=== block 1 ===
### Cell placement, block 1

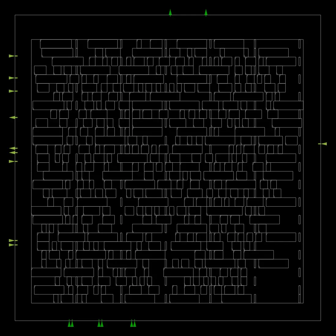
### Cells coloured by class, block 1

Scale: 3 px per µm.
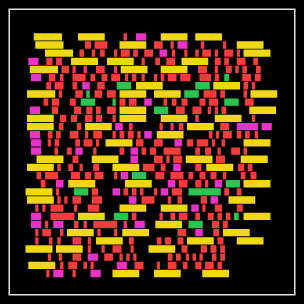
$ cat src/rtl/ps2_host_tx.sv
`default_nettype none
// ============================================================================
// Module  : ps2_host_tx
// Brief   : PS/2 host-to-device command transmitter driving open-drain enables
// Revision: 1.0 - initial release
// ============================================================================
module ps2_host_tx #(
  parameter int INHIBIT_CYCLES = 12000,
  parameter int TIMEOUT_CYCLES = 200000
) (
  input  logic       clk,
  input  logic       rst,
  input  logic [7:0] tx_data,
  input  logic       tx_start,
  input  logic       ps2_clk_in,
  input  logic       ps2_data_in,
  output logic       ps2_clk_oe,
  output logic       ps2_data_oe,
  output logic       tx_busy,
  output logic       tx_done,
  output logic       tx_err
);

  localparam logic [17:0] c_inhibit_last = 18'(INHIBIT_CYCLES - 1);
  localparam logic [17:0] c_timeout_last = 18'(TIMEOUT_CYCLES - 1);

  typedef enum logic [3:0] {
    S_IDLE      = 4'd0,
    S_INHIBIT   = 4'd1,
    S_REQ       = 4'd2,
    S_SEND      = 4'd3,
    S_ACK       = 4'd4,
    S_WAIT_IDLE = 4'd5,
    S_DONE      = 4'd6,
    S_ERR       = 4'd7
  } state_t;

  state_t      state_q, state_d;
  logic        clk_s1_q, clk_s2_q, clk_s3_q;
  logic        data_s1_q, data_s2_q;
  logic [9:0]  frame_q, frame_d;
  logic [3:0]  bit_cnt_q, bit_cnt_d;
  logic [17:0] inh_cnt_q, inh_cnt_d;
  logic [17:0] wd_q, wd_d;
  logic        clk_oe_q, clk_oe_d;
  logic        data_oe_q, data_oe_d;
  logic        busy_q, busy_d;
  logic        done_q, done_d;
  logic        err_q, err_d;
  logic        fall;
  logic        timeout;

  // Synchronisers idle high so a reset never looks like a clock fall.
  always_ff @(posedge clk or posedge rst) begin
    if (rst) begin
      clk_s1_q  <= 1'b1;
      clk_s2_q  <= 1'b1;
      clk_s3_q  <= 1'b1;
      data_s1_q <= 1'b1;
      data_s2_q <= 1'b1;
    end else begin
      clk_s1_q  <= ps2_clk_in;
      clk_s2_q  <= clk_s1_q;
      clk_s3_q  <= clk_s2_q;
      data_s1_q <= ps2_data_in;
      data_s2_q <= data_s1_q;
    end
  end

  assign fall    = clk_s3_q & ~clk_s2_q;
  assign timeout = (wd_q == c_timeout_last);

  always_ff @(posedge clk or posedge rst) begin
    if (rst) begin
      state_q   <= S_IDLE;
      frame_q   <= '0;
      bit_cnt_q <= '0;
      inh_cnt_q <= '0;
      wd_q      <= '0;
      clk_oe_q  <= 1'b0;
      data_oe_q <= 1'b0;
      busy_q    <= 1'b0;
      done_q    <= 1'b0;
      err_q     <= 1'b0;
    end else begin
      state_q   <= state_d;
      frame_q   <= frame_d;
      bit_cnt_q <= bit_cnt_d;
      inh_cnt_q <= inh_cnt_d;
      wd_q      <= wd_d;
      clk_oe_q  <= clk_oe_d;
      data_oe_q <= data_oe_d;
      busy_q    <= busy_d;
      done_q    <= done_d;
      err_q     <= err_d;
    end
  end

  // Outputs are registered: each branch sets the value for the state being entered.
  // The watchdog runs on from REQ into SEND so the wait for the first device
  // clock is measured from the moment REQ is entered.
  always_comb begin
    state_d   = state_q;
    frame_d   = frame_q;
    bit_cnt_d = bit_cnt_q;
    inh_cnt_d = inh_cnt_q;
    wd_d      = wd_q + 18'd1;
    clk_oe_d  = clk_oe_q;
    data_oe_d = data_oe_q;
    busy_d    = busy_q;
    done_d    = 1'b0;
    err_d     = 1'b0;

    unique case (state_q)
      S_IDLE: begin
        clk_oe_d  = 1'b0;
        data_oe_d = 1'b0;
        busy_d    = 1'b0;
        wd_d      = '0;
        if (tx_start) begin
          frame_d   = {1'b1, ~^tx_data, tx_data};
          bit_cnt_d = '0;
          inh_cnt_d = '0;
          busy_d    = 1'b1;
          clk_oe_d  = 1'b1;
          state_d   = S_INHIBIT;
        end
      end
      S_INHIBIT: begin
        wd_d = '0;
        if (inh_cnt_q == c_inhibit_last) begin
          data_oe_d = 1'b1;
          state_d   = S_REQ;
        end else begin
          inh_cnt_d = inh_cnt_q + 18'd1;
        end
      end
      S_REQ: begin
        clk_oe_d = 1'b0;
        state_d  = S_SEND;
      end
      S_SEND: begin
        if (fall) begin
          wd_d      = '0;
          data_oe_d = ~frame_q[bit_cnt_q];
          bit_cnt_d = bit_cnt_q + 4'd1;
          if (bit_cnt_q == 4'd9) begin
            state_d = S_ACK;
          end
        end else if (timeout) begin
          state_d = S_ERR;
        end
      end
      S_ACK: begin
        if (fall) begin
          wd_d    = '0;
          state_d = data_s2_q ? S_ERR : S_WAIT_IDLE;
        end else if (timeout) begin
          state_d = S_ERR;
        end
      end
      S_WAIT_IDLE: begin
        if (clk_s2_q && data_s2_q) begin
          done_d  = 1'b1;
          state_d = S_DONE;
        end else if (timeout) begin
          state_d = S_ERR;
        end
      end
      S_DONE: begin
        wd_d    = '0;
        busy_d  = 1'b0;
        state_d = S_IDLE;
      end
      S_ERR: begin
        wd_d    = '0;
        busy_d  = 1'b0;
        state_d = S_IDLE;
      end
      default: begin
        state_d = S_IDLE;
      end
    endcase

    // Every path into ERR releases the bus and raises the error pulse.
    if (state_d == S_ERR && state_q != S_ERR) begin
      clk_oe_d  = 1'b0;
      data_oe_d = 1'b0;
      err_d     = 1'b1;
    end
  end

  assign ps2_clk_oe  = clk_oe_q;
  assign ps2_data_oe = data_oe_q;
  assign tx_busy     = busy_q;
  assign tx_done     = done_q;
  assign tx_err      = err_q;

endmodule
`default_nettype wire
$ cat config.mk
export PLATFORM = sky130hd
export DESIGN_NAME = ps2_host_tx
export DESIGN_NICKNAME = d
export VERILOG_FILES = /design/src/rtl/ps2_host_tx.sv
export SDC_FILE = /design/constraint.sdc
export NUM_CORES = 1
export LEC_CHECK = 0
export CAP_MARGIN = 0
export CELL_PAD_IN_SITES_DETAIL_PLACEMENT = 1
export CELL_PAD_IN_SITES_GLOBAL_PLACEMENT = 1
export CORE_MARGIN = 5
export CORE_UTILIZATION = 46
export CTS_CLUSTER_SIZE = 24
export DETAILED_ROUTE_END_ITERATION = 16
export PLACE_DENSITY_LB_ADDON = 0.1
export SYNTH_ARGS = -nofsm -noshare
export SYNTH_HDL_FRONTEND = slang
export SYNTH_SLANG_ARGS = --single-unit
$ cat constraint.sdc
create_clock -name clk -period 2.1 [get_ports clk]
set_input_delay 0.315 -clock clk [delete_from_list [all_inputs] [get_ports clk]]
set_output_delay 0.315 -clock clk [all_outputs]
set_load 0.005 [all_outputs]
==> impl.org <==
* Flow results

** Outcome
- The flow ran to the end, and the final reports show no timing, DRC or antenna violations.

** Placed design
- Input and output buffers added on the ports amount to 17.
- After legalization and detailed placement, the total HPWL measured roughly 5400 µm.

** Layout
- Final-layout non-clock buffer area share :: under 10%
- The final antenna diode tally reported by the flow is 0.
- Area fraction of clock buffers and clock inverters :: 5.12%
- Area-dominant class :: registers
- Comb gate area :: around 1600 µm²
- Compared with the post-synthesis result, the final layout area differs by 17.9%.
- Combinational share of cell area :: 40.5%
- Final net count :: about 400
- Cells fill a little under three fifths of the core in the end.
- Top library cells by usage in the layout, fill and taps aside :: dfrtp_1 (59), nand2_1 (43), nor2_1 (37)

** Setup path
- The worst setup path is of the reg2reg kind.
- Among all stages on the critical path, the maximum delay recorded is approximately 500 ps.
- Worst endpoint data arrival time :: about 2200 ps
- Number of logic stages on the critical path including buffering :: 5
- Crit path max-delay family :: simple AND/OR/NAND/NOR gates
- Along the worst path, the maximum fanout reaches 5.
- Worst R2R End :: tx_err
- The worst setup path is captured at a flip-flop.
- Across all register-to-register paths, the minimum setup slack is approximately 150 ps.
- Number of cell instances on the worst register-to-register path :: 5

** Synthesis
- Warnings reported by Yosys during synthesis add up to 0.
- The synthesis report gives the async set-or-reset register share as 100%.
- Post-synth tally of flip-flops with integrated enable :: 0
- Number of distinct library cells after synthesis :: 54
- Per the post-synthesis report, the nets total 362.
- A synthesized cell averages approximately 9.5 µm².
- The synthesized netlist devotes around 8% of its cell area to XOR and XNOR gates.

** Clocking
- Clock input transition at the sequential cells of the worst setup and hold paths :: 70 ps
- Htree depth :: 3
- As reported, the later end of the worst-skew pair has a clock insertion delay of 340 ps.
- The CTS report gives the tree buffer count as 9.
- TritonCTS clock tree :: built
- The post-CTS hold buffer count recorded in the log is 0.

** Run
- The tool warning count for the run is 27.
- Maximum capacitance violations :: 0

** Die
- Row count :: 30
- Number of top-level design ports :: 18

** STA
- Setup repair after global routing left no endpoint under its margin.
- The last timing report of the flow puts the setup violation total at 0.

** Pwr
- IR analysis of the VDD net gives a maximum drop of between 0.3 and 0.4 mV.
- Internal :: 2060 µW
- Power density cells :: just over 700 nW/µm²
- In this run the power spent charging and discharging nets is around 670 µW.
- Of all power groups, the one with the highest power is sequential cells.
- Net switching is about a quarter of the power.

** Routing
- Per the post-route antenna check, the number of violating nets is 0.
- According to the report, the first pass of detailed routing completed in 4 iterations.
- Per the detail_route log, met2 wirelength is ~3800 µm.
- After detailed routing, the average wire length per cell comes to between 15 and 20 µm.
- Summed over all layers, the routed wires come to about 7600 µm.

** Global route
- Pin count of the biggest net entering global routing :: ~65
- Global routing used about a fifth of the available tracks across all layers.

** Min path
- Looking at hold timing, the worst path starts from clk_s1_q.
About 'Cell placement' of block 1:
Flop Count: 64
number of fill cells in the layout: 819
placeable core region: 6870 µm²

About 'Cells coloured by class' of block 1:
Red shows combinational and other logic, cells 269, share of their area 43%. Magenta shows other buffers and delay cells, cells 38, share of their area 9.0%. Green shows clock drivers and dummy loads, cells 16, share of their area 5.3%. Yellow shows flops, cells 64, share of their area 43%.


=== block 2 ===
### Wiring by layer, block 2

Scale: 4 px per µm. Only two layers are drawn.
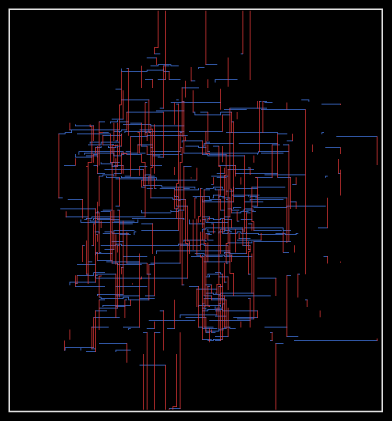
### M3 wires, block 2

Scale: 4 px per µm.
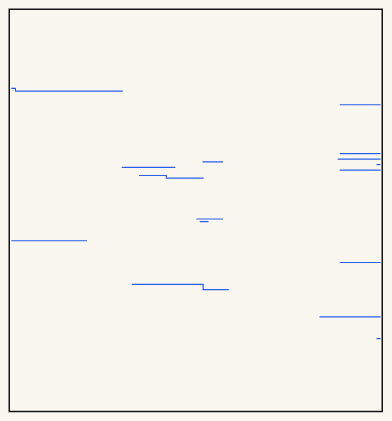
### Sequential cells coloured by netlist name, block 2

Scale: 6 px per µm.
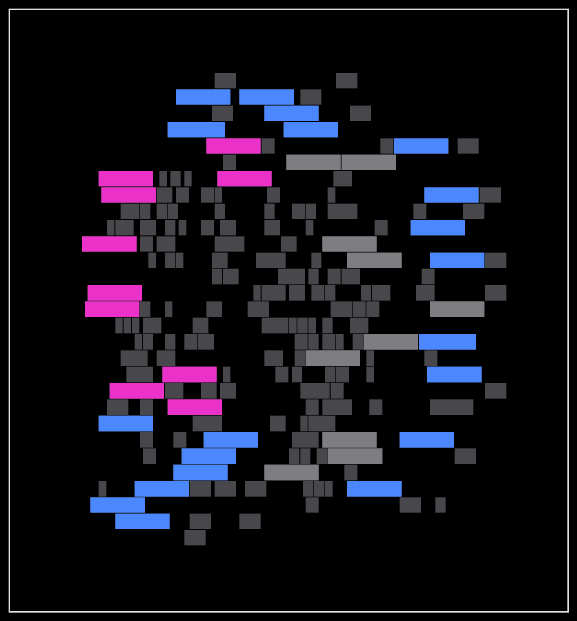
**config.mk**
```make
export PLATFORM = sky130hd
export DESIGN_NAME = vga_raster_gen
export DESIGN_NICKNAME = d
export VERILOG_FILES = /design/src/rtl/vga_raster_gen.sv
export SDC_FILE = /design/constraint.sdc
export NUM_CORES = 1
export LEC_CHECK = 0
export CAP_MARGIN = 25
export CORE_ASPECT_RATIO = 1.1
export CORE_MARGIN = 10
export CORE_UTILIZATION = 29
export DETAILED_ROUTE_END_ITERATION = 10
export PLACE_DENSITY_LB_ADDON = 0.08
export SLEW_MARGIN = 15
export SYNTH_ARGS = -nofsm -noshare
export SYNTH_HDL_FRONTEND = slang
export SYNTH_SLANG_ARGS = --single-unit
```
**constraint.sdc**
```tcl
create_clock -name VGA_CLK -period 2 [get_ports VGA_CLK]
set_input_delay 0.4 -clock VGA_CLK [delete_from_list [all_inputs] [get_ports VGA_CLK]]
set_output_delay 0.4 -clock VGA_CLK [all_outputs]
set_load 0.02 [all_outputs]
```
**src/rtl/vga_raster_gen.sv**
```systemverilog
// vga_raster_gen: 640x480@60 VGA raster timing with down-scaled 160x120 pixel coordinates
//
// Ports:
//   VGA_CLK      in   system/pixel clock, all state on the rising edge
//   resetn       in   asynchronous active-low reset
//   VGA_HS       out  horizontal sync, active low
//   VGA_VS       out  vertical sync, active low
//   VGA_BLANK_N  out  1 on visible pixels, 0 during blanking
//   xvga         out  scaled column (hcount >> SCALE_SHIFT), 0 while blanked
//   yvga         out  scaled row (vcount >> SCALE_SHIFT), 0 while blanked
//   pixel_tick   out  one-cycle pulse per raster advance (constant 1 when CLK_DIV = 1)
//   frame_start  out  one-cycle pulse on the first cycle that presents pixel (0,0)
//
// Define VGA_OUT_PIPE_EN to add one more register stage on every output (latency 2),
// keeping all outputs aligned with each other and with identical reset values.
module vga_raster_gen #(
  parameter int H_VISIBLE   = 640,
  parameter int H_FRONT     = 16,
  parameter int H_SYNC      = 96,
  parameter int H_BACK      = 48,
  parameter int V_VISIBLE   = 480,
  parameter int V_FRONT     = 10,
  parameter int V_SYNC      = 2,
  parameter int V_BACK      = 33,
  parameter int SCALE_SHIFT = 2,
  parameter int CLK_DIV     = 1
) (
  input  logic       VGA_CLK,
  input  logic       resetn,
  output logic       VGA_HS,
  output logic       VGA_VS,
  output logic       VGA_BLANK_N,
  output logic [7:0] xvga,
  output logic [6:0] yvga,
  output logic       pixel_tick,
  output logic       frame_start
);
  localparam int H_TOTAL = H_VISIBLE + H_FRONT + H_SYNC + H_BACK;
  localparam int V_TOTAL = V_VISIBLE + V_FRONT + V_SYNC + V_BACK;
  localparam int HW = $clog2(H_TOTAL);
  localparam int VW = $clog2(V_TOTAL);
  localparam int DW = CLK_DIV > 1 ? $clog2(CLK_DIV) : 1;
  localparam logic [19:0] OUT_RST = {1'b1, 1'b1, 18'd0};
  logic [DW-1:0] div;
  logic [HW-1:0] hcount;
  logic [VW-1:0] vcount;
  logic          adv;
  logic          h_end;
  logic          v_end;
  logic          vis;
  logic          hs_n;
  logic          vs_n;
  logic          fs;
  logic [HW-1:0] hs_scaled;
  logic [VW-1:0] vs_scaled;
  logic [19:0]   dec;
  logic [19:0]   stage1;
  logic [19:0]   out_vec;
  assign adv   = div == DW'(CLK_DIV - 1);
  assign h_end = hcount == HW'(H_TOTAL - 1);
  assign v_end = vcount == VW'(V_TOTAL - 1);
  always_ff @(posedge VGA_CLK or negedge resetn) begin
    if (!resetn) begin
      div    <= '0;
      hcount <= '0;
      vcount <= '0;
    end else begin
      div <= adv ? '0 : div + 1'b1;
      if (adv) begin
        hcount <= h_end ? '0 : hcount + 1'b1;
        if (h_end) vcount <= v_end ? '0 : vcount + 1'b1;
      end
    end
  end
  // Comparisons are done at 32 bits so range limits equal to a power of two cannot wrap.
  assign vis       = 32'(hcount) < H_VISIBLE && 32'(vcount) < V_VISIBLE;
  assign hs_n      = !(32'(hcount) >= H_VISIBLE + H_FRONT && 32'(hcount) < H_VISIBLE + H_FRONT + H_SYNC);
  assign vs_n      = !(32'(vcount) >= V_VISIBLE + V_FRONT && 32'(vcount) < V_VISIBLE + V_FRONT + V_SYNC);
  assign hs_scaled = hcount >> SCALE_SHIFT;
  assign vs_scaled = vcount >> SCALE_SHIFT;
  // Only the first divider phase of pixel (0,0) flags the frame, so the pulse stays one cycle wide.
  assign fs        = div == '0 && hcount == '0 && vcount == '0;
  assign dec = {hs_n, vs_n, vis, vis ? 8'(hs_scaled) : 8'd0, vis ? 7'(vs_scaled) : 7'd0, adv, fs};
  always_ff @(posedge VGA_CLK or negedge resetn) begin
    if (!resetn) stage1 <= OUT_RST;
    else stage1 <= dec;
  end
`ifdef VGA_OUT_PIPE_EN
  logic [19:0] stage2;
  always_ff @(posedge VGA_CLK or negedge resetn) begin
    if (!resetn) stage2 <= OUT_RST;
    else stage2 <= stage1;
  end
  assign out_vec = stage2;
`else
  assign out_vec = stage1;
`endif
  assign {VGA_HS, VGA_VS, VGA_BLANK_N, xvga, yvga, pixel_tick, frame_start} = out_vec;
endmodule
```
==> impl.org <==
* Flow results

** Outcome
- Status :: finished clean

** Pwr
- Standby leakage power :: ~0.00094 µW
- The final power report lists total power as about 1400 µW.
- In this run switching power makes up roughly a fifth of total power.

** Synthesis
- Total standard cell area after synthesis :: between 1500 and 2000 µm²
- Number of distinct library cells after synthesis :: 34
- Synth top area share :: 56.1%
- Most area-consuming cells after synthesis :: dfrtp_1 (56%), and2_1 (5.2%), nand3_1 (5.0%)
- Mapped Nets :: between 150 and 200
- Summing the areas of all compound-gate instances in the mapped netlist gives 4.50% of the synthesized area.

** Run
- The logs give a warning total of 28.

** Layout
- The layout report lists the combined flip-flop and latch area as roughly 1000 µm².
- Top library cells by usage in the layout, fill and taps aside :: dfrtp_1 (38), clkdlybuf4s50_1 (20), nand3_1 (17)
- Register share of the cell area :: around 47%
- The layout report gives the multi-input gate share of total cell area as between 20 and 30%.
- Leaving out buffers and inverters, the combinational logic in the layout accounts for 644 µm².
- Area fraction of clock buffers and clock inverters :: under 10%

** Clocking
- Post-CTS Repair Setup Buffers :: 0
- CTS placed an instance of clkbuf_8 at the clock tree root.
- Hold repair after CTS inserted 0 buffers.
- Post-CTS repair ended up resizing 0 cells.

** Setup path
- CP Launch Type :: flip-flop
- The timing report shows the most common cell along the critical path to be or3_1.
- Number of logic stages on the critical path including buffering :: 4
- Buf/Inv on CP :: 0
- Crit-path cells :: or3_1, or3_4, or3_1, nand3_1

** Global route
- Initial antenna violation count :: 0
- The first global-routing pass estimated 6340 µm of wire.

** Routing
- Met1 routed wirelength after detailed routing :: between 1500 and 2000 µm

** Die
- Init Core Util :: between 20% and 30%
Notes on 'Wiring by layer' of block 2 above:
Blue shows metal 1, wire length 1,530 µm. Red shows metal 2, wire length 1,800 µm.

Notes on 'M3 wires' of block 2 above:
The wires run mostly horizontal. The longest straight run is 26.7 µm. 13 nets have wire on it. The layer carries 181 µm of wire. The layer holds 5.1% of the routed length.

Notes on 'Sequential cells coloured by netlist name' of block 2 above:
Blue shows out_vec, placed flops 20. Magenta shows hcount, placed flops 10.
Another 10 sequential cells are not coloured.


=== block 3 ===
--- src/rtl/ntt_input_loader.sv ---
// ntt_input_loader: streams the x vector and twiddle matrix from the host into the
// shared BRAM, then releases the NTT stage and waits for its completion.
`default_nettype none

module ntt_input_loader #(
  parameter int X_LEN  = 64,
  parameter int W_LEN  = 4096,
  parameter int X_BASE = 0,
  parameter int W_BASE = 128,
  parameter int ADDR_W = 15
) (
  input  logic              clk,
  input  logic              rst,
  input  logic              start,
  input  logic              s_valid,
  input  logic [63:0]       s_data,
  input  logic              s_last,
  output logic              s_ready,
  output logic [ADDR_W-1:0] BRAM_addr,
  output logic [63:0]       BRAM_din,
  output logic              BRAM_en,
  output logic              BRAM_we,
  output logic              bram_owner,
  output logic              ntt_rst,
  input  logic              ntt_done,
  output logic              busy,
  output logic              done,
  output logic              err
);

  localparam int CNT_W = 13;

  typedef enum logic [2:0] {
    IDLE     = 3'd0,
    LOAD_X   = 3'd1,
    LOAD_W   = 3'd2,
    RELEASE  = 3'd3,
    WAIT_NTT = 3'd4,
    DONE     = 3'd5
  } state_t;

  state_t             state_q;
  logic [CNT_W-1:0]   cnt_q;
  logic               s_ready_q;
  logic [ADDR_W-1:0]  addr_q;
  logic [63:0]        din_q;
  logic               en_q;
  logic               we_q;
  logic               owner_q;
  logic               ntt_rst_q;
  logic               busy_q;
  logic               done_q;
  logic               err_q;

  logic               hs_d;
  logic               final_d;
  logic               x_term_d;
  logic [ADDR_W-1:0]  word_d;

  // s_ready_q is only ever set in the two load states, so it alone qualifies a handshake.
  assign hs_d     = s_valid & s_ready_q;
  assign final_d  = (state_q == LOAD_W) && (cnt_q == CNT_W'(W_LEN - 1));
  assign x_term_d = (state_q == LOAD_X) && (cnt_q == CNT_W'(X_LEN - 1));
  assign word_d   = (state_q == LOAD_X) ? ADDR_W'(X_BASE) + ADDR_W'(cnt_q)
                                        : ADDR_W'(W_BASE) + ADDR_W'(cnt_q);

  always_ff @(posedge clk) begin
    if (rst) begin
      state_q   <= IDLE;
      cnt_q     <= '0;
      s_ready_q <= 1'b0;
      addr_q    <= '0;
      din_q     <= '0;
      en_q      <= 1'b0;
      we_q      <= 1'b0;
      owner_q   <= 1'b0;
      ntt_rst_q <= 1'b1;
      busy_q    <= 1'b0;
      done_q    <= 1'b0;
      err_q     <= 1'b0;
    end else begin
      en_q   <= 1'b0;
      we_q   <= 1'b0;
      done_q <= 1'b0;
      case (state_q)
        IDLE, DONE: begin
          if (start) begin
            state_q   <= LOAD_X;
            cnt_q     <= '0;
            err_q     <= 1'b0;
            s_ready_q <= 1'b1;
            busy_q    <= 1'b1;
            ntt_rst_q <= 1'b1;
            owner_q   <= 1'b0;
          end
        end
        LOAD_X, LOAD_W: begin
          if (hs_d) begin
            if (s_last && !final_d) begin
              // Early s_last: abort without writing the offending word.
              state_q   <= IDLE;
              cnt_q     <= '0;
              err_q     <= 1'b1;
              s_ready_q <= 1'b0;
              busy_q    <= 1'b0;
            end else begin
              en_q   <= 1'b1;
              we_q   <= 1'b1;
              addr_q <= word_d << 2;
              din_q  <= s_data;
              if (final_d) begin
                cnt_q     <= '0;
                s_ready_q <= 1'b0;
                if (s_last) begin
                  state_q <= RELEASE;
                end else begin
                  state_q <= IDLE;
                  err_q   <= 1'b1;
                  busy_q  <= 1'b0;
                end
              end else if (x_term_d) begin
                state_q <= LOAD_W;
                cnt_q   <= '0;
              end else begin
                cnt_q <= cnt_q + 1'b1;
              end
            end
          end
        end
        RELEASE: begin
          state_q   <= WAIT_NTT;
          ntt_rst_q <= 1'b0;
          owner_q   <= 1'b1;
        end
        WAIT_NTT: begin
          if (ntt_done) begin
            state_q <= DONE;
            done_q  <= 1'b1;
            busy_q  <= 1'b0;
          end
        end
        default: begin
          state_q <= IDLE;
        end
      endcase
    end
  end

  assign s_ready    = s_ready_q;
  assign BRAM_addr  = addr_q;
  assign BRAM_din   = din_q;
  assign BRAM_en    = en_q;
  assign BRAM_we    = we_q;
  assign bram_owner = owner_q;
  assign ntt_rst    = ntt_rst_q;
  assign busy       = busy_q;
  assign done       = done_q;
  assign err        = err_q;

endmodule

`default_nettype wire
--- config.mk ---
export PLATFORM = sky130hd
export DESIGN_NAME = ntt_input_loader
export DESIGN_NICKNAME = d
export VERILOG_FILES = /design/src/rtl/ntt_input_loader.sv
export SDC_FILE = /design/constraint.sdc
export NUM_CORES = 1
export LEC_CHECK = 0
export ABC_AREA = 1
export CELL_PAD_IN_SITES_DETAIL_PLACEMENT = 1
export CELL_PAD_IN_SITES_GLOBAL_PLACEMENT = 2
export CORE_UTILIZATION = 23
export CTS_CLUSTER_DIAMETER = 40
export DETAILED_ROUTE_END_ITERATION = 6
export PLACE_DENSITY = 0.82
export SLEW_MARGIN = 20
export SYNTH_ARGS = -nofsm -noshare
export SYNTH_HDL_FRONTEND = slang
export SYNTH_SLANG_ARGS = --single-unit
--- constraint.sdc ---
create_clock -name clk -period 2.3 [get_ports clk]
set_input_delay 0.46 -clock clk [delete_from_list [all_inputs] [get_ports clk]]
set_output_delay 0.46 -clock clk [all_outputs]
set_load 0.005 [all_outputs]
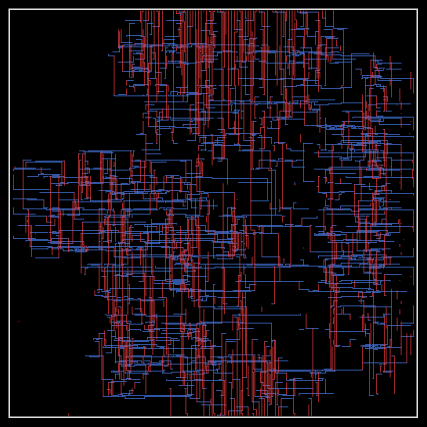
*Wiring by layer, block 3*
Scale: 3 px per µm. Only two layers are drawn.
Red shows metal 2, wire length 6,750 µm. Blue shows metal 1, wire length 5,710 µm.

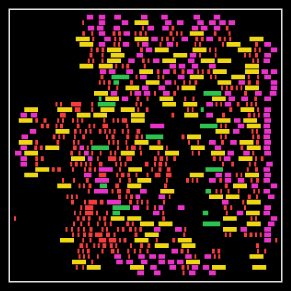
*Cells coloured by class, block 3*
Scale: 2 px per µm.
Green shows clock drivers and dummy loads, cells 16, share of their area 4.8%. Magenta shows other buffers and delay cells, cells 165, share of their area 29%. Yellow shows flops, cells 100, share of their area 34%. Red shows combinational and other logic, cells 424, share of their area 32%.

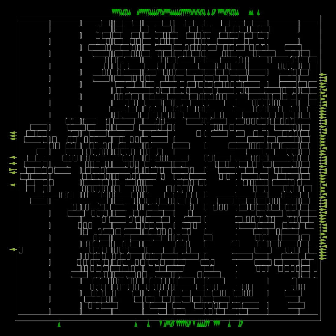
*Cell placement, block 3*
register share of the cell area: 32.5%
placeable core region: 17,400 µm²

==> impl.org <==
* Flow results

** Pwr
- Power density cells :: 776 nW/µm²

** Clocking
- Per the TritonCTS log, the buffer count is 9.
- Clk Latency, worst-skew pair :: 350 ps

** Setup path
- Biggest cell delay along the critical path :: 380 ps
- Per STA, the worst path is made up of ha_2, nand3_1, nor2_1, nand3_1, ha_1, nor2_2, nand2_4, inv_2, buf_6, o21ai_0, a21oi_1.
- Worst endpoint data arrival time :: between 2000 and 2500 ps
- The launch point of the critical path was reported as cnt_q[1].

** STA
- Shortest period the worst path allows :: roughly 2100 ps
- Hold timing on the final database bottoms out at a slack of ~470 ps.
- Max-slew check failures listed in the final report amount to 0.
- Final critical-path share of the clock period :: approximately nine tenths
- Setup slack on the critical path of the routed design comes to approximately 190 ps.

** Routing
- Met3 Routed Length :: roughly 660 µm
- In the final routed layout, each cell accounts on average for ~14 µm.
- Summing over every cut layer, the via total after detailed routing is 4,121.

** Die
- Pin placement for this block handled between 150 and 200 I/O pins.

** Synthesis
- The cell count after synthesis came out at around 550.

** Layout
- In the final design database the tool counted between 700 and 800 nets.

** Outcome
- Status :: finished clean

** Min path
- In this run the most critical hold path is launched from err.

** Placed design
- Last weighted congestion value of the routability-driven placer :: ~0.80

=== block 4 ===
### M3 wires, block 4

Scale: 6 px per µm.
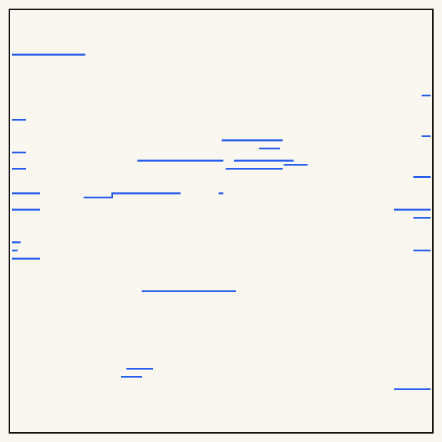
### Cells coloured by class, block 4

Scale: 4 px per µm.
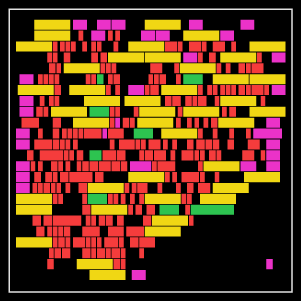
### Sequential cells coloured by netlist name, block 4

Scale: 8 px per µm.
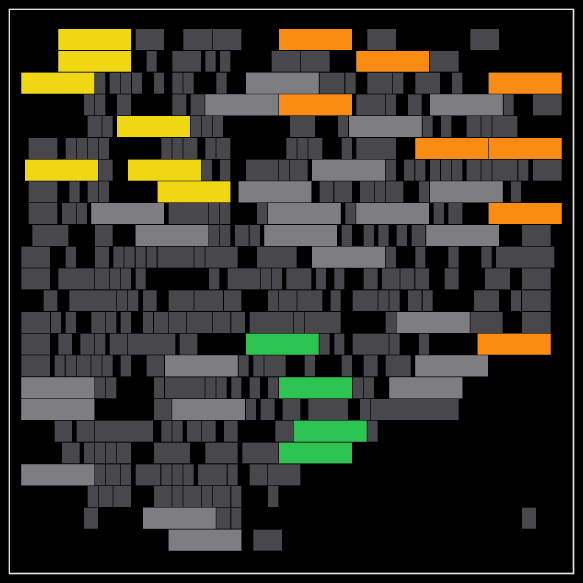
--- src/rtl/prog_loader.sv ---
// prog_loader: streams configuration words LSB-first into a serial
// configuration chain and returns the chain's previous contents, captured
// from the chain tail, as readback words of the same size.
module prog_loader #(
   parameter int WORD_W    = 8,
   parameter int CHAIN_LEN = 64
) (
   input  logic              prog_clk,
   input  logic              prog_rst_n,
   input  logic              start,
   input  logic [WORD_W-1:0] data_in,
   input  logic              data_valid,
   output logic              data_ready,
   output logic              prog_in,
   output logic              prog_en,
   input  logic              prog_out,
   output logic [WORD_W-1:0] rb_data,
   output logic              rb_valid,
   output logic              busy,
   output logic              done
);

   localparam int CNT_W = $clog2(CHAIN_LEN + 1);
   localparam int N_W   = $clog2(WORD_W + 1);

   typedef enum logic [1:0] {IDLE, LOAD, SHIFT, DONE} state_t;

   state_t            state_reg, state_next;
   logic [CNT_W-1:0]  remaining_reg, remaining_next;
   logic [N_W-1:0]    n_reg, n_next;
   logic [N_W-1:0]    idx_reg, idx_next;
   logic [N_W-1:0]    idx_inc;
   logic [N_W-1:0]    n_load;
   logic [WORD_W-1:0] word_reg, word_next;
   logic [WORD_W-1:0] cap_reg, cap_next;
   logic [WORD_W-1:0] cap_sample;
   logic [WORD_W-1:0] rb_data_reg, rb_data_next;
   logic              prog_in_reg, prog_in_next;
   logic              prog_en_reg, prog_en_next;
   logic              rb_valid_reg, rb_valid_next;
   logic              last_bit;

   // State and datapath registers; reset abandons any pass in progress
   always_ff @(posedge prog_clk or negedge prog_rst_n) begin
      if (!prog_rst_n) begin
         state_reg     <= IDLE;
         remaining_reg <= '0;
         n_reg         <= '0;
         idx_reg       <= '0;
         word_reg      <= '0;
         cap_reg       <= '0;
         rb_data_reg   <= '0;
         prog_in_reg   <= 1'b0;
         prog_en_reg   <= 1'b0;
         rb_valid_reg  <= 1'b0;
      end else begin
         state_reg     <= state_next;
         remaining_reg <= remaining_next;
         n_reg         <= n_next;
         idx_reg       <= idx_next;
         word_reg      <= word_next;
         cap_reg       <= cap_next;
         rb_data_reg   <= rb_data_next;
         prog_in_reg   <= prog_in_next;
         prog_en_reg   <= prog_en_next;
         rb_valid_reg  <= rb_valid_next;
      end
   end

   // Next-state logic: accept a word in LOAD, emit it bit by bit in SHIFT
   always_comb begin
      state_next     = state_reg;
      remaining_next = remaining_reg;
      n_next         = n_reg;
      idx_next       = idx_reg;
      word_next      = word_reg;
      cap_next       = cap_reg;
      rb_data_next   = rb_data_reg;
      prog_in_next   = 1'b0;
      prog_en_next   = 1'b0;
      rb_valid_next  = 1'b0;
      idx_inc        = idx_reg + N_W'(1);
      cap_sample     = cap_reg | (WORD_W'(prog_out) << idx_reg);
      last_bit       = 1'b0;

      // The final word of a pass may be shorter than WORD_W
      if (32'(remaining_reg) >= WORD_W) begin
         n_load = N_W'(WORD_W);
      end else begin
         n_load = N_W'(remaining_reg);
      end

      case (state_reg)
         IDLE, DONE: begin
            if (start) begin
               state_next     = LOAD;
               remaining_next = CNT_W'(CHAIN_LEN);
            end
         end
         LOAD: begin
            if (remaining_reg == '0) begin
               state_next = DONE;
            end else if (data_valid) begin
               state_next   = SHIFT;
               n_next       = n_load;
               idx_next     = '0;
               word_next    = data_in >> 1;
               cap_next     = '0;
               prog_in_next = data_in[0];
               prog_en_next = 1'b1;
            end
         end
         SHIFT: begin
            // Each cycle here is one enabled shift edge of the chain
            if (remaining_reg != '0) begin
               remaining_next = remaining_reg - CNT_W'(1);
            end
            last_bit = (idx_inc == n_reg) || (remaining_next == '0);
            if (last_bit) begin
               rb_data_next  = cap_sample;
               rb_valid_next = 1'b1;
               cap_next      = '0;
               state_next    = (remaining_next == '0) ? DONE : LOAD;
            end else begin
               cap_next     = cap_sample;
               idx_next     = idx_inc;
               word_next    = word_reg >> 1;
               prog_in_next = word_reg[0];
               prog_en_next = 1'b1;
            end
         end
         default: begin
            state_next = IDLE;
         end
      endcase
   end

   assign data_ready = (state_reg == LOAD);
   assign busy       = (state_reg == LOAD) || (state_reg == SHIFT);
   assign done       = (state_reg == DONE);
   assign prog_in    = prog_in_reg;
   assign prog_en    = prog_en_reg;
   assign rb_data    = rb_data_reg;
   assign rb_valid   = rb_valid_reg;

endmodule

--- config.mk ---
export PLATFORM = sky130hd
export DESIGN_NAME = prog_loader
export DESIGN_NICKNAME = d
export VERILOG_FILES = /design/src/rtl/prog_loader.sv
export SDC_FILE = /design/constraint.sdc
export NUM_CORES = 1
export LEC_CHECK = 0
export ABC_AREA = 1
export CORE_MARGIN = 1
export CORE_UTILIZATION = 50
export DETAILED_ROUTE_END_ITERATION = 8
export GPL_TIMING_DRIVEN = 0
export PLACE_DENSITY = 0.8
export SLEW_MARGIN = 15
export SYNTH_ARGS = -nofsm -noshare
export SYNTH_HDL_FRONTEND = slang
export SYNTH_SLANG_ARGS = --single-unit
--- constraint.sdc ---
create_clock -name prog_clk -period 3.9 [get_ports prog_clk]
set_input_delay 0.78 -clock prog_clk [delete_from_list [all_inputs] [get_ports prog_clk]]
set_output_delay 0.78 -clock prog_clk [all_outputs]
set_load 0.01 [all_outputs]
==> impl.org <==
* Flow results

** Outcome
- Status :: finished clean

** Routing
- Routed wl met2 :: approximately 2100 µm
- The count of nets left with antenna violations once routing finished came out at 0.
- Met3 Routed Length :: about 140 µm
- Before antenna repair, the detailed router went through 4 iterations.

** STA
- Summed over all failing endpoints, the final setup total negative slack is 0 ps.
- Final setup fails :: 0
- RSZ-0062 raised after global routing :: false
- Upper clock frequency limit :: 381 MHz

** Run
- Total number of warnings across the stage logs :: 29

** Global route
- Met2 usage in global routing :: 31.7%
- Global routing met1 resource utilization :: between 20% and 30%

** Layout
- Share of post-route cells with drive strength above 1 :: approximately 15%
- Across the whole layout, storage elements account for 1080 µm².
- Multi-input gates account for 39.2% of the area.
- Measured on the final layout, the clock distribution area share stands at approximately 4.0%.

** Min path
- Checking hold timing, the worst path is listed with class in2async.

** Synthesis
- Summed over all instances, the cell type with the most area after synthesis is dfrtp_1.
- For reference, the mux area share after synthesis is 0%.
- In the Yosys stats the netlist draws on 29 distinct library cells.

** Clocking
- Gates resized during post-CTS repair numbered 0.
- The root buffer cell chosen for the clock tree is clkbuf_8.
- TritonCTS built the clock tree.

** Placed design
- I/O Buffers :: 26

** Pwr
- In this run, power in combinational logic comes to 1040 µW.

** Setup path
- CP Launch Type :: flip-flop

** Die
- According to the floorplan report, the die width is 70.3 µm.
Notes on 'M3 wires' of block 4 above:
The layer holds 3.2% of the routed length. The layer carries 144 µm of wire. 23 nets have wire on it. The longest straight run is 15.4 µm.

Notes on 'Cells coloured by class' of block 4 above:
Green shows clock drivers and dummy loads, cells 8, share of their area 4.1%. Red shows combinational and other logic, cells 236, share of their area 45%. Magenta shows other buffers and delay cells, cells 32, share of their area 12%. Yellow shows flops, cells 43, share of their area 40%.

Notes on 'Sequential cells coloured by netlist name' of block 4 above:
Yellow shows word_reg, placed flops 7, where upper left. Green shows n_reg, placed flops 4. Orange shows rb_data, placed flops 8, where upper right.
Another 24 sequential cells are not coloured.


=== block 5 ===
### M3 wires, block 5

Scale: 4 px per µm.
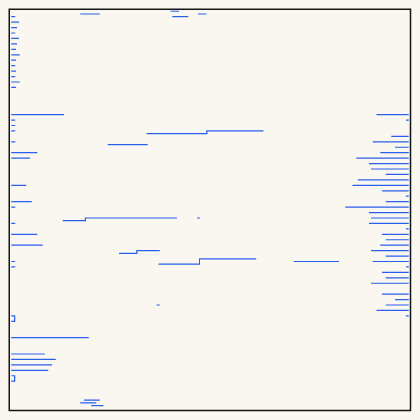
`config.mk`:
```
export PLATFORM = sky130hd
export DESIGN_NAME = fft_io_controller_flat
export DESIGN_NICKNAME = d
export VERILOG_FILES = /design/src/rtl/fft_io_controller_pkg.sv /design/src/rtl/fft_io_controller_if.sv /design/src/rtl/fft_io_controller_skid_fifo.sv /design/src/rtl/fft_io_controller.sv /design/src/flat_wrapper.sv
export SDC_FILE = /design/constraint.sdc
export NUM_CORES = 1
export LEC_CHECK = 0
export CAP_MARGIN = 40
export CORE_MARGIN = 3
export CORE_UTILIZATION = 44
export CTS_CLUSTER_DIAMETER = 200
export DETAILED_ROUTE_END_ITERATION = 6
export PLACE_DENSITY = 0.8
export SYNTH_ARGS = -nofsm -noshare
export SYNTH_HDL_FRONTEND = slang
export SYNTH_SLANG_ARGS = --single-unit
export TNS_END_PERCENT = 30
```
`constraint.sdc`:
```
create_clock -name clk -period 6.2 [get_ports clk]
set_input_delay 1.86 -clock clk [delete_from_list [all_inputs] [get_ports clk]]
set_output_delay 1.86 -clock clk [all_outputs]
set_load 0.005 [all_outputs]
```
`src/rtl/fft_io_controller_pkg.sv`:
```
// Shared definitions for the FFT I/O path: state encoding, address width
// derivation and the bit-reverse helper also used by the butterfly address
// generator.
package fft_pkg;

  typedef enum logic [1:0] {
    ST_LOAD    = 2'd0,
    ST_REQ     = 2'd1,
    ST_COMPUTE = 2'd2,
    ST_UNLOAD  = 2'd3
  } state_t;

  // Widest address the bit-reverse helper handles (N up to 65536).
  localparam int MAX_ADDR_W = 16;

  function automatic int addr_width(input int n);
    return $clog2(n);
  endfunction

  // Mirrors the w LSBs of v; bits at and above w come back as zero.
  function automatic logic [MAX_ADDR_W-1:0] bit_rev(input logic [MAX_ADDR_W-1:0] v,
                                                    input int w);
    logic [MAX_ADDR_W-1:0] r;
    r = '0;
    for (int b = 0; b < MAX_ADDR_W; b++) begin
      if (b < w) r[b] = v[w-1-b];
    end
    return r;
  endfunction

endpackage

```
`src/rtl/fft_io_controller_if.sv`:
```
// Bundle of the sample streams, sample-RAM port and fftDriver handshake seen
// by the I/O controller. master = controller side, slave = surrounding logic.
interface fft_io_controller_if
  import fft_pkg::*;
#(
  parameter int DATA_W = 32,
  parameter int ADDR_W = 5
) ();
  logic [DATA_W-1:0] s_data;
  logic              s_valid;
  logic              s_ready;
  logic [DATA_W-1:0] m_data;
  logic              m_valid;
  logic              m_ready;
  logic              m_last;
  logic              mem_we;
  logic [ADDR_W-1:0] mem_waddr;
  logic [DATA_W-1:0] mem_wdata;
  logic              mem_re;
  logic [ADDR_W-1:0] mem_raddr;
  logic [DATA_W-1:0] mem_rdata;
  logic              io_bank;
  logic              input_valid;
  logic              io_busy;
  logic              fft_busy;
  logic              fft_done;
  logic              bank_select;

  modport master (
    input  s_data, s_valid, m_ready, mem_rdata, fft_busy, fft_done, bank_select,
    output s_ready, m_data, m_valid, m_last, mem_we, mem_waddr, mem_wdata,
           mem_re, mem_raddr, io_bank, input_valid, io_busy
  );

  modport slave (
    output s_data, s_valid, m_ready, mem_rdata, fft_busy, fft_done, bank_select,
    input  s_ready, m_data, m_valid, m_last, mem_we, mem_waddr, mem_wdata,
           mem_re, mem_raddr, io_bank, input_valid, io_busy
  );
endinterface

```
`src/rtl/fft_io_controller_skid_fifo.sv`:
```
// Two-entry output skid FIFO; count is exported so the reader can issue RAM
// reads only when the in-flight data is guaranteed a slot.
module fft_skid_fifo
  import fft_pkg::*;
#(
  parameter int W = 33
) (
  input  logic         clk,
  input  logic         reset,
  input  logic         i_push,
  input  logic [W-1:0] i_data,
  input  logic         i_pop,
  output logic [W-1:0] o_data,
  output logic         o_valid,
  output logic [1:0]   o_count
);
  logic [W-1:0] r_mem [2];
  logic         r_wr_ptr;
  logic         r_rd_ptr;
  logic [1:0]   r_count;
  logic         w_do_push;
  logic         w_do_pop;

  assign w_do_pop  = i_pop && (r_count != 2'd0);
  assign w_do_push = i_push && ((r_count != 2'd2) || w_do_pop);

  // Pointer and occupancy tracking.
  always_ff @(posedge clk) begin
    if (reset) begin
      r_wr_ptr <= 1'b0;
      r_rd_ptr <= 1'b0;
      r_count  <= 2'd0;
    end else begin
      if (w_do_push) r_wr_ptr <= ~r_wr_ptr;
      if (w_do_pop)  r_rd_ptr <= ~r_rd_ptr;
      if (w_do_push && !w_do_pop)      r_count <= r_count + 2'd1;
      else if (!w_do_push && w_do_pop) r_count <= r_count - 2'd1;
    end
  end

  // Storage; contents are only meaningful while counted, so no reset.
  always_ff @(posedge clk) begin
    if (w_do_push) r_mem[r_wr_ptr] <= i_data;
  end

  assign o_data  = r_mem[r_rd_ptr];
  assign o_valid = (r_count != 2'd0);
  assign o_count = r_count;
endmodule

```
`src/rtl/fft_io_controller.sv`:
```
// Host-side I/O sequencer for the in-place FFT: loads a frame into the sample
// RAM, hands it to fftDriver, then drains results with full backpressure.
//
//  state      | meaning
//  -----------+----------------------------------------------------------
//  ST_LOAD    | accepting input beats, writing RAM (bit-reversed if enabled)
//  ST_REQ     | frame loaded, input_valid high until fftDriver reports busy
//  ST_COMPUTE | fftDriver owns RAM, waiting for fft_done
//  ST_UNLOAD  | reading RAM in natural order into the skid FIFO / out stream
module fft_io_controller
  import fft_pkg::*;
#(
  parameter int N         = 32,
  parameter int DATA_W    = 32,
  parameter int BITREV_IN = 1,
  localparam int ADDR_W   = addr_width(N)
) (
  input  logic                clk,
  input  logic                reset,
  fft_io_controller_if.master bus
);
  localparam logic [ADDR_W:0] LAST_IDX = (ADDR_W+1)'(N - 1);
  localparam logic [ADDR_W:0] NUM_IDX  = (ADDR_W+1)'(N);

  state_t              r_state;
  state_t              w_state_next;
  logic [ADDR_W:0]     r_wr_idx;
  logic [ADDR_W:0]     r_rd_idx;
  logic                r_inflight;
  logic                r_inflight_last;
  logic                r_io_bank;
  logic                w_s_ready;
  logic                w_io_busy;
  logic                w_input_valid;
  logic                w_mem_we;
  logic                w_mem_re;
  logic                w_fifo_raw_valid;
  logic                w_fifo_valid;
  logic [DATA_W:0]     w_head;
  logic                w_head_last;
  logic [1:0]          w_fifo_count;
  logic                w_pop;
  logic [2:0]          w_occ;
  logic                w_credit;
  logic                w_unload_done;
  logic [ADDR_W-1:0]   w_waddr_rev;

  assign w_waddr_rev = ADDR_W'(bit_rev(MAX_ADDR_W'(r_wr_idx[ADDR_W-1:0]), ADDR_W));

  // Outputs are forced to their reset values while reset is held.
  assign w_fifo_valid  = w_fifo_raw_valid && !reset;
  assign w_head_last   = w_head[DATA_W];
  assign w_pop         = w_fifo_valid && bus.m_ready;
  // Slots claimed after this cycle: stored + in flight - leaving; a new read
  // is allowed only if that leaves room for it.
  assign w_occ         = 3'(w_fifo_count) + 3'(r_inflight) - 3'(w_pop);
  assign w_credit      = (w_occ < 3'd2);
  assign w_unload_done = (r_state == ST_UNLOAD) && w_pop && w_head_last;

  // State register.
  always_ff @(posedge clk) begin
    if (reset) r_state <= ST_LOAD;
    else       r_state <= w_state_next;
  end

  // Next-state and per-state control outputs.
  always_comb begin
    w_state_next  = r_state;
    w_s_ready     = 1'b0;
    w_io_busy     = 1'b1;
    w_input_valid = 1'b0;
    w_mem_we      = 1'b0;
    w_mem_re      = 1'b0;
    if (!reset) begin
      case (r_state)
        ST_LOAD: begin
          w_s_ready = 1'b1;
          w_mem_we  = bus.s_valid;
          if (bus.s_valid && (r_wr_idx == LAST_IDX)) w_state_next = ST_REQ;
        end
        ST_REQ: begin
          w_io_busy     = 1'b0;
          w_input_valid = 1'b1;
          if (bus.fft_busy) w_state_next = ST_COMPUTE;
        end
        ST_COMPUTE: begin
          w_io_busy = 1'b0;
          if (bus.fft_done) w_state_next = ST_UNLOAD;
        end
        ST_UNLOAD: begin
          w_mem_re = w_credit && (r_rd_idx != NUM_IDX);
          if (w_unload_done) w_state_next = ST_LOAD;
        end
        default: w_state_next = ST_LOAD;
      endcase
    end
  end

  // Sample counters, read pipeline tracking and I/O bank capture.
  always_ff @(posedge clk) begin
    if (reset) begin
      r_wr_idx        <= '0;
      r_rd_idx        <= '0;
      r_inflight      <= 1'b0;
      r_inflight_last <= 1'b0;
      r_io_bank       <= 1'b0;
    end else begin
      r_inflight      <= w_mem_re;
      r_inflight_last <= (r_rd_idx == LAST_IDX);
      if (w_mem_we) r_wr_idx <= r_wr_idx + 1'b1;
      if (w_mem_re) r_rd_idx <= r_rd_idx + 1'b1;
      if ((r_state == ST_COMPUTE) && bus.fft_done) r_io_bank <= bus.bank_select;
      if (w_unload_done) begin
        r_wr_idx <= '0;
        r_rd_idx <= '0;
      end
    end
  end

  fft_skid_fifo #(.W(DATA_W + 1)) u_skid (
    .clk     (clk),
    .reset   (reset),
    .i_push  (r_inflight),
    .i_data  ({r_inflight_last, bus.mem_rdata}),
    .i_pop   (w_pop),
    .o_data  (w_head),
    .o_valid (w_fifo_raw_valid),
    .o_count (w_fifo_count)
  );

  assign bus.s_ready     = w_s_ready;
  assign bus.io_busy     = w_io_busy;
  assign bus.input_valid = w_input_valid;
  assign bus.mem_we      = w_mem_we;
  assign bus.mem_waddr   = (BITREV_IN != 0) ? w_waddr_rev : r_wr_idx[ADDR_W-1:0];
  assign bus.mem_wdata   = bus.s_data;
  assign bus.mem_re      = w_mem_re;
  assign bus.mem_raddr   = r_rd_idx[ADDR_W-1:0];
  assign bus.io_bank     = r_io_bank;
  assign bus.m_valid     = w_fifo_valid;
  assign bus.m_data      = w_head[DATA_W-1:0];
  assign bus.m_last      = w_fifo_valid && w_head_last;
endmodule

```
`src/flat_wrapper.sv`:
```
// flat-port wrapper written by rule: the top's interface ports become plain ports
module fft_io_controller_flat import fft_pkg::*;
#(
  parameter int N         = 32,
  parameter int DATA_W    = 32,
  parameter int BITREV_IN = 1,
  localparam int ADDR_W   = addr_width(N)
)
  (clk, reset, bus_s_data, bus_s_valid, bus_m_ready, bus_mem_rdata, bus_fft_busy, bus_fft_done, bus_bank_select, bus_s_ready, bus_m_data, bus_m_valid, bus_m_last, bus_mem_we, bus_mem_waddr, bus_mem_wdata, bus_mem_re, bus_mem_raddr, bus_io_bank, bus_input_valid, bus_io_busy);
  fft_io_controller_if #(.DATA_W(DATA_W), .ADDR_W((3))) bus_i ();
  input  logic clk;
  input  logic reset;
  input wire logic [$bits(bus_i.s_data)-1:0] bus_s_data;
  input wire logic [$bits(bus_i.s_valid)-1:0] bus_s_valid;
  input wire logic [$bits(bus_i.m_ready)-1:0] bus_m_ready;
  input wire logic [$bits(bus_i.mem_rdata)-1:0] bus_mem_rdata;
  input wire logic [$bits(bus_i.fft_busy)-1:0] bus_fft_busy;
  input wire logic [$bits(bus_i.fft_done)-1:0] bus_fft_done;
  input wire logic [$bits(bus_i.bank_select)-1:0] bus_bank_select;
  output wire logic [$bits(bus_i.s_ready)-1:0] bus_s_ready;
  output wire logic [$bits(bus_i.m_data)-1:0] bus_m_data;
  output wire logic [$bits(bus_i.m_valid)-1:0] bus_m_valid;
  output wire logic [$bits(bus_i.m_last)-1:0] bus_m_last;
  output wire logic [$bits(bus_i.mem_we)-1:0] bus_mem_we;
  output wire logic [$bits(bus_i.mem_waddr)-1:0] bus_mem_waddr;
  output wire logic [$bits(bus_i.mem_wdata)-1:0] bus_mem_wdata;
  output wire logic [$bits(bus_i.mem_re)-1:0] bus_mem_re;
  output wire logic [$bits(bus_i.mem_raddr)-1:0] bus_mem_raddr;
  output wire logic [$bits(bus_i.io_bank)-1:0] bus_io_bank;
  output wire logic [$bits(bus_i.input_valid)-1:0] bus_input_valid;
  output wire logic [$bits(bus_i.io_busy)-1:0] bus_io_busy;
  assign bus_i.s_data = bus_s_data;
  assign bus_i.s_valid = bus_s_valid;
  assign bus_i.m_ready = bus_m_ready;
  assign bus_i.mem_rdata = bus_mem_rdata;
  assign bus_i.fft_busy = bus_fft_busy;
  assign bus_i.fft_done = bus_fft_done;
  assign bus_i.bank_select = bus_bank_select;
  assign bus_s_ready = bus_i.s_ready;
  assign bus_m_data = bus_i.m_data;
  assign bus_m_valid = bus_i.m_valid;
  assign bus_m_last = bus_i.m_last;
  assign bus_mem_we = bus_i.mem_we;
  assign bus_mem_waddr = bus_i.mem_waddr;
  assign bus_mem_wdata = bus_i.mem_wdata;
  assign bus_mem_re = bus_i.mem_re;
  assign bus_mem_raddr = bus_i.mem_raddr;
  assign bus_io_bank = bus_i.io_bank;
  assign bus_input_valid = bus_i.input_valid;
  assign bus_io_busy = bus_i.io_busy;
  fft_io_controller #(.N(N), .DATA_W(DATA_W), .BITREV_IN(BITREV_IN)) u_core (.clk(clk), .reset(reset), .bus(bus_i));
endmodule
```
==> impl.org <==
* Flow results

** Pwr
- The power report puts the net switching power at between 200 and 250 µW.

** Routing
- Initial DRC count :: 57
- Met1 routed wirelength after detailed routing :: 2920 µm

** Clocking
- Sinks on Clock Net :: around 90
- Clk Latency, worst-skew pair :: between 300 and 400 ps

** Placed design
- I/O Buffers :: between 80 and 90
- Total instance count after detailed placement :: 426

** Global route
- Global routing met1 resource utilization :: 17.8%
- Global-route layer with the greatest usage :: met2
- The global routing report lists met3 layer usage as around 5.1%.

** Layout
- The registers reported with the highest flop counts are u_core.u_skid.r_mem x66, u_core.r_rd_idx x6, u_core.r_wr_idx x6.
- After routing the design area is a little under 5000 µm².
- The register with the most flip-flops in the layout has 66 of them.

** Setup path
- Crit path max-delay family :: adder cells

** Outcome
- Status :: finished clean

** Synthesis
- The area recorded from the Yosys report for this design is just under 4000 µm².
About 'M3 wires' of block 5:
The longest straight run is 22.8 µm. The layer holds 7.3% of the routed length. The layer carries 504 µm of wire. 73 nets have wire on it. The wires run mostly horizontal.


=== block 6 ===
### Cell placement, block 6

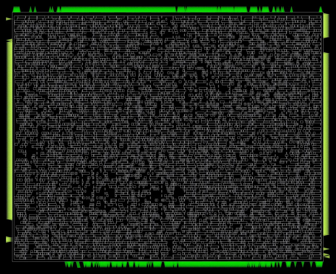
### Wiring by layer, block 6

Scale: 1 px per µm. Only two layers are drawn.
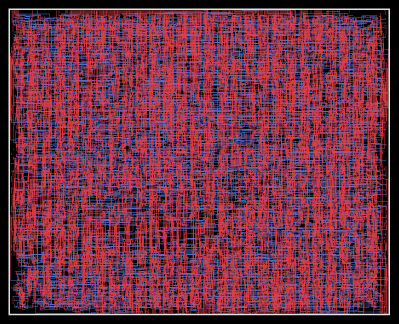
### Sequential cells coloured by netlist name, block 6

Scale: 1.5 px per µm.
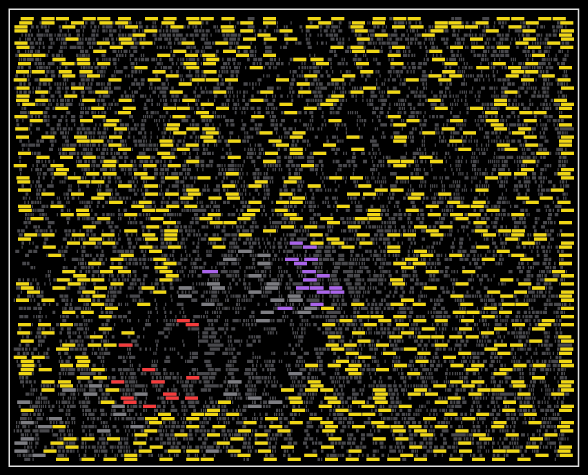
## src/rtl/snake_pkg.sv

```systemverilog
// Shared encodings and cell helpers for the snake game-state block and its renderer.
package snake_pkg;
    localparam int GRID_W_DEF = 100;
    localparam int GRID_H_DEF = 75;

    localparam logic [1:0] DIR_UP    = 2'd0;
    localparam logic [1:0] DIR_RIGHT = 2'd1;
    localparam logic [1:0] DIR_DOWN  = 2'd2;
    localparam logic [1:0] DIR_LEFT  = 2'd3;

    typedef enum logic [1:0] {ST_RUN, ST_STEP, ST_FOOD, ST_OVER} state_t;

    function automatic int unsigned xy_to_pos(input int unsigned x, input int unsigned y,
                                              input int unsigned grid_w);
        return y * grid_w + x;
    endfunction

    // Renderer-side helper; the game logic itself tracks x/y and never divides.
    function automatic void pos_to_xy(input int unsigned pos, input int unsigned grid_w,
                                      output int unsigned x, output int unsigned y);
        x = pos % grid_w;
        y = pos / grid_w;
    endfunction

    function automatic logic [1:0] dir_reverse(input logic [1:0] d);
        return d ^ 2'd2;
    endfunction
endpackage

```

## src/rtl/snake_food_gen.sv

```systemverilog
// Free-running food LFSR plus the range/occupancy filter that qualifies each candidate cell.
module snake_food_gen
    import snake_pkg::*;
#(
    parameter int          GRID_W    = GRID_W_DEF,
    parameter int          GRID_H    = GRID_H_DEF,
    parameter int          MAX_LEN   = 64,
    parameter int          POS_BITS  = 13,
    parameter int          LEN_BITS  = 7,
    parameter logic [15:0] LFSR_SEED = 16'hACE1
) (
    input  logic                              clk,
    input  logic                              rstn,
    input  logic                              restart,
    input  logic [MAX_LEN-1:0][POS_BITS-1:0]  body,
    input  logic [LEN_BITS-1:0]               length,
    output logic [POS_BITS-1:0]               cand_pos,
    output logic                              cand_ok
);
    logic [15:0] lfsr;
    logic [6:0]  cand_x;
    logic [6:0]  cand_y;
    logic        hit;

    // Galois form, taps 16,14,13,11
    always_ff @(posedge clk or negedge rstn) begin
        if (!rstn)
            lfsr <= LFSR_SEED;
        else if (restart)
            lfsr <= LFSR_SEED;
        else
            lfsr <= {1'b0, lfsr[15:1]} ^ (lfsr[0] ? 16'hB400 : 16'h0000);
    end

    assign cand_x   = lfsr[6:0];
    assign cand_y   = lfsr[13:7];
    assign cand_pos = POS_BITS'(xy_to_pos(32'(cand_x), 32'(cand_y), GRID_W));

    always_comb begin
        hit = 1'b0;
        for (int i = 0; i < MAX_LEN; i++)
            if (i < int'(length) && body[i] == cand_pos)
                hit = 1'b1;
    end

    assign cand_ok = (int'(cand_x) < GRID_W) && (int'(cand_y) < GRID_H) && !hit;
endmodule

```

## src/rtl/snake_game_state.sv

```systemverilog
// Snake game state: body shift register, length, food and collision tracking.
//  state | meaning
//  RUN   | counting frame ticks toward the next step
//  STEP  | commit one move or flag a collision
//  FOOD  | search LFSR candidates for a free cell after eating
//  OVER  | frozen after collision until start
module snake_game_state
    import snake_pkg::*;
#(
    parameter int          GRID_W    = GRID_W_DEF,
    parameter int          GRID_H    = GRID_H_DEF,
    parameter int          MAX_LEN   = 64,
    parameter int          POS_BITS  = 13,
    parameter int          START_LEN = 3,
    parameter int          MOVE_DIV  = 6,
    parameter logic [15:0] LFSR_SEED = 16'hACE1
) (
    input  logic                             clk,
    input  logic                             rstn,
    input  logic                             frame_tick,
    input  logic [1:0]                       dir_req,
    input  logic                             dir_valid,
    input  logic                             start,
    output logic [POS_BITS*MAX_LEN-1:0]      snake_body_flat,
    output logic [$clog2(MAX_LEN+1)-1:0]     snake_length,
    output logic [POS_BITS-1:0]              food_pos,
    output logic                             game_over,
    output logic                             step_strobe
);
    localparam int LEN_BITS = $clog2(MAX_LEN+1);
    localparam int CNT_W    = $clog2(MOVE_DIV+1);
    localparam int CX       = GRID_W / 2;
    localparam int CY       = GRID_H / 2;
    localparam int CENTER   = CY * GRID_W + CX;

    function automatic logic [MAX_LEN-1:0][POS_BITS-1:0] body_image();
        logic [MAX_LEN-1:0][POS_BITS-1:0] img;
        img = '0;
        for (int i = 0; i < START_LEN; i++)
            img[i] = POS_BITS'(CENTER - i);
        return img;
    endfunction

    localparam logic [MAX_LEN-1:0][POS_BITS-1:0] BODY_INIT = body_image();

    state_t                           state;
    logic [MAX_LEN-1:0][POS_BITS-1:0] body;
    logic [POS_BITS-1:0]              head_x, head_y;
    logic [POS_BITS-1:0]              new_x, new_y, new_head;
    logic [CNT_W-1:0]                 tick_cnt;
    logic [1:0]                       dir, pending_dir, ref_dir;
    logic                             step_pending, tick_wrap, wall, eat, self_hit;
    logic                             restart;
    logic [POS_BITS-1:0]              cand_pos;
    logic                             cand_ok;

    assign snake_body_flat = body;
    assign restart   = (state == ST_OVER) && start;
    assign tick_wrap = frame_tick && (state != ST_OVER) && (tick_cnt == CNT_W'(MOVE_DIV-1));
    // A request arriving during STEP is judged against the direction being committed.
    assign ref_dir   = (state == ST_STEP) ? pending_dir : dir;

    always_comb begin
        new_x = head_x;
        new_y = head_y;
        wall  = 1'b0;
        case (pending_dir)
            DIR_UP: begin
                wall  = (head_y == '0);
                new_y = head_y - POS_BITS'(1);
            end
            DIR_DOWN: begin
                wall  = (head_y == POS_BITS'(GRID_H-1));
                new_y = head_y + POS_BITS'(1);
            end
            DIR_LEFT: begin
                wall  = (head_x == '0);
                new_x = head_x - POS_BITS'(1);
            end
            default: begin
                wall  = (head_x == POS_BITS'(GRID_W-1));
                new_x = head_x + POS_BITS'(1);
            end
        endcase
    end

    assign new_head = POS_BITS'(xy_to_pos(32'(new_x), 32'(new_y), GRID_W));
    assign eat      = (new_head == food_pos);

    // The tail only vacates when the snake does not grow on this step.
    always_comb begin
        self_hit = 1'b0;
        for (int i = 0; i < MAX_LEN; i++)
            if (i < int'(snake_length) && (eat || i != int'(snake_length) - 1) && body[i] == new_head)
                self_hit = 1'b1;
    end

    snake_food_gen #(
        .GRID_W   (GRID_W),
        .GRID_H   (GRID_H),
        .MAX_LEN  (MAX_LEN),
        .POS_BITS (POS_BITS),
        .LEN_BITS (LEN_BITS),
        .LFSR_SEED(LFSR_SEED)
    ) u_food_gen (
        .clk     (clk),
        .rstn    (rstn),
        .restart (restart),
        .body    (body),
        .length  (snake_length),
        .cand_pos(cand_pos),
        .cand_ok (cand_ok)
    );

    always_ff @(posedge clk or negedge rstn) begin
        if (!rstn) begin
            state        <= ST_RUN;
            body         <= BODY_INIT;
            head_x       <= POS_BITS'(CX);
            head_y       <= POS_BITS'(CY);
            snake_length <= LEN_BITS'(START_LEN);
            food_pos     <= POS_BITS'(CENTER + GRID_W/4);
            game_over    <= 1'b0;
            step_strobe  <= 1'b0;
            tick_cnt     <= '0;
            step_pending <= 1'b0;
            dir          <= DIR_RIGHT;
            pending_dir  <= DIR_RIGHT;
        end else begin
            step_strobe <= 1'b0;
            if (state != ST_OVER) begin
                if (frame_tick)
                    tick_cnt <= tick_wrap ? '0 : tick_cnt + CNT_W'(1);
                if (dir_valid && dir_req != dir_reverse(ref_dir))
                    pending_dir <= dir_req;
            end
            case (state)
                ST_RUN: begin
                    if (tick_wrap || step_pending) begin
                        step_pending <= 1'b0;
                        state        <= ST_STEP;
                    end
                end
                ST_STEP: begin
                    dir <= pending_dir;
                    if (tick_wrap)
                        step_pending <= 1'b1;
                    if (wall || self_hit) begin
                        game_over <= 1'b1;
                        state     <= ST_OVER;
                    end else begin
                        for (int i = MAX_LEN-1; i > 0; i--)
                            body[i] <= body[i-1];
                        body[0]     <= new_head;
                        head_x      <= new_x;
                        head_y      <= new_y;
                        step_strobe <= 1'b1;
                        if (eat && int'(snake_length) < MAX_LEN)
                            snake_length <= snake_length + LEN_BITS'(1);
                        state <= eat ? ST_FOOD : ST_RUN;
                    end
                end
                ST_FOOD: begin
                    if (tick_wrap)
                        step_pending <= 1'b1;
                    if (cand_ok) begin
                        food_pos <= cand_pos;
                        state    <= ST_RUN;
                    end
                end
                default: begin
                    if (start) begin
                        state        <= ST_RUN;
                        body         <= BODY_INIT;
                        head_x       <= POS_BITS'(CX);
                        head_y       <= POS_BITS'(CY);
                        snake_length <= LEN_BITS'(START_LEN);
                        food_pos     <= POS_BITS'(CENTER + GRID_W/4);
                        game_over    <= 1'b0;
                        tick_cnt     <= '0;
                        step_pending <= 1'b0;
                        dir          <= DIR_RIGHT;
                        pending_dir  <= DIR_RIGHT;
                    end
                end
            endcase
        end
    end
endmodule
```

## config.mk

```make
export PLATFORM = sky130hd
export DESIGN_NAME = snake_game_state
export DESIGN_NICKNAME = d
export VERILOG_FILES = /design/src/rtl/snake_pkg.sv /design/src/rtl/snake_food_gen.sv /design/src/rtl/snake_game_state.sv
export SDC_FILE = /design/constraint.sdc
export NUM_CORES = 2
export LEC_CHECK = 0
export ABC_AREA = 1
export CAP_MARGIN = 20
export CELL_PAD_IN_SITES_DETAIL_PLACEMENT = 0
export CELL_PAD_IN_SITES_GLOBAL_PLACEMENT = 1
export CORE_ASPECT_RATIO = 0.8
export CORE_MARGIN = 2
export CORE_UTILIZATION = 53
export CTS_BUF_LIST = sky130_fd_sc_hd__clkbuf_4 sky130_fd_sc_hd__clkbuf_8
export DETAILED_ROUTE_END_ITERATION = 16
export DONT_BUFFER_PORTS = 1
export PLACE_DENSITY_LB_ADDON = 0.1
export SYNTH_ARGS = -nofsm -noshare
export SYNTH_HDL_FRONTEND = slang
export SYNTH_SLANG_ARGS = --single-unit
```

## constraint.sdc

```tcl
create_clock -name clk -period 15 [get_ports clk]
set_clock_uncertainty 0.2 [all_clocks]
set_input_delay 1.5 -clock clk [delete_from_list [all_inputs] [get_ports clk]]
set_output_delay 1.5 -clock clk [all_outputs]
set_load 0.05 [all_outputs]
```

==> impl.org <==
* Flow results

** Outcome
- The flow ran to the end, and the final reports show no timing, DRC or antenna violations.

** Synthesis
- Number of distinct library cells after synthesis :: ~57
- The synthesized netlist devotes between 10% and 20% of its cell area to simple gates.
- Cell type contributing the most total cell area after synthesis :: dfrtp_1

** Clocking
- TritonCTS buffer count :: between 150 and 200
- The number of setup buffers added after CTS is 0.
- CTS built an H-tree with a depth of 4.

** Setup path
- Top cell by count, worst path :: nand2_1
- Following the worst setup path forward leads to its endpoint at snake_body_flat[670].
- Maximum fanout encountered on the critical timing path :: ~210
- The arrival time of data at the worst endpoint is listed as roughly 12,000 ps.
- The required time at the worst endpoint is listed as 15,550 ps.

** Global route
- met3 track demand over resource after global routing is 27.6%.
- Entering global routing, the biggest net connects about 900 pins.

** Layout
- Buffers, non-clock :: ~99
- In the final layout, clock buffers and inverters account for under 10% of the cell area.
- The finished cells cover 63,200 µm².

** Routing
- For this run, design rule violations remaining after detail routing come to 0.
- Routed wl met2 :: 126,000 µm

** Run
- Total number of warnings across the stage logs :: 73
Notes on 'Cell placement' of block 6 above:
register share of the cell area: 35.9%
placeable core region: 111,000 µm²
post-route non-filler standard cell count: 8,956
row count: 109

Notes on 'Wiring by layer' of block 6 above:
Red shows metal 2, wire length 126 mm. Blue shows metal 1, wire length 109 mm.

Notes on 'Sequential cells coloured by netlist name' of block 6 above:
Purple shows u_food_gen.lfsr, placed flops 16, where centre. Red shows head_y, placed flops 13, where lower left. Yellow shows snake_body_flat, placed flops 832, where spread over the die.


=== block 7 ===
### src/rtl/alu_frame_deserializer.sv
// ---------------------------------------------------------------------------
// alu_frame_deserializer
//
// Serial front end of the ALU datapath. Deframes 12-bit packets from the
// one-bit line `sin` (start, type, payload[7:0] MSB first, even parity,
// stop). DATA payloads are stacked; each CONTROL payload produces one
// command bundle carrying the two most recent stacked bytes and a status
// code. The stack and both sticky error flags are cleared on every CONTROL.
//
// Ports
//   clk          in   clock, all logic on the rising edge
//   rst_n        in   synchronous active-low reset
//   sin          in   serial line, idles high, one bit per clock
//   out_valid    out  one-cycle pulse while a bundle is presented
//   out_cmd      out  received command byte (operation_t encoding)
//   out_arg_a    out  second-most-recent stacked byte, 0 if missing
//   out_arg_b    out  most recent stacked byte, 0 if missing
//   out_status   out  status_t code qualifying the bundle
//   stack_level  out  number of stacked bytes, saturates at DATA_DEPTH
//   dbg_state    out  current deframer state (state_t encoding)
//
// Handshake: out_valid has no ready. The bundle is presented for exactly
// one cycle; the consumer must take it then. The bundle fields hold until
// the next bundle, only out_valid drops.
// ---------------------------------------------------------------------------
module alu_frame_deserializer #(
  parameter int DATA_DEPTH = 8
) (
  input  logic       clk,
  input  logic       rst_n,
  input  logic       sin,
  output logic       out_valid,
  output logic [7:0] out_cmd,
  output logic [7:0] out_arg_a,
  output logic [7:0] out_arg_b,
  output logic [7:0] out_status,
  output logic [3:0] stack_level,
  output logic [2:0] dbg_state
);

  typedef enum logic [2:0] {
    ST_IDLE   = 3'd0,
    ST_SHIFT  = 3'd1,
    ST_STOP   = 3'd2,
    ST_DONE   = 3'd3,
    ST_RESYNC = 3'd4
  } state_t;

  typedef enum logic [7:0] {
    OP_NOP = 8'h00,
    OP_AND = 8'h01,
    OP_OR  = 8'h02,
    OP_XOR = 8'h03,
    OP_ADD = 8'h10,
    OP_SUB = 8'h20
  } operation_t;

  typedef enum logic [7:0] {
    S_NO_ERROR             = 8'h00,
    S_MISSING_DATA         = 8'h01,
    S_DATA_STACK_OVERFLOW  = 8'h02,
    S_DATA_PARITY_ERROR    = 8'h20,
    S_COMMAND_PARITY_ERROR = 8'h40,
    S_INVALID_COMMAND      = 8'h80
  } status_t;

  localparam logic [3:0] DEPTH_L = 4'(DATA_DEPTH);

  // Deframer state
  state_t      state_q;
  logic [9:0]  shift_q;   // {type, payload[7:0], parity} once full
  logic [3:0]  cnt_q;     // bits shifted so far in SHIFT

  // Operand stack. Sixteen entries keep the 4-bit level a legal index for
  // every DATA_DEPTH in 2..15; entries at or above DATA_DEPTH are never
  // written.
  logic [7:0]  stack_q [16];
  logic [3:0]  level_q;
  logic        dpar_q;    // sticky: a DATA frame had bad parity
  logic        ovf_q;     // sticky: a good DATA byte hit a full stack

  // Registered bundle
  logic        valid_q;
  logic [7:0]  cmd_q;
  logic [7:0]  arg_a_q;
  logic [7:0]  arg_b_q;
  logic [7:0]  status_q;

  // Decoded view of the frame currently held in shift_q
  logic        frame_type;
  logic [7:0]  frame_payload;
  logic        frame_par_ok;
  logic        cmd_known;

  // Next bundle values, captured on the STOP edge of a CONTROL frame
  logic [7:0]  arg_a_d;
  logic [7:0]  arg_b_d;
  logic [7:0]  status_d;

  assign frame_type    = shift_q[9];
  assign frame_payload = shift_q[8:1];
  // Even parity: the ten bits type+payload+parity must XOR to zero.
  assign frame_par_ok  = ~(^shift_q);

  always_comb begin
    cmd_known = 1'b0;
    case (frame_payload)
      OP_NOP, OP_AND, OP_OR, OP_XOR, OP_ADD, OP_SUB: cmd_known = 1'b1;
      default:                                       cmd_known = 1'b0;
    endcase
  end

  always_comb begin
    arg_a_d = 8'h00;
    arg_b_d = 8'h00;
    if (level_q >= 4'd1) arg_b_d = stack_q[level_q - 4'd1];
    if (level_q >= 4'd2) arg_a_d = stack_q[level_q - 4'd2];
  end

  // Status priority: the first matching condition wins.
  always_comb begin
    status_d = S_NO_ERROR;
    if (!frame_par_ok)
      status_d = S_COMMAND_PARITY_ERROR;
    else if (dpar_q)
      status_d = S_DATA_PARITY_ERROR;
    else if (!cmd_known)
      status_d = S_INVALID_COMMAND;
    else if (ovf_q)
      status_d = S_DATA_STACK_OVERFLOW;
    else if (frame_payload != OP_NOP && level_q < 4'd2)
      status_d = S_MISSING_DATA;
  end

  // Bundle outputs are loaded on the edge that accepts the stop bit so they
  // are valid throughout the DONE cycle. The stack update for the same
  // frame happens on the edge that leaves DONE, so the bundle always sees
  // the stack as it was before the CONTROL frame cleared it.
  always_ff @(posedge clk) begin
    if (!rst_n) begin
      state_q  <= ST_IDLE;
      shift_q  <= '0;
      cnt_q    <= '0;
      level_q  <= '0;
      dpar_q   <= 1'b0;
      ovf_q    <= 1'b0;
      valid_q  <= 1'b0;
      cmd_q    <= '0;
      arg_a_q  <= '0;
      arg_b_q  <= '0;
      status_q <= S_NO_ERROR;
    end else begin
      valid_q <= 1'b0;
      case (state_q)
        ST_IDLE: begin
          cnt_q <= '0;
          if (!sin) state_q <= ST_SHIFT;
        end
        ST_SHIFT: begin
          shift_q <= {shift_q[8:0], sin};
          cnt_q   <= cnt_q + 4'd1;
          if (cnt_q == 4'd9) state_q <= ST_STOP;
        end
        ST_STOP: begin
          if (sin) begin
            state_q <= ST_DONE;
            if (frame_type) begin
              valid_q  <= 1'b1;
              cmd_q    <= frame_payload;
              arg_a_q  <= arg_a_d;
              arg_b_q  <= arg_b_d;
              status_q <= status_d;
            end
          end else begin
            // Framing error: drop the frame, wait for the line to idle.
            state_q <= ST_RESYNC;
          end
        end
        ST_DONE: begin
          // sin is deliberately ignored here; a start bit is only
          // recognised once back in IDLE.
          state_q <= ST_IDLE;
          if (frame_type) begin
            level_q <= '0;
            dpar_q  <= 1'b0;
            ovf_q   <= 1'b0;
          end else if (!frame_par_ok) begin
            dpar_q <= 1'b1;
          end else if (level_q < DEPTH_L) begin
            stack_q[level_q] <= frame_payload;
            level_q          <= level_q + 4'd1;
          end else begin
            ovf_q <= 1'b1;
          end
        end
        ST_RESYNC: begin
          if (sin) state_q <= ST_IDLE;
        end
        default: state_q <= ST_IDLE;
      endcase
    end
  end

  assign out_valid   = valid_q;
  assign out_cmd     = cmd_q;
  assign out_arg_a   = arg_a_q;
  assign out_arg_b   = arg_b_q;
  assign out_status  = status_q;
  assign stack_level = level_q;
  assign dbg_state   = state_q;

endmodule
### config.mk
export PLATFORM = sky130hd
export DESIGN_NAME = alu_frame_deserializer
export DESIGN_NICKNAME = d
export VERILOG_FILES = /design/src/rtl/alu_frame_deserializer.sv
export SDC_FILE = /design/constraint.sdc
export NUM_CORES = 1
export LEC_CHECK = 0
export CAP_MARGIN = 10
export CORE_MARGIN = 2
export CORE_UTILIZATION = 50
export CTS_BUF_LIST = sky130_fd_sc_hd__clkbuf_8
export DETAILED_ROUTE_END_ITERATION = 8
export PLACE_DENSITY_LB_ADDON = 0.12
export SETUP_SLACK_MARGIN = 0.05
export SLEW_MARGIN = 15
export SYNTH_ARGS = -nofsm -noshare
export SYNTH_HDL_FRONTEND = slang
export SYNTH_SLANG_ARGS = --single-unit
### constraint.sdc
create_clock -name clk -period 5.5 [get_ports clk]
set_clock_uncertainty 0.05 [all_clocks]
set_input_delay 1.1 -clock clk [delete_from_list [all_inputs] [get_ports clk]]
set_output_delay 1.1 -clock clk [all_outputs]
set_load 0.02 [all_outputs]
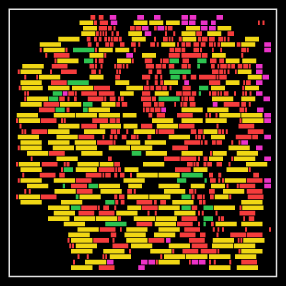
*Cells coloured by class, block 7*
Scale: 2 px per µm.
Magenta shows other buffers and delay cells, cells 45, share of their area 4.7%. Red shows combinational and other logic, cells 410, share of their area 37%. Green shows clock drivers and dummy loads, cells 32, share of their area 5.1%. Yellow shows flops, cells 181, share of their area 53%.

==> impl.org <==
* Flow results

** Global route
- Total grt overflow :: 0
- Global routing used 22.1% of the available tracks across all layers.

** Synthesis
- A synthesized cell averages approximately 15 µm².
- Area fraction in compound gates after synthesis :: between 7 and 8%
- Measured against the total synthesized area, the mux share comes to between 10% and 20%.
- Looking at the cell usage after synthesis, the top flip-flop cell is edfxtp_1.
- The post-synth register bit count is 181.

** Routing
- Once iteration 0 of detailed routing completed, the report listed roughly 390 DRC markers.
- Met1 routed wirelength after detailed routing :: roughly 7700 µm
- For this run, the detailed router reports a per-instance via density of 5.72.
- The iteration count recorded for the first detailed-route pass is 4.
- For this run, design rule violations remaining after detail routing come to 0.
- Summing over every cut layer, the via total after detailed routing is 5,083.

** STA
- Fin worst setup slack :: roughly 2100 ps
- The worst path uses 60.9% of the clock period.
- Upper clock frequency limit :: between 200 and 300 MHz
- Setup repair after global routing left no endpoint under its margin.
- Worst hold-check slack :: around 410 ps
- Final Max Slew Viols :: 0

** Layout
- The area taken by multi-input combinational cells is reported as ~3400 µm².
- In the layout the tool counted multi-input logic cells amounting to 404.
- Post-route non-filler standard cell count :: 888
- Between the synthesized netlist and the finished layout, the area growth was recorded as 15.0%.
- Cell area after layout :: 9550 µm²

** Setup path
- The required time at the worst endpoint is listed as 5790 ps.
- Slowest stage cell, crit path :: ha_2
- Biggest cell delay along the critical path :: slightly below 1000 ps
- The timing report notes that buffer and inverter cells on the critical path total 2.

** Pwr
- The sequential power reported by the tool is around 1500 µW.
- Post-layout power :: ~2700 µW
- In this run the static leakage power is about 0.0033 µW.
- Combinational cells consume a total of between 150 and 200 µW.

** Placed design
- DP Worst Slack :: between 1500 and 2000 ps
- Per the gpl log, the routability congestion estimate is slightly above 0.8.

** Clocking
- TritonCTS buffer count :: 17
- TritonCTS built the clock tree.
- Post-CTS Repair Setup Buffers :: 0

** Outcome
- The flow ran to the end, and the final reports show no timing, DRC or antenna violations.

** Die
- Row count :: around 47

=== block 8 ===
===== src/rtl/pipe_ctrl_pkg.sv =====
// Shared types and constants for the pipeline stall/flush sequencer.
package pipe_ctrl_pkg;

  localparam int REG_W = 5;
  localparam logic [REG_W-1:0] REG_ZERO = '0;

  typedef enum logic [1:0] {
    ST_RUN,
    ST_MEM_WAIT,
    ST_ERROR
  } ctrl_state_t;

endpackage


===== src/rtl/hazard_detect.sv =====
// Load-use detector: the load in EX writes a register the instruction in ID reads.
module hazard_detect
  import pipe_ctrl_pkg::*;
(
  input  logic             ex_memread,
  input  logic [REG_W-1:0] ex_rd,
  input  logic [REG_W-1:0] id_rs1,
  input  logic [REG_W-1:0] id_rs2,
  output logic             load_use
);

  // x0 is hardwired to zero, so a load targeting it never creates a dependency
  assign load_use = ex_memread && (ex_rd != REG_ZERO) &&
                    ((ex_rd == id_rs1) || (ex_rd == id_rs2));

endmodule


===== src/rtl/pipe_hazard_ctrl.sv =====
// Central stall/flush sequencer: arbitrates load-use, taken branches and
// multi-cycle data-memory accesses, and counts stalled cycles.
module pipe_hazard_ctrl
  import pipe_ctrl_pkg::*;
#(
  parameter int MEM_TIMEOUT = 64,
  parameter int CNT_W       = 16
) (
  input  logic             clk_i,
  input  logic             rst_i,
  input  logic             start_i,
  input  logic [REG_W-1:0] id_rs1_i,
  input  logic [REG_W-1:0] id_rs2_i,
  input  logic             ex_memread_i,
  input  logic [REG_W-1:0] ex_rd_i,
  input  logic             branch_taken_i,
  input  logic             mem_req_i,
  input  logic             mem_ack_i,
  output logic             pc_write_o,
  output logic             if_id_stall_o,
  output logic             if_id_flush_o,
  output logic             id_ex_nop_o,
  output logic             pipe_hold_o,
  output logic             mem_start_o,
  output logic             err_o,
  output logic [CNT_W-1:0] stall_cnt_o
);

  localparam int WAIT_W = (MEM_TIMEOUT > 2) ? $clog2(MEM_TIMEOUT) : 1;

  ctrl_state_t       state;
  logic [WAIT_W-1:0] wait_cnt;
  logic              load_use;

  hazard_detect u_hazard_detect (
    .ex_memread (ex_memread_i),
    .ex_rd      (ex_rd_i),
    .id_rs1     (id_rs1_i),
    .id_rs2     (id_rs2_i),
    .load_use   (load_use)
  );

  // Holds outrank everything, so a persisting branch flushes only once released
  always_comb begin
    pc_write_o    = 1'b0;
    if_id_stall_o = 1'b0;
    if_id_flush_o = 1'b0;
    id_ex_nop_o   = 1'b0;
    pipe_hold_o   = 1'b0;
    mem_start_o   = 1'b0;
    if (rst_i || (state == ST_ERROR) || !start_i) begin
      if_id_stall_o = 1'b1;
      pipe_hold_o   = 1'b1;
    end else if ((state == ST_MEM_WAIT) && !mem_ack_i) begin
      if_id_stall_o = 1'b1;
      pipe_hold_o   = 1'b1;
    end else if ((state == ST_RUN) && mem_req_i) begin
      if_id_stall_o = 1'b1;
      pipe_hold_o   = 1'b1;
      mem_start_o   = 1'b1;
    end else if (load_use) begin
      if_id_stall_o = 1'b1;
      id_ex_nop_o   = 1'b1;
    end else if (branch_taken_i) begin
      if_id_flush_o = 1'b1;
      pc_write_o    = 1'b1;
    end else begin
      pc_write_o    = 1'b1;
    end
  end

  // The ack cycle returns to RUN without looking at mem_req_i, so a following
  // memory instruction is launched no earlier than the next cycle
  always_ff @(posedge clk_i) begin
    if (rst_i) begin
      state       <= ST_RUN;
      wait_cnt    <= '0;
      err_o       <= 1'b0;
      stall_cnt_o <= '0;
    end else begin
      if (start_i && !pc_write_o && (stall_cnt_o != '1))
        stall_cnt_o <= stall_cnt_o + CNT_W'(1);
      case (state)
        ST_RUN: begin
          if (mem_start_o) begin
            state    <= ST_MEM_WAIT;
            wait_cnt <= '0;
          end
        end
        ST_MEM_WAIT: begin
          if (mem_ack_i) begin
            state <= ST_RUN;
          end else if (wait_cnt == WAIT_W'(MEM_TIMEOUT - 1)) begin
            state <= ST_ERROR;
            err_o <= 1'b1;
          end else begin
            wait_cnt <= wait_cnt + WAIT_W'(1);
          end
        end
        ST_ERROR: begin
          state <= ST_ERROR;
        end
        default: begin
          state <= ST_RUN;
        end
      endcase
    end
  end

endmodule


===== config.mk =====
export PLATFORM = sky130hd
export DESIGN_NAME = pipe_hazard_ctrl
export DESIGN_NICKNAME = d
export VERILOG_FILES = /design/src/rtl/pipe_ctrl_pkg.sv /design/src/rtl/hazard_detect.sv /design/src/rtl/pipe_hazard_ctrl.sv
export SDC_FILE = /design/constraint.sdc
export NUM_CORES = 1
export LEC_CHECK = 0
export CORE_UTILIZATION = 56
export CTS_CLUSTER_SIZE = 16
export DETAILED_ROUTE_END_ITERATION = 7
export DONT_BUFFER_PORTS = 1
export HOLD_SLACK_MARGIN = 0.1
export PLACE_DENSITY = 0.71
export SETUP_SLACK_MARGIN = 0.15
export SLEW_MARGIN = 30
export SYNTH_ARGS = -nofsm -noshare
export SYNTH_HDL_FRONTEND = slang
export SYNTH_SLANG_ARGS = --single-unit

===== constraint.sdc =====
create_clock -name clk_i -period 1.8 [get_ports clk_i]
set_input_delay 0.27 -clock clk_i [delete_from_list [all_inputs] [get_ports clk_i]]
set_output_delay 0.27 -clock clk_i [all_outputs]
set_load 0.005 [all_outputs]

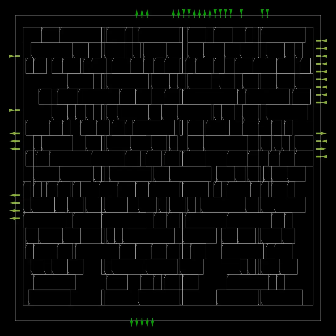
*Cell placement, block 8*
placeable core region: 2500 µm²
Flop Count: 25
row count: 18

==> impl.org <==
* Flow results

** Layout
- Number of fill cells in the layout :: ~180
- Most common library cell in the layout ignoring fill and taps :: buf_4
- In the final layout, the registers with the most flip-flops are stall_cnt_o x16, wait_cnt x6, state x2.
- Of the cells placed in the final design, the portion with a size suffix greater than 1 is a little under two fifths.
- 0 antenna diodes ended up in the layout.
- Excluding fillers, the count of instances in the completed layout stands at approximately 240.
- Area taken by flip-flops and latches :: roughly 500 µm²
- The finished design was reported to have a net count of between 200 and 250.
- Multi-input comb cells :: 136
- The top cell types in the final layout, fill and taps aside, are buf_4 (33), nor2_1 (27), dfxtp_1 (19).
- Per the layout report, the design carries 39 non-clock buffers.
- End-of-flow core utilization :: roughly 79%
- Cell area after layout :: between 1500 and 2000 µm²
- The layout report gives the multi-input gate share of total cell area as 53.2%.
- Area-dominant class :: combinational gates

** STA
- Final worst clock skew :: between 4 and 5 ps
- Final number of hold-violating endpoints :: 0
- The most critical hold endpoint after final layout shows a slack of roughly 130 ps.
- Final Max Slew Viols :: 0
- RSZ-0062 raised after global routing :: true

** Synthesis
- Sorting the synthesized cells by area gives the leading types as dfxtp_1 (33%), xor2_1 (8.2%), nor2_1 (6.8%).
- Dominant combinational family :: simple AND/OR/NAND/NOR gates
- Of the synthesized area, sequential elements account for between 30 and 40%.
- The synthesized netlist occupies a cell area of ~1500 µm².
- In the synthesized netlist the async set-or-reset flop fraction comes to 0%.
- For reference, the top cells by count after synthesis are nor2_1 (27), dfxtp_1 (25), xor2_1 (14).
- Synth top area share :: around 33%
- During synthesis, Yosys emitted a total of 0 warnings.
- In this run, the synthesized area fraction spent on xor and xnor cells is recorded as a little under a tenth.

** Clocking
- The clock reaches the later pin of the worst-skew pair after 330 ps.
- In this run the deepest clock path goes through 2 buffers.
- Resize count post-CTS :: 17
- Post-CTS Repair Setup Buffers :: 6
- Buffers inserted to repair hold after CTS numbered 1.

** Global route
- The global routing report lists met3 layer usage as under 10%.
- The global routing report lists met2 layer usage as 44.7%.
- Entering global routing, the biggest net connects 26 pins.
- For met1 alone, demand over resource in global routing was between 20% and 30%.

** Setup path
- Crit path max-delay family :: simple AND/OR/NAND/NOR gates
- Counting buffers and inverters, the worst setup path is 7 cells deep.
- Data required time of the worst path :: a little over 2000 ps
- For reference, the critical path is launched at stall_cnt_o[1].
- STA shows the worst reg2reg path with a cell count of 7.

** Pwr
- The power report attributes to the combinational group a share of approximately 16%.
- Post-layout power :: between 900 and 1000 µW

** Run
- The report counts max-capacitance violations totalling 0.
- In this run the tools logged warnings totalling 29.

** Die
- Number of top-level design ports :: ~45
- The flow inserted 30 tap cells.

** Routing
- Number of vias in the routed layout :: between 1,000 and 1,500
- In this run the remaining antenna-violating nets after routing total 0.
- Per the detail_route log, met2 wirelength is about 1800 µm.
- For this block, the initial DRC count from the detailed router was 10.

** Placed design
- I/O Buffers :: 0
- Before CTS, the worst setup slack after placement is -151 ps.

** Outcome
- The run finished with clean final reports.

** Min path
- The path class of the tightest hold or removal check is in2reg.
- The report gives the cell count of the worst hold path as 2.

=== block 9 ===
### src/rtl/display_scan_mux.sv
`default_nettype none
// ============================================================================
// display_scan_mux : registered N-channel digit scanner with prescaler-driven
//                    auto scan, manual override, blanking and dead cycle.
// Revision 1.0
// ============================================================================
module display_scan_mux #(
  parameter int W   = 4,
  parameter int CH  = 4,
  parameter int DIV = 1000,
  parameter int SW  = $clog2(CH)
) (
  input  logic            clk,
  input  logic            rst,
  input  logic [CH*W-1:0] din,
  input  logic            auto_en,
  input  logic [SW-1:0]   man_sel,
  input  logic [CH-1:0]   blank,
  output logic [W-1:0]    y,
  output logic [CH-1:0]   en,
  output logic [SW-1:0]   sel_o
);

  localparam int            CW       = (DIV > 1) ? $clog2(DIV) : 1;
  localparam logic [CW-1:0] CNT_LAST = CW'(DIV - 1);
  localparam logic [SW-1:0] IDX_LAST = SW'(CH - 1);
  localparam logic [CH-1:0] ONE_HOT0 = CH'(1);

  logic [CW-1:0] cnt;
  logic [SW-1:0] idx;
  logic          dead;

  logic [CW-1:0] cnt_next;
  logic [SW-1:0] idx_next;
  logic          dead_next;
  logic [SW-1:0] target;
  logic [W-1:0]  digit [CH];

  genvar k;
  generate
    for (k = 0; k < CH; k++) begin : g_unpack
      assign digit[k] = din[k*W +: W];
    end
  endgenerate

  // Out-of-range selects (non-power-of-two CH) land on the last channel.
  always_comb begin
    target = man_sel;
    if ({{(32-SW){1'b0}}, man_sel} >= 32'(CH)) begin
      target = IDX_LAST;
    end
  end

  always_comb begin
    cnt_next  = cnt;
    idx_next  = idx;
    dead_next = 1'b0;
    if (auto_en) begin
      if (cnt == CNT_LAST) begin
        cnt_next  = '0;
        idx_next  = (idx == IDX_LAST) ? '0 : idx + 1'b1;
        dead_next = 1'b1;
      end else begin
        cnt_next  = cnt + 1'b1;
      end
    end else begin
      cnt_next = '0;
      if (target != idx) begin
        idx_next  = target;
        dead_next = 1'b1;
      end
    end
  end

  always_ff @(posedge clk) begin
    if (rst) begin
      cnt  <= '0;
      idx  <= '0;
      dead <= 1'b1;
    end else begin
      cnt  <= cnt_next;
      idx  <= idx_next;
      dead <= dead_next;
    end
  end

  // Outputs are taken from the pre-edge state, so a channel change shows on
  // y one edge later and its enable one edge after that.
  always_ff @(posedge clk) begin
    if (rst) begin
      y     <= '0;
      en    <= '0;
      sel_o <= '0;
    end else begin
      y     <= digit[idx];
      sel_o <= idx;
      en    <= (dead | blank[idx]) ? '0 : (ONE_HOT0 << idx);
    end
  end

endmodule
`default_nettype wire

### config.mk
export PLATFORM = sky130hd
export DESIGN_NAME = display_scan_mux
export DESIGN_NICKNAME = d
export VERILOG_FILES = /design/src/rtl/display_scan_mux.sv
export SDC_FILE = /design/constraint.sdc
export NUM_CORES = 1
export LEC_CHECK = 0
export CELL_PAD_IN_SITES_DETAIL_PLACEMENT = 1
export CELL_PAD_IN_SITES_GLOBAL_PLACEMENT = 1
export CORE_UTILIZATION = 31
export CTS_BUF_LIST = sky130_fd_sc_hd__clkbuf_8
export DETAILED_ROUTE_END_ITERATION = 16
export HOLD_SLACK_MARGIN = 0.15
export PLACE_DENSITY_LB_ADDON = 0.1
export SYNTH_ARGS = -nofsm -noshare
export SYNTH_HDL_FRONTEND = slang
export SYNTH_SLANG_ARGS = --single-unit
### constraint.sdc
create_clock -name clk -period 1.7 [get_ports clk]
set_clock_uncertainty 0.1 [all_clocks]
set_input_delay 0.255 -clock clk [delete_from_list [all_inputs] [get_ports clk]]
set_output_delay 0.255 -clock clk [all_outputs]
set_load 0.02 [all_outputs]
==> impl.org <==
* Flow results

** Synthesis
- Dominant cell by count in the synthesized netlist :: dfxtp_1
- For this run, the chip area from Yosys synthesis comes to approximately 970 µm².
- Synth warn :: 0
- Of all flip-flops after synthesis, the portion carrying an async set or reset was 0%.
- A synthesized cell averages between 10 and 15 µm².
- After synthesis, the design contains just over 90 cells according to Yosys.
- Most common flop cell mapped by yosys :: dfxtp_1

** Pwr
- Highest-power group :: sequential cells
- The sequential power reported by the tool is about 580 µW.
- Post-layout power :: between 1000 and 1500 µW
- Power share of the clock group :: a little under a third
- Power density cells :: 747 nW/µm²
- IR analysis of the VDD net gives a maximum drop of around 0.44 mV.

** Routing
- Across all layers, the routed design uses 809 vias.
- TritonRoute output was used to compute an average wire per cell of ~14 µm.
- Met3 Routed Length :: ~73 µm
- The routed layout reports a DRC error count of 2.
- Signal routing reaches up to met4.
- The first detailed-routing pass took 10 iterations.

** Clocking
- Looking at the clock tree report, the root buffer type is clkbuf_8.
- TritonCTS built the clock tree.
- Post-CTS repair changed the size of 3 cells.
- Clock input transition at the sequential cells of the worst setup and hold paths :: approximately 90 ps
- TritonCTS buffer count :: 3

** Die
- Die span in y :: between 50 and 60 µm
- Row count :: 19
- Die footprint :: 3360 µm²
- The core region is around 2900 µm².

** Layout
- Post-route non-filler standard cell count :: approximately 170
- The largest register by flop count is cnt.
- Buffers, non-clock :: ~47
- Area taken by flip-flops and latches :: between 400 and 500 µm²
- Final net count :: 167
- By instance count after routing, the leading logic cell types are clkdlybuf4s50_1 (34), dfxtp_1 (20), buf_4 (13).
- Final-layout non-clock buffer area share :: around 29%
- In the final layout, flip-flops and latches take up 30.9% of the cell area.
- The largest registers in the layout are cnt x10, en x4, y x4.
- End-of-flow core utilization :: between 50% and 60%

** Min path
- Number of cells on the worst hold path :: 2

** Outcome
- The flow ran to the end, but the final reports show violations.
- Violations in the final reports :: DRC

** STA
- On the final layout, the worst hold slack is 434 ps.
- Counting endpoints that fail hold in the final report gives 0.
- Setup TNS Final :: 0 ps
- Across all checked pins, the minimum headroom to the slew limit is 74.5%.
- Counting pins that exceed their max-slew limit in the final report gives 0.

** Global route
- For met3 alone, demand over resource in global routing was between 2 and 3%.
- Entering global routing, the biggest net connects 14 pins.
- The first global-routing pass estimated 4110 µm of wire.
- The via count of the first global-routing pass is about 900.
- Recorded from the global router log, the overflow total was 0.
- met1 track demand over resource after global routing is 20.7%.

** Placed design
- According to the dpl log, the detail-placed design has an HPWL of between 1500 and 2000 µm.
- The placement stage leaves a total instance area of between 1000 and 1500 µm².
- STA on the placed design reports a worst setup slack of -62.7 ps.
- I/O Buffers :: 34
- Per the gpl log, the routability congestion estimate is between 0.7 and 0.8.

** Setup path
- CP Launch Type :: flip-flop
- Worst R2R End :: idx[1]
- The worst register-to-register path depth is 5.
- STA classifies the critical path endpoint as a flip-flop.
- R2R Setup Slk :: roughly 34 ps
- Traced cell by cell, the critical path runs through ha_4, nand4b_1, or3_4, a21oi_4, mux2_4.
- Maximum fanout encountered on the critical timing path :: 3
- The capture point of the critical path was reported as idx[1].
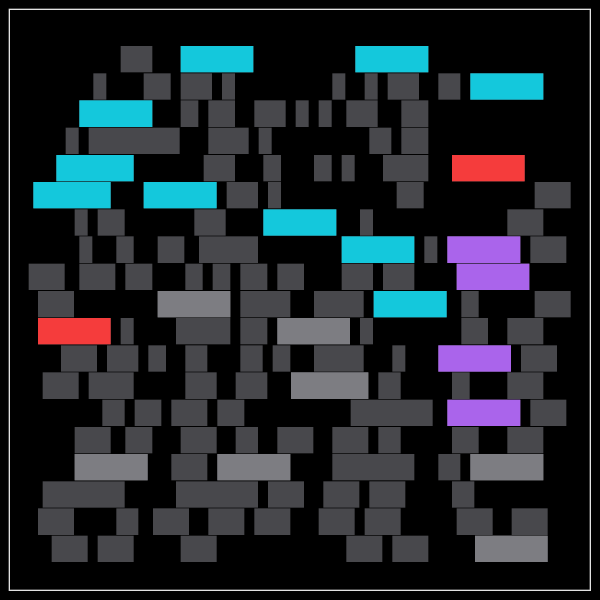
*Sequential cells coloured by netlist name, block 9*
Scale: 10 px per µm.
Red shows sel_o, placed flops 2. Purple shows en, placed flops 4, where middle right. Cyan shows cnt, placed flops 10.
Another 7 sequential cells are not coloured.

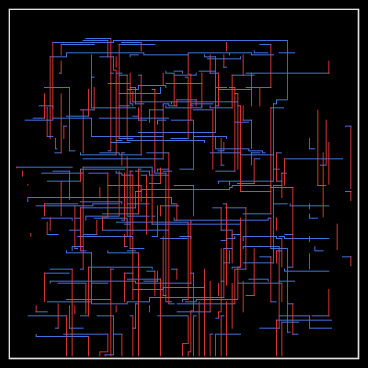
*Wiring by layer, block 9*
Scale: 6 px per µm. Only two layers are drawn.
Red shows metal 2, wire length 1,170 µm. Blue shows metal 1, wire length 1,070 µm.

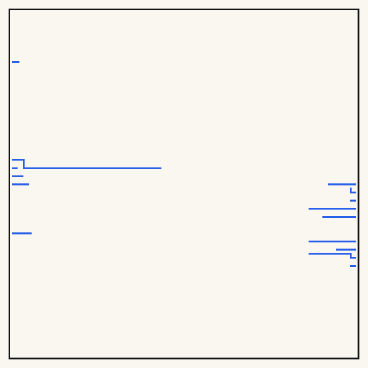
*M3 wires, block 9*
Scale: 6 px per µm.
14 nets have wire on it. The longest straight run is 22.8 µm. The layer carries 73.6 µm of wire. The wires run mostly horizontal. The layer holds 3.2% of the routed length.


=== block 10 ===
### M3 wires, block 10

Scale: 6 px per µm.
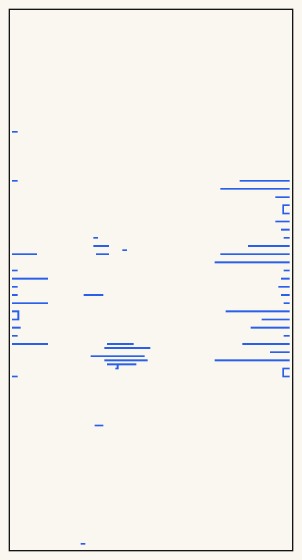
### Cell placement, block 10

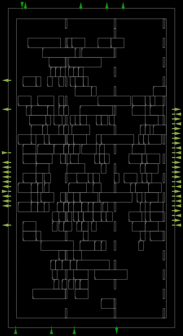
### Cells coloured by class, block 10

Scale: 4 px per µm.
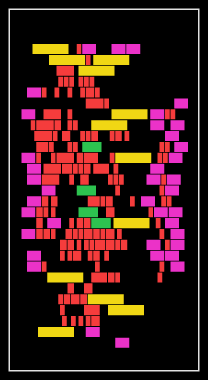
## src/rtl/systolic_stream_sequencer.sv

```systemverilog
`default_nettype none
// ============================================================================
// Module      : systolic_stream_sequencer
// Description : Handshake-driven sequencer for an N_PE systolic array.
//               It consumes one valid/ready operand stream in three phases:
//               N_PE weights, then N_PE biases, then 2*N_PE-1 data beats.
//               For each accepted beat it raises the matching weight, bias or
//               skewed accumulate strobe in the same cycle. It then drains
//               the N_PE accumulators through a valid/ready result port.
//               Both sides may stall at any time.
// Option      : SEQ_WEIGHT_REUSE_EN - when defined, start_i together with
//               start_reuse_i skips the weight phase. This only takes effect
//               once weights have been loaded since reset.
// Ports       : clk, rst_n      clock, asynchronous active-low reset
//               start_i         begin a job (sampled in IDLE only)
//               start_reuse_i   with start_i: keep the loaded weights
//               in_valid_i/in_ready_o/in_data_i   operand stream
//               pe_data_o       operand to array (= in_data_i)
//               pe_weight_en_o, pe_bias_en_o      one-hot load strobes
//               pe_acc_en_o     skewed accumulate enables
//               drain_sel_o     accumulator select during drain
//               acc_in_i        selected accumulator from array
//               res_valid_o/res_ready_i/res_data_o  result stream
//               busy_o          job in progress
//               done_o          1-cycle pulse after the last result
// Revision    : 1.0 - initial release
// ============================================================================
module systolic_stream_sequencer #(
  parameter int N_PE = 4,
  parameter int DW   = 4,
  parameter int AW   = 8
) (
  input  logic                    clk,
  input  logic                    rst_n,
  input  logic                    start_i,
  input  logic                    start_reuse_i,
  input  logic                    in_valid_i,
  output logic                    in_ready_o,
  input  logic [DW-1:0]           in_data_i,
  output logic [DW-1:0]           pe_data_o,
  output logic [N_PE-1:0]         pe_weight_en_o,
  output logic [N_PE-1:0]         pe_bias_en_o,
  output logic [N_PE-1:0]         pe_acc_en_o,
  output logic [$clog2(N_PE)-1:0] drain_sel_o,
  input  logic [AW-1:0]           acc_in_i,
  output logic                    res_valid_o,
  input  logic                    res_ready_i,
  output logic [AW-1:0]           res_data_o,
  output logic                    busy_o,
  output logic                    done_o
);

  localparam int CW = $clog2(2*N_PE);
  localparam int SW = $clog2(N_PE);

  localparam logic [CW-1:0] C_LAST_LOAD  = CW'(N_PE-1);
  localparam logic [CW-1:0] C_LAST_COMP  = CW'(2*N_PE-2);
  localparam logic [CW-1:0] C_LAST_DRAIN = CW'(N_PE-1);
  localparam logic [CW-1:0] C_N_PE       = CW'(N_PE);

  typedef enum logic [2:0] {
    S_IDLE    = 3'd0,
    S_LOAD_W  = 3'd1,
    S_LOAD_B  = 3'd2,
    S_COMPUTE = 3'd3,
    S_DRAIN   = 3'd4
  } state_t;

  state_t          state_q;
  logic [CW-1:0]   cnt_q;
  logic            in_ready_q;
  logic            res_valid_q;
  logic [SW-1:0]   drain_sel_q;
  logic            busy_q;
  logic            done_q;

  logic            accept;
  logic            reuse_start;

  // in_ready_q is only ever high in the three loading/compute phases, so an
  // accept can only happen there; every strobe below is gated by it.
  assign accept = in_valid_i & in_ready_q;

`ifdef SEQ_WEIGHT_REUSE_EN
  logic wts_loaded_q;

  // Remembers that a full weight set has been loaded since reset.
  always_ff @(posedge clk or negedge rst_n) begin
    if (!rst_n) begin
      wts_loaded_q <= 1'b0;
    end else if (state_q == S_LOAD_W && accept && cnt_q == C_LAST_LOAD) begin
      wts_loaded_q <= 1'b1;
    end
  end

  assign reuse_start = start_reuse_i & wts_loaded_q;
`else
  logic unused_start_reuse;
  assign unused_start_reuse = start_reuse_i;
  assign reuse_start        = 1'b0;
`endif

  // --------------------------------------------------------------------------
  // Phase sequencer
  // --------------------------------------------------------------------------
  always_ff @(posedge clk or negedge rst_n) begin
    if (!rst_n) begin
      state_q     <= S_IDLE;
      cnt_q       <= '0;
      in_ready_q  <= 1'b0;
      res_valid_q <= 1'b0;
      drain_sel_q <= '0;
      busy_q      <= 1'b0;
      done_q      <= 1'b0;
    end else begin
      done_q <= 1'b0;
      case (state_q)
        S_IDLE: begin
          if (start_i) begin
            state_q    <= reuse_start ? S_LOAD_B : S_LOAD_W;
            cnt_q      <= '0;
            in_ready_q <= 1'b1;
            busy_q     <= 1'b1;
          end
        end
        S_LOAD_W: begin
          if (accept) begin
            if (cnt_q == C_LAST_LOAD) begin
              state_q <= S_LOAD_B;
              cnt_q   <= '0;
            end else begin
              cnt_q <= cnt_q + 1'b1;
            end
          end
        end
        S_LOAD_B: begin
          if (accept) begin
            if (cnt_q == C_LAST_LOAD) begin
              state_q <= S_COMPUTE;
              cnt_q   <= '0;
            end else begin
              cnt_q <= cnt_q + 1'b1;
            end
          end
        end
        S_COMPUTE: begin
          if (accept) begin
            if (cnt_q == C_LAST_COMP) begin
              state_q     <= S_DRAIN;
              cnt_q       <= '0;
              in_ready_q  <= 1'b0;
              res_valid_q <= 1'b1;
              drain_sel_q <= '0;
            end else begin
              cnt_q <= cnt_q + 1'b1;
            end
          end
        end
        S_DRAIN: begin
          // res_valid_q is always high here; drain_sel_q only moves on a
          // completed result handshake so it is stable under backpressure.
          if (res_ready_i) begin
            if (cnt_q == C_LAST_DRAIN) begin
              state_q     <= S_IDLE;
              cnt_q       <= '0;
              res_valid_q <= 1'b0;
              drain_sel_q <= '0;
              busy_q      <= 1'b0;
              done_q      <= 1'b1;
            end else begin
              cnt_q       <= cnt_q + 1'b1;
              drain_sel_q <= SW'(cnt_q + 1'b1);
            end
          end
        end
        default: begin
          state_q     <= S_IDLE;
          cnt_q       <= '0;
          in_ready_q  <= 1'b0;
          res_valid_q <= 1'b0;
          drain_sel_q <= '0;
          busy_q      <= 1'b0;
        end
      endcase
    end
  end

  // --------------------------------------------------------------------------
  // Per-PE strobes (combinational on the accepted beat)
  // --------------------------------------------------------------------------
  for (genvar i = 0; i < N_PE; i++) begin : g_pe_strobe
    localparam logic [CW-1:0] C_IDX = CW'(i);
    logic [CW-1:0] rel;

    // PE i accumulates on compute beats i .. i+N_PE-1. The modular
    // difference cnt-i is below N_PE exactly in that window; for cnt < i it
    // wraps to at least 2*N_PE-i, which is >= N_PE+1.
    assign rel = cnt_q - C_IDX;

    assign pe_weight_en_o[i] = accept && (state_q == S_LOAD_W) && (cnt_q == C_IDX);
    assign pe_bias_en_o[i]   = accept && (state_q == S_LOAD_B) && (cnt_q == C_IDX);
    assign pe_acc_en_o[i]    = accept && (state_q == S_COMPUTE) && (rel < C_N_PE);
  end

  assign in_ready_o  = in_ready_q;
  assign pe_data_o   = in_data_i;
  assign drain_sel_o = drain_sel_q;
  assign res_valid_o = res_valid_q;
  assign res_data_o  = res_valid_q ? acc_in_i : '0;
  assign busy_o      = busy_q;
  assign done_o      = done_q;

endmodule
`default_nettype wire

```

## config.mk

```make
export PLATFORM = sky130hd
export DESIGN_NAME = systolic_stream_sequencer
export DESIGN_NICKNAME = d
export VERILOG_FILES = /design/src/rtl/systolic_stream_sequencer.sv
export SDC_FILE = /design/constraint.sdc
export NUM_CORES = 1
export LEC_CHECK = 0
export ABC_AREA = 1
export CORE_AREA = 2 2 45 88
export CTS_CLUSTER_DIAMETER = 40
export DETAILED_ROUTE_END_ITERATION = 7
export DIE_AREA = 0 0 47 90
export PLACE_DENSITY = 0.58
export SYNTH_ARGS = -nofsm -noshare
export SYNTH_HDL_FRONTEND = slang
export SYNTH_SLANG_ARGS = --single-unit
```

## constraint.sdc

```tcl
create_clock -name clk -period 4.1 [get_ports clk]
set_input_delay 0.82 -clock clk [delete_from_list [all_inputs] [get_ports clk]]
set_output_delay 0.82 -clock clk [all_outputs]
set_load 0.02 [all_outputs]
```

==> impl.org <==
* Flow results

** Synthesis
- Post-synth mux share :: 0%
- In this run, synthesis produced a sequential element count of 12.
- The synth_stat.txt file lists the number of cells as 151.
- Cell type contributing the most total cell area after synthesis :: dfrtp_1

** Setup path
- Worst endpoint data arrival time :: 2510 ps
- Worst R2R End :: state_q[2]

** Layout
- The net count of the finished layout is 212.
- Area-dominant class :: combinational gates

** STA
- Setup repair after global routing left no endpoint under its margin.
- Final worst clock skew :: 4.56 ps
- Counting endpoints that fail hold in the final report gives 0.

** Pwr
- Net Switching :: 426 µW
- Power density cells :: around 590 nW/µm²

** Clocking
- Htree depth :: 1
- Clock buffer depth :: 2
- For this design, the CTS-stage hold fixing added 0 buffers.

** Min path
- Looking at hold timing, the worst path starts from drain_sel_o[0].

** Routing
- For this sky-water flow run, the detailed-routed wirelength per cell is reported as approximately 11 µm.
- Routed wl met2 :: between 1000 and 1500 µm
- Once iteration 0 of detailed routing completed, the report listed 19 DRC markers.
- Final WL :: approximately 2700 µm

** Outcome
- Status :: finished clean

** Global route
- Global-route layer with the greatest usage :: met2
- The number of antenna violations at the first check in global routing came to 0.

** Placed design
- DP Worst Slack :: between 700 and 800 ps
About 'M3 wires' of block 10:
44 nets have wire on it. The layer carries 184 µm of wire. The longest straight run is 12.2 µm. The wires run mostly horizontal. The layer holds 6.9% of the routed length.

About 'Cell placement' of block 10:
tap cells: 49
Flop Count: 12

About 'Cells coloured by class' of block 10:
Magenta shows other buffers and delay cells, cells 38, share of their area 27%. Yellow shows flops, cells 12, share of their area 21%. Green shows clock drivers and dummy loads, cells 4, share of their area 3.9%. Red shows combinational and other logic, cells 131, share of their area 48%.


=== block 11 ===
### M3 wires, block 11

Scale: 1.5 px per µm.
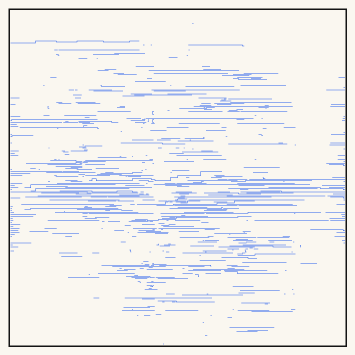
### Cell placement, block 11

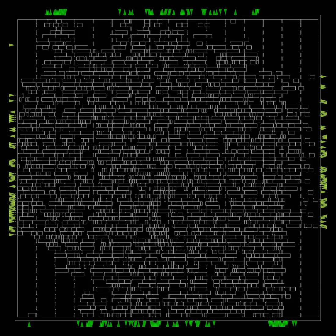
**config.mk**
```make
export PLATFORM = sky130hd
export DESIGN_NAME = operand_issue
export DESIGN_NICKNAME = d
export VERILOG_FILES = /design/src/rtl/operand_issue.sv
export SDC_FILE = /design/constraint.sdc
export NUM_CORES = 1
export LEC_CHECK = 0
export CORE_MARGIN = 1.5
export CORE_UTILIZATION = 43
export DETAILED_ROUTE_END_ITERATION = 6
export GPL_TIMING_DRIVEN = 0
export PLACE_DENSITY_LB_ADDON = 0.25
export SETUP_SLACK_MARGIN = 0.5
export SLEW_MARGIN = 20
export SYNTH_ARGS = -nofsm -noshare
export SYNTH_HDL_FRONTEND = slang
export SYNTH_SLANG_ARGS = --single-unit
```
**constraint.sdc**
```tcl
create_clock -name clk -period 6.6 [get_ports clk]
set_input_delay 1.32 -clock clk [delete_from_list [all_inputs] [get_ports clk]]
set_output_delay 1.32 -clock clk [all_outputs]
set_load 0.01 [all_outputs]
```
**src/rtl/operand_issue.sv**
```systemverilog
// Issue stage for the pipelined ALU: register file, hazard scoreboard,
// operand launch and fixed-latency result writeback.
module operand_issue #(
  parameter int unsigned n    = 32,
  parameter int unsigned LAT  = 1,
  parameter int unsigned NREG = 8
) (
  input  logic         clk,
  input  logic         rst_n,
  input  logic         instr_valid,
  output logic         instr_ready,
  input  logic [11:0]  instr,
  input  logic         ld_en,
  input  logic [2:0]   ld_addr,
  input  logic [n-1:0] ld_data,
  output logic [n-1:0] R2,
  output logic [n-1:0] R3,
  output logic [2:0]   ALUOp,
  input  logic [n-1:0] alu_result,
  input  logic         alu_overflow,
  input  logic         alu_zero,
  input  logic         alu_carry,
  output logic         overflow,
  output logic         zero,
  output logic         carry,
  output logic         busy,
  input  logic [2:0]   dbg_addr,
  output logic [n-1:0] dbg_data
);

  localparam int unsigned AW    = 3;
  localparam int unsigned OPW   = 3;
  localparam int unsigned DEPTH = LAT + 1;

  logic [OPW-1:0]  f_op;
  logic [AW-1:0]   f_rd, f_rs, f_rt;

  logic [n-1:0]    rf_q [NREG];
  logic [n-1:0]    rf_d [NREG];
  logic [NREG-1:0] pend_q, pend_d;
  logic [DEPTH-1:0] tok_v_q, tok_v_d;
  logic [AW-1:0]   tok_rd_q [DEPTH];
  logic [AW-1:0]   tok_rd_d [DEPTH];
  logic [n-1:0]    r2_q, r2_d, r3_q, r3_d;
  logic [OPW-1:0]  op_q, op_d;
  logic            ovf_q, ovf_d, zero_q, zero_d, carry_q, carry_d;
  logic            busy_q, busy_d;
  logic            accept;
  logic            wb_en;
  logic [AW-1:0]   wb_rd;

  assign f_op = instr[11:9];
  assign f_rd = instr[8:6];
  assign f_rs = instr[5:3];
  assign f_rt = instr[2:0];

  // Stall on host load or any pending write to a source or destination register.
  assign instr_ready = !ld_en && !pend_q[f_rs] && !pend_q[f_rt] && !pend_q[f_rd];
  assign accept      = instr_valid && instr_ready;

  // The token in the last slot is the one whose result is on alu_result now.
  assign wb_en = tok_v_q[LAT];
  assign wb_rd = tok_rd_q[LAT];

  always_comb begin
    rf_d     = rf_q;
    pend_d   = pend_q;
    tok_v_d  = '0;
    tok_rd_d = tok_rd_q;
    r2_d     = r2_q;
    r3_d     = r3_q;
    op_d     = op_q;
    ovf_d    = ovf_q;
    zero_d   = zero_q;
    carry_d  = carry_q;

    // Writeback is applied after the host load so it wins on a shared address.
    if (ld_en) rf_d[ld_addr] = ld_data;
    if (wb_en) begin
      rf_d[wb_rd]   = alu_result;
      pend_d[wb_rd] = 1'b0;
      ovf_d         = alu_overflow;
      zero_d        = alu_zero;
      carry_d       = alu_carry;
    end

    tok_v_d[0]  = accept;
    tok_rd_d[0] = f_rd;
    for (int i = 1; i < int'(DEPTH); i++) begin
      tok_v_d[i]  = tok_v_q[i-1];
      tok_rd_d[i] = tok_rd_q[i-1];
    end

    if (accept) begin
      r2_d         = rf_q[f_rs];
      r3_d         = rf_q[f_rt];
      op_d         = f_op;
      pend_d[f_rd] = 1'b1;
    end

    busy_d = |tok_v_d;
  end

  always_ff @(posedge clk or negedge rst_n) begin
    if (!rst_n) begin
      for (int i = 0; i < int'(NREG); i++) rf_q[i] <= '0;
      for (int i = 0; i < int'(DEPTH); i++) tok_rd_q[i] <= '0;
      pend_q  <= '0;
      tok_v_q <= '0;
      r2_q    <= '0;
      r3_q    <= '0;
      op_q    <= '0;
      ovf_q   <= 1'b0;
      zero_q  <= 1'b0;
      carry_q <= 1'b0;
      busy_q  <= 1'b0;
    end else begin
      rf_q     <= rf_d;
      tok_rd_q <= tok_rd_d;
      pend_q   <= pend_d;
      tok_v_q  <= tok_v_d;
      r2_q     <= r2_d;
      r3_q     <= r3_d;
      op_q     <= op_d;
      ovf_q    <= ovf_d;
      zero_q   <= zero_d;
      carry_q  <= carry_d;
      busy_q   <= busy_d;
    end
  end

  assign R2       = r2_q;
  assign R3       = r3_q;
  assign ALUOp    = op_q;
  assign overflow = ovf_q;
  assign zero     = zero_q;
  assign carry    = carry_q;
  assign busy     = busy_q;
  assign dbg_data = rf_q[dbg_addr];

endmodule

```
==> impl.org <==
* Flow results

** Layout
- The register with the most flip-flops in the layout has 256 of them.
- Combinational share of cell area :: between 40% and 50%
- Post-route non-filler standard cell count :: 2,572
- Final-layout non-clock buffer area share :: roughly 8.9%
- Per the final layout report, the fraction of cells sized above drive strength 1 comes to about 21%.
- Cell area after layout :: ~24,000 µm²
- Area taken by flip-flops and latches :: approximately 8600 µm²
- Ant. Diodes :: 6

** Routing
- The script parses the final routing iteration and logs DRC violations as 0.
- In the detailed route, the total length drawn on met2 is 34,500 µm.
- Number of vias in the routed layout :: 16,300
- According to the report, the first pass of detailed routing completed in 5 iterations.
- In the final routed layout, each cell accounts on average for 28.8 µm.
- Initial DRC count :: 1,803
- Final WL :: 74,100 µm
- In the routed layout, each cell is associated on average with a via count of 6.33.

** Placed design
- Total instance count after detailed placement :: between 2,000 and 2,500
- I/O Buffers :: roughly 120
- Post-DP HPWL :: 48,800 µm

** Setup path
- R2R Setup Slk :: 3800 ps
- The script reports the combined buffer and inverter count of the critical path as 3.
- STA classifies the critical path endpoint as an output port.
- Slowest stage cell, crit path :: clkbuf_1
- Worst Path Class, Setup :: in2out
- Maximum fanout encountered on the critical timing path :: 10
- The STA report counts the stages on the worst setup path as 5.

** Synthesis
- The portion of synthesized area spent on multiplexers is a little over two fifths.
- Synth top area share :: 41.0%
- Post-synthesis simple-gate area fraction :: 5.84%
- Mapped Nets :: 1,844
- Cell type contributing the most total cell area after synthesis :: dfrtp_1
- Per the post-synthesis report, the number of cells in the design is between 1,500 and 2,000.
- Sequential area share after synthesis :: about two fifths
- For this run, the leading register cell type out of synthesis is dfrtp_1.
- Area fraction in compound gates after synthesis :: 6.61%
- FA/HA/MAJ Cells, Area Fraction :: 0%

** Pwr
- Share of total power in combinational logic :: about 25%
- The report lists the power per cell area as between 200 and 300 nW/µm².
- Sequential cells account for between 40% and 50% of the total power.
- Post-layout power :: ~7000 µW

** Min path
- Endpoint of the worst hold path :: wb_rd[1]
- Class of the most critical hold timing path :: reg2reg
- Looking at hold timing, the worst path starts from tok_rd_d[1].

** Global route
- Entering global routing, the biggest net connects a little under 90 pins.
- Routing resource usage on met2 recorded by global route was a little under half.
- Per the GRT congestion report, total overflow comes to 0.

** STA
- Worst hold-check slack :: 350 ps
- Checking max transition, the worst relative margin is 18.5%.
- In the final report, the number of endpoints failing setup comes to 0.
- Setup TNS Final :: 0 ps
- Once routing completed, OpenROAD measured the worst setup slack at between 1000 and 1500 ps.
- Final number of hold-violating endpoints :: 0
- RSZ-0062 raised after global routing :: false

** Run
- Maximum capacitance violations :: 0

** Clocking
- Number of buffers added to fix hold violations after cts :: 0
- Clock input transition at the sequential cells of the worst setup and hold paths :: roughly 60 ps
- In this run, post-CTS repair resized a total of 0 instances.

** Outcome
- Status :: finished clean

** Die
- Row count :: around 80
Notes on 'M3 wires' of block 11 above:
The layer holds 10% of the routed length. 328 nets have wire on it. The wires run mostly horizontal. The layer carries 7,410 µm of wire. The longest straight run is 104 µm.

Notes on 'Cell placement' of block 11 above:
end-of-flow core utilization: 51.0%
Flop Count: 343
placeable core region: 47,800 µm²
register share of the cell area: 35.2%


=== block 12 ===
==> src/rtl/pc_unit_if.sv <==
// Fetch-stage PC unit bus: control/operand inputs and registered PC/RAS status outputs.
// The master drives the next-PC request; the slave is the PC unit itself.
interface pc_unit_if #(
  parameter int WIDTH = 32
);
  logic             en;
  logic [2:0]       op;
  logic             cond;
  logic [WIDTH-1:0] offset;
  logic [WIDTH-1:0] target;
  logic [WIDTH-1:0] pc;
  logic [WIDTH-1:0] pc_plus;
  logic             redirect;
  logic             ras_empty;
  logic             ras_full;
  logic             ras_err;

  modport master (
    output en, op, cond, offset, target,
    input  pc, pc_plus, redirect, ras_empty, ras_full, ras_err
  );

  modport slave (
    input  en, op, cond, offset, target,
    output pc, pc_plus, redirect, ras_empty, ras_full, ras_err
  );
endinterface

==> src/rtl/pc_unit.sv <==
// Program-counter unit: PC register, next-PC selection (seq/branch/jump/call/return/trap)
// and a circular return-address stack whose oldest entry is overwritten on overflow.
module pc_unit #(
  parameter int unsigned    WIDTH     = 32,
  parameter int unsigned    STEP      = 4,
  parameter logic [WIDTH-1:0] RESET_PC = '0,
  parameter logic [31:0]    TRAP_VEC  = 32'h0000_0080,
  parameter int unsigned    RAS_DEPTH = 4
) (
  input logic        clk,
  input logic        rst_n,
  pc_unit_if.slave   bus
);

  localparam int PTR_W = $clog2(RAS_DEPTH);
  localparam int CNT_W = $clog2(RAS_DEPTH + 1);
  localparam logic [WIDTH-1:0] STEP_W  = WIDTH'(STEP);
  localparam logic [WIDTH-1:0] TRAP_PC = WIDTH'(TRAP_VEC);
  localparam logic [CNT_W-1:0] FULL_CNT = CNT_W'(RAS_DEPTH);

  typedef enum logic [2:0] {
    OP_SEQ    = 3'b000,
    OP_BRANCH = 3'b001,
    OP_JUMP   = 3'b010,
    OP_CALL   = 3'b011,
    OP_RET    = 3'b100,
    OP_TRAP   = 3'b101
  } op_e;

  logic [WIDTH-1:0] pcReg;
  logic [WIDTH-1:0] pcPlusReg;
  logic             redirectReg;
  logic             rasErrReg;
  logic [PTR_W-1:0] top;
  logic [CNT_W-1:0] count;
  logic [WIDTH-1:0] ras [RAS_DEPTH];

  logic [WIDTH-1:0] pcNext;
  logic             redirectNext;
  logic             rasErrNext;
  logic [PTR_W-1:0] topNext;
  logic [CNT_W-1:0] countNext;
  logic             pushEn;

  // pcPlusReg already holds pc + STEP, so it doubles as the sequential target and call return address.
  always_comb begin
    pcNext       = pcPlusReg;
    redirectNext = 1'b0;
    rasErrNext   = 1'b0;
    topNext      = top;
    countNext    = count;
    pushEn       = 1'b0;
    case (bus.op)
      OP_BRANCH: begin
        if (bus.cond) begin
          pcNext       = pcReg + bus.offset;
          redirectNext = 1'b1;
        end
      end
      OP_JUMP: begin
        pcNext       = bus.target;
        redirectNext = 1'b1;
      end
      OP_CALL: begin
        pushEn       = 1'b1;
        topNext      = top + 1'b1;
        pcNext       = bus.target;
        redirectNext = 1'b1;
        if (count == FULL_CNT) begin
          rasErrNext = 1'b1;
        end else begin
          countNext = count + 1'b1;
        end
      end
      OP_RET: begin
        redirectNext = 1'b1;
        if (count == '0) begin
          pcNext     = TRAP_PC;
          rasErrNext = 1'b1;
        end else begin
          pcNext    = ras[top];
          topNext   = top - 1'b1;
          countNext = count - 1'b1;
        end
      end
      OP_TRAP: begin
        pcNext       = TRAP_PC;
        redirectNext = 1'b1;
      end
      default: ;
    endcase
  end

  // A stall holds PC and stack but still clears the one-cycle pulses.
  always_ff @(posedge clk or negedge rst_n) begin
    if (!rst_n) begin
      pcReg       <= RESET_PC;
      pcPlusReg   <= RESET_PC + STEP_W;
      redirectReg <= 1'b0;
      rasErrReg   <= 1'b0;
      top         <= '0;
      count       <= '0;
    end else if (bus.en) begin
      pcReg       <= pcNext;
      pcPlusReg   <= pcNext + STEP_W;
      redirectReg <= redirectNext;
      rasErrReg   <= rasErrNext;
      top         <= topNext;
      count       <= countNext;
    end else begin
      redirectReg <= 1'b0;
      rasErrReg   <= 1'b0;
    end
  end

  // Stack storage needs no reset: the occupancy count decides which entries are valid.
  always_ff @(posedge clk) begin
    if (bus.en && pushEn) begin
      ras[topNext] <= pcPlusReg;
    end
  end

  assign bus.pc        = pcReg;
  assign bus.pc_plus   = pcPlusReg;
  assign bus.redirect  = redirectReg;
  assign bus.ras_err   = rasErrReg;
  assign bus.ras_empty = (count == '0);
  assign bus.ras_full  = (count == FULL_CNT);

endmodule

==> src/flat_wrapper.sv <==
// flat-port wrapper written by rule: the top's interface ports become plain ports
module pc_unit_flat 
#(
  parameter int unsigned    WIDTH     = 32,
  parameter int unsigned    STEP      = 4,
  parameter logic [WIDTH-1:0] RESET_PC = '0,
  parameter logic [31:0]    TRAP_VEC  = 32'h0000_0080,
  parameter int unsigned    RAS_DEPTH = 4
)
  (clk, rst_n, bus_en, bus_op, bus_cond, bus_offset, bus_target, bus_pc, bus_pc_plus, bus_redirect, bus_ras_empty, bus_ras_full, bus_ras_err);
  pc_unit_if #(.WIDTH(WIDTH)) bus_i ();
  input logic clk;
  input logic rst_n;
  input wire logic [$bits(bus_i.en)-1:0] bus_en;
  input wire logic [$bits(bus_i.op)-1:0] bus_op;
  input wire logic [$bits(bus_i.cond)-1:0] bus_cond;
  input wire logic [$bits(bus_i.offset)-1:0] bus_offset;
  input wire logic [$bits(bus_i.target)-1:0] bus_target;
  output wire logic [$bits(bus_i.pc)-1:0] bus_pc;
  output wire logic [$bits(bus_i.pc_plus)-1:0] bus_pc_plus;
  output wire logic [$bits(bus_i.redirect)-1:0] bus_redirect;
  output wire logic [$bits(bus_i.ras_empty)-1:0] bus_ras_empty;
  output wire logic [$bits(bus_i.ras_full)-1:0] bus_ras_full;
  output wire logic [$bits(bus_i.ras_err)-1:0] bus_ras_err;
  assign bus_i.en = bus_en;
  assign bus_i.op = bus_op;
  assign bus_i.cond = bus_cond;
  assign bus_i.offset = bus_offset;
  assign bus_i.target = bus_target;
  assign bus_pc = bus_i.pc;
  assign bus_pc_plus = bus_i.pc_plus;
  assign bus_redirect = bus_i.redirect;
  assign bus_ras_empty = bus_i.ras_empty;
  assign bus_ras_full = bus_i.ras_full;
  assign bus_ras_err = bus_i.ras_err;
  pc_unit #(.WIDTH(WIDTH), .STEP(STEP), .RESET_PC(RESET_PC), .TRAP_VEC(TRAP_VEC), .RAS_DEPTH(RAS_DEPTH)) u_core (.clk(clk), .rst_n(rst_n), .bus(bus_i));
endmodule
==> config.mk <==
export PLATFORM = sky130hd
export DESIGN_NAME = pc_unit_flat
export DESIGN_NICKNAME = d
export VERILOG_FILES = /design/src/rtl/pc_unit_if.sv /design/src/rtl/pc_unit.sv /design/src/flat_wrapper.sv
export SDC_FILE = /design/constraint.sdc
export NUM_CORES = 1
export LEC_CHECK = 0
export CAP_MARGIN = 20
export CORE_UTILIZATION = 61
export DETAILED_ROUTE_END_ITERATION = 10
export PLACE_DENSITY = 0.87
export SYNTH_ARGS = -nofsm -noshare
export SYNTH_HDL_FRONTEND = slang
export SYNTH_SLANG_ARGS = --single-unit
export TNS_END_PERCENT = 5
==> constraint.sdc <==
create_clock -name clk -period 13.58 [get_ports clk]
set_input_delay 2.716 -clock clk [delete_from_list [all_inputs] [get_ports clk]]
set_output_delay 2.716 -clock clk [all_outputs]
set_load 0.005 [all_outputs]
==> impl.org <==
* Flow results

** Outcome
- The flow ran to the end, and the final reports show no timing, DRC or antenna violations.

** Synthesis
- Dominant cell by count in the synthesized netlist :: edfxtp_1
- Synth warn :: 0
- Counting every net in the synthesized netlist gives ~1,100.
- Cell type contributing the most total cell area after synthesis :: edfxtp_1
- Post-synth mux share :: 9.37%
- Per the synthesis report, the simple-gate share of the synthesized area is between 10% and 20%.

** Die
- According to the floorplan report, the total die area is 18,500 µm².

** Clocking
- In the CTS report, the clock slew at the register clock pins of the worst setup and hold paths is listed as around 70 ps.
- No sink is reached through more buffers than the 2 on the longest clock path.
- In this run, post-CTS hold repair placed 0 buffers.
- The later pin in the worst-skew pair is clocked with a latency of between 400 and 500 ps.

** Setup path
- Worst Path Class, Setup :: in2reg
- The worst-case reg-to-reg setup slack stands at between 8000 and 9000 ps.
- Data required time of the worst path :: roughly 14,000 ps
- CP Launch Type :: input pin
- Maximum fanout encountered on the critical timing path :: 22

** Min path
- Launch instance of the worst min-delay path :: u_core.count[1]
- Hold analysis shows the worst path with a depth of 1.

** Global route
- The via count of the first global-routing pass came to ~9,000.
- For this run, the total global-route usage over all layers was measured as a little over a third.

** Layout
- Biggest register :: u_core.ras
- Area fraction of clock buffers and clock inverters :: 4.36%
- Flop Count :: a little under 200
- Number of fill cells in the layout :: between 1,000 and 1,500
- The layout report lists the combined flip-flop and latch area as between 5000 and 6000 µm².
- Layout clock buffers :: 18
- Non-clock buffering takes up between 10% and 20% of total cell area after layout.
- Logic inverters :: 24
- The post-route utilization of the core is recorded as around three quarters.

** Run
- Maximum capacitance violations :: 0
- Total number of warnings across the stage logs :: 26

** Routing
- Wire length per cell :: ~25 µm

** Placed design
- DP Worst Slack :: slightly above 6000 ps
- In the placement report, post-DP HPWL is listed as between 20,000 and 25,000 µm.
- The placed instances occupy a cell area of 12,500 µm².

** STA
- RSZ-0062 raised after global routing :: false
- Slew HR :: 33.2%
- Worst hold-check slack :: 499 ps
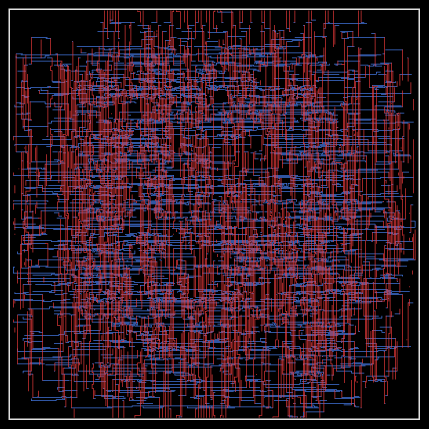
*Wiring by layer, block 12*
Scale: 3 px per µm. Only two layers are drawn.
Blue shows metal 1, wire length 11,900 µm. Red shows metal 2, wire length 15,700 µm.

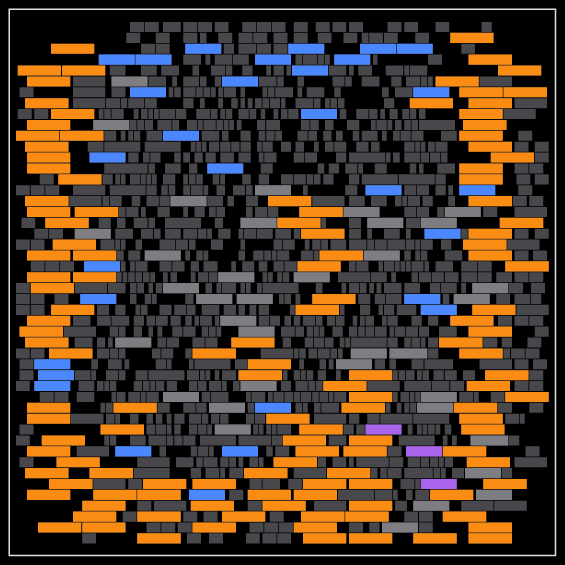
*Sequential cells coloured by netlist name, block 12*
Scale: 4 px per µm.
Orange shows u_core.ras, placed flops 128, where spread over the die. Blue shows u_core.bus.pc, placed flops 30, where spread over the die. Purple shows u_core.count, placed flops 3.
Another 36 sequential cells are not coloured.


=== block 13 ===
### Wiring by layer, block 13

Scale: 6 px per µm. Only two layers are drawn.
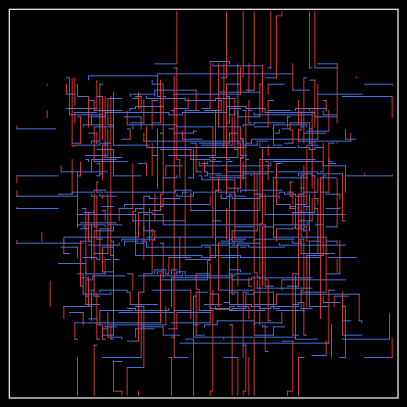
### M3 wires, block 13

Scale: 6 px per µm.
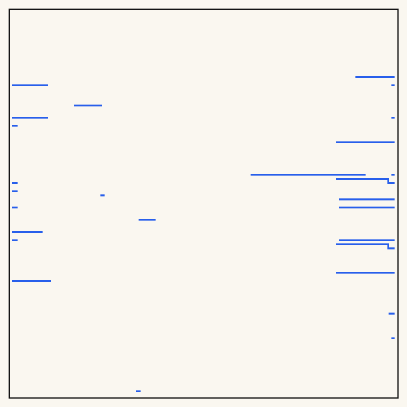
### Cell area per tile, block 13

Scale: 6 px per µm. The die is cut into 6 by 6 equal tiles; black is low, pale yellow is high, 0 to 100% covered.
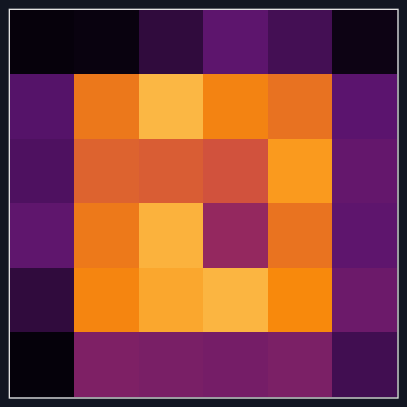
==> config.mk <==
export PLATFORM = sky130hd
export DESIGN_NAME = pc_seq
export DESIGN_NICKNAME = d
export VERILOG_FILES = /design/src/rtl/pc_seq_pkg.sv /design/src/rtl/pc_seq_ras.sv /design/src/rtl/pc_seq.sv
export SDC_FILE = /design/constraint.sdc
export NUM_CORES = 1
export LEC_CHECK = 0
export CORE_MARGIN = 5
export CORE_UTILIZATION = 40
export DETAILED_ROUTE_END_ITERATION = 12
export PLACE_DENSITY_LB_ADDON = 0.05
export SLEW_MARGIN = 0
export SYNTH_ARGS = -nofsm -noshare
export SYNTH_HDL_FRONTEND = slang
export SYNTH_SLANG_ARGS = --single-unit
==> constraint.sdc <==
create_clock -name clk -period 2.38 [get_ports clk]
set_clock_uncertainty 0.15 [all_clocks]
set_input_delay 0.476 -clock clk [delete_from_list [all_inputs] [get_ports clk]]
set_output_delay 0.476 -clock clk [all_outputs]
set_load 0.05 [all_outputs]
==> src/rtl/pc_seq_pkg.sv <==
// Shared types for the pc_seq program-counter sequencer.
package pc_seq_pkg;

  // Encodings 6 and 7 are reserved and behave as OpHold.
  typedef enum logic [2:0] {
    OpNext   = 3'd0,
    OpJump   = 3'd1,
    OpBranch = 3'd2,
    OpCall   = 3'd3,
    OpRet    = 3'd4,
    OpHold   = 3'd5
  } pc_op_t;

endpackage

==> src/rtl/pc_seq_ras.sv <==
// Circular return-address stack: a full push overwrites the oldest entry.
module pc_seq_ras #(
  parameter int unsigned ADDR_W    = 8,
  parameter int unsigned RAS_DEPTH = 4,
  localparam int unsigned PTR_W    = $clog2(RAS_DEPTH),
  localparam int unsigned CNT_W    = PTR_W + 1
) (
  input  logic              clk,
  input  logic              rstn,
  input  logic              push,
  input  logic              pop,
  input  logic [ADDR_W-1:0] push_data,
  output logic [ADDR_W-1:0] top,
  output logic [CNT_W-1:0]  cnt,
  output logic              full,
  output logic              empty
);

  logic [ADDR_W-1:0] mem_q [RAS_DEPTH];
  logic [PTR_W-1:0]  wp_q, wp_d, top_idx;
  logic [CNT_W-1:0]  cnt_q, cnt_d;

  assign full    = (cnt_q == CNT_W'(RAS_DEPTH));
  assign empty   = (cnt_q == '0);
  assign cnt     = cnt_q;
  assign top_idx = wp_q - PTR_W'(1);
  assign top     = mem_q[top_idx];

  // Power-of-two depth lets the write pointer wrap naturally.
  always_comb begin
    wp_d  = wp_q;
    cnt_d = cnt_q;
    if (push) begin
      wp_d = wp_q + PTR_W'(1);
      if (!full) cnt_d = cnt_q + CNT_W'(1);
    end else if (pop && !empty) begin
      wp_d  = top_idx;
      cnt_d = cnt_q - CNT_W'(1);
    end
  end

  always_ff @(posedge clk or negedge rstn) begin
    if (!rstn) begin
      wp_q  <= '0;
      cnt_q <= '0;
    end else begin
      wp_q  <= wp_d;
      cnt_q <= cnt_d;
    end
  end

  always_ff @(posedge clk) begin
    if (push) mem_q[wp_q] <= push_data;
  end

endmodule

==> src/rtl/pc_seq.sv <==
// Program-counter sequencer with sticky wrap/stack flags.
// Define PC_SEQ_RAS_EN to build in the return-address stack; otherwise CALL=JUMP, RET=NEXT.
module pc_seq
  import pc_seq_pkg::*;
#(
  parameter int unsigned       ADDR_W    = 8,
  parameter int unsigned       RAS_DEPTH = 4,
  parameter logic [ADDR_W-1:0] RESET_VEC = '0,
  localparam int unsigned      CNT_W     = $clog2(RAS_DEPTH) + 1
) (
  input  logic              clk,
  input  logic              rstn,
  input  logic              en,
  input  logic [2:0]        op,
  input  logic [ADDR_W-1:0] step,
  input  logic [ADDR_W-1:0] target,
  input  logic [ADDR_W-1:0] offset,
  input  logic              clr_flags,
  output logic [ADDR_W-1:0] pc,
  output logic              wrap,
  output logic              ras_ovf,
  output logic              ras_unf,
  output logic [CNT_W-1:0]  ras_cnt
);

  logic [ADDR_W-1:0] pc_q, pc_d;
  logic              wrap_q, wrap_set;
  logic [ADDR_W:0]   next_sum, br_sum;

  assign next_sum = {1'b0, pc_q} + {1'b0, step};
  assign br_sum   = {1'b0, pc_q} + {1'b0, offset};

`ifdef PC_SEQ_RAS_EN
  logic              push, pop, ras_full, ras_empty;
  logic [ADDR_W-1:0] ras_top;
  logic              ovf_q, unf_q, ovf_set, unf_set;

  pc_seq_ras #(
    .ADDR_W    (ADDR_W),
    .RAS_DEPTH (RAS_DEPTH)
  ) u_ras (
    .clk       (clk),
    .rstn      (rstn),
    .push      (push),
    .pop       (pop),
    .push_data (next_sum[ADDR_W-1:0]),
    .top       (ras_top),
    .cnt       (ras_cnt),
    .full      (ras_full),
    .empty     (ras_empty)
  );

  always_ff @(posedge clk or negedge rstn) begin
    if (!rstn) begin
      ovf_q <= 1'b0;
      unf_q <= 1'b0;
    end else begin
      ovf_q <= ovf_set | (ovf_q & ~(en & clr_flags));
      unf_q <= unf_set | (unf_q & ~(en & clr_flags));
    end
  end

  assign ras_ovf = ovf_q;
  assign ras_unf = unf_q;
`else
  assign ras_ovf = 1'b0;
  assign ras_unf = 1'b0;
  assign ras_cnt = '0;
`endif

  always_comb begin
    pc_d     = pc_q;
    wrap_set = 1'b0;
`ifdef PC_SEQ_RAS_EN
    push    = 1'b0;
    pop     = 1'b0;
    ovf_set = 1'b0;
    unf_set = 1'b0;
`endif
    if (en) begin
      case (op)
        OpNext: begin
          pc_d     = next_sum[ADDR_W-1:0];
          wrap_set = next_sum[ADDR_W];
        end
        OpJump: pc_d = target;
        OpBranch: begin
          pc_d     = br_sum[ADDR_W-1:0];
          // Negative offset: no carry-out means the result went below zero.
          wrap_set = offset[ADDR_W-1] ? ~br_sum[ADDR_W] : br_sum[ADDR_W];
        end
        OpCall: begin
          pc_d = target;
`ifdef PC_SEQ_RAS_EN
          push    = 1'b1;
          ovf_set = ras_full;
`endif
        end
        OpRet: begin
`ifdef PC_SEQ_RAS_EN
          if (!ras_empty) begin
            pc_d = ras_top;
            pop  = 1'b1;
          end else begin
            pc_d     = next_sum[ADDR_W-1:0];
            wrap_set = next_sum[ADDR_W];
            unf_set  = 1'b1;
          end
`else
          pc_d     = next_sum[ADDR_W-1:0];
          wrap_set = next_sum[ADDR_W];
`endif
        end
        default: ;
      endcase
    end
  end

  always_ff @(posedge clk or negedge rstn) begin
    if (!rstn) begin
      pc_q   <= RESET_VEC;
      wrap_q <= 1'b0;
    end else begin
      pc_q   <= pc_d;
      wrap_q <= wrap_set | (wrap_q & ~(en & clr_flags));
    end
  end

  assign pc   = pc_q;
  assign wrap = wrap_q;

endmodule

==> impl.org <==
* Flow results

** Outcome
- The run finished with clean final reports.

** Synthesis
- Dominant combinational family :: AND-OR/OR-AND gates
- Total standard cell area after synthesis :: approximately 1200 µm²
- Syn Inst Count :: 146
- Most common flop cell mapped by yosys :: dfrtp_1
- Cell type contributing the most total cell area after synthesis :: dfrtp_1
- The synthesized netlist devotes 7.36% of its cell area to XOR and XNOR gates.
- Leading post-synthesis cells by instance count :: a21oi_1 (16), ha_1 (16), nand2_1 (12)
- Yosys Instances :: ~150
- Of the post-synthesis cell area, the part taken by muxes is ~3.6%.
- Yosys attributes the largest share of cell area to dfrtp_1 (19%), ha_1 (17%), a21oi_1 (6.7%).
- Number of distinct library cells after synthesis :: 36
- Sequential area share after synthesis :: between 10% and 20%
- Post-synthesis simple-gate area fraction :: between 10% and 20%

** Clocking
- Resize count post-CTS :: 7
- TritonCTS buffer count :: 3
- Counting every sink on the clock net gives 9.
- Htree depth :: 1
- Clock input transition at the sequential cells of the worst setup and hold paths :: roughly 60 ps
- The number of setup buffers added after CTS is 1.

** Die
- Per the OpenROAD floorplan log, the width of the die is ~65 µm.
- Number of top-level design ports :: 45

** Routing
- 1st-pass router iterations :: 4
- In the detailed route, the total length drawn on met2 is roughly 1600 µm.
- The routed design has ~3400 µm of wire.
- Per the detail_route report, DRC violations left total 0.
- Highest signal layer in the routed design :: met4
- Vias per cell :: ~5.4
- Wire length per cell :: about 14 µm

** Pwr
- Power share of the clock group :: 6.4%
- Post-layout power :: approximately 1700 µW
- Of the total power, combinational logic draws between 70% and 80%.
- Switching share of total power :: about 48%
- Worst vdd ir :: between 0.5 and 0.6 mV
- The internal portion of the total power is ~890 µW.
- The largest share of the power goes to combinational cells.

** Setup path
- Slowest stage cell, crit path :: clkdlybuf4s50_1
- Looking at the reg2reg group, the worst path ends at wrap.
- Sort of element at the end of the critical path :: flip-flop
- Worst Path Class, Setup :: in2reg
- OpenSTA lists the critical path startpoint as offset[1].

** Placed design
- Last weighted congestion value of the routability-driven placer :: about 0.8
- Total instance count after detailed placement :: 227
- Detailed placement reports a standard cell area of approximately 1700 µm².
- Post-DP HPWL :: about 2800 µm

** Run
- Total number of warnings across the stage logs :: 28
- Max-cap violations in this run came to 0.

** Layout
- Area fraction of clock buffers and clock inverters :: under 10%
- Excluding fillers, the count of instances in the completed layout stands at ~230.
- The biggest slice of the area belongs to combinational gates.
- Max FFs per register :: 8
- The layout summary lists the proportion of cells stronger than drive strength 1 as between 20 and 25%.
- Final net count :: ~250

** STA
- Final setup fails :: 0
- Final Max Slew Viols :: 0
- Checking max transition, the worst relative margin is 66.7%.
- Upper clock frequency limit :: ~430 MHz

** Global route
- Entering global routing, the biggest net connects 14 pins.
- For this run, global-route usage on met2 was measured as 28.4%.
- The first global-routing pass estimated around 5500 µm of wire.
- Via count of the first global-routing pass :: approximately 1,300
Notes on 'Wiring by layer' of block 13 above:
Blue shows metal 1, wire length 1,560 µm. Red shows metal 2, wire length 1,650 µm.

Notes on 'M3 wires' of block 13 above:
The layer carries 126 µm of wire. 25 nets have wire on it.

Notes on 'Cell area per tile' of block 13 above:
5.6% of the tiles are nearly empty. The mean over all tiles is 43%. The fullest tile reaches 84%. The emptiest ninth of the die: upper left. 14% of the tiles are over 75% full.


=== block 14 ===
### Sequential cells coloured by netlist name, block 14

Scale: 4 px per µm.
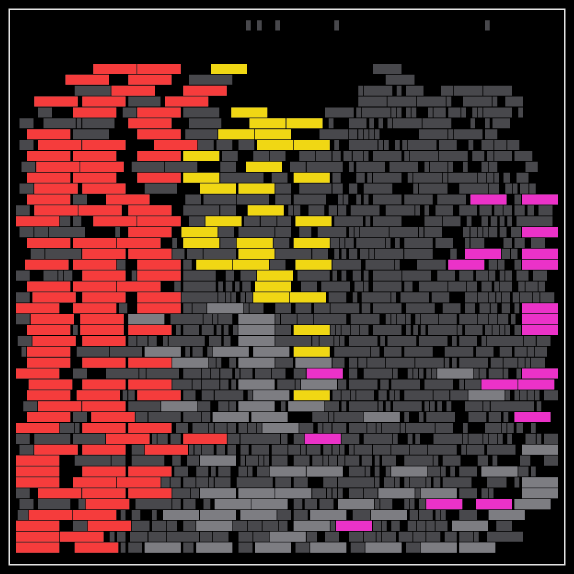
### Cell placement, block 14

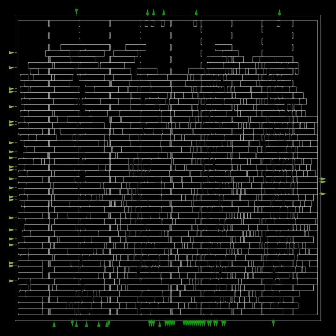
### Wiring by layer, block 14

Scale: 3 px per µm. Only two layers are drawn.
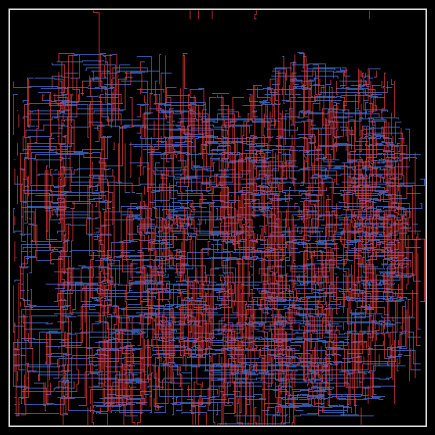
<file path="config.mk">
export PLATFORM = sky130hd
export DESIGN_NAME = pe_neuron_core
export DESIGN_NICKNAME = d
export VERILOG_FILES = /design/src/rtl/pe_neuron_core_pkg.sv /design/src/rtl/pe_fifo.sv /design/src/rtl/pe_neuron_core.sv
export SDC_FILE = /design/constraint.sdc
export NUM_CORES = 1
export LEC_CHECK = 0
export ABC_CLOCK_PERIOD_IN_PS = 13400
export CAP_MARGIN = 20
export CORE_UTILIZATION = 65
export DETAILED_ROUTE_END_ITERATION = 10
export PLACE_DENSITY = 0.95
export SYNTH_ARGS = -nofsm -noshare
export SYNTH_HDL_FRONTEND = slang
export SYNTH_SLANG_ARGS = --single-unit
</file>
<file path="constraint.sdc">
create_clock -name clk -period 13.4 [get_ports clk]
set_clock_uncertainty 0.2 [all_clocks]
set_input_delay 1.34 -clock clk [delete_from_list [all_inputs] [get_ports clk]]
set_output_delay 1.34 -clock clk [all_outputs]
set_load 0.01 [all_outputs]
</file>
<file path="src/rtl/pe_neuron_core_pkg.sv">
// Shared PE definitions: packet field encodings, neuron FSM states, packet width helper.
// Latency: n/a (types and constants only).
// Backpressure: n/a.
package pe_neuron_core_pkg;

  localparam int TYPE_W = 2;

  typedef enum logic [TYPE_W-1:0] {
    PKT_WEIGHT = 2'b00,
    PKT_DATA   = 2'b01,
    PKT_BIAS   = 2'b10,
    PKT_RSVD   = 2'b11
  } pkt_type_t;

  typedef enum logic [1:0] {
    ST_ACCUM    = 2'd0,
    ST_FIRE     = 2'd1,
    ST_OUT_WAIT = 2'd2
  } pe_state_t;

  // Packet is {TYPE, SEQ, SRC, PAYLOAD}, MSB first.
  function automatic int pkt_w(input int seq_w, input int src_w, input int data_w);
    return TYPE_W + seq_w + src_w + data_w;
  endfunction

endpackage

</file>
<file path="src/rtl/pe_fifo.sv">
// Generic show-ahead FIFO with full/empty flags; DEPTH must be a power of 2 (>= 2).
// Latency: a pushed word is visible on dout the cycle after the push edge.
// Backpressure: push ignored when full, pop ignored when empty; caller gates on the flags.
module pe_fifo #(
  parameter int WIDTH = 8,
  parameter int DEPTH = 4
) (
  input  logic             clk,
  input  logic             rst,
  input  logic             push,
  input  logic [WIDTH-1:0] din,
  input  logic             pop,
  output logic [WIDTH-1:0] dout,
  output logic             full,
  output logic             empty
);

  localparam int AW = $clog2(DEPTH);

  logic [WIDTH-1:0] mem [DEPTH];
  logic [AW:0]      wr_ptr;
  logic [AW:0]      rd_ptr;

  // Extra pointer bit distinguishes full from empty when the indices match.
  assign empty = (wr_ptr == rd_ptr);
  assign full  = (wr_ptr[AW] != rd_ptr[AW]) && (wr_ptr[AW-1:0] == rd_ptr[AW-1:0]);
  assign dout  = mem[rd_ptr[AW-1:0]];

  // Pointer update; reset empties the queue.
  always_ff @(posedge clk or negedge rst) begin
    if (!rst) begin
      wr_ptr <= '0;
      rd_ptr <= '0;
    end else begin
      if (push && !full) wr_ptr <= wr_ptr + 1'b1;
      if (pop && !empty) rd_ptr <= rd_ptr + 1'b1;
    end
  end

  // Storage write; contents need no reset since the pointers gate visibility.
  always_ff @(posedge clk) begin
    if (push && !full) mem[wr_ptr[AW-1:0]] <= din;
  end

endmodule

</file>
<file path="src/rtl/pe_neuron_core.sv">
// Neuron PE: buffers inbound packets, accumulates data*weight per sequence, emits a clamped activation.
// Latency: result valid 2 edges after the edge that accepts the final data packet (FIFO empty).
// Backpressure: NI_PE_ready = !fifo_full; no pops while an output waits on PE_NI_ready.
module pe_neuron_core
  import pe_neuron_core_pkg::*;
#(
  parameter int SOURCE_ADDRESS = 1,
  parameter int NUM_INPUTS     = 4,
  parameter int DATA_W         = 8,
  parameter int SEQ_W          = 8,
  parameter int SRC_W          = 8,
  parameter int FIFO_DEPTH     = 4,
  parameter int AF_MODE        = 0
) (
  input  logic                                       clk,
  input  logic                                       rst,
  input  logic                                       NI_PE_valid,
  input  logic [pkt_w(SEQ_W, SRC_W, DATA_W)-1:0]     NI_PE_packet,
  output logic                                       NI_PE_ready,
  output logic                                       PE_NI_valid,
  output logic [pkt_w(SEQ_W, SRC_W, DATA_W)-1:0]     PE_NI_packet,
  input  logic                                       PE_NI_ready,
  output logic [7:0]                                 drop_count
);

  localparam int PKT_W  = pkt_w(SEQ_W, SRC_W, DATA_W);
  localparam int IDX_W  = $clog2(NUM_INPUTS);
  localparam int CNT_W  = $clog2(NUM_INPUTS + 1);
  localparam int PROD_W = 2 * DATA_W;
  localparam int ACC_W  = 2 * DATA_W + $clog2(NUM_INPUTS) + 1;

  // Clamp bounds, sign-extended to the accumulator width for comparison.
  localparam logic signed [ACC_W-1:0]  ACC_HI = {{(ACC_W-DATA_W+1){1'b0}}, {(DATA_W-1){1'b1}}};
  localparam logic signed [ACC_W-1:0]  ACC_LO = (AF_MODE == 0) ? '0 :
                                                {{(ACC_W-DATA_W+1){1'b1}}, {(DATA_W-1){1'b0}}};
  localparam logic signed [DATA_W-1:0] RES_HI = {1'b0, {(DATA_W-1){1'b1}}};
  localparam logic signed [DATA_W-1:0] RES_LO = (AF_MODE == 0) ? '0 : {1'b1, {(DATA_W-1){1'b0}}};

  pe_state_t state, state_nxt;

  logic                     fifo_full, fifo_empty, fifo_pop;
  logic [PKT_W-1:0]         head;
  logic [TYPE_W-1:0]        h_type;
  logic [SEQ_W-1:0]         h_seq;
  logic [SRC_W-1:0]         h_src;
  logic signed [DATA_W-1:0] h_pay;
  logic [IDX_W-1:0]         src_idx;
  logic                     src_ok, data_ok, weight_ok, bias_ld, drop;
  logic                     fire, out_ack;

  logic signed [DATA_W-1:0] weight [NUM_INPUTS];
  logic signed [DATA_W-1:0] bias;
  logic signed [ACC_W-1:0]  acc;
  logic signed [PROD_W-1:0] prod;
  logic signed [DATA_W-1:0] result;
  logic [SEQ_W-1:0]         cur_seq;
  logic [CNT_W-1:0]         count;
  logic [NUM_INPUTS-1:0]    seen;

  pe_fifo #(.WIDTH(PKT_W), .DEPTH(FIFO_DEPTH)) u_fifo (
    .clk   (clk),
    .rst   (rst),
    .push  (NI_PE_valid && NI_PE_ready),
    .din   (NI_PE_packet),
    .pop   (fifo_pop),
    .dout  (head),
    .full  (fifo_full),
    .empty (fifo_empty)
  );

  assign NI_PE_ready = !fifo_full;

  // Head-of-queue decode and per-type acceptance.
  assign {h_type, h_seq, h_src, h_pay} = head;
  assign src_idx   = h_src[IDX_W-1:0];
  assign src_ok    = int'(h_src) < NUM_INPUTS;
  assign data_ok   = fifo_pop && (h_type == PKT_DATA) && (h_seq == cur_seq) && src_ok && !seen[src_idx];
  assign weight_ok = fifo_pop && (h_type == PKT_WEIGHT) && src_ok;
  assign bias_ld   = fifo_pop && (h_type == PKT_BIAS);
  assign drop      = fifo_pop && !(data_ok || weight_ok || bias_ld);
  assign prod      = PROD_W'(h_pay) * PROD_W'(weight[src_idx]);

  // Activation: saturate the accumulator into the payload range.
  always_comb begin
    result = acc[DATA_W-1:0];
    if (acc > ACC_HI)      result = RES_HI;
    else if (acc < ACC_LO) result = RES_LO;
  end

  // FSM state register.
  always_ff @(posedge clk or negedge rst) begin
    if (!rst) state <= ST_ACCUM;
    else      state <= state_nxt;
  end

  // FSM next state: fire once the last distinct input of the sequence lands.
  always_comb begin
    state_nxt = state;
    case (state)
      ST_ACCUM:    if (data_ok && (count == CNT_W'(NUM_INPUTS - 1))) state_nxt = ST_FIRE;
      ST_FIRE:     state_nxt = ST_OUT_WAIT;
      ST_OUT_WAIT: if (PE_NI_ready) state_nxt = ST_ACCUM;
      default:     state_nxt = ST_ACCUM;
    endcase
  end

  // FSM outputs: pop only while accumulating, FIFO keeps filling otherwise.
  always_comb begin
    fifo_pop = (state == ST_ACCUM) && !fifo_empty;
    fire     = (state == ST_FIRE);
    out_ack  = (state == ST_OUT_WAIT) && PE_NI_ready;
  end

  // Weight table updates.
  always_ff @(posedge clk or negedge rst) begin
    if (!rst) begin
      for (int i = 0; i < NUM_INPUTS; i++) weight[i] <= '0;
    end else if (weight_ok) begin
      weight[src_idx] <= h_pay;
    end
  end

  // Accumulation, output register, sequence advance and drop counting.
  always_ff @(posedge clk or negedge rst) begin
    if (!rst) begin
      acc          <= '0;
      bias         <= '0;
      cur_seq      <= '0;
      count        <= '0;
      seen         <= '0;
      drop_count   <= '0;
      PE_NI_valid  <= 1'b0;
      PE_NI_packet <= '0;
    end else begin
      if (bias_ld) bias <= h_pay;
      if (data_ok) begin
        acc           <= acc + ACC_W'(prod);
        seen[src_idx] <= 1'b1;
        count         <= count + CNT_W'(1);
      end
      if (drop && (drop_count != 8'hFF)) drop_count <= drop_count + 8'd1;
      if (fire) begin
        PE_NI_packet <= {PKT_DATA, cur_seq, SRC_W'(SOURCE_ADDRESS), result};
        PE_NI_valid  <= 1'b1;
      end
      if (out_ack) begin
        PE_NI_valid <= 1'b0;
        cur_seq     <= cur_seq + SEQ_W'(1);
        acc         <= ACC_W'(bias);
        seen        <= '0;
        count       <= '0;
      end
    end
  end

endmodule

</file>
==> impl.org <==
* Flow results

** STA
- Setup TNS Final :: 0 ps
- Setup repair after global routing left no endpoint under its margin.
- The clock period could shrink to 7760 ps.
- Counting pins that exceed their max-slew limit in the final report gives 0.
- Final setup fails :: 0

** Synthesis
- Flip-flop and latch count after synthesis :: roughly 210
- Summed over all instances, the cell type with the most area after synthesis is edfxtp_1.
- Post-synth mux share :: 11.7%
- The synthesized netlist devotes roughly a fifth of its cell area to adder and majority cells.
- Post-synthesis simple-gate area fraction :: ~8.3%
- In this run, the synthesized area fraction spent on xor and xnor cells is recorded as approximately 3.4%.
- After synthesis, the cell types taking the most area are edfxtp_1 (26%), dfrtp_1 (22%), fa_1 (14%).
- The synth_stat.txt file lists the number of cells as 916.

** Clocking
- Clock input transition at the sequential cells of the worst setup and hold paths :: around 60 ps
- The tree built by TritonCTS fans out to about 210 sinks.
- In this run, post-CTS repair resized a total of 0 instances.
- Buffers added to address setup during post-CTS repair amount to 0.

** Setup path
- The worst setup path is launched from a flip-flop.
- Traced cell by cell, the critical path runs through mux4_2, mux4_2, and2_1, inv_1, fa_1, inv_1, fa_1, fa_1, fa_1, inv_1, fa_1, inv_1, ha_1, o21a_1, o31a_1, o21ai_0, a311oi_1, a211oi_1, nor3_1, xnor2_1, a21oi_1.
- Per the STA report, the cell with the highest stage delay on the worst path is dfrtp_1.
- Maximum fanout encountered on the critical timing path :: 14
- The capture point of the critical path was reported as acc[18].
- CP Launch Point :: u_fifo.rd_ptr[0]
- R2r startpoint :: u_fifo.rd_ptr[0]
- STA classifies the critical path endpoint as a flip-flop.

** Layout
- Ant. Diodes :: 0
- The top cell type in the final layout, fill and taps aside, is dfrtp_1.
- Flop Count :: between 200 and 250
- Max FFs per register :: 104
- By area, registers come first.

** Routing
- Using the TritonRoute via totals, the vias-per-cell ratio works out to 6.11.
- The first detailed-routing pass ran for 4 iterations.
- Number of vias in the routed layout :: 7,435
- Met3 Routed Length :: 1420 µm

** Global route
- Global routing met1 resource utilization :: around 37%
- Total grt overflow :: 0
- Global-route layer with the greatest usage :: met2

** Min path
- Number of cells on the worst hold path :: 2

** Die
- Die span in y :: about 140 µm
- The total area inside the core boundary comes to around 18,000 µm².
- Horizontal extent of the die :: 138 µm

** Placed design
- Summing all placed instances gives a cell area of approximately 13,000 µm².

** Outcome
- Status :: finished clean
About 'Sequential cells coloured by netlist name' of block 14:
Magenta shows acc, placed flops 19. Yellow shows weight, placed flops 32. Red shows u_fifo.mem, placed flops 104, where a vertical strip on the left.

About 'Cell placement' of block 14:
post-route non-filler standard cell count: 1,217
row count: 49
number of fill cells in the layout: 1,035
register share of the cell area: 43.0%
tap cells: 229

About 'Wiring by layer' of block 14:
Red shows metal 2, wire length 14,000 µm. Blue shows metal 1, wire length 10,200 µm.


=== block 15 ===
### M3 wires, block 15

Scale: 2 px per µm.
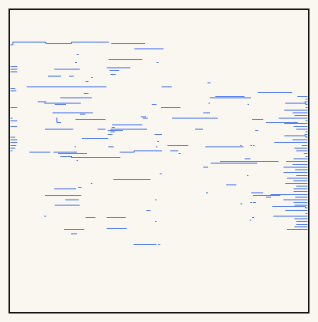
### Sequential cells coloured by netlist name, block 15

Scale: 4 px per µm.
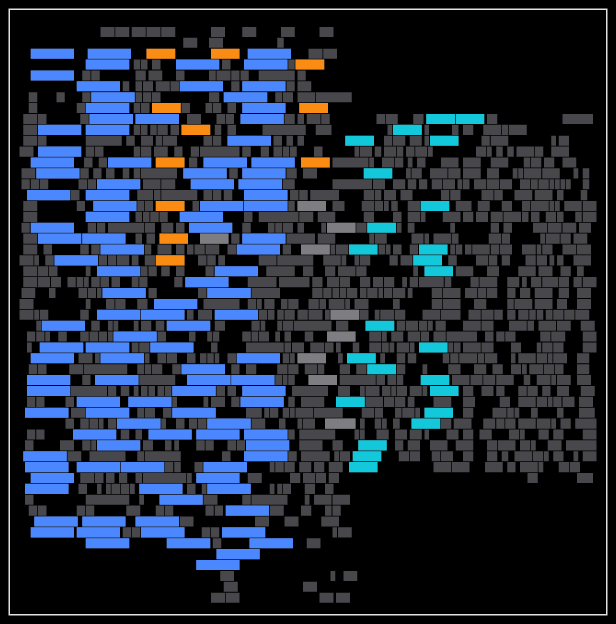
### Cells coloured by class, block 15

Scale: 2 px per µm.
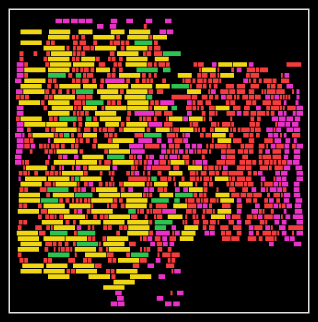
## config.mk

```make
export PLATFORM = sky130hd
export DESIGN_NAME = note_sequencer
export DESIGN_NICKNAME = d
export VERILOG_FILES = /design/src/rtl/synth_pkg.sv /design/src/rtl/seq_pattern_ram.sv /design/src/rtl/note_sequencer.sv
export SDC_FILE = /design/constraint.sdc
export NUM_CORES = 1
export LEC_CHECK = 0
export CORE_AREA = 2 2 147 149
export DETAILED_ROUTE_END_ITERATION = 7
export DIE_AREA = 0 0 149 151
export GPL_ROUTABILITY_DRIVEN = 0
export PLACE_DENSITY = 0.74
export RECOVER_POWER = 25
export SLEW_MARGIN = 20
export SYNTH_ARGS = -nofsm -noshare
export SYNTH_HDL_FRONTEND = slang
export SYNTH_SLANG_ARGS = --single-unit
```

## constraint.sdc

```tcl
create_clock -name clk -period 3.3 [get_ports clk]
set_clock_uncertainty 0.2 [all_clocks]
set_input_delay 0.495 -clock clk [delete_from_list [all_inputs] [get_ports clk]]
set_output_delay 0.495 -clock clk [all_outputs]
set_load 0.05 [all_outputs]
```

## src/rtl/synth_pkg.sv

```systemverilog
// Shared definitions for the synth voice control path: pattern entry layout
// and the step sequencer state encoding.
package synth_pkg;

    localparam int ENTRY_W  = 14;
    localparam int REST_BIT = 13;
    localparam int OCT_MSB  = 12;
    localparam int OCT_LSB  = 11;
    localparam int SW_MSB   = 10;
    localparam int SW_W     = SW_MSB + 1;

    localparam logic [ENTRY_W-1:0] REST_ENTRY = 14'h2000;

    typedef enum logic [1:0] {
        IDLE = 2'd0,
        GATE = 2'd1,
        HOLD = 2'd2
    } seq_state_e;

    // Field order matches {rest, octave[1:0], sw[11:1]} on the config bus.
    typedef struct packed {
        logic                rest;
        logic [1:0]          octave;
        logic [SW_W-1:0]     sw;
    } step_entry_t;

endpackage

```

## src/rtl/seq_pattern_ram.sv

```systemverilog
// Pattern storage for the step sequencer: STEPS x 14-bit entries, written
// synchronously by the host and read combinationally by the step loader.
module seq_pattern_ram
    import synth_pkg::*;
#(
    parameter int STEPS = 8,
    parameter int AW    = $clog2(STEPS)
) (
    input  logic               clk,
    input  logic               rst,
    input  logic               wr_en,
    input  logic [AW-1:0]      wr_addr,
    input  logic [ENTRY_W-1:0] wr_data,
    input  logic [AW-1:0]      rd_addr,
    output logic [ENTRY_W-1:0] rd_data
);

    logic [ENTRY_W-1:0] mem [STEPS];

    // NOTE: the array is reset entry by entry so a freshly reset pattern plays
    // as silence; this keeps it in flops rather than a RAM macro, which is
    // fine at this depth.
    always_ff @(posedge clk) begin
        if (rst) begin
            for (int i = 0; i < STEPS; i++) begin
                mem[i] <= REST_ENTRY;
            end
        end else if (wr_en) begin
            mem[wr_addr] <= wr_data;
        end
    end

    // Async read: a load in the same cycle as a write sees the old entry.
    assign rd_data = mem[rd_addr];

endmodule

```

## src/rtl/note_sequencer.sv

```systemverilog
// Step sequencer driving the synth voice: loops through pattern entries at a
// programmable tempo, latching note/octave per step and gating the waveform.
module note_sequencer
    import synth_pkg::*;
#(
    parameter int STEPS   = 8,
    parameter int TEMPO_W = 24,
    parameter int AW      = $clog2(STEPS)
) (
    input  logic               clk,
    input  logic               rst,
    input  logic               run,
    input  logic               wr_en,
    input  logic [AW-1:0]      wr_addr,
    input  logic [ENTRY_W-1:0] wr_data,
    input  logic [AW-1:0]      last_step,
    input  logic [TEMPO_W-1:0] step_len,
    input  logic [TEMPO_W-1:0] gate_len,
    output logic [SW_W-1:0]    sw_out,
    output logic [1:0]         octave_out,
    output logic               en_out,
    output logic [AW-1:0]      step_idx,
    output logic               step_pulse
);

    seq_state_e         state, state_nxt;
    logic [TEMPO_W-1:0] cnt, cnt_nxt;
    logic [TEMPO_W-1:0] step_eff;
    logic [AW-1:0]      rd_addr, wrap_idx;
    logic [ENTRY_W-1:0] rd_data;
    step_entry_t        entry;
    logic               load;

    logic [SW_W-1:0]    sw_nxt;
    logic [1:0]         oct_nxt;
    logic               en_nxt, pulse_nxt;
    logic [AW-1:0]      idx_nxt;

    seq_pattern_ram #(
        .STEPS (STEPS),
        .AW    (AW)
    ) u_ram (
        .clk     (clk),
        .rst     (rst),
        .wr_en   (wr_en),
        .wr_addr (wr_addr),
        .wr_data (wr_data),
        .rd_addr (rd_addr),
        .rd_data (rd_data)
    );

    assign entry    = step_entry_t'(rd_data);
    assign step_eff = (step_len == '0) ? TEMPO_W'(1) : step_len;
    // Wrap on >= so lowering last_step below the current step still wraps.
    assign wrap_idx = (step_idx >= last_step) ? '0 : step_idx + AW'(1);

    // NOTE: every signal driven here gets a default first, so no path leaves
    // one unassigned and no latch is inferred.
    always_comb begin
        state_nxt = state;
        cnt_nxt   = cnt;
        sw_nxt    = sw_out;
        oct_nxt   = octave_out;
        en_nxt    = en_out;
        idx_nxt   = step_idx;
        pulse_nxt = 1'b0;
        load      = 1'b0;
        rd_addr   = '0;

        if (!run) begin
            state_nxt = IDLE;
            cnt_nxt   = '0;
            en_nxt    = 1'b0;
            idx_nxt   = '0;
        end else begin
            unique case (state)
                IDLE: begin
                    load    = 1'b1;
                    rd_addr = '0;
                end
                GATE, HOLD: begin
                    if (cnt >= step_eff) begin
                        load    = 1'b1;
                        rd_addr = wrap_idx;
                    end else begin
                        cnt_nxt = (cnt == '1) ? cnt : cnt + TEMPO_W'(1);
                        if (state == GATE && cnt == gate_len && gate_len < step_eff) begin
                            en_nxt    = 1'b0;
                            state_nxt = HOLD;
                        end
                    end
                end
                default: state_nxt = IDLE;
            endcase
        end

        // Outputs are latched only here, so a rest step keeps the divider on
        // its previous note and legato steps never drop the gate.
        if (load) begin
            state_nxt = GATE;
            idx_nxt   = rd_addr;
            cnt_nxt   = TEMPO_W'(1);
            pulse_nxt = 1'b1;
            en_nxt    = !entry.rest && (gate_len != '0);
            if (!entry.rest) begin
                sw_nxt  = entry.sw;
                oct_nxt = entry.octave;
            end
        end
    end

    // NOTE: state is updated with non-blocking assignments only, so every
    // register samples the same pre-edge values regardless of statement order.
    always_ff @(posedge clk) begin
        if (rst) begin
            state      <= IDLE;
            cnt        <= '0;
            sw_out     <= '0;
            octave_out <= '0;
            en_out     <= 1'b0;
            step_idx   <= '0;
            step_pulse <= 1'b0;
        end else begin
            state      <= state_nxt;
            cnt        <= cnt_nxt;
            sw_out     <= sw_nxt;
            octave_out <= oct_nxt;
            en_out     <= en_nxt;
            step_idx   <= idx_nxt;
            step_pulse <= pulse_nxt;
        end
    end

endmodule

```

==> impl.org <==
* Flow results

** Die
- The floorplan has roughly 53 rows.
- Measured along the y axis, the die boundary spans 151 µm.
- Tap insertion was completed with 275 tapcells.
- From left edge to right edge, the die measures 149 µm.

** Pwr
- The switching portion of total power comes to 24.4%.
- Internal power comes to ~3800 µW.
- Combinational cell power :: 595 µW
- P_seq :: 2230 µW
- Net Switching :: roughly 1200 µW
- Standby leakage power :: about 0.0046 µW

** Outcome
- The checks that failed: setup timing.
- Status :: finished with violations

** Min path
- In this run the worst hold path is classified as reg2reg.
- The launch point of the worst min-delay path is recorded as sw_out[9].

** Setup path
- Number of logic stages on the critical path including buffering :: 16
- R2r startpoint :: cnt[5]
- Per STA, the worst path accumulates the most delay in the family AND-OR/OR-AND gates.
- In this run the register-to-register setup slack is around 140 ps.
- The report shows a maximum critical-path fanout of 7.
- Top cell by count, worst path :: buf_12
- The critical path's slowest stage uses the library cell or4_4.
- According to the timing report, the arrival time at the worst endpoint equals around 3500 ps.

** Synthesis
- Xor-xnor portion of the synthesized cell area :: between 4 and 5%
- Total standard cell area after synthesis :: approximately 9000 µm²
- Syn Inst Count :: ~870
- Post-synthesis simple-gate area fraction :: ~25%
- Dominant combinational family :: simple AND/OR/NAND/NOR gates
- For reference, the post-synthesis area per instance comes to about 10 µm².
- Synth top area share :: a little under two fifths
- Post-synth tally of flip-flops with integrated enable :: 112
- The cell-mix breakdown from Yosys lists the adder-cell area share as under 10%.

** Layout
- The flow measured a signed area growth from synthesis to layout of 30.4%.
- The design has between 150 and 200 sequential cells.
- Buffers, non-clock :: 204
- Cells fill a little under three fifths of the core in the end.
- 0 antenna diodes ended up in the layout.
- Top library cells by usage in the layout, fill and taps aside :: edfxtp_1 (112), buf_4 (100), and2_1 (91)
- Final-layout non-clock buffer area share :: ~16%
- The clock network takes up ~5.6% of total cell area after layout.
- Area-dominant class :: combinational gates

** Clocking
- TritonCTS built the clock tree.
- Clk Latency, worst-skew pair :: about 430 ps
- Clock root buffer :: clkbuf_16

** Placed design
- At the placement stage, the worst setup path has a slack of -880 ps.
- Total instance count after detailed placement :: ~1,300

** Global route
- Met2 usage in global routing :: 41.3%
- Overall routing resource usage recorded by global route was between 20% and 30%.

** STA
- For the pin with the worst max-slew slack, the measured transition is 1120 ps.
- Final setup fails :: 1
- Adding up every negative setup slack in the final design gives -29.5 ps.
- Per the slew report, the remaining headroom to the max-slew limit stands at between 20% and 30%.
- In the post-route analysis, the smallest setup slack over all paths is -29.5 ps.
- The final timing summary puts the cycle share of the worst path at 101%.

** Routing
- Number of vias in the routed layout :: around 7,400
- In the per-layer breakdown of the detailed-route log, met1 shows 9970 µm.
- The wire length recorded after detailed routing is 24,900 µm.
- Per the detail_route report, vias per standard cell equal around 5.5.
Notes on 'M3 wires' of block 15 above:
131 nets have wire on it. The layer holds 4.8% of the routed length. The layer carries 1,210 µm of wire.

Notes on 'Sequential cells coloured by netlist name' of block 15 above:
Cyan shows cnt, placed flops 24. Blue shows u_ram.mem, placed flops 112. Orange shows sw_out, placed flops 11, where upper left.
Another 9 sequential cells are not coloured.

Notes on 'Cells coloured by class' of block 15 above:
Yellow shows flops, cells 156, share of their area 37%. Green shows clock drivers and dummy loads, cells 32, share of their area 5.7%. Red shows combinational and other logic, cells 677, share of their area 41%. Magenta shows other buffers and delay cells, cells 204, share of their area 16%.


=== block 16 ===
==> src/rtl/lycalo_pkg.sv <==
// lycalo_pkg: shared defaults and slot-extraction widths for the lycalo charge-sum block
package lycalo_pkg;
  localparam int NSLOT_DEF  = 16;
  localparam int SLOT_W_DEF = 64;
  localparam int Q_W_DEF    = 25;
  localparam int SUM_W_DEF  = 29;
  localparam int DATA_W     = 1024;
  localparam int MASK_W     = 256;
  localparam int THR_W      = 32;
endpackage

==> src/rtl/lycalo_block.sv <==
// lycalo_block: two-stage masked slot-charge sum with sum-threshold and per-slot OR triggers
module lycalo_block
  import lycalo_pkg::*;
#(
  parameter int NSLOT  = NSLOT_DEF,
  parameter int SLOT_W = SLOT_W_DEF,
  parameter int Q_W    = Q_W_DEF,
  parameter int SUM_W  = SUM_W_DEF
) (
  input  logic              CLK,
  input  logic              RSTN,
  input  logic [DATA_W-1:0] DATA,
  input  logic [THR_W-1:0]  LYCALOTHR,
  input  logic [MASK_W-1:0] LYCALOMASK,
  output logic              LYCALOTRG,
  output logic              LYCALOORTRG,
  output logic [SUM_W-1:0]  LYCALOQSUM
);
  logic signed [Q_W-1:0]   charge_d [NSLOT];
  logic signed [Q_W-1:0]   charge_q [NSLOT];
  logic signed [THR_W-1:0] thr_d, thr_q;
  logic [NSLOT-1:0]        flag_d, flag_q;
  logic signed [SUM_W-1:0] sum_d, sum_q;
  logic                    trg_d, trg_q, ortrg_d, ortrg_q;
  logic                    unused_bits;
  // upper slot bits and reserved mask bits are intentionally ignored
  assign unused_bits = ^{DATA, LYCALOMASK};
  always_comb begin
    thr_d = LYCALOTHR;
    sum_d = '0;
    for (int i = 0; i < NSLOT; i++) begin
      charge_d[i] = LYCALOMASK[i] ? DATA[SLOT_W*i +: Q_W] : '0;
      flag_d[i]   = LYCALOMASK[i] && (THR_W'(charge_d[i]) > thr_d);
      sum_d       = sum_d + SUM_W'(charge_q[i]);
    end
    trg_d   = THR_W'(sum_d) > thr_q;
    ortrg_d = |flag_q;
  end
  always_ff @(posedge CLK) begin
    if (!RSTN) begin
      charge_q <= '{default: '0};
      thr_q    <= '0;
      flag_q   <= '0;
      sum_q    <= '0;
      trg_q    <= 1'b0;
      ortrg_q  <= 1'b0;
    end else begin
      charge_q <= charge_d;
      thr_q    <= thr_d;
      flag_q   <= flag_d;
      sum_q    <= sum_d;
      trg_q    <= trg_d;
      ortrg_q  <= ortrg_d;
    end
  end
  assign LYCALOQSUM  = sum_q;
  assign LYCALOTRG   = trg_q;
  assign LYCALOORTRG = ortrg_q;
endmodule

==> config.mk <==
export PLATFORM = sky130hd
export DESIGN_NAME = lycalo_block
export DESIGN_NICKNAME = d
export VERILOG_FILES = /design/src/rtl/lycalo_pkg.sv /design/src/rtl/lycalo_block.sv
export SDC_FILE = /design/constraint.sdc
export NUM_CORES = 2
export LEC_CHECK = 0
export ABC_CLOCK_PERIOD_IN_PS = 6400
export CAP_MARGIN = 20
export CORE_AREA = 2 2 519 521
export CTS_CLUSTER_DIAMETER = 150
export DETAILED_ROUTE_END_ITERATION = 10
export DIE_AREA = 0 0 521 523
export PLACE_DENSITY_LB_ADDON = 0.15
export SLEW_MARGIN = 20
export SYNTH_ARGS = -nofsm -noshare
export SYNTH_HDL_FRONTEND = slang
export SYNTH_SLANG_ARGS = --single-unit
==> constraint.sdc <==
create_clock -name CLK -period 6.4 [get_ports CLK]
set_input_delay 1.92 -clock CLK [delete_from_list [all_inputs] [get_ports CLK]]
set_output_delay 1.92 -clock CLK [all_outputs]
set_load 0.02 [all_outputs]
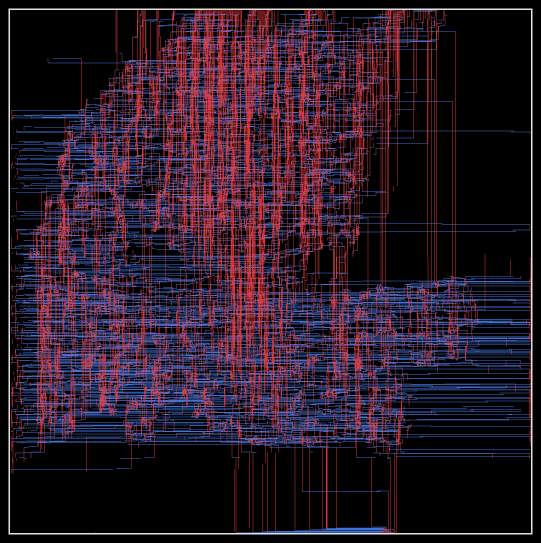
*Wiring by layer, block 16*
Scale: 1 px per µm. Only two layers are drawn.
Red shows metal 2, wire length 89.3 mm. Blue shows metal 1, wire length 113 mm.

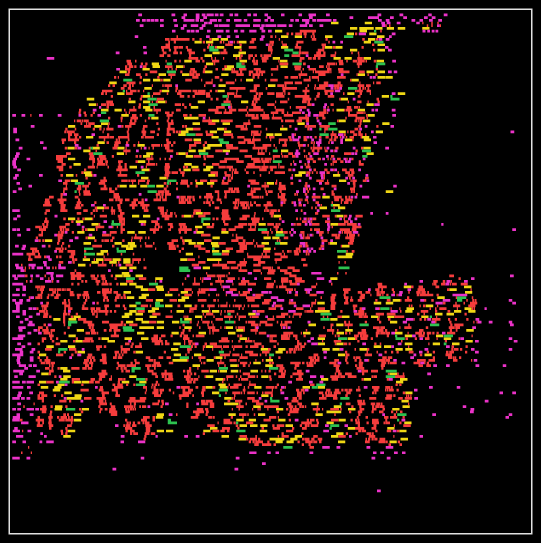
*Cells coloured by class, block 16*
Scale: 1 px per µm.
Red shows combinational and other logic, cells 3,531, share of their area 60%. Yellow shows flops, cells 479, share of their area 20%. Magenta shows other buffers and delay cells, cells 776, share of their area 15%. Green shows clock drivers and dummy loads, cells 130, share of their area 5.1%.

==> impl.org <==
* Flow results

** Clocking
- After clock tree synthesis, the setup repair step added 14 buffers.
- The tree built by TritonCTS fans out to 479 sinks.
- TritonCTS buffer count :: between 70 and 80
- Clock input transition at the sequential cells of the worst setup and hold paths :: approximately 60 ps

** STA
- Fin worst setup slack :: -627 ps
- Final setup fails :: 1
- Per the slew report, the remaining headroom to the max-slew limit stands at 33.6%.
- Final number of hold-violating endpoints :: 0
- Setup TNS Final :: -627 ps

** Die
- Die footprint :: about 270,000 µm²
- Per the OpenROAD floorplan log, the width of the die is approximately 520 µm.
- Tap cells :: between 3,000 and 4,000

** Setup path
- The timing report notes that buffer and inverter cells on the critical path total 6.
- For the worst setup path, the data required time is ~7000 ps.
- In this design, the largest share of critical-path delay is due to adder cells.
- Worst R2R End :: LYCALOTRG

** Pwr
- Worst vdd ir :: 0.470 mV
- Post-layout power :: between 20,000 and 25,000 µW
- For this design the ratio of total power to cell area is around 460 nW/µm².
- Combinational cell power :: 17,000 µW
- Sequential fraction of design power :: between 10% and 20%
- Highest-power group :: combinational cells
- Summed over all nets, the switching power comes to between 10,000 and 15,000 µW.

** Outcome
- Violations in the final reports :: setup timing
- The run finished, with violations left.

** Global route
- Entering global routing, the biggest net connects ~100 pins.
- The global routing report lists met1 layer usage as 23.9%.
- For this run the aggregate overflow at the end of global routing stands at 0.
- Initial antenna violation count :: approximately 86
- Met3 Usage GRT :: under 10%
- Routing resource usage on met2 recorded by global route was approximately 23%.

** Synthesis
- After Yosys synthesis, XOR and XNOR cells account for less than 1% of the synthesized area.
- Post-synth tally of flip-flops with integrated enable :: 0
- Synthesis produced a netlist with a net count of between 6,000 and 7,000.
- dfxtp_1 takes more of the synthesized area than any other cell.

** Layout
- Registers take between 9000 and 10,000 µm².
- The final layout report lists a non-clock inverter count of approximately 650.

** Routing
- Met1 routed wirelength after detailed routing :: ~110,000 µm
- Vias per cell :: 3.86
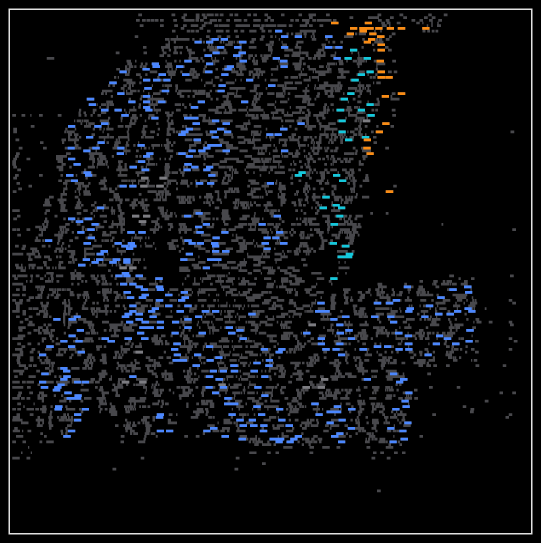
*Sequential cells coloured by netlist name, block 16*
Scale: 1 px per µm.
Orange shows LYCALOQSUM, placed flops 29. Cyan shows thr_q, placed flops 32. Blue shows charge_q, placed flops 400.


=== block 17 ===
### M3 wires, block 17

Scale: 3 px per µm.
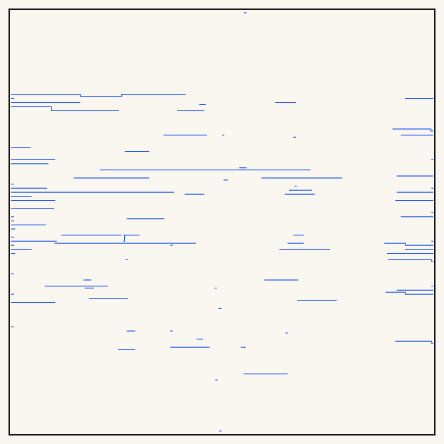
===== config.mk =====
export PLATFORM = sky130hd
export DESIGN_NAME = register_snapshot_reader_flat
export DESIGN_NICKNAME = d
export VERILOG_FILES = /design/src/rtl/register_snapshot_reader_pkg.sv /design/src/rtl/register_snapshot_reader_if.sv /design/src/rtl/register_snapshot_reader_snapshot_fifo.sv /design/src/rtl/register_snapshot_reader.sv /design/src/flat_wrapper.sv
export SDC_FILE = /design/constraint.sdc
export NUM_CORES = 1
export LEC_CHECK = 0
export ABC_AREA = 1
export CAP_MARGIN = 10
export CORE_MARGIN = 8
export CORE_UTILIZATION = 45
export DETAILED_ROUTE_END_ITERATION = 6
export PLACE_DENSITY = 0.72
export REMOVE_ABC_BUFFERS = 1
export SYNTH_ARGS = -nofsm -noshare
export SYNTH_HDL_FRONTEND = slang
export SYNTH_SLANG_ARGS = --single-unit

===== constraint.sdc =====
create_clock -name clk -period 3.5 [get_ports clk]
set_input_delay 0.525 -clock clk [delete_from_list [all_inputs] [get_ports clk]]
set_output_delay 0.525 -clock clk [all_outputs]
set_load 0.005 [all_outputs]

===== src/rtl/register_snapshot_reader_pkg.sv =====
// ============================================================================
//  Module   : register_snapshot_reader_pkg
//  Brief    : Shared constants and helpers for the snapshot reader.
//  Revision : 1.0  initial release
// ============================================================================
`default_nettype none

package register_snapshot_reader_pkg;

    localparam int OVF_W = 8;

    localparam logic [OVF_W-1:0] c_OVF_MAX = '1;

    function automatic logic [OVF_W-1:0] sat_inc(input logic [OVF_W-1:0] i_val);
        return (i_val == c_OVF_MAX) ? i_val : i_val + 1'b1;
    endfunction

endpackage

`default_nettype wire


===== src/rtl/register_snapshot_reader_if.sv =====
// ============================================================================
//  Module   : register_snapshot_reader_if
//  Brief    : valid/ready snapshot stream between the reader and its consumer.
//  Revision : 1.0  initial release
// ============================================================================
`default_nettype none

interface register_snapshot_reader_if #(
    parameter int WIDTH = 32
);
    logic             valid;
    logic             ready;
    logic [WIDTH-1:0] data;

    modport master (output valid, output data, input ready);
    modport slave  (input valid, input data, output ready);
endinterface

`default_nettype wire


===== src/rtl/register_snapshot_reader_snapshot_fifo.sv =====
// ============================================================================
//  Module   : snapshot_fifo
//  Brief    : DEPTH-entry FIFO with level tracking; storage is not reset.
//  Revision : 1.0  initial release
// ============================================================================
`default_nettype none

module snapshot_fifo #(
    parameter int WIDTH = 32,
    parameter int DEPTH = 4
) (
    input  wire logic                     clk,
    input  wire logic                     rst_n,
    input  wire logic                     i_push,
    input  wire logic                     i_pop,
    input  wire logic [WIDTH-1:0]         i_data,
    output logic      [WIDTH-1:0]         o_data,
    output logic      [$clog2(DEPTH):0]   o_level,
    output logic                          o_full,
    output logic                          o_empty
);
    localparam int PTR_W = $clog2(DEPTH);
    localparam int LVL_W = PTR_W + 1;

    logic [WIDTH-1:0] r_mem [DEPTH];
    logic [PTR_W-1:0] r_wr_ptr;
    logic [PTR_W-1:0] r_rd_ptr;
    logic [LVL_W-1:0] r_level;

    logic w_wr_en;
    logic w_rd_en;

    assign o_full  = (r_level == LVL_W'(DEPTH));
    assign o_empty = (r_level == '0);

    // A write into a full FIFO is only legal when the head leaves the same cycle.
    assign w_wr_en = i_push & (~o_full | i_pop);
    assign w_rd_en = i_pop & ~o_empty;

    always_ff @(posedge clk) begin
        if (w_wr_en) begin
            r_mem[r_wr_ptr] <= i_data;
        end
    end

    always_ff @(posedge clk or negedge rst_n) begin
        if (!rst_n) begin
            r_wr_ptr <= '0;
            r_rd_ptr <= '0;
            r_level  <= '0;
        end else begin
            if (w_wr_en) begin
                r_wr_ptr <= r_wr_ptr + 1'b1;
            end
            if (w_rd_en) begin
                r_rd_ptr <= r_rd_ptr + 1'b1;
            end
            if (w_wr_en && !w_rd_en) begin
                r_level <= r_level + LVL_W'(1);
            end else if (!w_wr_en && w_rd_en) begin
                r_level <= r_level - LVL_W'(1);
            end
        end
    end

    assign o_data  = r_mem[r_rd_ptr];
    assign o_level = r_level;

endmodule

`default_nettype wire


===== src/rtl/register_snapshot_reader.sv =====
// ============================================================================
//  Module   : register_snapshot_reader
//  Brief    : Streams every change (or forced sample) of a watched register.
//  Revision : 1.0  initial release
// ============================================================================
`default_nettype none

module register_snapshot_reader
    import register_snapshot_reader_pkg::*;
#(
    parameter int               WIDTH   = 32,
    parameter int               DEPTH   = 4,
    parameter logic [WIDTH-1:0] INITIAL = '0
) (
    input  wire logic                     clk,
    input  wire logic                     rst_n,
    input  wire logic [WIDTH-1:0]         i_value,
    input  wire logic                     i_sample_req,
    register_snapshot_reader_if.master    snap,
    output logic      [$clog2(DEPTH):0]   o_level,
    output logic      [OVF_W-1:0]         o_overflow_count
);
    logic [WIDTH-1:0] r_shadow;
    logic [OVF_W-1:0] r_ovf_cnt;

    logic             w_ev;
    logic             w_pop;
    logic             w_push;
    logic             w_drop;
    logic             w_full;
    logic             w_empty;
    logic [WIDTH-1:0] w_head;

    assign w_ev   = (i_value != r_shadow) | i_sample_req;
    assign w_pop  = snap.valid & snap.ready;
    assign w_push = w_ev & (~w_full | w_pop);
    assign w_drop = w_ev & w_full & ~w_pop;

    snapshot_fifo #(
        .WIDTH (WIDTH),
        .DEPTH (DEPTH)
    ) u_fifo (
        .clk     (clk),
        .rst_n   (rst_n),
        .i_push  (w_push),
        .i_pop   (w_pop),
        .i_data  (i_value),
        .o_data  (w_head),
        .o_level (o_level),
        .o_full  (w_full),
        .o_empty (w_empty)
    );

    // Shadow follows every event, stored or dropped, so a drop never re-fires.
    always_ff @(posedge clk or negedge rst_n) begin
        if (!rst_n) begin
            r_shadow  <= INITIAL;
            r_ovf_cnt <= '0;
        end else begin
            if (w_ev) begin
                r_shadow <= i_value;
            end
            if (w_drop) begin
                r_ovf_cnt <= sat_inc(r_ovf_cnt);
            end
        end
    end

    assign snap.valid       = ~w_empty;
    assign snap.data        = w_head;
    assign o_overflow_count = r_ovf_cnt;

endmodule

`default_nettype wire


===== src/flat_wrapper.sv =====
// flat-port wrapper written by rule: the top's interface ports become plain ports
module register_snapshot_reader_flat import register_snapshot_reader_pkg::*;
#(
    parameter int               WIDTH   = 32,
    parameter int               DEPTH   = 4,
    parameter logic [WIDTH-1:0] INITIAL = '0
)
  (clk, rst_n, i_value, i_sample_req, o_level, o_overflow_count, snap_valid, snap_data, snap_ready);
  register_snapshot_reader_if #(.WIDTH(WIDTH)) snap_i ();
  input  wire logic clk;
  input  wire logic rst_n;
  input  wire logic [WIDTH-1:0] i_value;
  input  wire logic i_sample_req;
  output logic      [$clog2(DEPTH):0] o_level;
  output logic      [OVF_W-1:0] o_overflow_count;
  output wire logic [$bits(snap_i.valid)-1:0] snap_valid;
  output wire logic [$bits(snap_i.data)-1:0] snap_data;
  input wire logic [$bits(snap_i.ready)-1:0] snap_ready;
  assign snap_valid = snap_i.valid;
  assign snap_data = snap_i.data;
  assign snap_i.ready = snap_ready;
  register_snapshot_reader #(.WIDTH(WIDTH), .DEPTH(DEPTH), .INITIAL(INITIAL)) u_core (.clk(clk), .rst_n(rst_n), .i_value(i_value), .i_sample_req(i_sample_req), .snap(snap_i), .o_level(o_level), .o_overflow_count(o_overflow_count));
endmodule

==> impl.org <==
* Flow results

** Layout
- Layout clock buffers :: 19
- Area taken by flip-flops and latches :: roughly 5000 µm²
- Post-route non-filler standard cell count :: around 900
- There are roughly 180 flip-flops and latches.
- The post-route netlist has 9.20% of its cells at a drive strength greater than 1.

** Clocking
- Clk Latency, worst-skew pair :: 420 ps
- Post-CTS repair changed the size of 0 cells.

** Placed design
- The final weighted congestion recorded by global placement is between 0.7 and 0.8.

** Synthesis
- Counting flops with an async set or reset pin after synthesis yields a share of between 20% and 30%.
- Sequential cells were found to cover 71.0% of the synthesized design area.
- FA/HA/MAJ Cells, Area Fraction :: 1.35%
- Area fraction in compound gates after synthesis :: roughly 8.5%

** Die
- The report lists the number of standard-cell rows as around 46.
- The floorplan step set the die width to roughly 140 µm.

** Outcome
- The run finished with clean final reports.

** Setup path
- Listed in order, past its start point the critical path passes buf_4, o21ai_0, o22ai_1, clkdlybuf4s50_1.
- Worst R2R End :: u_core.u_fifo.o_level[1]

** STA
- Across all hold checks on the routed design, the worst slack comes to roughly 26 ps.
- In the final timing run, aggregate negative setup slack is 0 ps.

** Routing
- Wire segments on met2 add up to between 7000 and 8000 µm in the final route.
- Wire length per cell :: around 17 µm

** Pwr
- P_seq :: 3190 µW
- Power density cells :: ~900 nW/µm²
## Picture notes: 'M3 wires' of block 17
The longest straight run is 69.9 µm. The layer carries 892 µm of wire. The layer holds 5.9% of the routed length.


=== block 18 ===
--- src/rtl/v_pkg.sv ---
// Shared types for the v_pipe_update front end.
// Holds the update-bus field types and the arbiter FSM encoding.
package v_pkg;

  typedef logic [2:0]  id_t;
  typedef logic [1:0]  cmd_t;
  typedef logic [15:0] key_t;
  typedef logic [7:0]  size_t;

  typedef enum logic [1:0] {
    RUN      = 2'd0,
    DRAIN    = 2'd1,
    QUIESCED = 2'd2
  } upd_arb_state_t;

  localparam int UPD_ARB_STATS_W = 16;

endpackage

--- src/rtl/v_rr_arb.sv ---
// Combinational round-robin picker: first request at or above the
// pointer, wrapping, plus the pointer that follows the winner.
module v_rr_arb #(
  parameter  int N  = 4,
  localparam int PW = (N > 1) ? $clog2(N) : 1
) (
  input  logic [N-1:0]  i_req,
  input  logic [PW-1:0] i_ptr,
  output logic [N-1:0]  o_gnt,
  output logic [PW-1:0] o_nxt_ptr
);

  logic          w_found;
  int            w_sum;
  logic [PW-1:0] w_idx;

  always_comb begin
    o_gnt     = '0;
    o_nxt_ptr = i_ptr;
    w_found   = 1'b0;
    w_sum     = 0;
    w_idx     = '0;
    for (int k = 0; k < N; k++) begin
      w_sum = int'(i_ptr) + k;
      if (w_sum >= N) w_sum = w_sum - N;
      w_idx = PW'(w_sum);
      if (!w_found && i_req[w_idx]) begin
        w_found      = 1'b1;
        o_gnt[w_idx] = 1'b1;
        o_nxt_ptr    = (w_sum == N - 1) ? '0 : PW'(w_sum + 1);
      end
    end
  end

endmodule

--- src/rtl/v_upd_arb.sv ---
// Round-robin scheduler for the v_pipe_update bus with RMW hazard
// blocking and quiesce/drain. Optional stats: V_UPD_ARB_STATS_EN.
module v_upd_arb
  import v_pkg::*;
#(
  parameter int N_PROD = 4
) (
  input  logic                    clk,
  input  logic                    rst,
  input  logic [N_PROD-1:0]       i_req_vld,
  input  cmd_t  [N_PROD-1:0]      i_req_cmd,
  input  key_t  [N_PROD-1:0]      i_req_key,
  input  size_t [N_PROD-1:0]      i_req_size,
  output logic [N_PROD-1:0]       o_req_ack,
  output logic                    o_upd_vld_r,
  output id_t                     o_upd_prod_id_r,
  output cmd_t                    o_upd_cmd_r,
  output key_t                    o_upd_key_r,
  output size_t                   o_upd_size_r,
  input  logic                    i_s1_upd_vld_r,
  input  logic                    i_s2_upd_vld_r,
  input  logic                    i_s3_upd_vld_r,
  input  logic                    i_s4_upd_vld_r,
  input  id_t                     i_s1_upd_prod_id_r,
  input  id_t                     i_s2_upd_prod_id_r,
  input  id_t                     i_s3_upd_prod_id_r,
  input  id_t                     i_s4_upd_prod_id_r,
  input  logic                    i_quiesce_req,
  output logic                    o_quiesce_ack_r,
  output logic [1:0]              o_state_r
`ifdef V_UPD_ARB_STATS_EN
  ,
  input  logic                    i_stats_clr,
  output logic [N_PROD-1:0][UPD_ARB_STATS_W-1:0] o_grant_cnt_r,
  output logic [N_PROD-1:0][UPD_ARB_STATS_W-1:0] o_block_cnt_r
`endif
);

  localparam int PW = $clog2(N_PROD);

  upd_arb_state_t    r_state;
  upd_arb_state_t    w_state_nxt;
  logic [PW-1:0]     r_ptr;
  logic [PW-1:0]     w_nxt_ptr;
  logic [N_PROD-1:0] w_hz;
  logic [N_PROD-1:0] w_elig;
  logic [N_PROD-1:0] w_gnt;
  logic              w_run;
  logic              w_empty;
  id_t               w_gid;
  cmd_t              w_cmd;
  key_t              w_key;
  size_t             w_size;

  // A producer with anything in flight must not issue again (RMW).
  for (genvar g = 0; g < N_PROD; g++) begin : g_hz
    localparam id_t ID = id_t'(g);
    assign w_hz[g] =
      (o_upd_vld_r    && o_upd_prod_id_r    == ID) ||
      (i_s1_upd_vld_r && i_s1_upd_prod_id_r == ID) ||
      (i_s2_upd_vld_r && i_s2_upd_prod_id_r == ID) ||
      (i_s3_upd_vld_r && i_s3_upd_prod_id_r == ID) ||
      (i_s4_upd_vld_r && i_s4_upd_prod_id_r == ID);
  end

  assign w_run   = (r_state == RUN) && !i_quiesce_req;
  assign w_elig  = i_req_vld & ~w_hz & {N_PROD{w_run}};
  assign w_empty = !(o_upd_vld_r | i_s1_upd_vld_r | i_s2_upd_vld_r |
                     i_s3_upd_vld_r | i_s4_upd_vld_r);

  v_rr_arb #(.N(N_PROD)) u_rr (
    .i_req     (w_elig),
    .i_ptr     (r_ptr),
    .o_gnt     (w_gnt),
    .o_nxt_ptr (w_nxt_ptr)
  );

  assign o_req_ack = w_gnt;
  assign o_state_r = r_state;

  always_comb begin
    w_gid  = '0;
    w_cmd  = '0;
    w_key  = '0;
    w_size = '0;
    for (int i = 0; i < N_PROD; i++) begin
      if (w_gnt[i]) begin
        w_gid  = id_t'(i);
        w_cmd  = i_req_cmd[i];
        w_key  = i_req_key[i];
        w_size = i_req_size[i];
      end
    end
  end

  always_comb begin
    w_state_nxt = r_state;
    case (r_state)
      RUN:      if (i_quiesce_req) w_state_nxt = DRAIN;
      DRAIN: begin
        if (!i_quiesce_req) w_state_nxt = RUN;
        else if (w_empty)   w_state_nxt = QUIESCED;
      end
      QUIESCED: if (!i_quiesce_req) w_state_nxt = RUN;
      default:  w_state_nxt = RUN;
    endcase
  end

  always_ff @(posedge clk or posedge rst) begin
    if (rst) begin
      r_state         <= RUN;
      r_ptr           <= '0;
      o_quiesce_ack_r <= 1'b0;
      o_upd_vld_r     <= 1'b0;
      o_upd_prod_id_r <= '0;
      o_upd_cmd_r     <= '0;
      o_upd_key_r     <= '0;
      o_upd_size_r    <= '0;
    end else begin
      r_state         <= w_state_nxt;
      r_ptr           <= w_nxt_ptr;
      o_quiesce_ack_r <= (w_state_nxt == QUIESCED);
      o_upd_vld_r     <= |w_gnt;
      if (|w_gnt) begin
        o_upd_prod_id_r <= w_gid;
        o_upd_cmd_r     <= w_cmd;
        o_upd_key_r     <= w_key;
        o_upd_size_r    <= w_size;
      end
    end
  end

`ifdef V_UPD_ARB_STATS_EN
  localparam logic [UPD_ARB_STATS_W-1:0] SAT = '1;

  always_ff @(posedge clk or posedge rst) begin
    if (rst) begin
      o_grant_cnt_r <= '0;
      o_block_cnt_r <= '0;
    end else if (i_stats_clr) begin
      o_grant_cnt_r <= '0;
      o_block_cnt_r <= '0;
    end else begin
      for (int i = 0; i < N_PROD; i++) begin
        if (w_gnt[i] && o_grant_cnt_r[i] != SAT)
          o_grant_cnt_r[i] <= o_grant_cnt_r[i] + 1'b1;
        if (i_req_vld[i] && w_hz[i] && o_block_cnt_r[i] != SAT)
          o_block_cnt_r[i] <= o_block_cnt_r[i] + 1'b1;
      end
    end
  end
`endif

endmodule

--- config.mk ---
export PLATFORM = sky130hd
export DESIGN_NAME = v_upd_arb
export DESIGN_NICKNAME = d
export VERILOG_FILES = /design/src/rtl/v_pkg.sv /design/src/rtl/v_rr_arb.sv /design/src/rtl/v_upd_arb.sv
export SDC_FILE = /design/constraint.sdc
export NUM_CORES = 1
export LEC_CHECK = 0
export ABC_AREA = 1
export CAP_MARGIN = 20
export CORE_UTILIZATION = 44
export CTS_CLUSTER_DIAMETER = 120
export DETAILED_ROUTE_END_ITERATION = 12
export PLACE_DENSITY = 0.87
export RECOVER_POWER = 50
export SYNTH_ARGS = -nofsm -noshare
export SYNTH_HDL_FRONTEND = slang
export SYNTH_SLANG_ARGS = --single-unit
--- constraint.sdc ---
create_clock -name clk -period 7.35 [get_ports clk]
set_input_delay 0.735 -clock clk [delete_from_list [all_inputs] [get_ports clk]]
set_output_delay 0.735 -clock clk [all_outputs]
set_load 0.005 [all_outputs]
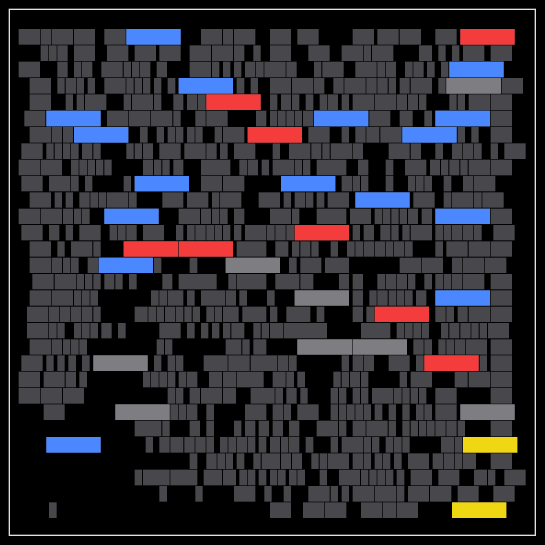
*Sequential cells coloured by netlist name, block 18*
Scale: 6 px per µm.
Yellow shows o_state_r, placed flops 2. Red shows o_upd_size_r, placed flops 8. Blue shows o_upd_key_r, placed flops 16.
Another 8 sequential cells are not coloured.

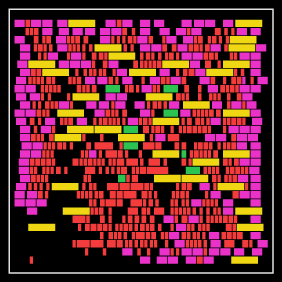
*Cells coloured by class, block 18*
Scale: 3 px per µm.
Red shows combinational and other logic, cells 484, share of their area 46%. Magenta shows other buffers and delay cells, cells 164, share of their area 34%. Yellow shows flops, cells 34, share of their area 18%. Green shows clock drivers and dummy loads, cells 8, share of their area 2.0%.

==> impl.org <==
* Flow results

** Outcome
- The run finished, with violations left.
- Violations in the final reports :: capacitance limit, slew limit

** STA
- Tightest Pin Transition :: between 1500 and 2000 ps
- The final max-slew violation count recorded for this run is 35.

** Die
- Tap cells :: approximately 96
- The floorplan step set the die width to 87.4 µm.

** Synthesis
- Most area-consuming cells after synthesis :: dfrtp_1 (26%), nand2_1 (20%), nand3_1 (14%)

** Global route
- Met2 usage in global routing :: roughly 53%

** Clocking
- On the reported timing paths, the clock transition at the registers reads approximately 80 ps.

** Run
- Maximum capacitance violations :: 1

** Routing
- After detailed routing, no signal wire sits above met4.

** Layout
- Logic inverters :: 35

** Placed design
- DP Worst Slack :: slightly below 3000 ps

** Pwr
- The internal power of the cells totals between 900 and 1000 µW.

** Min path
- Hold analysis shows the worst path with a depth of 2.

=== block 19 ===
### Wiring by layer, block 19

Scale: 4 px per µm. Only two layers are drawn.
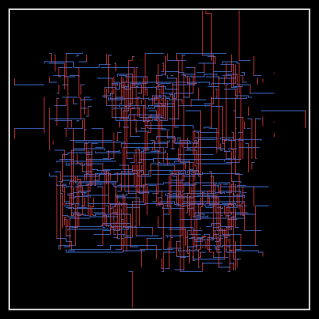
### Sequential cells coloured by netlist name, block 19

Scale: 8 px per µm.
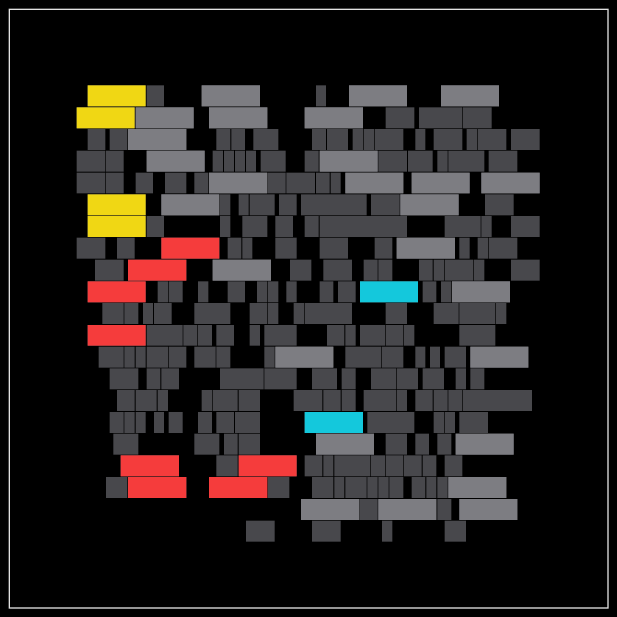
### Cells coloured by class, block 19

Scale: 4 px per µm.
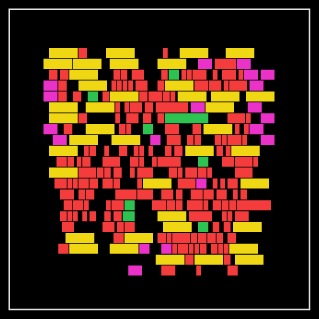
<file path="config.mk">
export PLATFORM = sky130hd
export DESIGN_NAME = keypad_scan
export DESIGN_NICKNAME = d
export VERILOG_FILES = /design/src/rtl/keypad_pkg.sv /design/src/rtl/kp_sync.sv /design/src/rtl/keypad_scan.sv
export SDC_FILE = /design/constraint.sdc
export NUM_CORES = 1
export LEC_CHECK = 0
export CAP_MARGIN = 30
export CORE_MARGIN = 8
export CORE_UTILIZATION = 57
export DETAILED_ROUTE_END_ITERATION = 6
export PLACE_DENSITY_LB_ADDON = 0.12
export SYNTH_ARGS = -nofsm -noshare
export SYNTH_HDL_FRONTEND = slang
export SYNTH_SLANG_ARGS = --single-unit
export TNS_END_PERCENT = 1
</file>
<file path="constraint.sdc">
create_clock -name clk_1khz -period 2.45 [get_ports clk_1khz]
set_input_delay 0.245 -clock clk_1khz [delete_from_list [all_inputs] [get_ports clk_1khz]]
set_output_delay 0.245 -clock clk_1khz [all_outputs]
set_load 0.01 [all_outputs]
</file>
<file path="src/rtl/keypad_pkg.sv">
// Shared definitions for the 4x4 calculator keypad scanner: state encoding,
// matrix geometry and the key_code to calculator symbol map used downstream.
package keypad_pkg;

  typedef enum logic [1:0] {
    ST_SCAN     = 2'd0,
    ST_DEBOUNCE = 2'd1,
    ST_PRESSED  = 2'd2,
    ST_RELEASE  = 2'd3
  } state_t;

  localparam int ROWS = 4;
  localparam int COLS = 4;
  localparam logic [3:0] KEY_NONE = 4'hF;

  // Lowest-index active-low column wins when several keys share a row.
  function automatic logic [1:0] first_low(input logic [3:0] pat);
    logic [1:0] idx;
    if (!pat[0])      idx = 2'd0;
    else if (!pat[1]) idx = 2'd1;
    else if (!pat[2]) idx = 2'd2;
    else              idx = 2'd3;
    return idx;
  endfunction

  // ASCII symbol printed on each key cap; code is {row, col}.
  function automatic logic [7:0] key_symbol(input logic [3:0] code);
    logic [7:0] sym;
    case (code)
      4'h0: sym = "1";
      4'h1: sym = "2";
      4'h2: sym = "3";
      4'h3: sym = "+";
      4'h4: sym = "4";
      4'h5: sym = "5";
      4'h6: sym = "6";
      4'h7: sym = "-";
      4'h8: sym = "7";
      4'h9: sym = "8";
      4'hA: sym = "9";
      4'hB: sym = "*";
      4'hC: sym = "C";
      4'hD: sym = "0";
      4'hE: sym = "=";
      default: sym = "/";
    endcase
    return sym;
  endfunction

endpackage

</file>
<file path="src/rtl/kp_sync.sv">
// Two-flop synchronizer for the asynchronous column lines; resets to the
// idle (all released, pulled-up) pattern.
module kp_sync (
  input  logic       clk,
  input  logic       rst,
  input  logic [3:0] d,
  output logic [3:0] q
);

  logic [3:0] meta;

  always_ff @(posedge clk) begin
    if (rst) begin
      meta <= 4'b1111;
      q    <= 4'b1111;
    end else begin
      meta <= d;
      q    <= meta;
    end
  end

endmodule

</file>
<file path="src/rtl/keypad_scan.sv">
// 4x4 keypad scanner: walks an active-low row, samples synchronized columns,
// debounces press and release and emits one key_code/key_valid per press.
module keypad_scan
  import keypad_pkg::*;
#(
  parameter int DEBOUNCE = 20,
  parameter int SETTLE   = 3
) (
  input  logic            clk_1khz,
  input  logic            rst,
  input  logic [COLS-1:0] col_in,
  output logic [ROWS-1:0] row_out,
  output logic [3:0]      key_code,
  output logic            key_valid,
  output logic            key_held
);

  localparam logic [7:0] DWELL_LAST = 8'(SETTLE - 1);
  localparam logic [7:0] CNT_LAST   = 8'(DEBOUNCE - 1);

  logic [3:0] col_s;
  state_t     state, state_nx;
  logic [1:0] row, row_nx;
  logic [1:0] col, col_nx;
  logic [7:0] dwell, dwell_nx;
  logic [7:0] cnt, cnt_nx;
  logic [3:0] lat_pat, lat_pat_nx;
  logic [3:0] code_nx;
  logic       valid_nx, held_nx;

  kp_sync u_sync (
    .clk (clk_1khz),
    .rst (rst),
    .d   (col_in),
    .q   (col_s)
  );

  assign row_out = ~(4'd1 << row);

  always_ff @(posedge clk_1khz) begin
    if (rst) begin
      state     <= ST_SCAN;
      row       <= 2'd0;
      col       <= 2'd0;
      dwell     <= 8'd0;
      cnt       <= 8'd0;
      lat_pat   <= 4'b1111;
      key_code  <= 4'd0;
      key_valid <= 1'b0;
      key_held  <= 1'b0;
    end else begin
      state     <= state_nx;
      row       <= row_nx;
      col       <= col_nx;
      dwell     <= dwell_nx;
      cnt       <= cnt_nx;
      lat_pat   <= lat_pat_nx;
      key_code  <= code_nx;
      key_valid <= valid_nx;
      key_held  <= held_nx;
    end
  end

  // The row stays frozen from the first low sample until release completes,
  // so other rows are invisible while a key is being debounced or held.
  always_comb begin
    state_nx   = state;
    row_nx     = row;
    col_nx     = col;
    dwell_nx   = dwell;
    cnt_nx     = cnt;
    lat_pat_nx = lat_pat;
    code_nx    = key_code;
    valid_nx   = 1'b0;
    held_nx    = key_held;

    case (state)
      ST_SCAN: begin
        if (dwell == DWELL_LAST) begin
          if (col_s == 4'b1111) begin
            row_nx   = row + 2'd1;
            dwell_nx = 8'd0;
          end else begin
            col_nx     = first_low(col_s);
            lat_pat_nx = col_s;
            cnt_nx     = 8'd0;
            state_nx   = ST_DEBOUNCE;
          end
        end else begin
          dwell_nx = dwell + 8'd1;
        end
      end
      ST_DEBOUNCE: begin
        if (col_s == lat_pat) begin
          if (cnt == CNT_LAST) begin
            code_nx  = {row, col};
            valid_nx = 1'b1;
            held_nx  = 1'b1;
            state_nx = ST_PRESSED;
          end else begin
            cnt_nx = cnt + 8'd1;
          end
        end else begin
          dwell_nx = 8'd0;
          state_nx = ST_SCAN;
        end
      end
      ST_PRESSED: begin
        if (col_s[col]) begin
          cnt_nx   = 8'd0;
          state_nx = ST_RELEASE;
        end
      end
      ST_RELEASE: begin
        if (col_s[col]) begin
          if (cnt == CNT_LAST) begin
            held_nx  = 1'b0;
            row_nx   = row + 2'd1;
            dwell_nx = 8'd0;
            state_nx = ST_SCAN;
          end else begin
            cnt_nx = cnt + 8'd1;
          end
        end else begin
          state_nx = ST_PRESSED;
        end
      end
      default: state_nx = ST_SCAN;
    endcase
  end

endmodule

</file>
==> impl.org <==
* Flow results

** Pwr
- Standby leakage power :: between 0.0008 and 0.0009 µW
- The flow reports that the clock network draws about 30% of the design power.
- Sequential cells burn about 50% of the power.

** Synthesis
- The synthesis stat section lists a flop and latch total of approximately 40.
- Of the total synthesized cell area, the portion taken by XOR and XNOR cells is 2.23%.
- After synthesis, flip-flops and latches occupy 40.8% of the total area.
- In this run, the synthesized area fraction spent on AND-OR/OR-AND gates is recorded as 16.1%.
- Dominant cell by count in the synthesized netlist :: dfxtp_1
- In this run the mean area of a mapped cell was roughly 8.9 µm².

** Layout
- The area taken by sequential standard cells is reported as around 800 µm².
- Between the synthesized netlist and the finished layout, the area growth was recorded as 14.4%.
- Area-dominant class :: combinational gates
- Logic inverters :: 18
- Number of fill cells in the layout :: 305
- Leaving out fill and tap cells, the most frequent cell in the layout is dfxtp_1.

** STA
- Final Max Slew Viols :: 0

** Min path
- Number of cells on the worst hold path :: 1
- In the hold report, the worst path ends at u_sync.q[3].

** Run
- Maximum capacitance violations :: 0

** Outcome
- Status :: finished clean

** Setup path
- Sort of element at the end of the critical path :: flip-flop
- Number of cell instances on the worst register-to-register path :: 5
- Biggest cell delay along the critical path :: ~570 ps
- The critical path is of the reg2reg type.

** Global route
- The first global-routing pass estimated around 6800 µm of wire.
- The number of antenna violations at the first check in global routing is 0.
- Entering global routing, the biggest net connects 19 pins.
- Total grt overflow :: 0

** Clocking
- CTS added clock buffers totalling 5.

** Routing
- The routed design uses 1900 µm of met2 wire.
- DRC violations left :: 0
Notes on 'Wiring by layer' of block 19 above:
Red shows metal 2, wire length 1,900 µm. Blue shows metal 1, wire length 1,740 µm.

Notes on 'Sequential cells coloured by netlist name' of block 19 above:
Red shows dwell, placed flops 8. Cyan shows state, placed flops 2. Yellow shows u_sync.meta, placed flops 4, where upper left.
Another 26 sequential cells are not coloured.

Notes on 'Cells coloured by class' of block 19 above:
Yellow shows flops, cells 40, share of their area 37%. Magenta shows other buffers and delay cells, cells 19, share of their area 8.2%. Red shows combinational and other logic, cells 172, share of their area 51%. Green shows clock drivers and dummy loads, cells 8, share of their area 3.8%.


=== block 20 ===
### Sequential cells coloured by netlist name, block 20

Scale: 10 px per µm.
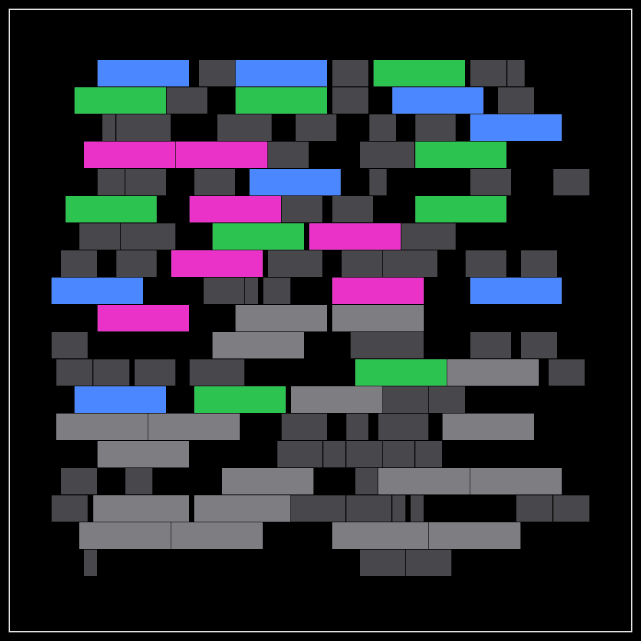
### M3 wires, block 20

Scale: 6 px per µm.
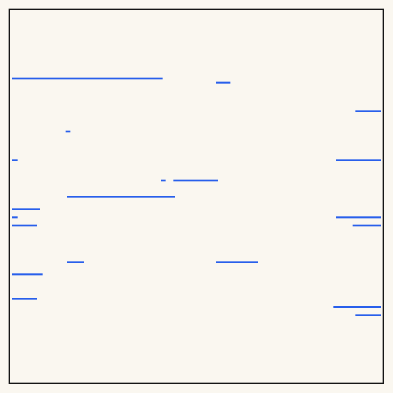
### Cells coloured by class, block 20

Scale: 4 px per µm.
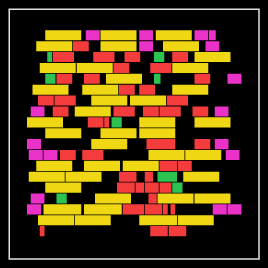
$ cat config.mk
export PLATFORM = sky130hd
export DESIGN_NAME = spi_slave_rx
export DESIGN_NICKNAME = d
export VERILOG_FILES = /design/src/rtl/spi_pkg.sv /design/src/rtl/sync_ff.sv /design/src/rtl/spi_slave_rx.sv
export SDC_FILE = /design/constraint.sdc
export NUM_CORES = 1
export LEC_CHECK = 0
export ABC_AREA = 0
export CORE_MARGIN = 4
export CORE_UTILIZATION = 53
export DETAILED_ROUTE_END_ITERATION = 6
export GPL_ROUTABILITY_DRIVEN = 0
export PLACE_DENSITY = 0.79
export SYNTH_ARGS = -nofsm -noshare
export SYNTH_HDL_FRONTEND = slang
export SYNTH_HIERARCHICAL = 1
export SYNTH_SLANG_ARGS = --single-unit
$ cat constraint.sdc
create_clock -name clk_in -period 2.7 [get_ports clk_in]
set_clock_uncertainty 0.2 [all_clocks]
set_input_delay 0.405 -clock clk_in [delete_from_list [all_inputs] [get_ports clk_in]]
set_output_delay 0.405 -clock clk_in [all_outputs]
set_load 0.01 [all_outputs]
$ cat src/rtl/spi_pkg.sv
`default_nettype none
// ============================================================================
//  Module      : spi_pkg
//  Description : Constants and types shared by the SPI slave receiver. Holds
//                the SPI mode, the byte width, the idle level used to reset
//                each input synchronizer, and the received-byte record.
//  Revision    : 1.0  initial release
// ============================================================================
package spi_pkg;

    typedef enum logic [1:0] {
        SPI_MODE_0 = 2'd0,
        SPI_MODE_1 = 2'd1,
        SPI_MODE_2 = 2'd2,
        SPI_MODE_3 = 2'd3
    } spi_mode_e;

    // Receiver is built for mode 0: SCLK idles low, sample on the rising edge.
    localparam spi_mode_e   c_SPI_MODE  = SPI_MODE_0;
    localparam int unsigned c_BYTE_W    = 8;

    // Reset value of each input synchronizer, i.e. the bus idle level.
    localparam logic        c_SCLK_IDLE = 1'b0;
    localparam logic        c_CS_N_IDLE = 1'b1;
    localparam logic        c_MOSI_IDLE = 1'b0;
    localparam logic        c_DC_IDLE   = 1'b0;

    // One received byte together with its data/command flag.
    typedef struct packed {
        logic                dc;
        logic [c_BYTE_W-1:0] data;
    } spi_byte_t;

endpackage : spi_pkg
`default_nettype wire

$ cat src/rtl/sync_ff.sv
`default_nettype none
// ============================================================================
//  Module      : sync_ff
//  Description : Multi-flop synchronizer for one asynchronous input bit.
//                Resets to a per-instance value so the synchronized signal
//                starts from the bus idle level.
//  Ports       : clk_in   - system clock
//                rst_n_in - asynchronous active-low reset
//                d_in     - asynchronous input
//                q_out    - synchronized output (STAGES clocks of latency)
//  Revision    : 1.0  initial release
// ============================================================================
module sync_ff #(
    parameter int unsigned STAGES    = 2,
    parameter logic        RESET_VAL = 1'b0
) (
    input  logic clk_in,
    input  logic rst_n_in,
    input  logic d_in,
    output logic q_out
);

    logic [STAGES-1:0] sync_q;

    always_ff @(posedge clk_in or negedge rst_n_in) begin
        if (!rst_n_in) begin
            sync_q <= {STAGES{RESET_VAL}};
        end else begin
            sync_q <= {sync_q[STAGES-2:0], d_in};
        end
    end

    assign q_out = sync_q[STAGES-1];

endmodule : sync_ff
`default_nettype wire

$ cat src/rtl/spi_slave_rx.sv
`default_nettype none
// ============================================================================
//  Module      : spi_slave_rx
//  Description : Mode-0 SPI slave receiver, oversampled by clk_in. All bus
//                inputs are synchronized, SCLK/CS edges are detected in the
//                clk_in domain and bytes are assembled MSB first together
//                with the dc flag sampled on the byte's last SCLK edge.
//  Build macro : SPI_SLAVE_RX_FIFO_EN - when defined, completed bytes go into
//                a FIFO_DEPTH-entry FIFO with valid/ready handshake and a
//                sticky overrun flag; otherwise byte_valid_out is a one-cycle
//                pulse and the byte is held until the next one.
//  Ports       : clk_in, rst_n_in                   - clock, async reset
//                spi_sclk_in/mosi_in/cs_n_in, dc_in - asynchronous bus
//                byte_data_out/dc_out/valid_out     - received byte stream
//                byte_ready_in                      - consumer ready (FIFO)
//                frame_start_out/frame_end_out      - CS fall/rise pulses
//                overrun_out                        - sticky byte-loss flag
//  Revision    : 1.0  initial release
// ============================================================================
module spi_slave_rx
    import spi_pkg::*;
#(
    parameter int unsigned SYNC_STAGES = 2,
    parameter int unsigned FIFO_DEPTH  = 4
) (
    input  logic                clk_in,
    input  logic                rst_n_in,
    input  logic                spi_sclk_in,
    input  logic                spi_mosi_in,
    input  logic                spi_cs_n_in,
    input  logic                dc_in,
    output logic [c_BYTE_W-1:0] byte_data_out,
    output logic                byte_dc_out,
    output logic                byte_valid_out,
    input  logic                byte_ready_in,
    output logic                frame_start_out,
    output logic                frame_end_out,
    output logic                overrun_out
);

    localparam int unsigned CNT_W = $clog2(c_BYTE_W);

    // ------------------------------------------------------------------
    // Input synchronizers
    // ------------------------------------------------------------------
    logic sclk_s;
    logic mosi_s;
    logic cs_n_s;
    logic dc_s;

    sync_ff #(.STAGES(SYNC_STAGES), .RESET_VAL(c_SCLK_IDLE)) u_sync_sclk (
        .clk_in   (clk_in),
        .rst_n_in (rst_n_in),
        .d_in     (spi_sclk_in),
        .q_out    (sclk_s)
    );

    sync_ff #(.STAGES(SYNC_STAGES), .RESET_VAL(c_MOSI_IDLE)) u_sync_mosi (
        .clk_in   (clk_in),
        .rst_n_in (rst_n_in),
        .d_in     (spi_mosi_in),
        .q_out    (mosi_s)
    );

    sync_ff #(.STAGES(SYNC_STAGES), .RESET_VAL(c_CS_N_IDLE)) u_sync_cs_n (
        .clk_in   (clk_in),
        .rst_n_in (rst_n_in),
        .d_in     (spi_cs_n_in),
        .q_out    (cs_n_s)
    );

    sync_ff #(.STAGES(SYNC_STAGES), .RESET_VAL(c_DC_IDLE)) u_sync_dc (
        .clk_in   (clk_in),
        .rst_n_in (rst_n_in),
        .d_in     (dc_in),
        .q_out    (dc_s)
    );

    // ------------------------------------------------------------------
    // Edge detection on the synchronized SCLK and CS
    // ------------------------------------------------------------------
    logic sclk_prev_q;
    logic cs_n_prev_q;
    logic w_sclk_rise;
    logic w_sclk_fall;
    logic w_sample;
    logic w_cs_fall;
    logic w_cs_rise;

    always_ff @(posedge clk_in or negedge rst_n_in) begin
        if (!rst_n_in) begin
            sclk_prev_q <= c_SCLK_IDLE;
            cs_n_prev_q <= c_CS_N_IDLE;
        end else begin
            sclk_prev_q <= sclk_s;
            cs_n_prev_q <= cs_n_s;
        end
    end

    assign w_sclk_rise = sclk_s & ~sclk_prev_q;
    assign w_sclk_fall = ~sclk_s & sclk_prev_q;
    assign w_cs_fall   = ~cs_n_s & cs_n_prev_q;
    assign w_cs_rise   = cs_n_s & ~cs_n_prev_q;

    // Modes 0 and 3 sample on the rising edge, modes 1 and 2 on the falling.
    assign w_sample = ((c_SPI_MODE == SPI_MODE_0) || (c_SPI_MODE == SPI_MODE_3))
                      ? w_sclk_rise : w_sclk_fall;

    // ------------------------------------------------------------------
    // Byte assembly
    // ------------------------------------------------------------------
    logic [CNT_W-1:0]    bit_cnt_q;
    logic [CNT_W-1:0]    bit_cnt_d;
    logic [c_BYTE_W-2:0] shift_q;
    logic [c_BYTE_W-2:0] shift_d;
    logic                done_q;
    logic                done_d;
    spi_byte_t           done_byte_q;
    spi_byte_t           done_byte_d;

    always_comb begin
        bit_cnt_d   = bit_cnt_q;
        shift_d     = shift_q;
        done_d      = 1'b0;
        done_byte_d = done_byte_q;

        // Clearing on both CS edges drops any partial byte without a flag.
        if (w_cs_fall || w_cs_rise) begin
            bit_cnt_d = '0;
        end else if (w_sample && !cs_n_s) begin
            shift_d   = {shift_q[c_BYTE_W-3:0], mosi_s};
            bit_cnt_d = bit_cnt_q + 1'b1;  // wraps to 0 after the last bit
            if (bit_cnt_q == CNT_W'(c_BYTE_W - 1)) begin
                done_d           = 1'b1;
                done_byte_d.data = {shift_q, mosi_s};
                done_byte_d.dc   = dc_s;
            end
        end
    end

    always_ff @(posedge clk_in or negedge rst_n_in) begin
        if (!rst_n_in) begin
            bit_cnt_q   <= '0;
            shift_q     <= '0;
            done_q      <= 1'b0;
            done_byte_q <= '0;
        end else begin
            bit_cnt_q   <= bit_cnt_d;
            shift_q     <= shift_d;
            done_q      <= done_d;
            done_byte_q <= done_byte_d;
        end
    end

    // ------------------------------------------------------------------
    // Frame pulses: registered once so they line up with done_q and the
    // byte of a frame is never reported after that frame's end pulse by
    // more than a single cycle.
    // ------------------------------------------------------------------
    logic frame_start_q;
    logic frame_end_q;

    always_ff @(posedge clk_in or negedge rst_n_in) begin
        if (!rst_n_in) begin
            frame_start_q <= 1'b0;
            frame_end_q   <= 1'b0;
        end else begin
            frame_start_q <= w_cs_fall;
            frame_end_q   <= w_cs_rise;
        end
    end

    assign frame_start_out = frame_start_q;
    assign frame_end_out   = frame_end_q;

`ifdef SPI_SLAVE_RX_FIFO_EN
    // ------------------------------------------------------------------
    // Output FIFO. Pointers carry one extra bit so full and empty are
    // distinguished by the level. Pop is evaluated before push so a full
    // FIFO accepts a new byte in the same cycle it delivers one.
    // ------------------------------------------------------------------
    localparam int unsigned PTR_W = $clog2(FIFO_DEPTH);

    spi_byte_t        fifo_mem_q [FIFO_DEPTH];
    logic [PTR_W:0]   wr_ptr_q;
    logic [PTR_W:0]   rd_ptr_q;
    logic [PTR_W:0]   w_level;
    logic             w_empty;
    logic             w_full;
    logic             w_pop;
    logic             w_push;
    logic             w_drop;
    logic             overrun_q;

    assign w_level = wr_ptr_q - rd_ptr_q;
    assign w_empty = (w_level == '0);
    assign w_full  = (w_level == (PTR_W + 1)'(FIFO_DEPTH));
    assign w_pop   = !w_empty && byte_ready_in;
    assign w_push  = done_q && (!w_full || w_pop);
    assign w_drop  = done_q && w_full && !w_pop;

    always_ff @(posedge clk_in or negedge rst_n_in) begin
        if (!rst_n_in) begin
            for (int i = 0; i < int'(FIFO_DEPTH); i++) begin
                fifo_mem_q[i] <= '0;
            end
        end else if (w_push) begin
            fifo_mem_q[wr_ptr_q[PTR_W-1:0]] <= done_byte_q;
        end
    end

    always_ff @(posedge clk_in or negedge rst_n_in) begin
        if (!rst_n_in) begin
            wr_ptr_q  <= '0;
            rd_ptr_q  <= '0;
            overrun_q <= 1'b0;
        end else begin
            if (w_push) begin
                wr_ptr_q <= wr_ptr_q + 1'b1;
            end
            if (w_pop) begin
                rd_ptr_q <= rd_ptr_q + 1'b1;
            end
            // A loss in the same cycle as a new frame start is kept visible.
            if (w_drop) begin
                overrun_q <= 1'b1;
            end else if (w_cs_fall) begin
                overrun_q <= 1'b0;
            end
        end
    end

    assign byte_valid_out = !w_empty;
    assign byte_data_out  = fifo_mem_q[rd_ptr_q[PTR_W-1:0]].data;
    assign byte_dc_out    = fifo_mem_q[rd_ptr_q[PTR_W-1:0]].dc;
    assign overrun_out    = overrun_q;
`else
    // ------------------------------------------------------------------
    // Direct output: one-cycle valid pulse, byte held until the next one.
    // The consumer cannot stall this path, so ready is not observed.
    // ------------------------------------------------------------------
    logic      valid_q;
    spi_byte_t out_byte_q;

    always_ff @(posedge clk_in or negedge rst_n_in) begin
        if (!rst_n_in) begin
            valid_q    <= 1'b0;
            out_byte_q <= '0;
        end else begin
            valid_q <= done_q;
            if (done_q) begin
                out_byte_q <= done_byte_q;
            end
        end
    end

    assign byte_valid_out = valid_q;
    assign byte_data_out  = out_byte_q.data;
    assign byte_dc_out    = out_byte_q.dc;
    assign overrun_out    = 1'b0;

    localparam int unsigned unused_fifo_depth = FIFO_DEPTH;
    logic unused_ready;
    assign unused_ready = byte_ready_in;
`endif

endmodule : spi_slave_rx
`default_nettype wire

==> impl.org <==
* Flow results

** Setup path
- Per STA, the highest per-stage delay on the worst path measures 590 ps.
- The setup check on the worst reg-to-reg path leaves a slack of around 400 ps.
- In this run the worst setup path begins at u_sync_cs_n/sync_q[1].
- Crit-path cells :: inv_1, ha_1, and4bb_1, nand2_8, mux2_4
- R2r startpoint :: u_sync_cs_n/sync_q[1]
- Number of cell instances on the worst register-to-register path :: 5
- Worst Path Class, Setup :: reg2reg
- Looking at the reg2reg group, the worst path ends at done_byte_q[7].

** Pwr
- Of the total power, the clock network draws ~29%.
- Net Switching :: around 240 µW
- The highest supply drop recorded on VDD is slightly below 0.6 mV.
- Of the total power, registers draw between 60 and 70%.
- The power report shows net switching accounting for between 20% and 30% of the total.

** Layout
- Logic inverters :: 3
- With fillers left out, the area of the finished cells amounts to approximately 1800 µm².
- The area growth from synthesis to layout is 16.2%.
- The layout has 7 clock buffers.
- Across the whole layout, multi-input logic makes up between 20 and 30% of the cell area.
- The final report lists a non-filler cell total of 141.
- The sequential cells in the finished layout cover a total of 1050 µm².
- Summing all multi-input logic gate instances after layout gives 462 µm².
- By instance count after routing, the leading logic cell type is dfrtp_1.
- The largest cell class by area is registers.
- Final-layout non-clock buffer area share :: around a tenth
- Sequential cells placed in the final layout were counted as about 42.
- Counting flops per register, the top entry is done_byte_q.
- Leaving out the clock tree, the finished layout contains a buffer count of 18.

** Outcome
- Status :: finished clean

** Synthesis
- Of all flip-flops after synthesis, the portion carrying an async set or reset was 100%.
- Post-synth tally of flip-flops with integrated enable :: 0
- The cell-mix breakdown from Yosys lists the simple-gate area share as 4.12%.
- Per the synth log, the flip-flop and latch total comes to 42.
- Post-synth mux share :: 21.6%
- Most common flop cell mapped by yosys :: dfrtp_1
- Summed over all instances, the cell type with the most area after synthesis is dfrtp_1.
- The synthesis run identifies the leading combinational cell family as multiplexers.
- After technology mapping, the gate count stands at 87.
- The synthesized netlist occupies a cell area of ~1600 µm².

** STA
- Final critical-path share of the clock period :: between 80 and 90%
- At the pin with the least slew margin, the transition time is slightly below 900 ps.
- The final report lists the setup-violating endpoint count as 0.
- Worst hold-check slack :: about 160 ps
- Slew HR :: a little over two fifths
- Setup repair after global routing left no endpoint under its margin.

** Die
- Init Core Util :: about 56%
- In this run the full chip footprint comes out at between 3000 and 4000 µm².
- The floorplan step set the die height to a little over 60 µm.
- Placeable core region :: approximately 2800 µm²
- According to the I/O placement log, the pin count is 20.
- The initialized floorplan defines 19 standard-cell rows.
- The flow inserted 31 tap cells.

** Placed design
- The wire-length estimate of the detail-placed layout is 1310 µm.
- Detailed placement reports a standard cell area of roughly 1700 µm².

** Min path
- Along the worst hold path, the cell count comes to 0.
- Launch instance of the worst min-delay path :: u_sync_sclk/sync_q[0]
- Endpoint of the worst hold path :: u_sync_sclk/sync_q[1]

** Clocking
- In this run the post-CTS setup repair buffer count came out at 0.

** Routing
- Routed signal wires occupy layers up through met4.
- After detailed routing, the wire length on met1 is about 940 µm.
- The routed design uses about 920 µm of met2 wire.
- 1st-pass router iterations :: 4
- Summed over all layers, the routed wires come to around 2000 µm.

** Run
- Total number of warnings across the stage logs :: 28

** Global route
- Summed over all layers, the global routing overflow is 0.
- Via count of the first global-routing pass :: ~710
- Global routing consumed, on the met2 layer, 18.0% of the routing resources.
Notes on 'Sequential cells coloured by netlist name' of block 20 above:
Green shows done_byte_q, placed flops 9. Magenta shows shift_q, placed flops 7. Blue shows byte_data_out, placed flops 8.

Notes on 'M3 wires' of block 20 above:
14 nets have wire on it. The longest straight run is 24.8 µm.

Notes on 'Cells coloured by class' of block 20 above:
Green shows clock drivers and dummy loads, cells 8, share of their area 3.4%. Yellow shows flops, cells 42, share of their area 60%. Red shows combinational and other logic, cells 42, share of their area 27%. Magenta shows other buffers and delay cells, cells 18, share of their area 9.9%.


=== block 21 ===
### Cells coloured by class, block 21

Scale: 6 px per µm.
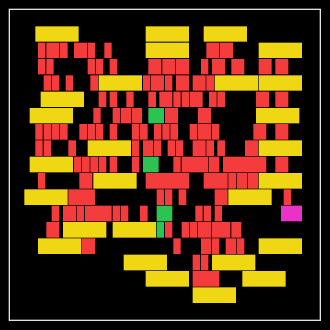
### Sequential cells coloured by netlist name, block 21

Scale: 12 px per µm.
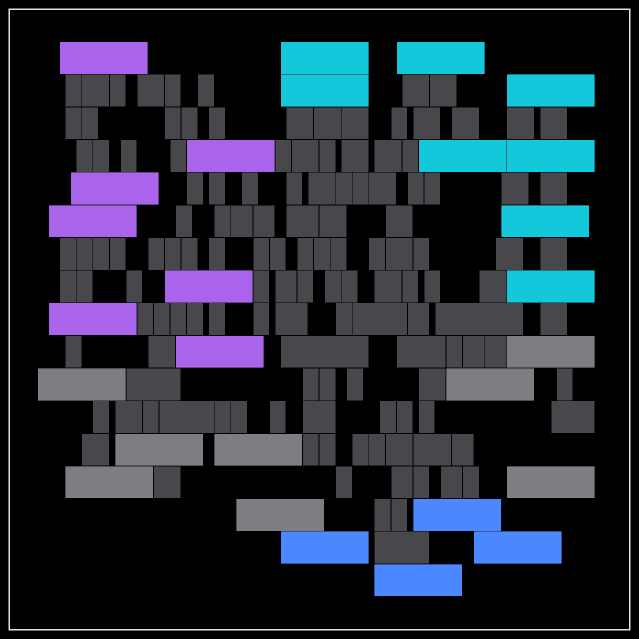
### M3 wires, block 21

Scale: 8 px per µm.
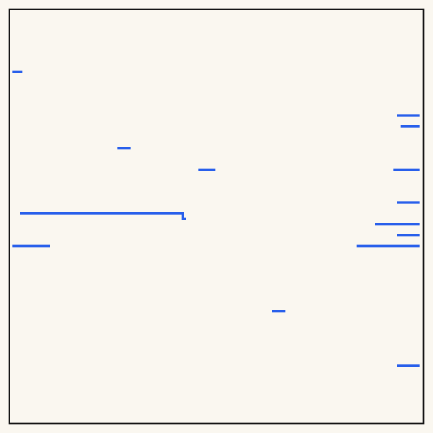
File: config.mk
export PLATFORM = sky130hd
export DESIGN_NAME = fifo_wr_ctrl
export DESIGN_NICKNAME = d
export VERILOG_FILES = /design/src/rtl/fifo_wr_pkg.sv /design/src/rtl/byte_deser.sv /design/src/rtl/fifo_wr_ctrl.sv
export SDC_FILE = /design/constraint.sdc
export NUM_CORES = 1
export LEC_CHECK = 0
export ABC_AREA = 1
export CAP_MARGIN = 20
export CORE_MARGIN = 2
export CORE_UTILIZATION = 55
export DETAILED_ROUTE_END_ITERATION = 7
export DONT_BUFFER_PORTS = 1
export PLACE_DENSITY = 0.7
export SYNTH_ARGS = -nofsm -noshare
export SYNTH_HDL_FRONTEND = slang
export SYNTH_HIERARCHICAL = 1
export SYNTH_SLANG_ARGS = --single-unit
File: constraint.sdc
create_clock -name clk -period 2.5 [get_ports clk]
set_input_delay 0.25 -clock clk [delete_from_list [all_inputs] [get_ports clk]]
set_output_delay 0.25 -clock clk [all_outputs]
set_load 0.005 [all_outputs]
File: src/rtl/fifo_wr_pkg.sv
// fifo_wr_pkg: shared state type, header defaults and widths for the FIFO write controller
package fifo_wr_pkg;
  localparam int BIT_W = 3;
  localparam int BYTE_W = 8;
  localparam logic [BYTE_W-1:0] HDR_A_DEF = 8'hA5;
  localparam logic [BYTE_W-1:0] HDR_B_DEF = 8'hC3;
  typedef enum logic [1:0] {HUNT, PAYLOAD, DONE} state_t;
endpackage

File: src/rtl/byte_deser.sv
// byte_deser: MSB-first serial-to-byte deserializer; in clk/reset_n/serial_data/data_ena, out byte_vld/byte_val (combinational, valid on the 8th bit)
module byte_deser
  import fifo_wr_pkg::*;
(
  input  logic              clk,
  input  logic              reset_n,
  input  logic              serial_data,
  input  logic              data_ena,
  output logic              byte_vld,
  output logic [BYTE_W-1:0] byte_val
);
  logic [BYTE_W-2:0] r_shift;
  logic [BIT_W-1:0]  r_bit_cnt;
  assign byte_vld = data_ena && (&r_bit_cnt);
  assign byte_val = {r_shift, serial_data};
  always_ff @(posedge clk)
    if (!reset_n) begin
      r_shift   <= '0;
      r_bit_cnt <= '0;
    end else if (data_ena) begin
      r_shift   <= byte_val[BYTE_W-2:0];
      r_bit_cnt <= r_bit_cnt + 1'b1;
    end else
      r_bit_cnt <= '0;
endmodule

File: src/rtl/fifo_wr_ctrl.sv
// fifo_wr_ctrl: header-hunting FIFO writer; in clk/reset_n/serial_data/data_ena/full_flag, out wr_fifo/fifo_data/pkt_done/overflow
module fifo_wr_ctrl
  import fifo_wr_pkg::*;
#(
  parameter int                BYTES_PER_PKT = 4,
  parameter logic [BYTE_W-1:0] HDR_A         = HDR_A_DEF,
  parameter logic [BYTE_W-1:0] HDR_B         = HDR_B_DEF
) (
  input  logic              clk,
  input  logic              reset_n,
  input  logic              serial_data,
  input  logic              data_ena,
  input  logic              full_flag,
  output logic              wr_fifo,
  output logic [BYTE_W-1:0] fifo_data,
  output logic              pkt_done,
  output logic              overflow
);
  localparam logic [3:0] LAST = 4'(BYTES_PER_PKT - 1);
  state_t            r_state;
  logic [3:0]        r_byte_cnt;
  logic              w_vld;
  logic [BYTE_W-1:0] w_byte;
  logic              w_hdr;
  logic              w_pay;
  logic              w_last;
  byte_deser u_deser (
    .clk        (clk),
    .reset_n    (reset_n),
    .serial_data(serial_data),
    .data_ena   (data_ena),
    .byte_vld   (w_vld),
    .byte_val   (w_byte)
  );
  assign w_hdr  = w_vld && (w_byte == HDR_A || w_byte == HDR_B);
  assign w_pay  = w_vld && r_state == PAYLOAD;
  assign w_last = r_byte_cnt == LAST;
  always_ff @(posedge clk)
    if (!reset_n) begin
      r_state    <= HUNT;
      r_byte_cnt <= '0;
      wr_fifo    <= 1'b0;
      fifo_data  <= '0;
      pkt_done   <= 1'b0;
      overflow   <= 1'b0;
    end else begin
      r_state    <= r_state == PAYLOAD ? (w_vld && w_last ? DONE : PAYLOAD) : (w_hdr ? PAYLOAD : HUNT);
      r_byte_cnt <= r_state == PAYLOAD ? r_byte_cnt + 4'(w_vld) : 4'd0;
      wr_fifo    <= w_pay && !full_flag;
      fifo_data  <= w_pay && !full_flag ? w_byte : fifo_data;
      pkt_done   <= w_pay && w_last;
      overflow   <= overflow | (w_pay && full_flag);
    end
endmodule

==> impl.org <==
* Flow results

** Synthesis
- Warnings reported by Yosys during synthesis add up to 6.
- Total standard cell area after synthesis :: 1250 µm²
- After synthesis, the design contains between 150 and 200 cells according to Yosys.
- The synthesis run shows the most used standard cells to be nand2_1 (30), dfxtp_1 (27), inv_1 (23).

** Pwr
- Standby leakage power :: between 0.0005 and 0.0006 µW
- The power report lists cell-internal power as roughly 520 µW.
- Per the breakdown, switching nets consume 22.6% of all power.
- Worst vdd ir :: 0.278 mV
- Per report_power, the Combinational row totals 37.7 µW.
- Power share of the clock group :: 27.5%

** Clocking
- Number of buffers added to fix hold violations after cts :: 1
- Sinks on Clock Net :: 27
- Post-CTS Repair Setup Buffers :: 0

** Routing
- The highest layer touched by signal routing is met4.
- The detailed router reports a met3 wire length of just under 60 µm.
- Wire length per cell :: roughly 9.7 µm
- Routed wl met2 :: 817 µm
- Initial DRC count :: 18

** Die
- Init Core Util :: between 50% and 60%

** Outcome
- Status :: finished clean

** Layout
- The layout has approximately 210 filler cells.
- Buffers, non-clock :: 1
- Multi-input comb cells :: approximately 100

** Setup path
- CP Launch Point :: u_deser/r_bit_cnt[0]
- The OpenROAD report gives the critical path a required time of approximately 2700 ps.
- Biggest cell delay along the critical path :: 350 ps
- The worst setup path is launched from a flip-flop.
- Crit-path cells :: ha_1, ha_1, nand2_1, inv_2, ha_1, ha_1, xnor2_1, nor2_1

** STA
- The routed design could run at a clock period as short as around 1600 ps.
- Timing would allow up to 619 MHz.

** Global route
- Met3 Usage GRT :: around 2.9%

** Placed design
- Once placement completed, the tool counted placed cells totaling roughly 180.
- Last weighted congestion value of the routability-driven placer :: between 0.7 and 0.8
- According to the dpl log, the detail-placed design has an HPWL of 1350 µm.

** Min path
- The worst hold path belongs to the class in2reg.

** Run
- OpenROAD emitted warnings numbering 26.
## Picture notes: 'Cells coloured by class' of block 21
Magenta shows other buffers and delay cells, cells 1, share of their area 0.81%. Red shows combinational and other logic, cells 129, share of their area 53%. Green shows clock drivers and dummy loads, cells 4, share of their area 2.1%. Yellow shows flops, cells 27, share of their area 44%.

## Picture notes: 'Sequential cells coloured by netlist name' of block 21
Cyan shows fifo_data, placed flops 8, where upper right. Purple shows u_deser/r_shift, placed flops 7. Blue shows r_byte_cnt, placed flops 4.

## Picture notes: 'M3 wires' of block 21
The longest straight run is 20.2 µm. The layer holds 3.2% of the routed length. The wires run mostly horizontal. The layer carries 59.1 µm of wire. 13 nets have wire on it.


=== block 22 ===
### Cell placement, block 22

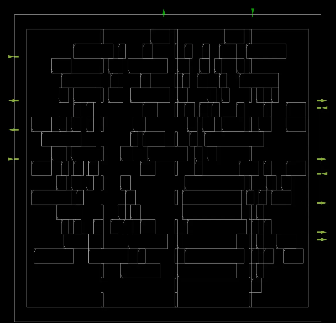
--- config.mk ---
export PLATFORM = sky130hd
export DESIGN_NAME = serial_nibble_deser
export DESIGN_NICKNAME = d
export VERILOG_FILES = /design/src/rtl/deser_pkg.sv /design/src/rtl/nibble_fifo2.sv /design/src/rtl/serial_nibble_deser.sv
export SDC_FILE = /design/constraint.sdc
export NUM_CORES = 1
export LEC_CHECK = 0
export ABC_AREA = 1
export CELL_PAD_IN_SITES_DETAIL_PLACEMENT = 1
export CELL_PAD_IN_SITES_GLOBAL_PLACEMENT = 1
export CORE_MARGIN = 2
export CORE_UTILIZATION = 32
export DETAILED_ROUTE_END_ITERATION = 10
export MAX_ROUTING_LAYER = met4
export PLACE_DENSITY_LB_ADDON = 0.1
export SYNTH_ARGS = -nofsm -noshare
export SYNTH_HDL_FRONTEND = slang
export SYNTH_SLANG_ARGS = --single-unit
--- constraint.sdc ---
create_clock -name clk -period 4.7 [get_ports clk]
set_input_delay 1.175 -clock clk [delete_from_list [all_inputs] [get_ports clk]]
set_output_delay 1.175 -clock clk [all_outputs]
set_load 0.03 [all_outputs]
--- src/rtl/deser_pkg.sv ---
// Shared types and constants for the serial nibble deserializer.
package deser_pkg;

  // Frame-alignment state: searching for a strobe, or tracking frames.
  typedef enum logic {
    HUNT = 1'b0,
    LOCK = 1'b1
  } state_t;

  // Output buffer depth; the FIFO pointers are 1 bit wide because of this.
  localparam int FIFO_DEPTH = 2;

  // Width of the optional saturating error counter.
  localparam int ERR_CNT_W = 8;

endpackage

--- src/rtl/nibble_fifo2.sv ---
// Two-entry first-word-fall-through FIFO with 1-bit pointers and a 2-bit count.
// A push into a full FIFO is accepted only when a pop happens in the same cycle.
module nibble_fifo2
  import deser_pkg::*;
#(
  parameter int WIDTH = 4
) (
  input  logic             clk,
  input  logic             rst,
  input  logic             push,
  input  logic             pop,
  input  logic [WIDTH-1:0] wdata,
  output logic [WIDTH-1:0] rdata,
  output logic             full,
  output logic             empty
);

  localparam logic [1:0] FULL_CNT = 2'(FIFO_DEPTH);

  logic [WIDTH-1:0] r_mem [0:FIFO_DEPTH-1];
  logic             r_wr_ptr;
  logic             r_rd_ptr;
  logic [1:0]       r_count;
  logic             w_do_push;
  logic             w_do_pop;

  assign empty     = (r_count == 2'd0);
  assign full      = (r_count == FULL_CNT);
  assign w_do_pop  = pop && !empty;
  assign w_do_push = push && (!full || w_do_pop);
  // Head reads as zero when empty so out_data is clean after reset.
  assign rdata     = empty ? '0 : r_mem[r_rd_ptr];

  // Storage write; contents are don't-care until counted valid.
  always_ff @(posedge clk) begin
    if (w_do_push) begin
      r_mem[r_wr_ptr] <= wdata;
    end
  end

  // Pointer and occupancy bookkeeping.
  always_ff @(posedge clk) begin
    if (rst) begin
      r_wr_ptr <= 1'b0;
      r_rd_ptr <= 1'b0;
      r_count  <= 2'd0;
    end else begin
      if (w_do_push) r_wr_ptr <= ~r_wr_ptr;
      if (w_do_pop)  r_rd_ptr <= ~r_rd_ptr;
      case ({w_do_push, w_do_pop})
        2'b10:   r_count <= r_count + 2'd1;
        2'b01:   r_count <= r_count - 2'd1;
        default: r_count <= r_count;
      endcase
    end
  end

endmodule

--- src/rtl/serial_nibble_deser.sv ---
// Serial-to-parallel deserializer with HUNT/LOCK frame alignment and a
// 2-entry output buffer. Define DESER_ERR_CNT_EN to add the saturating
// err_cnt output that counts cycles with frame_err or ovf asserted.
module serial_nibble_deser
  import deser_pkg::*;
#(
  parameter int W = 4
) (
  input  logic                 clk,
  input  logic                 rst,
  input  logic                 din,
  input  logic                 din_valid,
  input  logic                 out_ready,
  output logic [W-1:0]         out_data,
  output logic                 out_valid,
  output logic                 locked,
  output logic                 frame_err,
`ifdef DESER_ERR_CNT_EN
  output logic                 ovf,
  output logic [ERR_CNT_W-1:0] err_cnt
`else
  output logic                 ovf
`endif
);

  localparam int              CW       = (W > 1) ? $clog2(W) : 1;
  localparam int              SW       = W - 1;
  localparam logic [CW-1:0]   CNT_LAST = CW'(W - 1);
  localparam logic [CW-1:0]   CNT_ONE  = CW'(1);

  state_t          r_state;
  logic [CW-1:0]   r_cnt;
  logic [SW-1:0]   r_shift;     // bits of the current frame received so far
  logic            r_frame_err;
  logic            r_ovf;

  state_t          w_state_next;
  logic [CW-1:0]   w_cnt_next;
  logic [SW-1:0]   w_shift_next;
  logic [SW-1:0]   w_start;     // shift contents after a frame-start bit
  logic [W-1:0]    w_word;      // completed word when this bit is the LSB
  logic            w_push;
  logic            w_pop;
  logic            w_ferr_next;
  logic            w_full;
  logic            w_empty;

  assign w_start = SW'(din);
  assign w_word  = {r_shift, din};

  // State, bit counter, assembly register and registered fault pulses.
  always_ff @(posedge clk) begin
    if (rst) begin
      r_state     <= HUNT;
      r_cnt       <= '0;
      r_shift     <= '0;
      r_frame_err <= 1'b0;
      r_ovf       <= 1'b0;
    end else begin
      r_state     <= w_state_next;
      r_cnt       <= w_cnt_next;
      r_shift     <= w_shift_next;
      r_frame_err <= w_ferr_next;
      r_ovf       <= w_push && w_full && !w_pop;
    end
  end

  // Frame alignment: strobe handling, bit assembly and word completion.
  always_comb begin
    w_state_next = r_state;
    w_cnt_next   = r_cnt;
    w_shift_next = r_shift;
    w_push       = 1'b0;
    w_ferr_next  = 1'b0;
    case (r_state)
      HUNT: begin
        if (din_valid) begin
          w_state_next = LOCK;
          w_cnt_next   = CNT_ONE;
          w_shift_next = w_start;
        end
      end
      LOCK: begin
        if (r_cnt == '0) begin
          if (din_valid) begin
            w_cnt_next   = CNT_ONE;
            w_shift_next = w_start;
          end else begin
            // Missing strobe: lose alignment and drop this bit.
            w_ferr_next  = 1'b1;
            w_state_next = HUNT;
            w_cnt_next   = '0;
            w_shift_next = '0;
          end
        end else if (din_valid) begin
          // Early strobe: abandon the partial word and restart here.
          w_ferr_next  = 1'b1;
          w_cnt_next   = CNT_ONE;
          w_shift_next = w_start;
        end else begin
          w_shift_next = SW'(w_word);
          if (r_cnt == CNT_LAST) begin
            w_push     = 1'b1;
            w_cnt_next = '0;
          end else begin
            w_cnt_next = r_cnt + CNT_ONE;
          end
        end
      end
      default: begin
        w_state_next = HUNT;
        w_cnt_next   = '0;
        w_shift_next = '0;
      end
    endcase
  end

  assign w_pop = !w_empty && out_ready;

  nibble_fifo2 #(
    .WIDTH(W)
  ) u_fifo (
    .clk   (clk),
    .rst   (rst),
    .push  (w_push),
    .pop   (w_pop),
    .wdata (w_word),
    .rdata (out_data),
    .full  (w_full),
    .empty (w_empty)
  );

  assign out_valid = !w_empty;
  assign locked    = (r_state == LOCK);
  assign frame_err = r_frame_err;
  assign ovf       = r_ovf;

`ifdef DESER_ERR_CNT_EN
  logic [ERR_CNT_W-1:0] r_err_cnt;

  // Saturating count of cycles showing a fault pulse.
  always_ff @(posedge clk) begin
    if (rst) begin
      r_err_cnt <= '0;
    end else if ((r_frame_err || r_ovf) && (r_err_cnt != '1)) begin
      r_err_cnt <= r_err_cnt + 1'b1;
    end
  end

  assign err_cnt = r_err_cnt;
`endif

endmodule

==> impl.org <==
* Flow results

** Layout
- Area added between synthesis and finish :: 20.2%
- Largest registers in the final layout :: u_fifo.r_mem x8, r_shift x3
- Top library cells by usage in the layout, fill and taps aside :: nand2_1 (23), dfxtp_1 (13), clkdlybuf4s50_1 (12)
- In the final layout, multi-input gates take up between 30% and 40% of the cell area.
- The count of cells in the finished layout, fillers not included, comes to 146.
- Cell area after layout :: 1090 µm²
- Max FFs per register :: 8
- Buffers, non-clock :: 12
- Logic inverters :: 12

** Synthesis
- Most common flop cell mapped by yosys :: dfxtp_1
- Xor-xnor portion of the synthesized cell area :: 0%
- The synthesis run identifies the leading combinational cell family as simple AND/OR/NAND/NOR gates.
- The synthesized design contains 21 register bits.
- FA/HA/MAJ Cells, Area Fraction :: under 10%
- Cell type contributing the most total cell area after synthesis :: dfxtp_1
- Mapped Nets :: between 100 and 150

** Routing
- Initial DRC count :: 16
- After detailed routing, the met2 layer carries roughly 850 µm of wire.
- For this block, the routed nets add up to roughly 1800 µm of wire.
- In the final routed layout, each cell accounts on average for ~12 µm.

** Placed design
- Total instance count after detailed placement :: ~140
- Detailed placement finished with a half-perimeter wire length of between 1000 and 1500 µm.

** Setup path
- Number of logic stages on the critical path including buffering :: 3
- Worst Path Class, Setup :: reg2out
- Biggest cell delay along the critical path :: just under 700 ps
- Number of cell instances on the worst register-to-register path :: 7
- Crit-path cells :: nor2_2, a21oi_1, clkdlybuf4s50_1
- STA classifies the critical path startpoint as a flip-flop.

** Global route
- The layer flagged by global routing as most heavily used is met2.

** Pwr
- Net Switching :: 69.7 µW
- After layout, the design draws a total of about 300 µW.
- Switching share of total power :: between 20% and 30%

** STA
- After layout, the worst path uses around three fifths of the clock period.
- In the final report, the number of pins over their slew limit comes to 0.
- The final timing report gives a worst setup slack of between 1500 and 2000 ps.
- Hold-check failures listed in the final report amount to 0.

** Min path
- Launch instance of the worst min-delay path :: r_shift[2]

** Outcome
- Status :: finished clean

** Clocking
- TritonCTS buffer count :: 3
## Picture notes: 'Cell placement' of block 22
number of fill cells in the layout: 337
placeable core region: 2710 µm²


=== block 23 ===
### M3 wires, block 23

Scale: 8 px per µm.
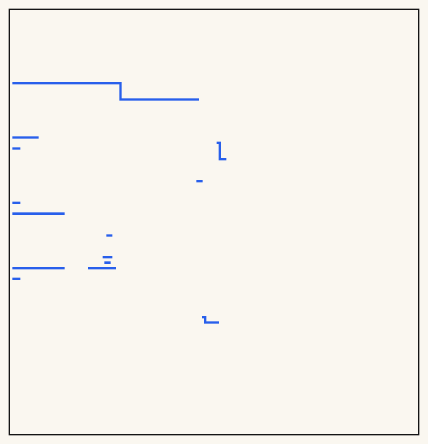
### Wiring by layer, block 23

Scale: 8 px per µm. Only two layers are drawn.
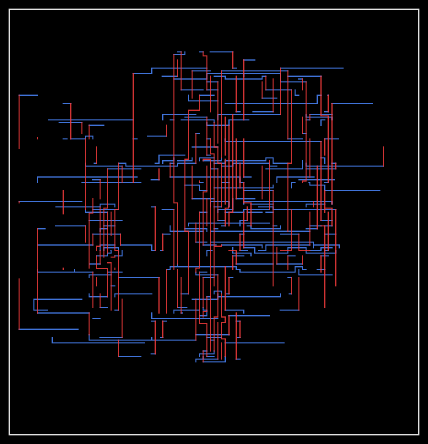
### Sequential cells coloured by netlist name, block 23

Scale: 12 px per µm.
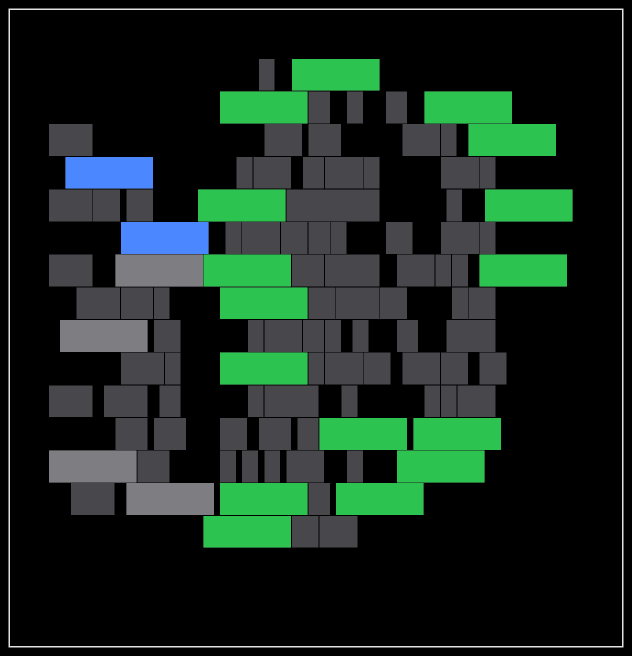
File: config.mk
export PLATFORM = sky130hd
export DESIGN_NAME = key_debouncer
export DESIGN_NICKNAME = d
export VERILOG_FILES = /design/src/rtl/key_debouncer.sv
export SDC_FILE = /design/constraint.sdc
export NUM_CORES = 1
export LEC_CHECK = 0
export CORE_AREA = 3 3 48 50
export CTS_CLUSTER_DIAMETER = 150
export DETAILED_ROUTE_END_ITERATION = 7
export DIE_AREA = 0 0 51 53
export PLACE_DENSITY = 0.67
export SLEW_MARGIN = 10
export SYNTH_ARGS = -nofsm -noshare
export SYNTH_HDL_FRONTEND = slang
export SYNTH_SLANG_ARGS = --single-unit
File: constraint.sdc
create_clock -name system1000 -period 2.6 [get_ports system1000]
set_clock_uncertainty 0.1 [all_clocks]
set_input_delay 0.52 -clock system1000 [delete_from_list [all_inputs] [get_ports system1000]]
set_output_delay 0.52 -clock system1000 [all_outputs]
set_load 0.03 [all_outputs]
File: src/rtl/key_debouncer.sv
// Pushbutton conditioner: synchronises the raw active-low key, debounces it and
// derives press/release strobes plus a press-toggled blink enable.
`timescale 1ns/1ps
module key_debouncer #(
  parameter int SYNC_STAGES     = 2,
  parameter int DEBOUNCE_CYCLES = 50000
) (
  input  logic system1000,
  input  logic system1000_rstn,
  input  logic key_n,
  output logic key_level,
  output logic key_press,
  output logic key_release,
  output logic blink_en
);

  localparam int CNT_W = $clog2(DEBOUNCE_CYCLES + 1);
  localparam logic [CNT_W-1:0] CNT_LAST = CNT_W'(DEBOUNCE_CYCLES - 1);

  logic [SYNC_STAGES-1:0] sync_q, sync_d;
  logic [CNT_W-1:0]       cnt_q, cnt_d;
  logic                   level_q, level_d;
  logic                   press_q, press_d;
  logic                   release_q, release_d;
  logic                   en_q, en_d;
  logic                   sync_key;

  always_comb begin
    sync_d    = {sync_q[SYNC_STAGES-2:0], key_n};
    sync_key  = ~sync_q[SYNC_STAGES-1];
    cnt_d     = '0;
    level_d   = level_q;
    press_d   = 1'b0;
    release_d = 1'b0;
    en_d      = en_q;
    // Any sample agreeing with the stable level leaves cnt_d at 0, restarting the count.
    if (sync_key != level_q) begin
      if (cnt_q == CNT_LAST) begin
        level_d   = sync_key;
        press_d   = sync_key;
        release_d = ~sync_key;
        en_d      = en_q ^ sync_key;
      end else begin
        cnt_d = cnt_q + CNT_W'(1);
      end
    end
  end

  always_ff @(posedge system1000) begin
    if (!system1000_rstn) begin
      sync_q    <= '1;
      cnt_q     <= '0;
      level_q   <= 1'b0;
      press_q   <= 1'b0;
      release_q <= 1'b0;
      en_q      <= 1'b0;
    end else begin
      sync_q    <= sync_d;
      cnt_q     <= cnt_d;
      level_q   <= level_d;
      press_q   <= press_d;
      release_q <= release_d;
      en_q      <= en_d;
    end
  end

  assign key_level   = level_q;
  assign key_press   = press_q;
  assign key_release = release_q;
  assign blink_en    = en_q;

endmodule

==> impl.org <==
* Flow results

** Setup path
- The report shows a maximum critical-path fanout of 15.
- Biggest cell delay along the critical path :: approximately 500 ps
- The OpenROAD report gives the critical path a required time of roughly 2700 ps.
- Number of cell instances on the worst register-to-register path :: 5
- CP Launch Point :: cnt_q[0]
- Slowest stage cell, crit path :: nor4_4

** Outcome
- Status :: finished clean

** Layout
- Combinational share of cell area :: 44.2%
- Biggest register :: cnt_q

** Pwr
- Standby leakage power :: roughly 0.00032 µW
- Net Switching :: a little under 100 µW
- Internal :: a little under 400 µW
- Looking at the VDD voltage map, the peak drop is 0.233 mV.

** Clocking
- Clock root buffer :: clkbuf_4
- The clock reaches the later pin of the worst-skew pair after around 300 ps.

** Routing
- After detailed routing, the number of vias per cell comes to roughly 5.2.

** Die
- Row count :: 16
- Placeable core region :: ~1900 µm²
About 'M3 wires' of block 23:
The longest straight run is 13.3 µm. The wires run mostly horizontal.

About 'Wiring by layer' of block 23:
Blue shows metal 1, wire length 745 µm. Red shows metal 2, wire length 738 µm.

About 'Sequential cells coloured by netlist name' of block 23:
Green shows cnt_q, placed flops 16. Blue shows sync_q, placed flops 2.


=== block 24 ===
<file path="config.mk">
export PLATFORM = sky130hd
export DESIGN_NAME = fetch_unit
export DESIGN_NICKNAME = d
export VERILOG_FILES = /design/src/rtl/riscv_pkg.sv /design/src/rtl/sync_fifo.sv /design/src/rtl/fetch_unit.sv
export SDC_FILE = /design/constraint.sdc
export NUM_CORES = 1
export LEC_CHECK = 0
export CORE_UTILIZATION = 32
export CTS_BUF_LIST = sky130_fd_sc_hd__clkbuf_16
export DETAILED_ROUTE_END_ITERATION = 12
export GPL_TIMING_DRIVEN = 0
export PLACE_DENSITY = 0.58
export SYNTH_ARGS = -nofsm -noshare
export SYNTH_HDL_FRONTEND = slang
export SYNTH_SLANG_ARGS = --single-unit
</file>
<file path="constraint.sdc">
create_clock -name clk -period 5.6 [get_ports clk]
set_clock_uncertainty 0.15 [all_clocks]
set_input_delay 1.4 -clock clk [delete_from_list [all_inputs] [get_ports clk]]
set_output_delay 1.4 -clock clk [all_outputs]
set_load 0.05 [all_outputs]
</file>
<file path="src/rtl/riscv_pkg.sv">
`default_nettype none
// ============================================================================
// Module   : riscv_pkg
// Brief    : Shared fetch-path constants and the fetch FSM state type.
// Revision : 1.0 - initial release
// ============================================================================
package riscv_pkg;

    localparam int          XLEN     = 32;
    localparam logic [31:0] RESET_PC = 32'h0000_0000;

    typedef enum logic [1:0] {
        IDLE = 2'd0,
        WAIT = 2'd1,
        DROP = 2'd2
    } fetch_state_t;

endpackage
`default_nettype wire

</file>
<file path="src/rtl/sync_fifo.sv">
`default_nettype none
// ============================================================================
// Module   : sync_fifo
// Brief    : Single-clock FIFO with flush; head word is read straight from
//            the storage registers.
// Revision : 1.0 - initial release
// ============================================================================
module sync_fifo #(
    parameter int WIDTH = 64,
    parameter int DEPTH = 4
) (
    input  logic                   clk,
    input  logic                   rst,
    input  logic                   push,
    input  logic                   pop,
    input  logic                   flush,
    input  logic [WIDTH-1:0]       din,
    output logic [WIDTH-1:0]       data,
    output logic [$clog2(DEPTH):0] count
);

    localparam int c_PTR_W = $clog2(DEPTH);

    logic [WIDTH-1:0]   r_mem [DEPTH];
    logic [c_PTR_W-1:0] r_rd_ptr;
    logic [c_PTR_W-1:0] r_wr_ptr;
    logic [c_PTR_W:0]   r_count;

    // Pointers wrap naturally because DEPTH is a power of two.
    always_ff @(posedge clk) begin
        if (rst || flush) begin
            r_rd_ptr <= '0;
            r_wr_ptr <= '0;
            r_count  <= '0;
        end else begin
            if (push) begin
                r_wr_ptr <= r_wr_ptr + 1'b1;
            end
            if (pop) begin
                r_rd_ptr <= r_rd_ptr + 1'b1;
            end
            case ({push, pop})
                2'b10:   r_count <= r_count + 1'b1;
                2'b01:   r_count <= r_count - 1'b1;
                default: r_count <= r_count;
            endcase
        end
    end

    always_ff @(posedge clk) begin
        if (push && !flush && !rst) begin
            r_mem[r_wr_ptr] <= din;
        end
    end

    assign data  = r_mem[r_rd_ptr];
    assign count = r_count;

endmodule
`default_nettype wire

</file>
<file path="src/rtl/fetch_unit.sv">
`default_nettype none
// ============================================================================
// Module   : fetch_unit
// Brief    : Instruction fetch with one outstanding memory request, a small
//            prefetch buffer and redirect handling.
// Revision : 1.0 - initial release
// ============================================================================
module fetch_unit #(
    parameter int              XLEN     = riscv_pkg::XLEN,
    parameter int              DEPTH    = 4,
    parameter logic [XLEN-1:0] RESET_PC = riscv_pkg::RESET_PC
) (
    input  logic                   clk,
    input  logic                   rst,
    output logic                   imem_req,
    output logic [XLEN-1:0]        imem_addr,
    input  logic                   imem_ack,
    input  logic [XLEN-1:0]        imem_rdata,
    input  logic                   redirect_en,
    input  logic [XLEN-1:0]        redirect_pc,
    output logic                   instr_valid,
    input  logic                   instr_ready,
    output logic [XLEN-1:0]        instr,
    output logic [XLEN-1:0]        instr_pc,
    output logic [$clog2(DEPTH):0] count
);

    import riscv_pkg::*;

    localparam int              c_CW      = $clog2(DEPTH) + 1;
    localparam int              c_CW1     = c_CW + 1;
    localparam logic [c_CW:0]   c_DEPTH_W = c_CW1'(DEPTH);
    localparam logic [XLEN-1:0] c_PC_STEP = XLEN'(4);

    fetch_state_t      r_state;
    fetch_state_t      w_state_next;
    logic [XLEN-1:0]   r_fetch_pc;
    logic [XLEN-1:0]   w_fetch_pc_next;
    logic [XLEN-1:0]   r_req_addr;
    logic [XLEN-1:0]   w_req_addr_next;
    logic              w_push;
    logic              w_pop;
    logic              w_flush;
    logic              w_issue;
    logic [c_CW:0]     w_count_ext;
    logic [c_CW:0]     w_count_after;
    logic              w_room_idle;
    logic              w_room_wait;
    logic [2*XLEN-1:0] w_head;

    assign instr_valid = (count != '0);
    assign w_pop       = instr_valid && instr_ready && !redirect_en;

    // Credit check: a new request is only launched when its reply is sure to fit.
    assign w_count_ext   = {1'b0, count};
    assign w_count_after = w_count_ext + c_CW1'(1) - {{c_CW{1'b0}}, w_pop};
    assign w_room_idle   = (w_count_ext < c_DEPTH_W);
    assign w_room_wait   = (w_count_after < c_DEPTH_W);

    always_ff @(posedge clk) begin
        if (rst) begin
            r_state    <= IDLE;
            r_fetch_pc <= RESET_PC;
            r_req_addr <= RESET_PC;
        end else begin
            r_state    <= w_state_next;
            r_fetch_pc <= w_fetch_pc_next;
            r_req_addr <= w_req_addr_next;
        end
    end

    always_comb begin
        w_state_next    = r_state;
        w_fetch_pc_next = r_fetch_pc;
        w_req_addr_next = r_req_addr;
        w_push          = 1'b0;
        w_flush         = 1'b0;
        w_issue         = 1'b0;
        if (redirect_en) begin
            // The in-flight reply (if any) belongs to the old path and is dropped.
            w_flush         = 1'b1;
            w_fetch_pc_next = {redirect_pc[XLEN-1:2], 2'b00};
            if (r_state != IDLE) begin
                w_state_next = imem_ack ? IDLE : DROP;
            end
        end else begin
            unique case (r_state)
                IDLE: begin
                    if (w_room_idle) begin
                        w_issue      = 1'b1;
                        w_state_next = WAIT;
                    end
                end
                WAIT: begin
                    if (imem_ack) begin
                        w_push = 1'b1;
                        if (w_room_wait) begin
                            w_issue = 1'b1;
                        end else begin
                            w_state_next = IDLE;
                        end
                    end
                end
                DROP: begin
                    if (imem_ack) begin
                        w_state_next = IDLE;
                    end
                end
                default: w_state_next = IDLE;
            endcase
            if (w_issue) begin
                w_req_addr_next = r_fetch_pc;
                w_fetch_pc_next = r_fetch_pc + c_PC_STEP;
            end
        end
    end

    sync_fifo #(
        .WIDTH (2 * XLEN),
        .DEPTH (DEPTH)
    ) u_buf (
        .clk   (clk),
        .rst   (rst),
        .push  (w_push),
        .pop   (w_pop),
        .flush (w_flush),
        .din   ({r_req_addr, imem_rdata}),
        .data  (w_head),
        .count (count)
    );

    assign imem_req  = (r_state != IDLE);
    assign imem_addr = r_req_addr;
    assign instr_pc  = w_head[2*XLEN-1:XLEN];
    assign instr     = w_head[XLEN-1:0];

endmodule
`default_nettype wire

</file>
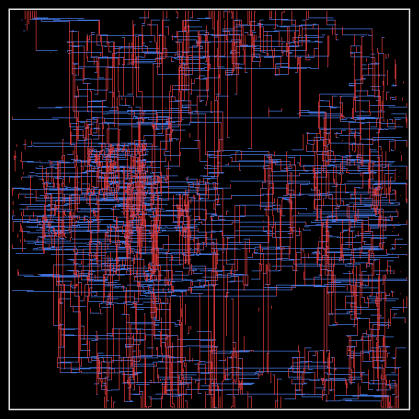
*Wiring by layer, block 24*
Scale: 2 px per µm. Only two layers are drawn.
Red shows metal 2, wire length 13,700 µm. Blue shows metal 1, wire length 13,100 µm.

==> impl.org <==
* Flow results

** Pwr
- The script extracted a total leakage power of ~0.005 µW.
- In this run, power in the clock network comes to roughly 2300 µW.
- Worst vdd ir :: about 0.13 mV

** Synthesis
- Async set or reset register ratio after synthesis :: 0%
- Leading post-synthesis cells by instance count :: edfxtp_1 (248), dfxtp_1 (71), nor2_1 (67)
- Counting flops and latches in the post-synthesis netlist gives around 320.

** Setup path
- R2r startpoint :: r_fetch_pc[5]

** STA
- Fin worst setup slack :: 506 ps
- OpenROAD reports that the post-layout worst path occupies 91.0% of the period.

** Routing
- Detailed routing placed a total of 13,700 µm of wire on met2.
- Antenna Violating Nets Remaining :: 0

** Layout
- Area added between synthesis and finish :: 28.3%
- The layout summary lists the proportion of cells stronger than drive strength 1 as 15.4%.

** Outcome
- Status :: finished clean

** Clocking
- Per the CTS log, the buffer count on the longest clock path is 3.
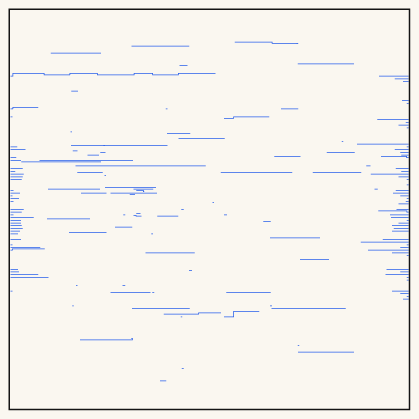
*M3 wires, block 24*
Scale: 2 px per µm.
The wires run mostly horizontal. 120 nets have wire on it.



==> screenshots <==
Cell placement.
shot_01.png
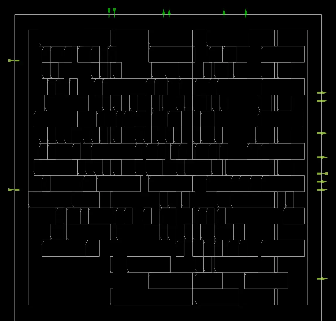
shot_02.png
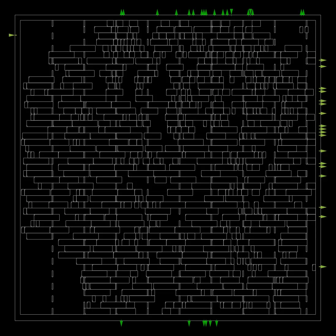
shot_03.png
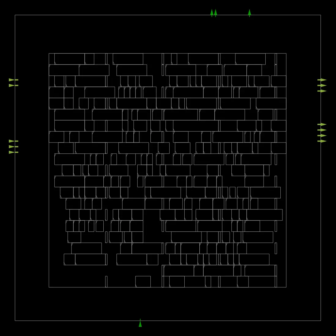
shot_04.png
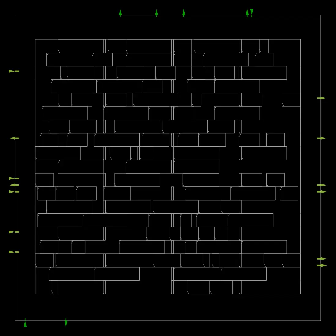
shot_05.png
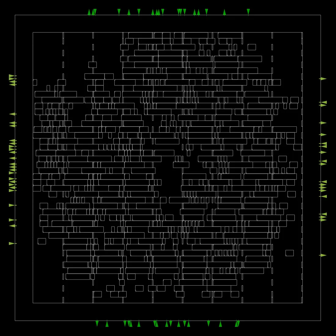
shot_06.png
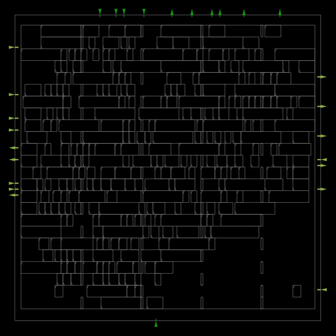
shot_01.png: block 21
shot_02.png: block 7
shot_03.png: block 19
shot_05.png: block 17
shot_04.png: block 20
shot_06.png: block 4


## Gallery

M3 wires.
picture 1
Scale: 4 px per µm.
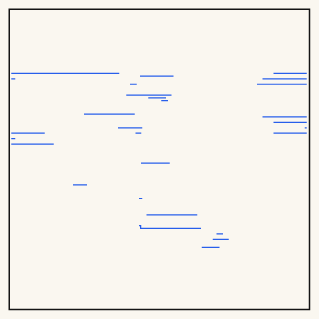
picture 2
Scale: 1 px per µm.
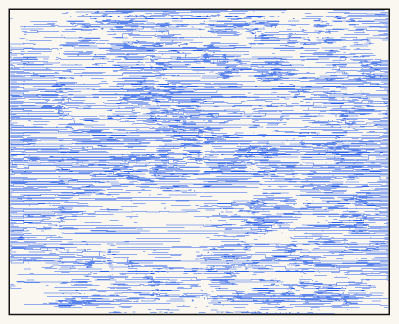
picture 3
Scale: 6 px per µm.
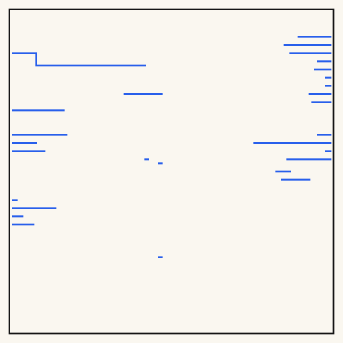
picture 4
Scale: 1 px per µm.
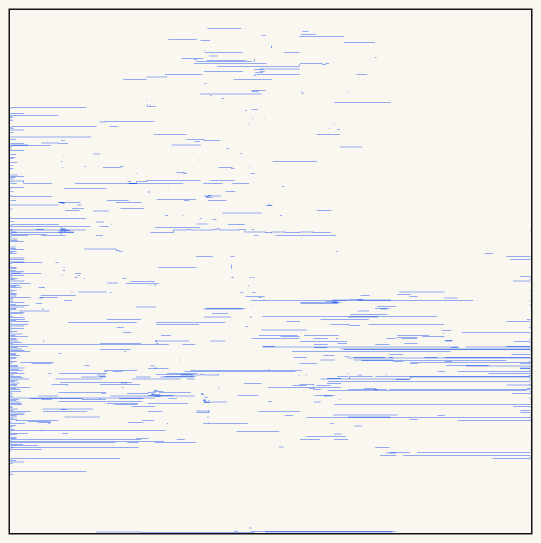
picture 5
Scale: 6 px per µm.
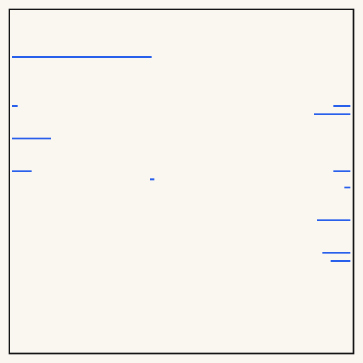
picture 6
Scale: 3 px per µm.
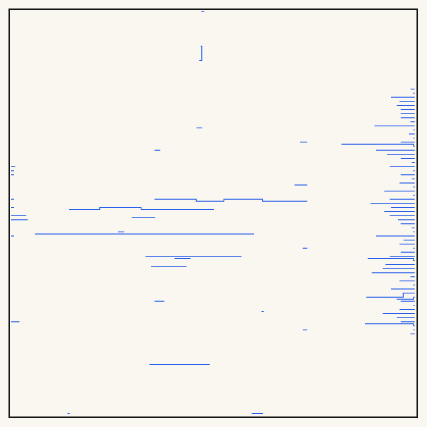
Block 22 is picture 5.
Block 3 is picture 6.
Block 16 is picture 4.
Block 8 is picture 3.
Block 19 is picture 1.
Block 6 is picture 2.

Power is estimated from default activity; no workload was simulated.
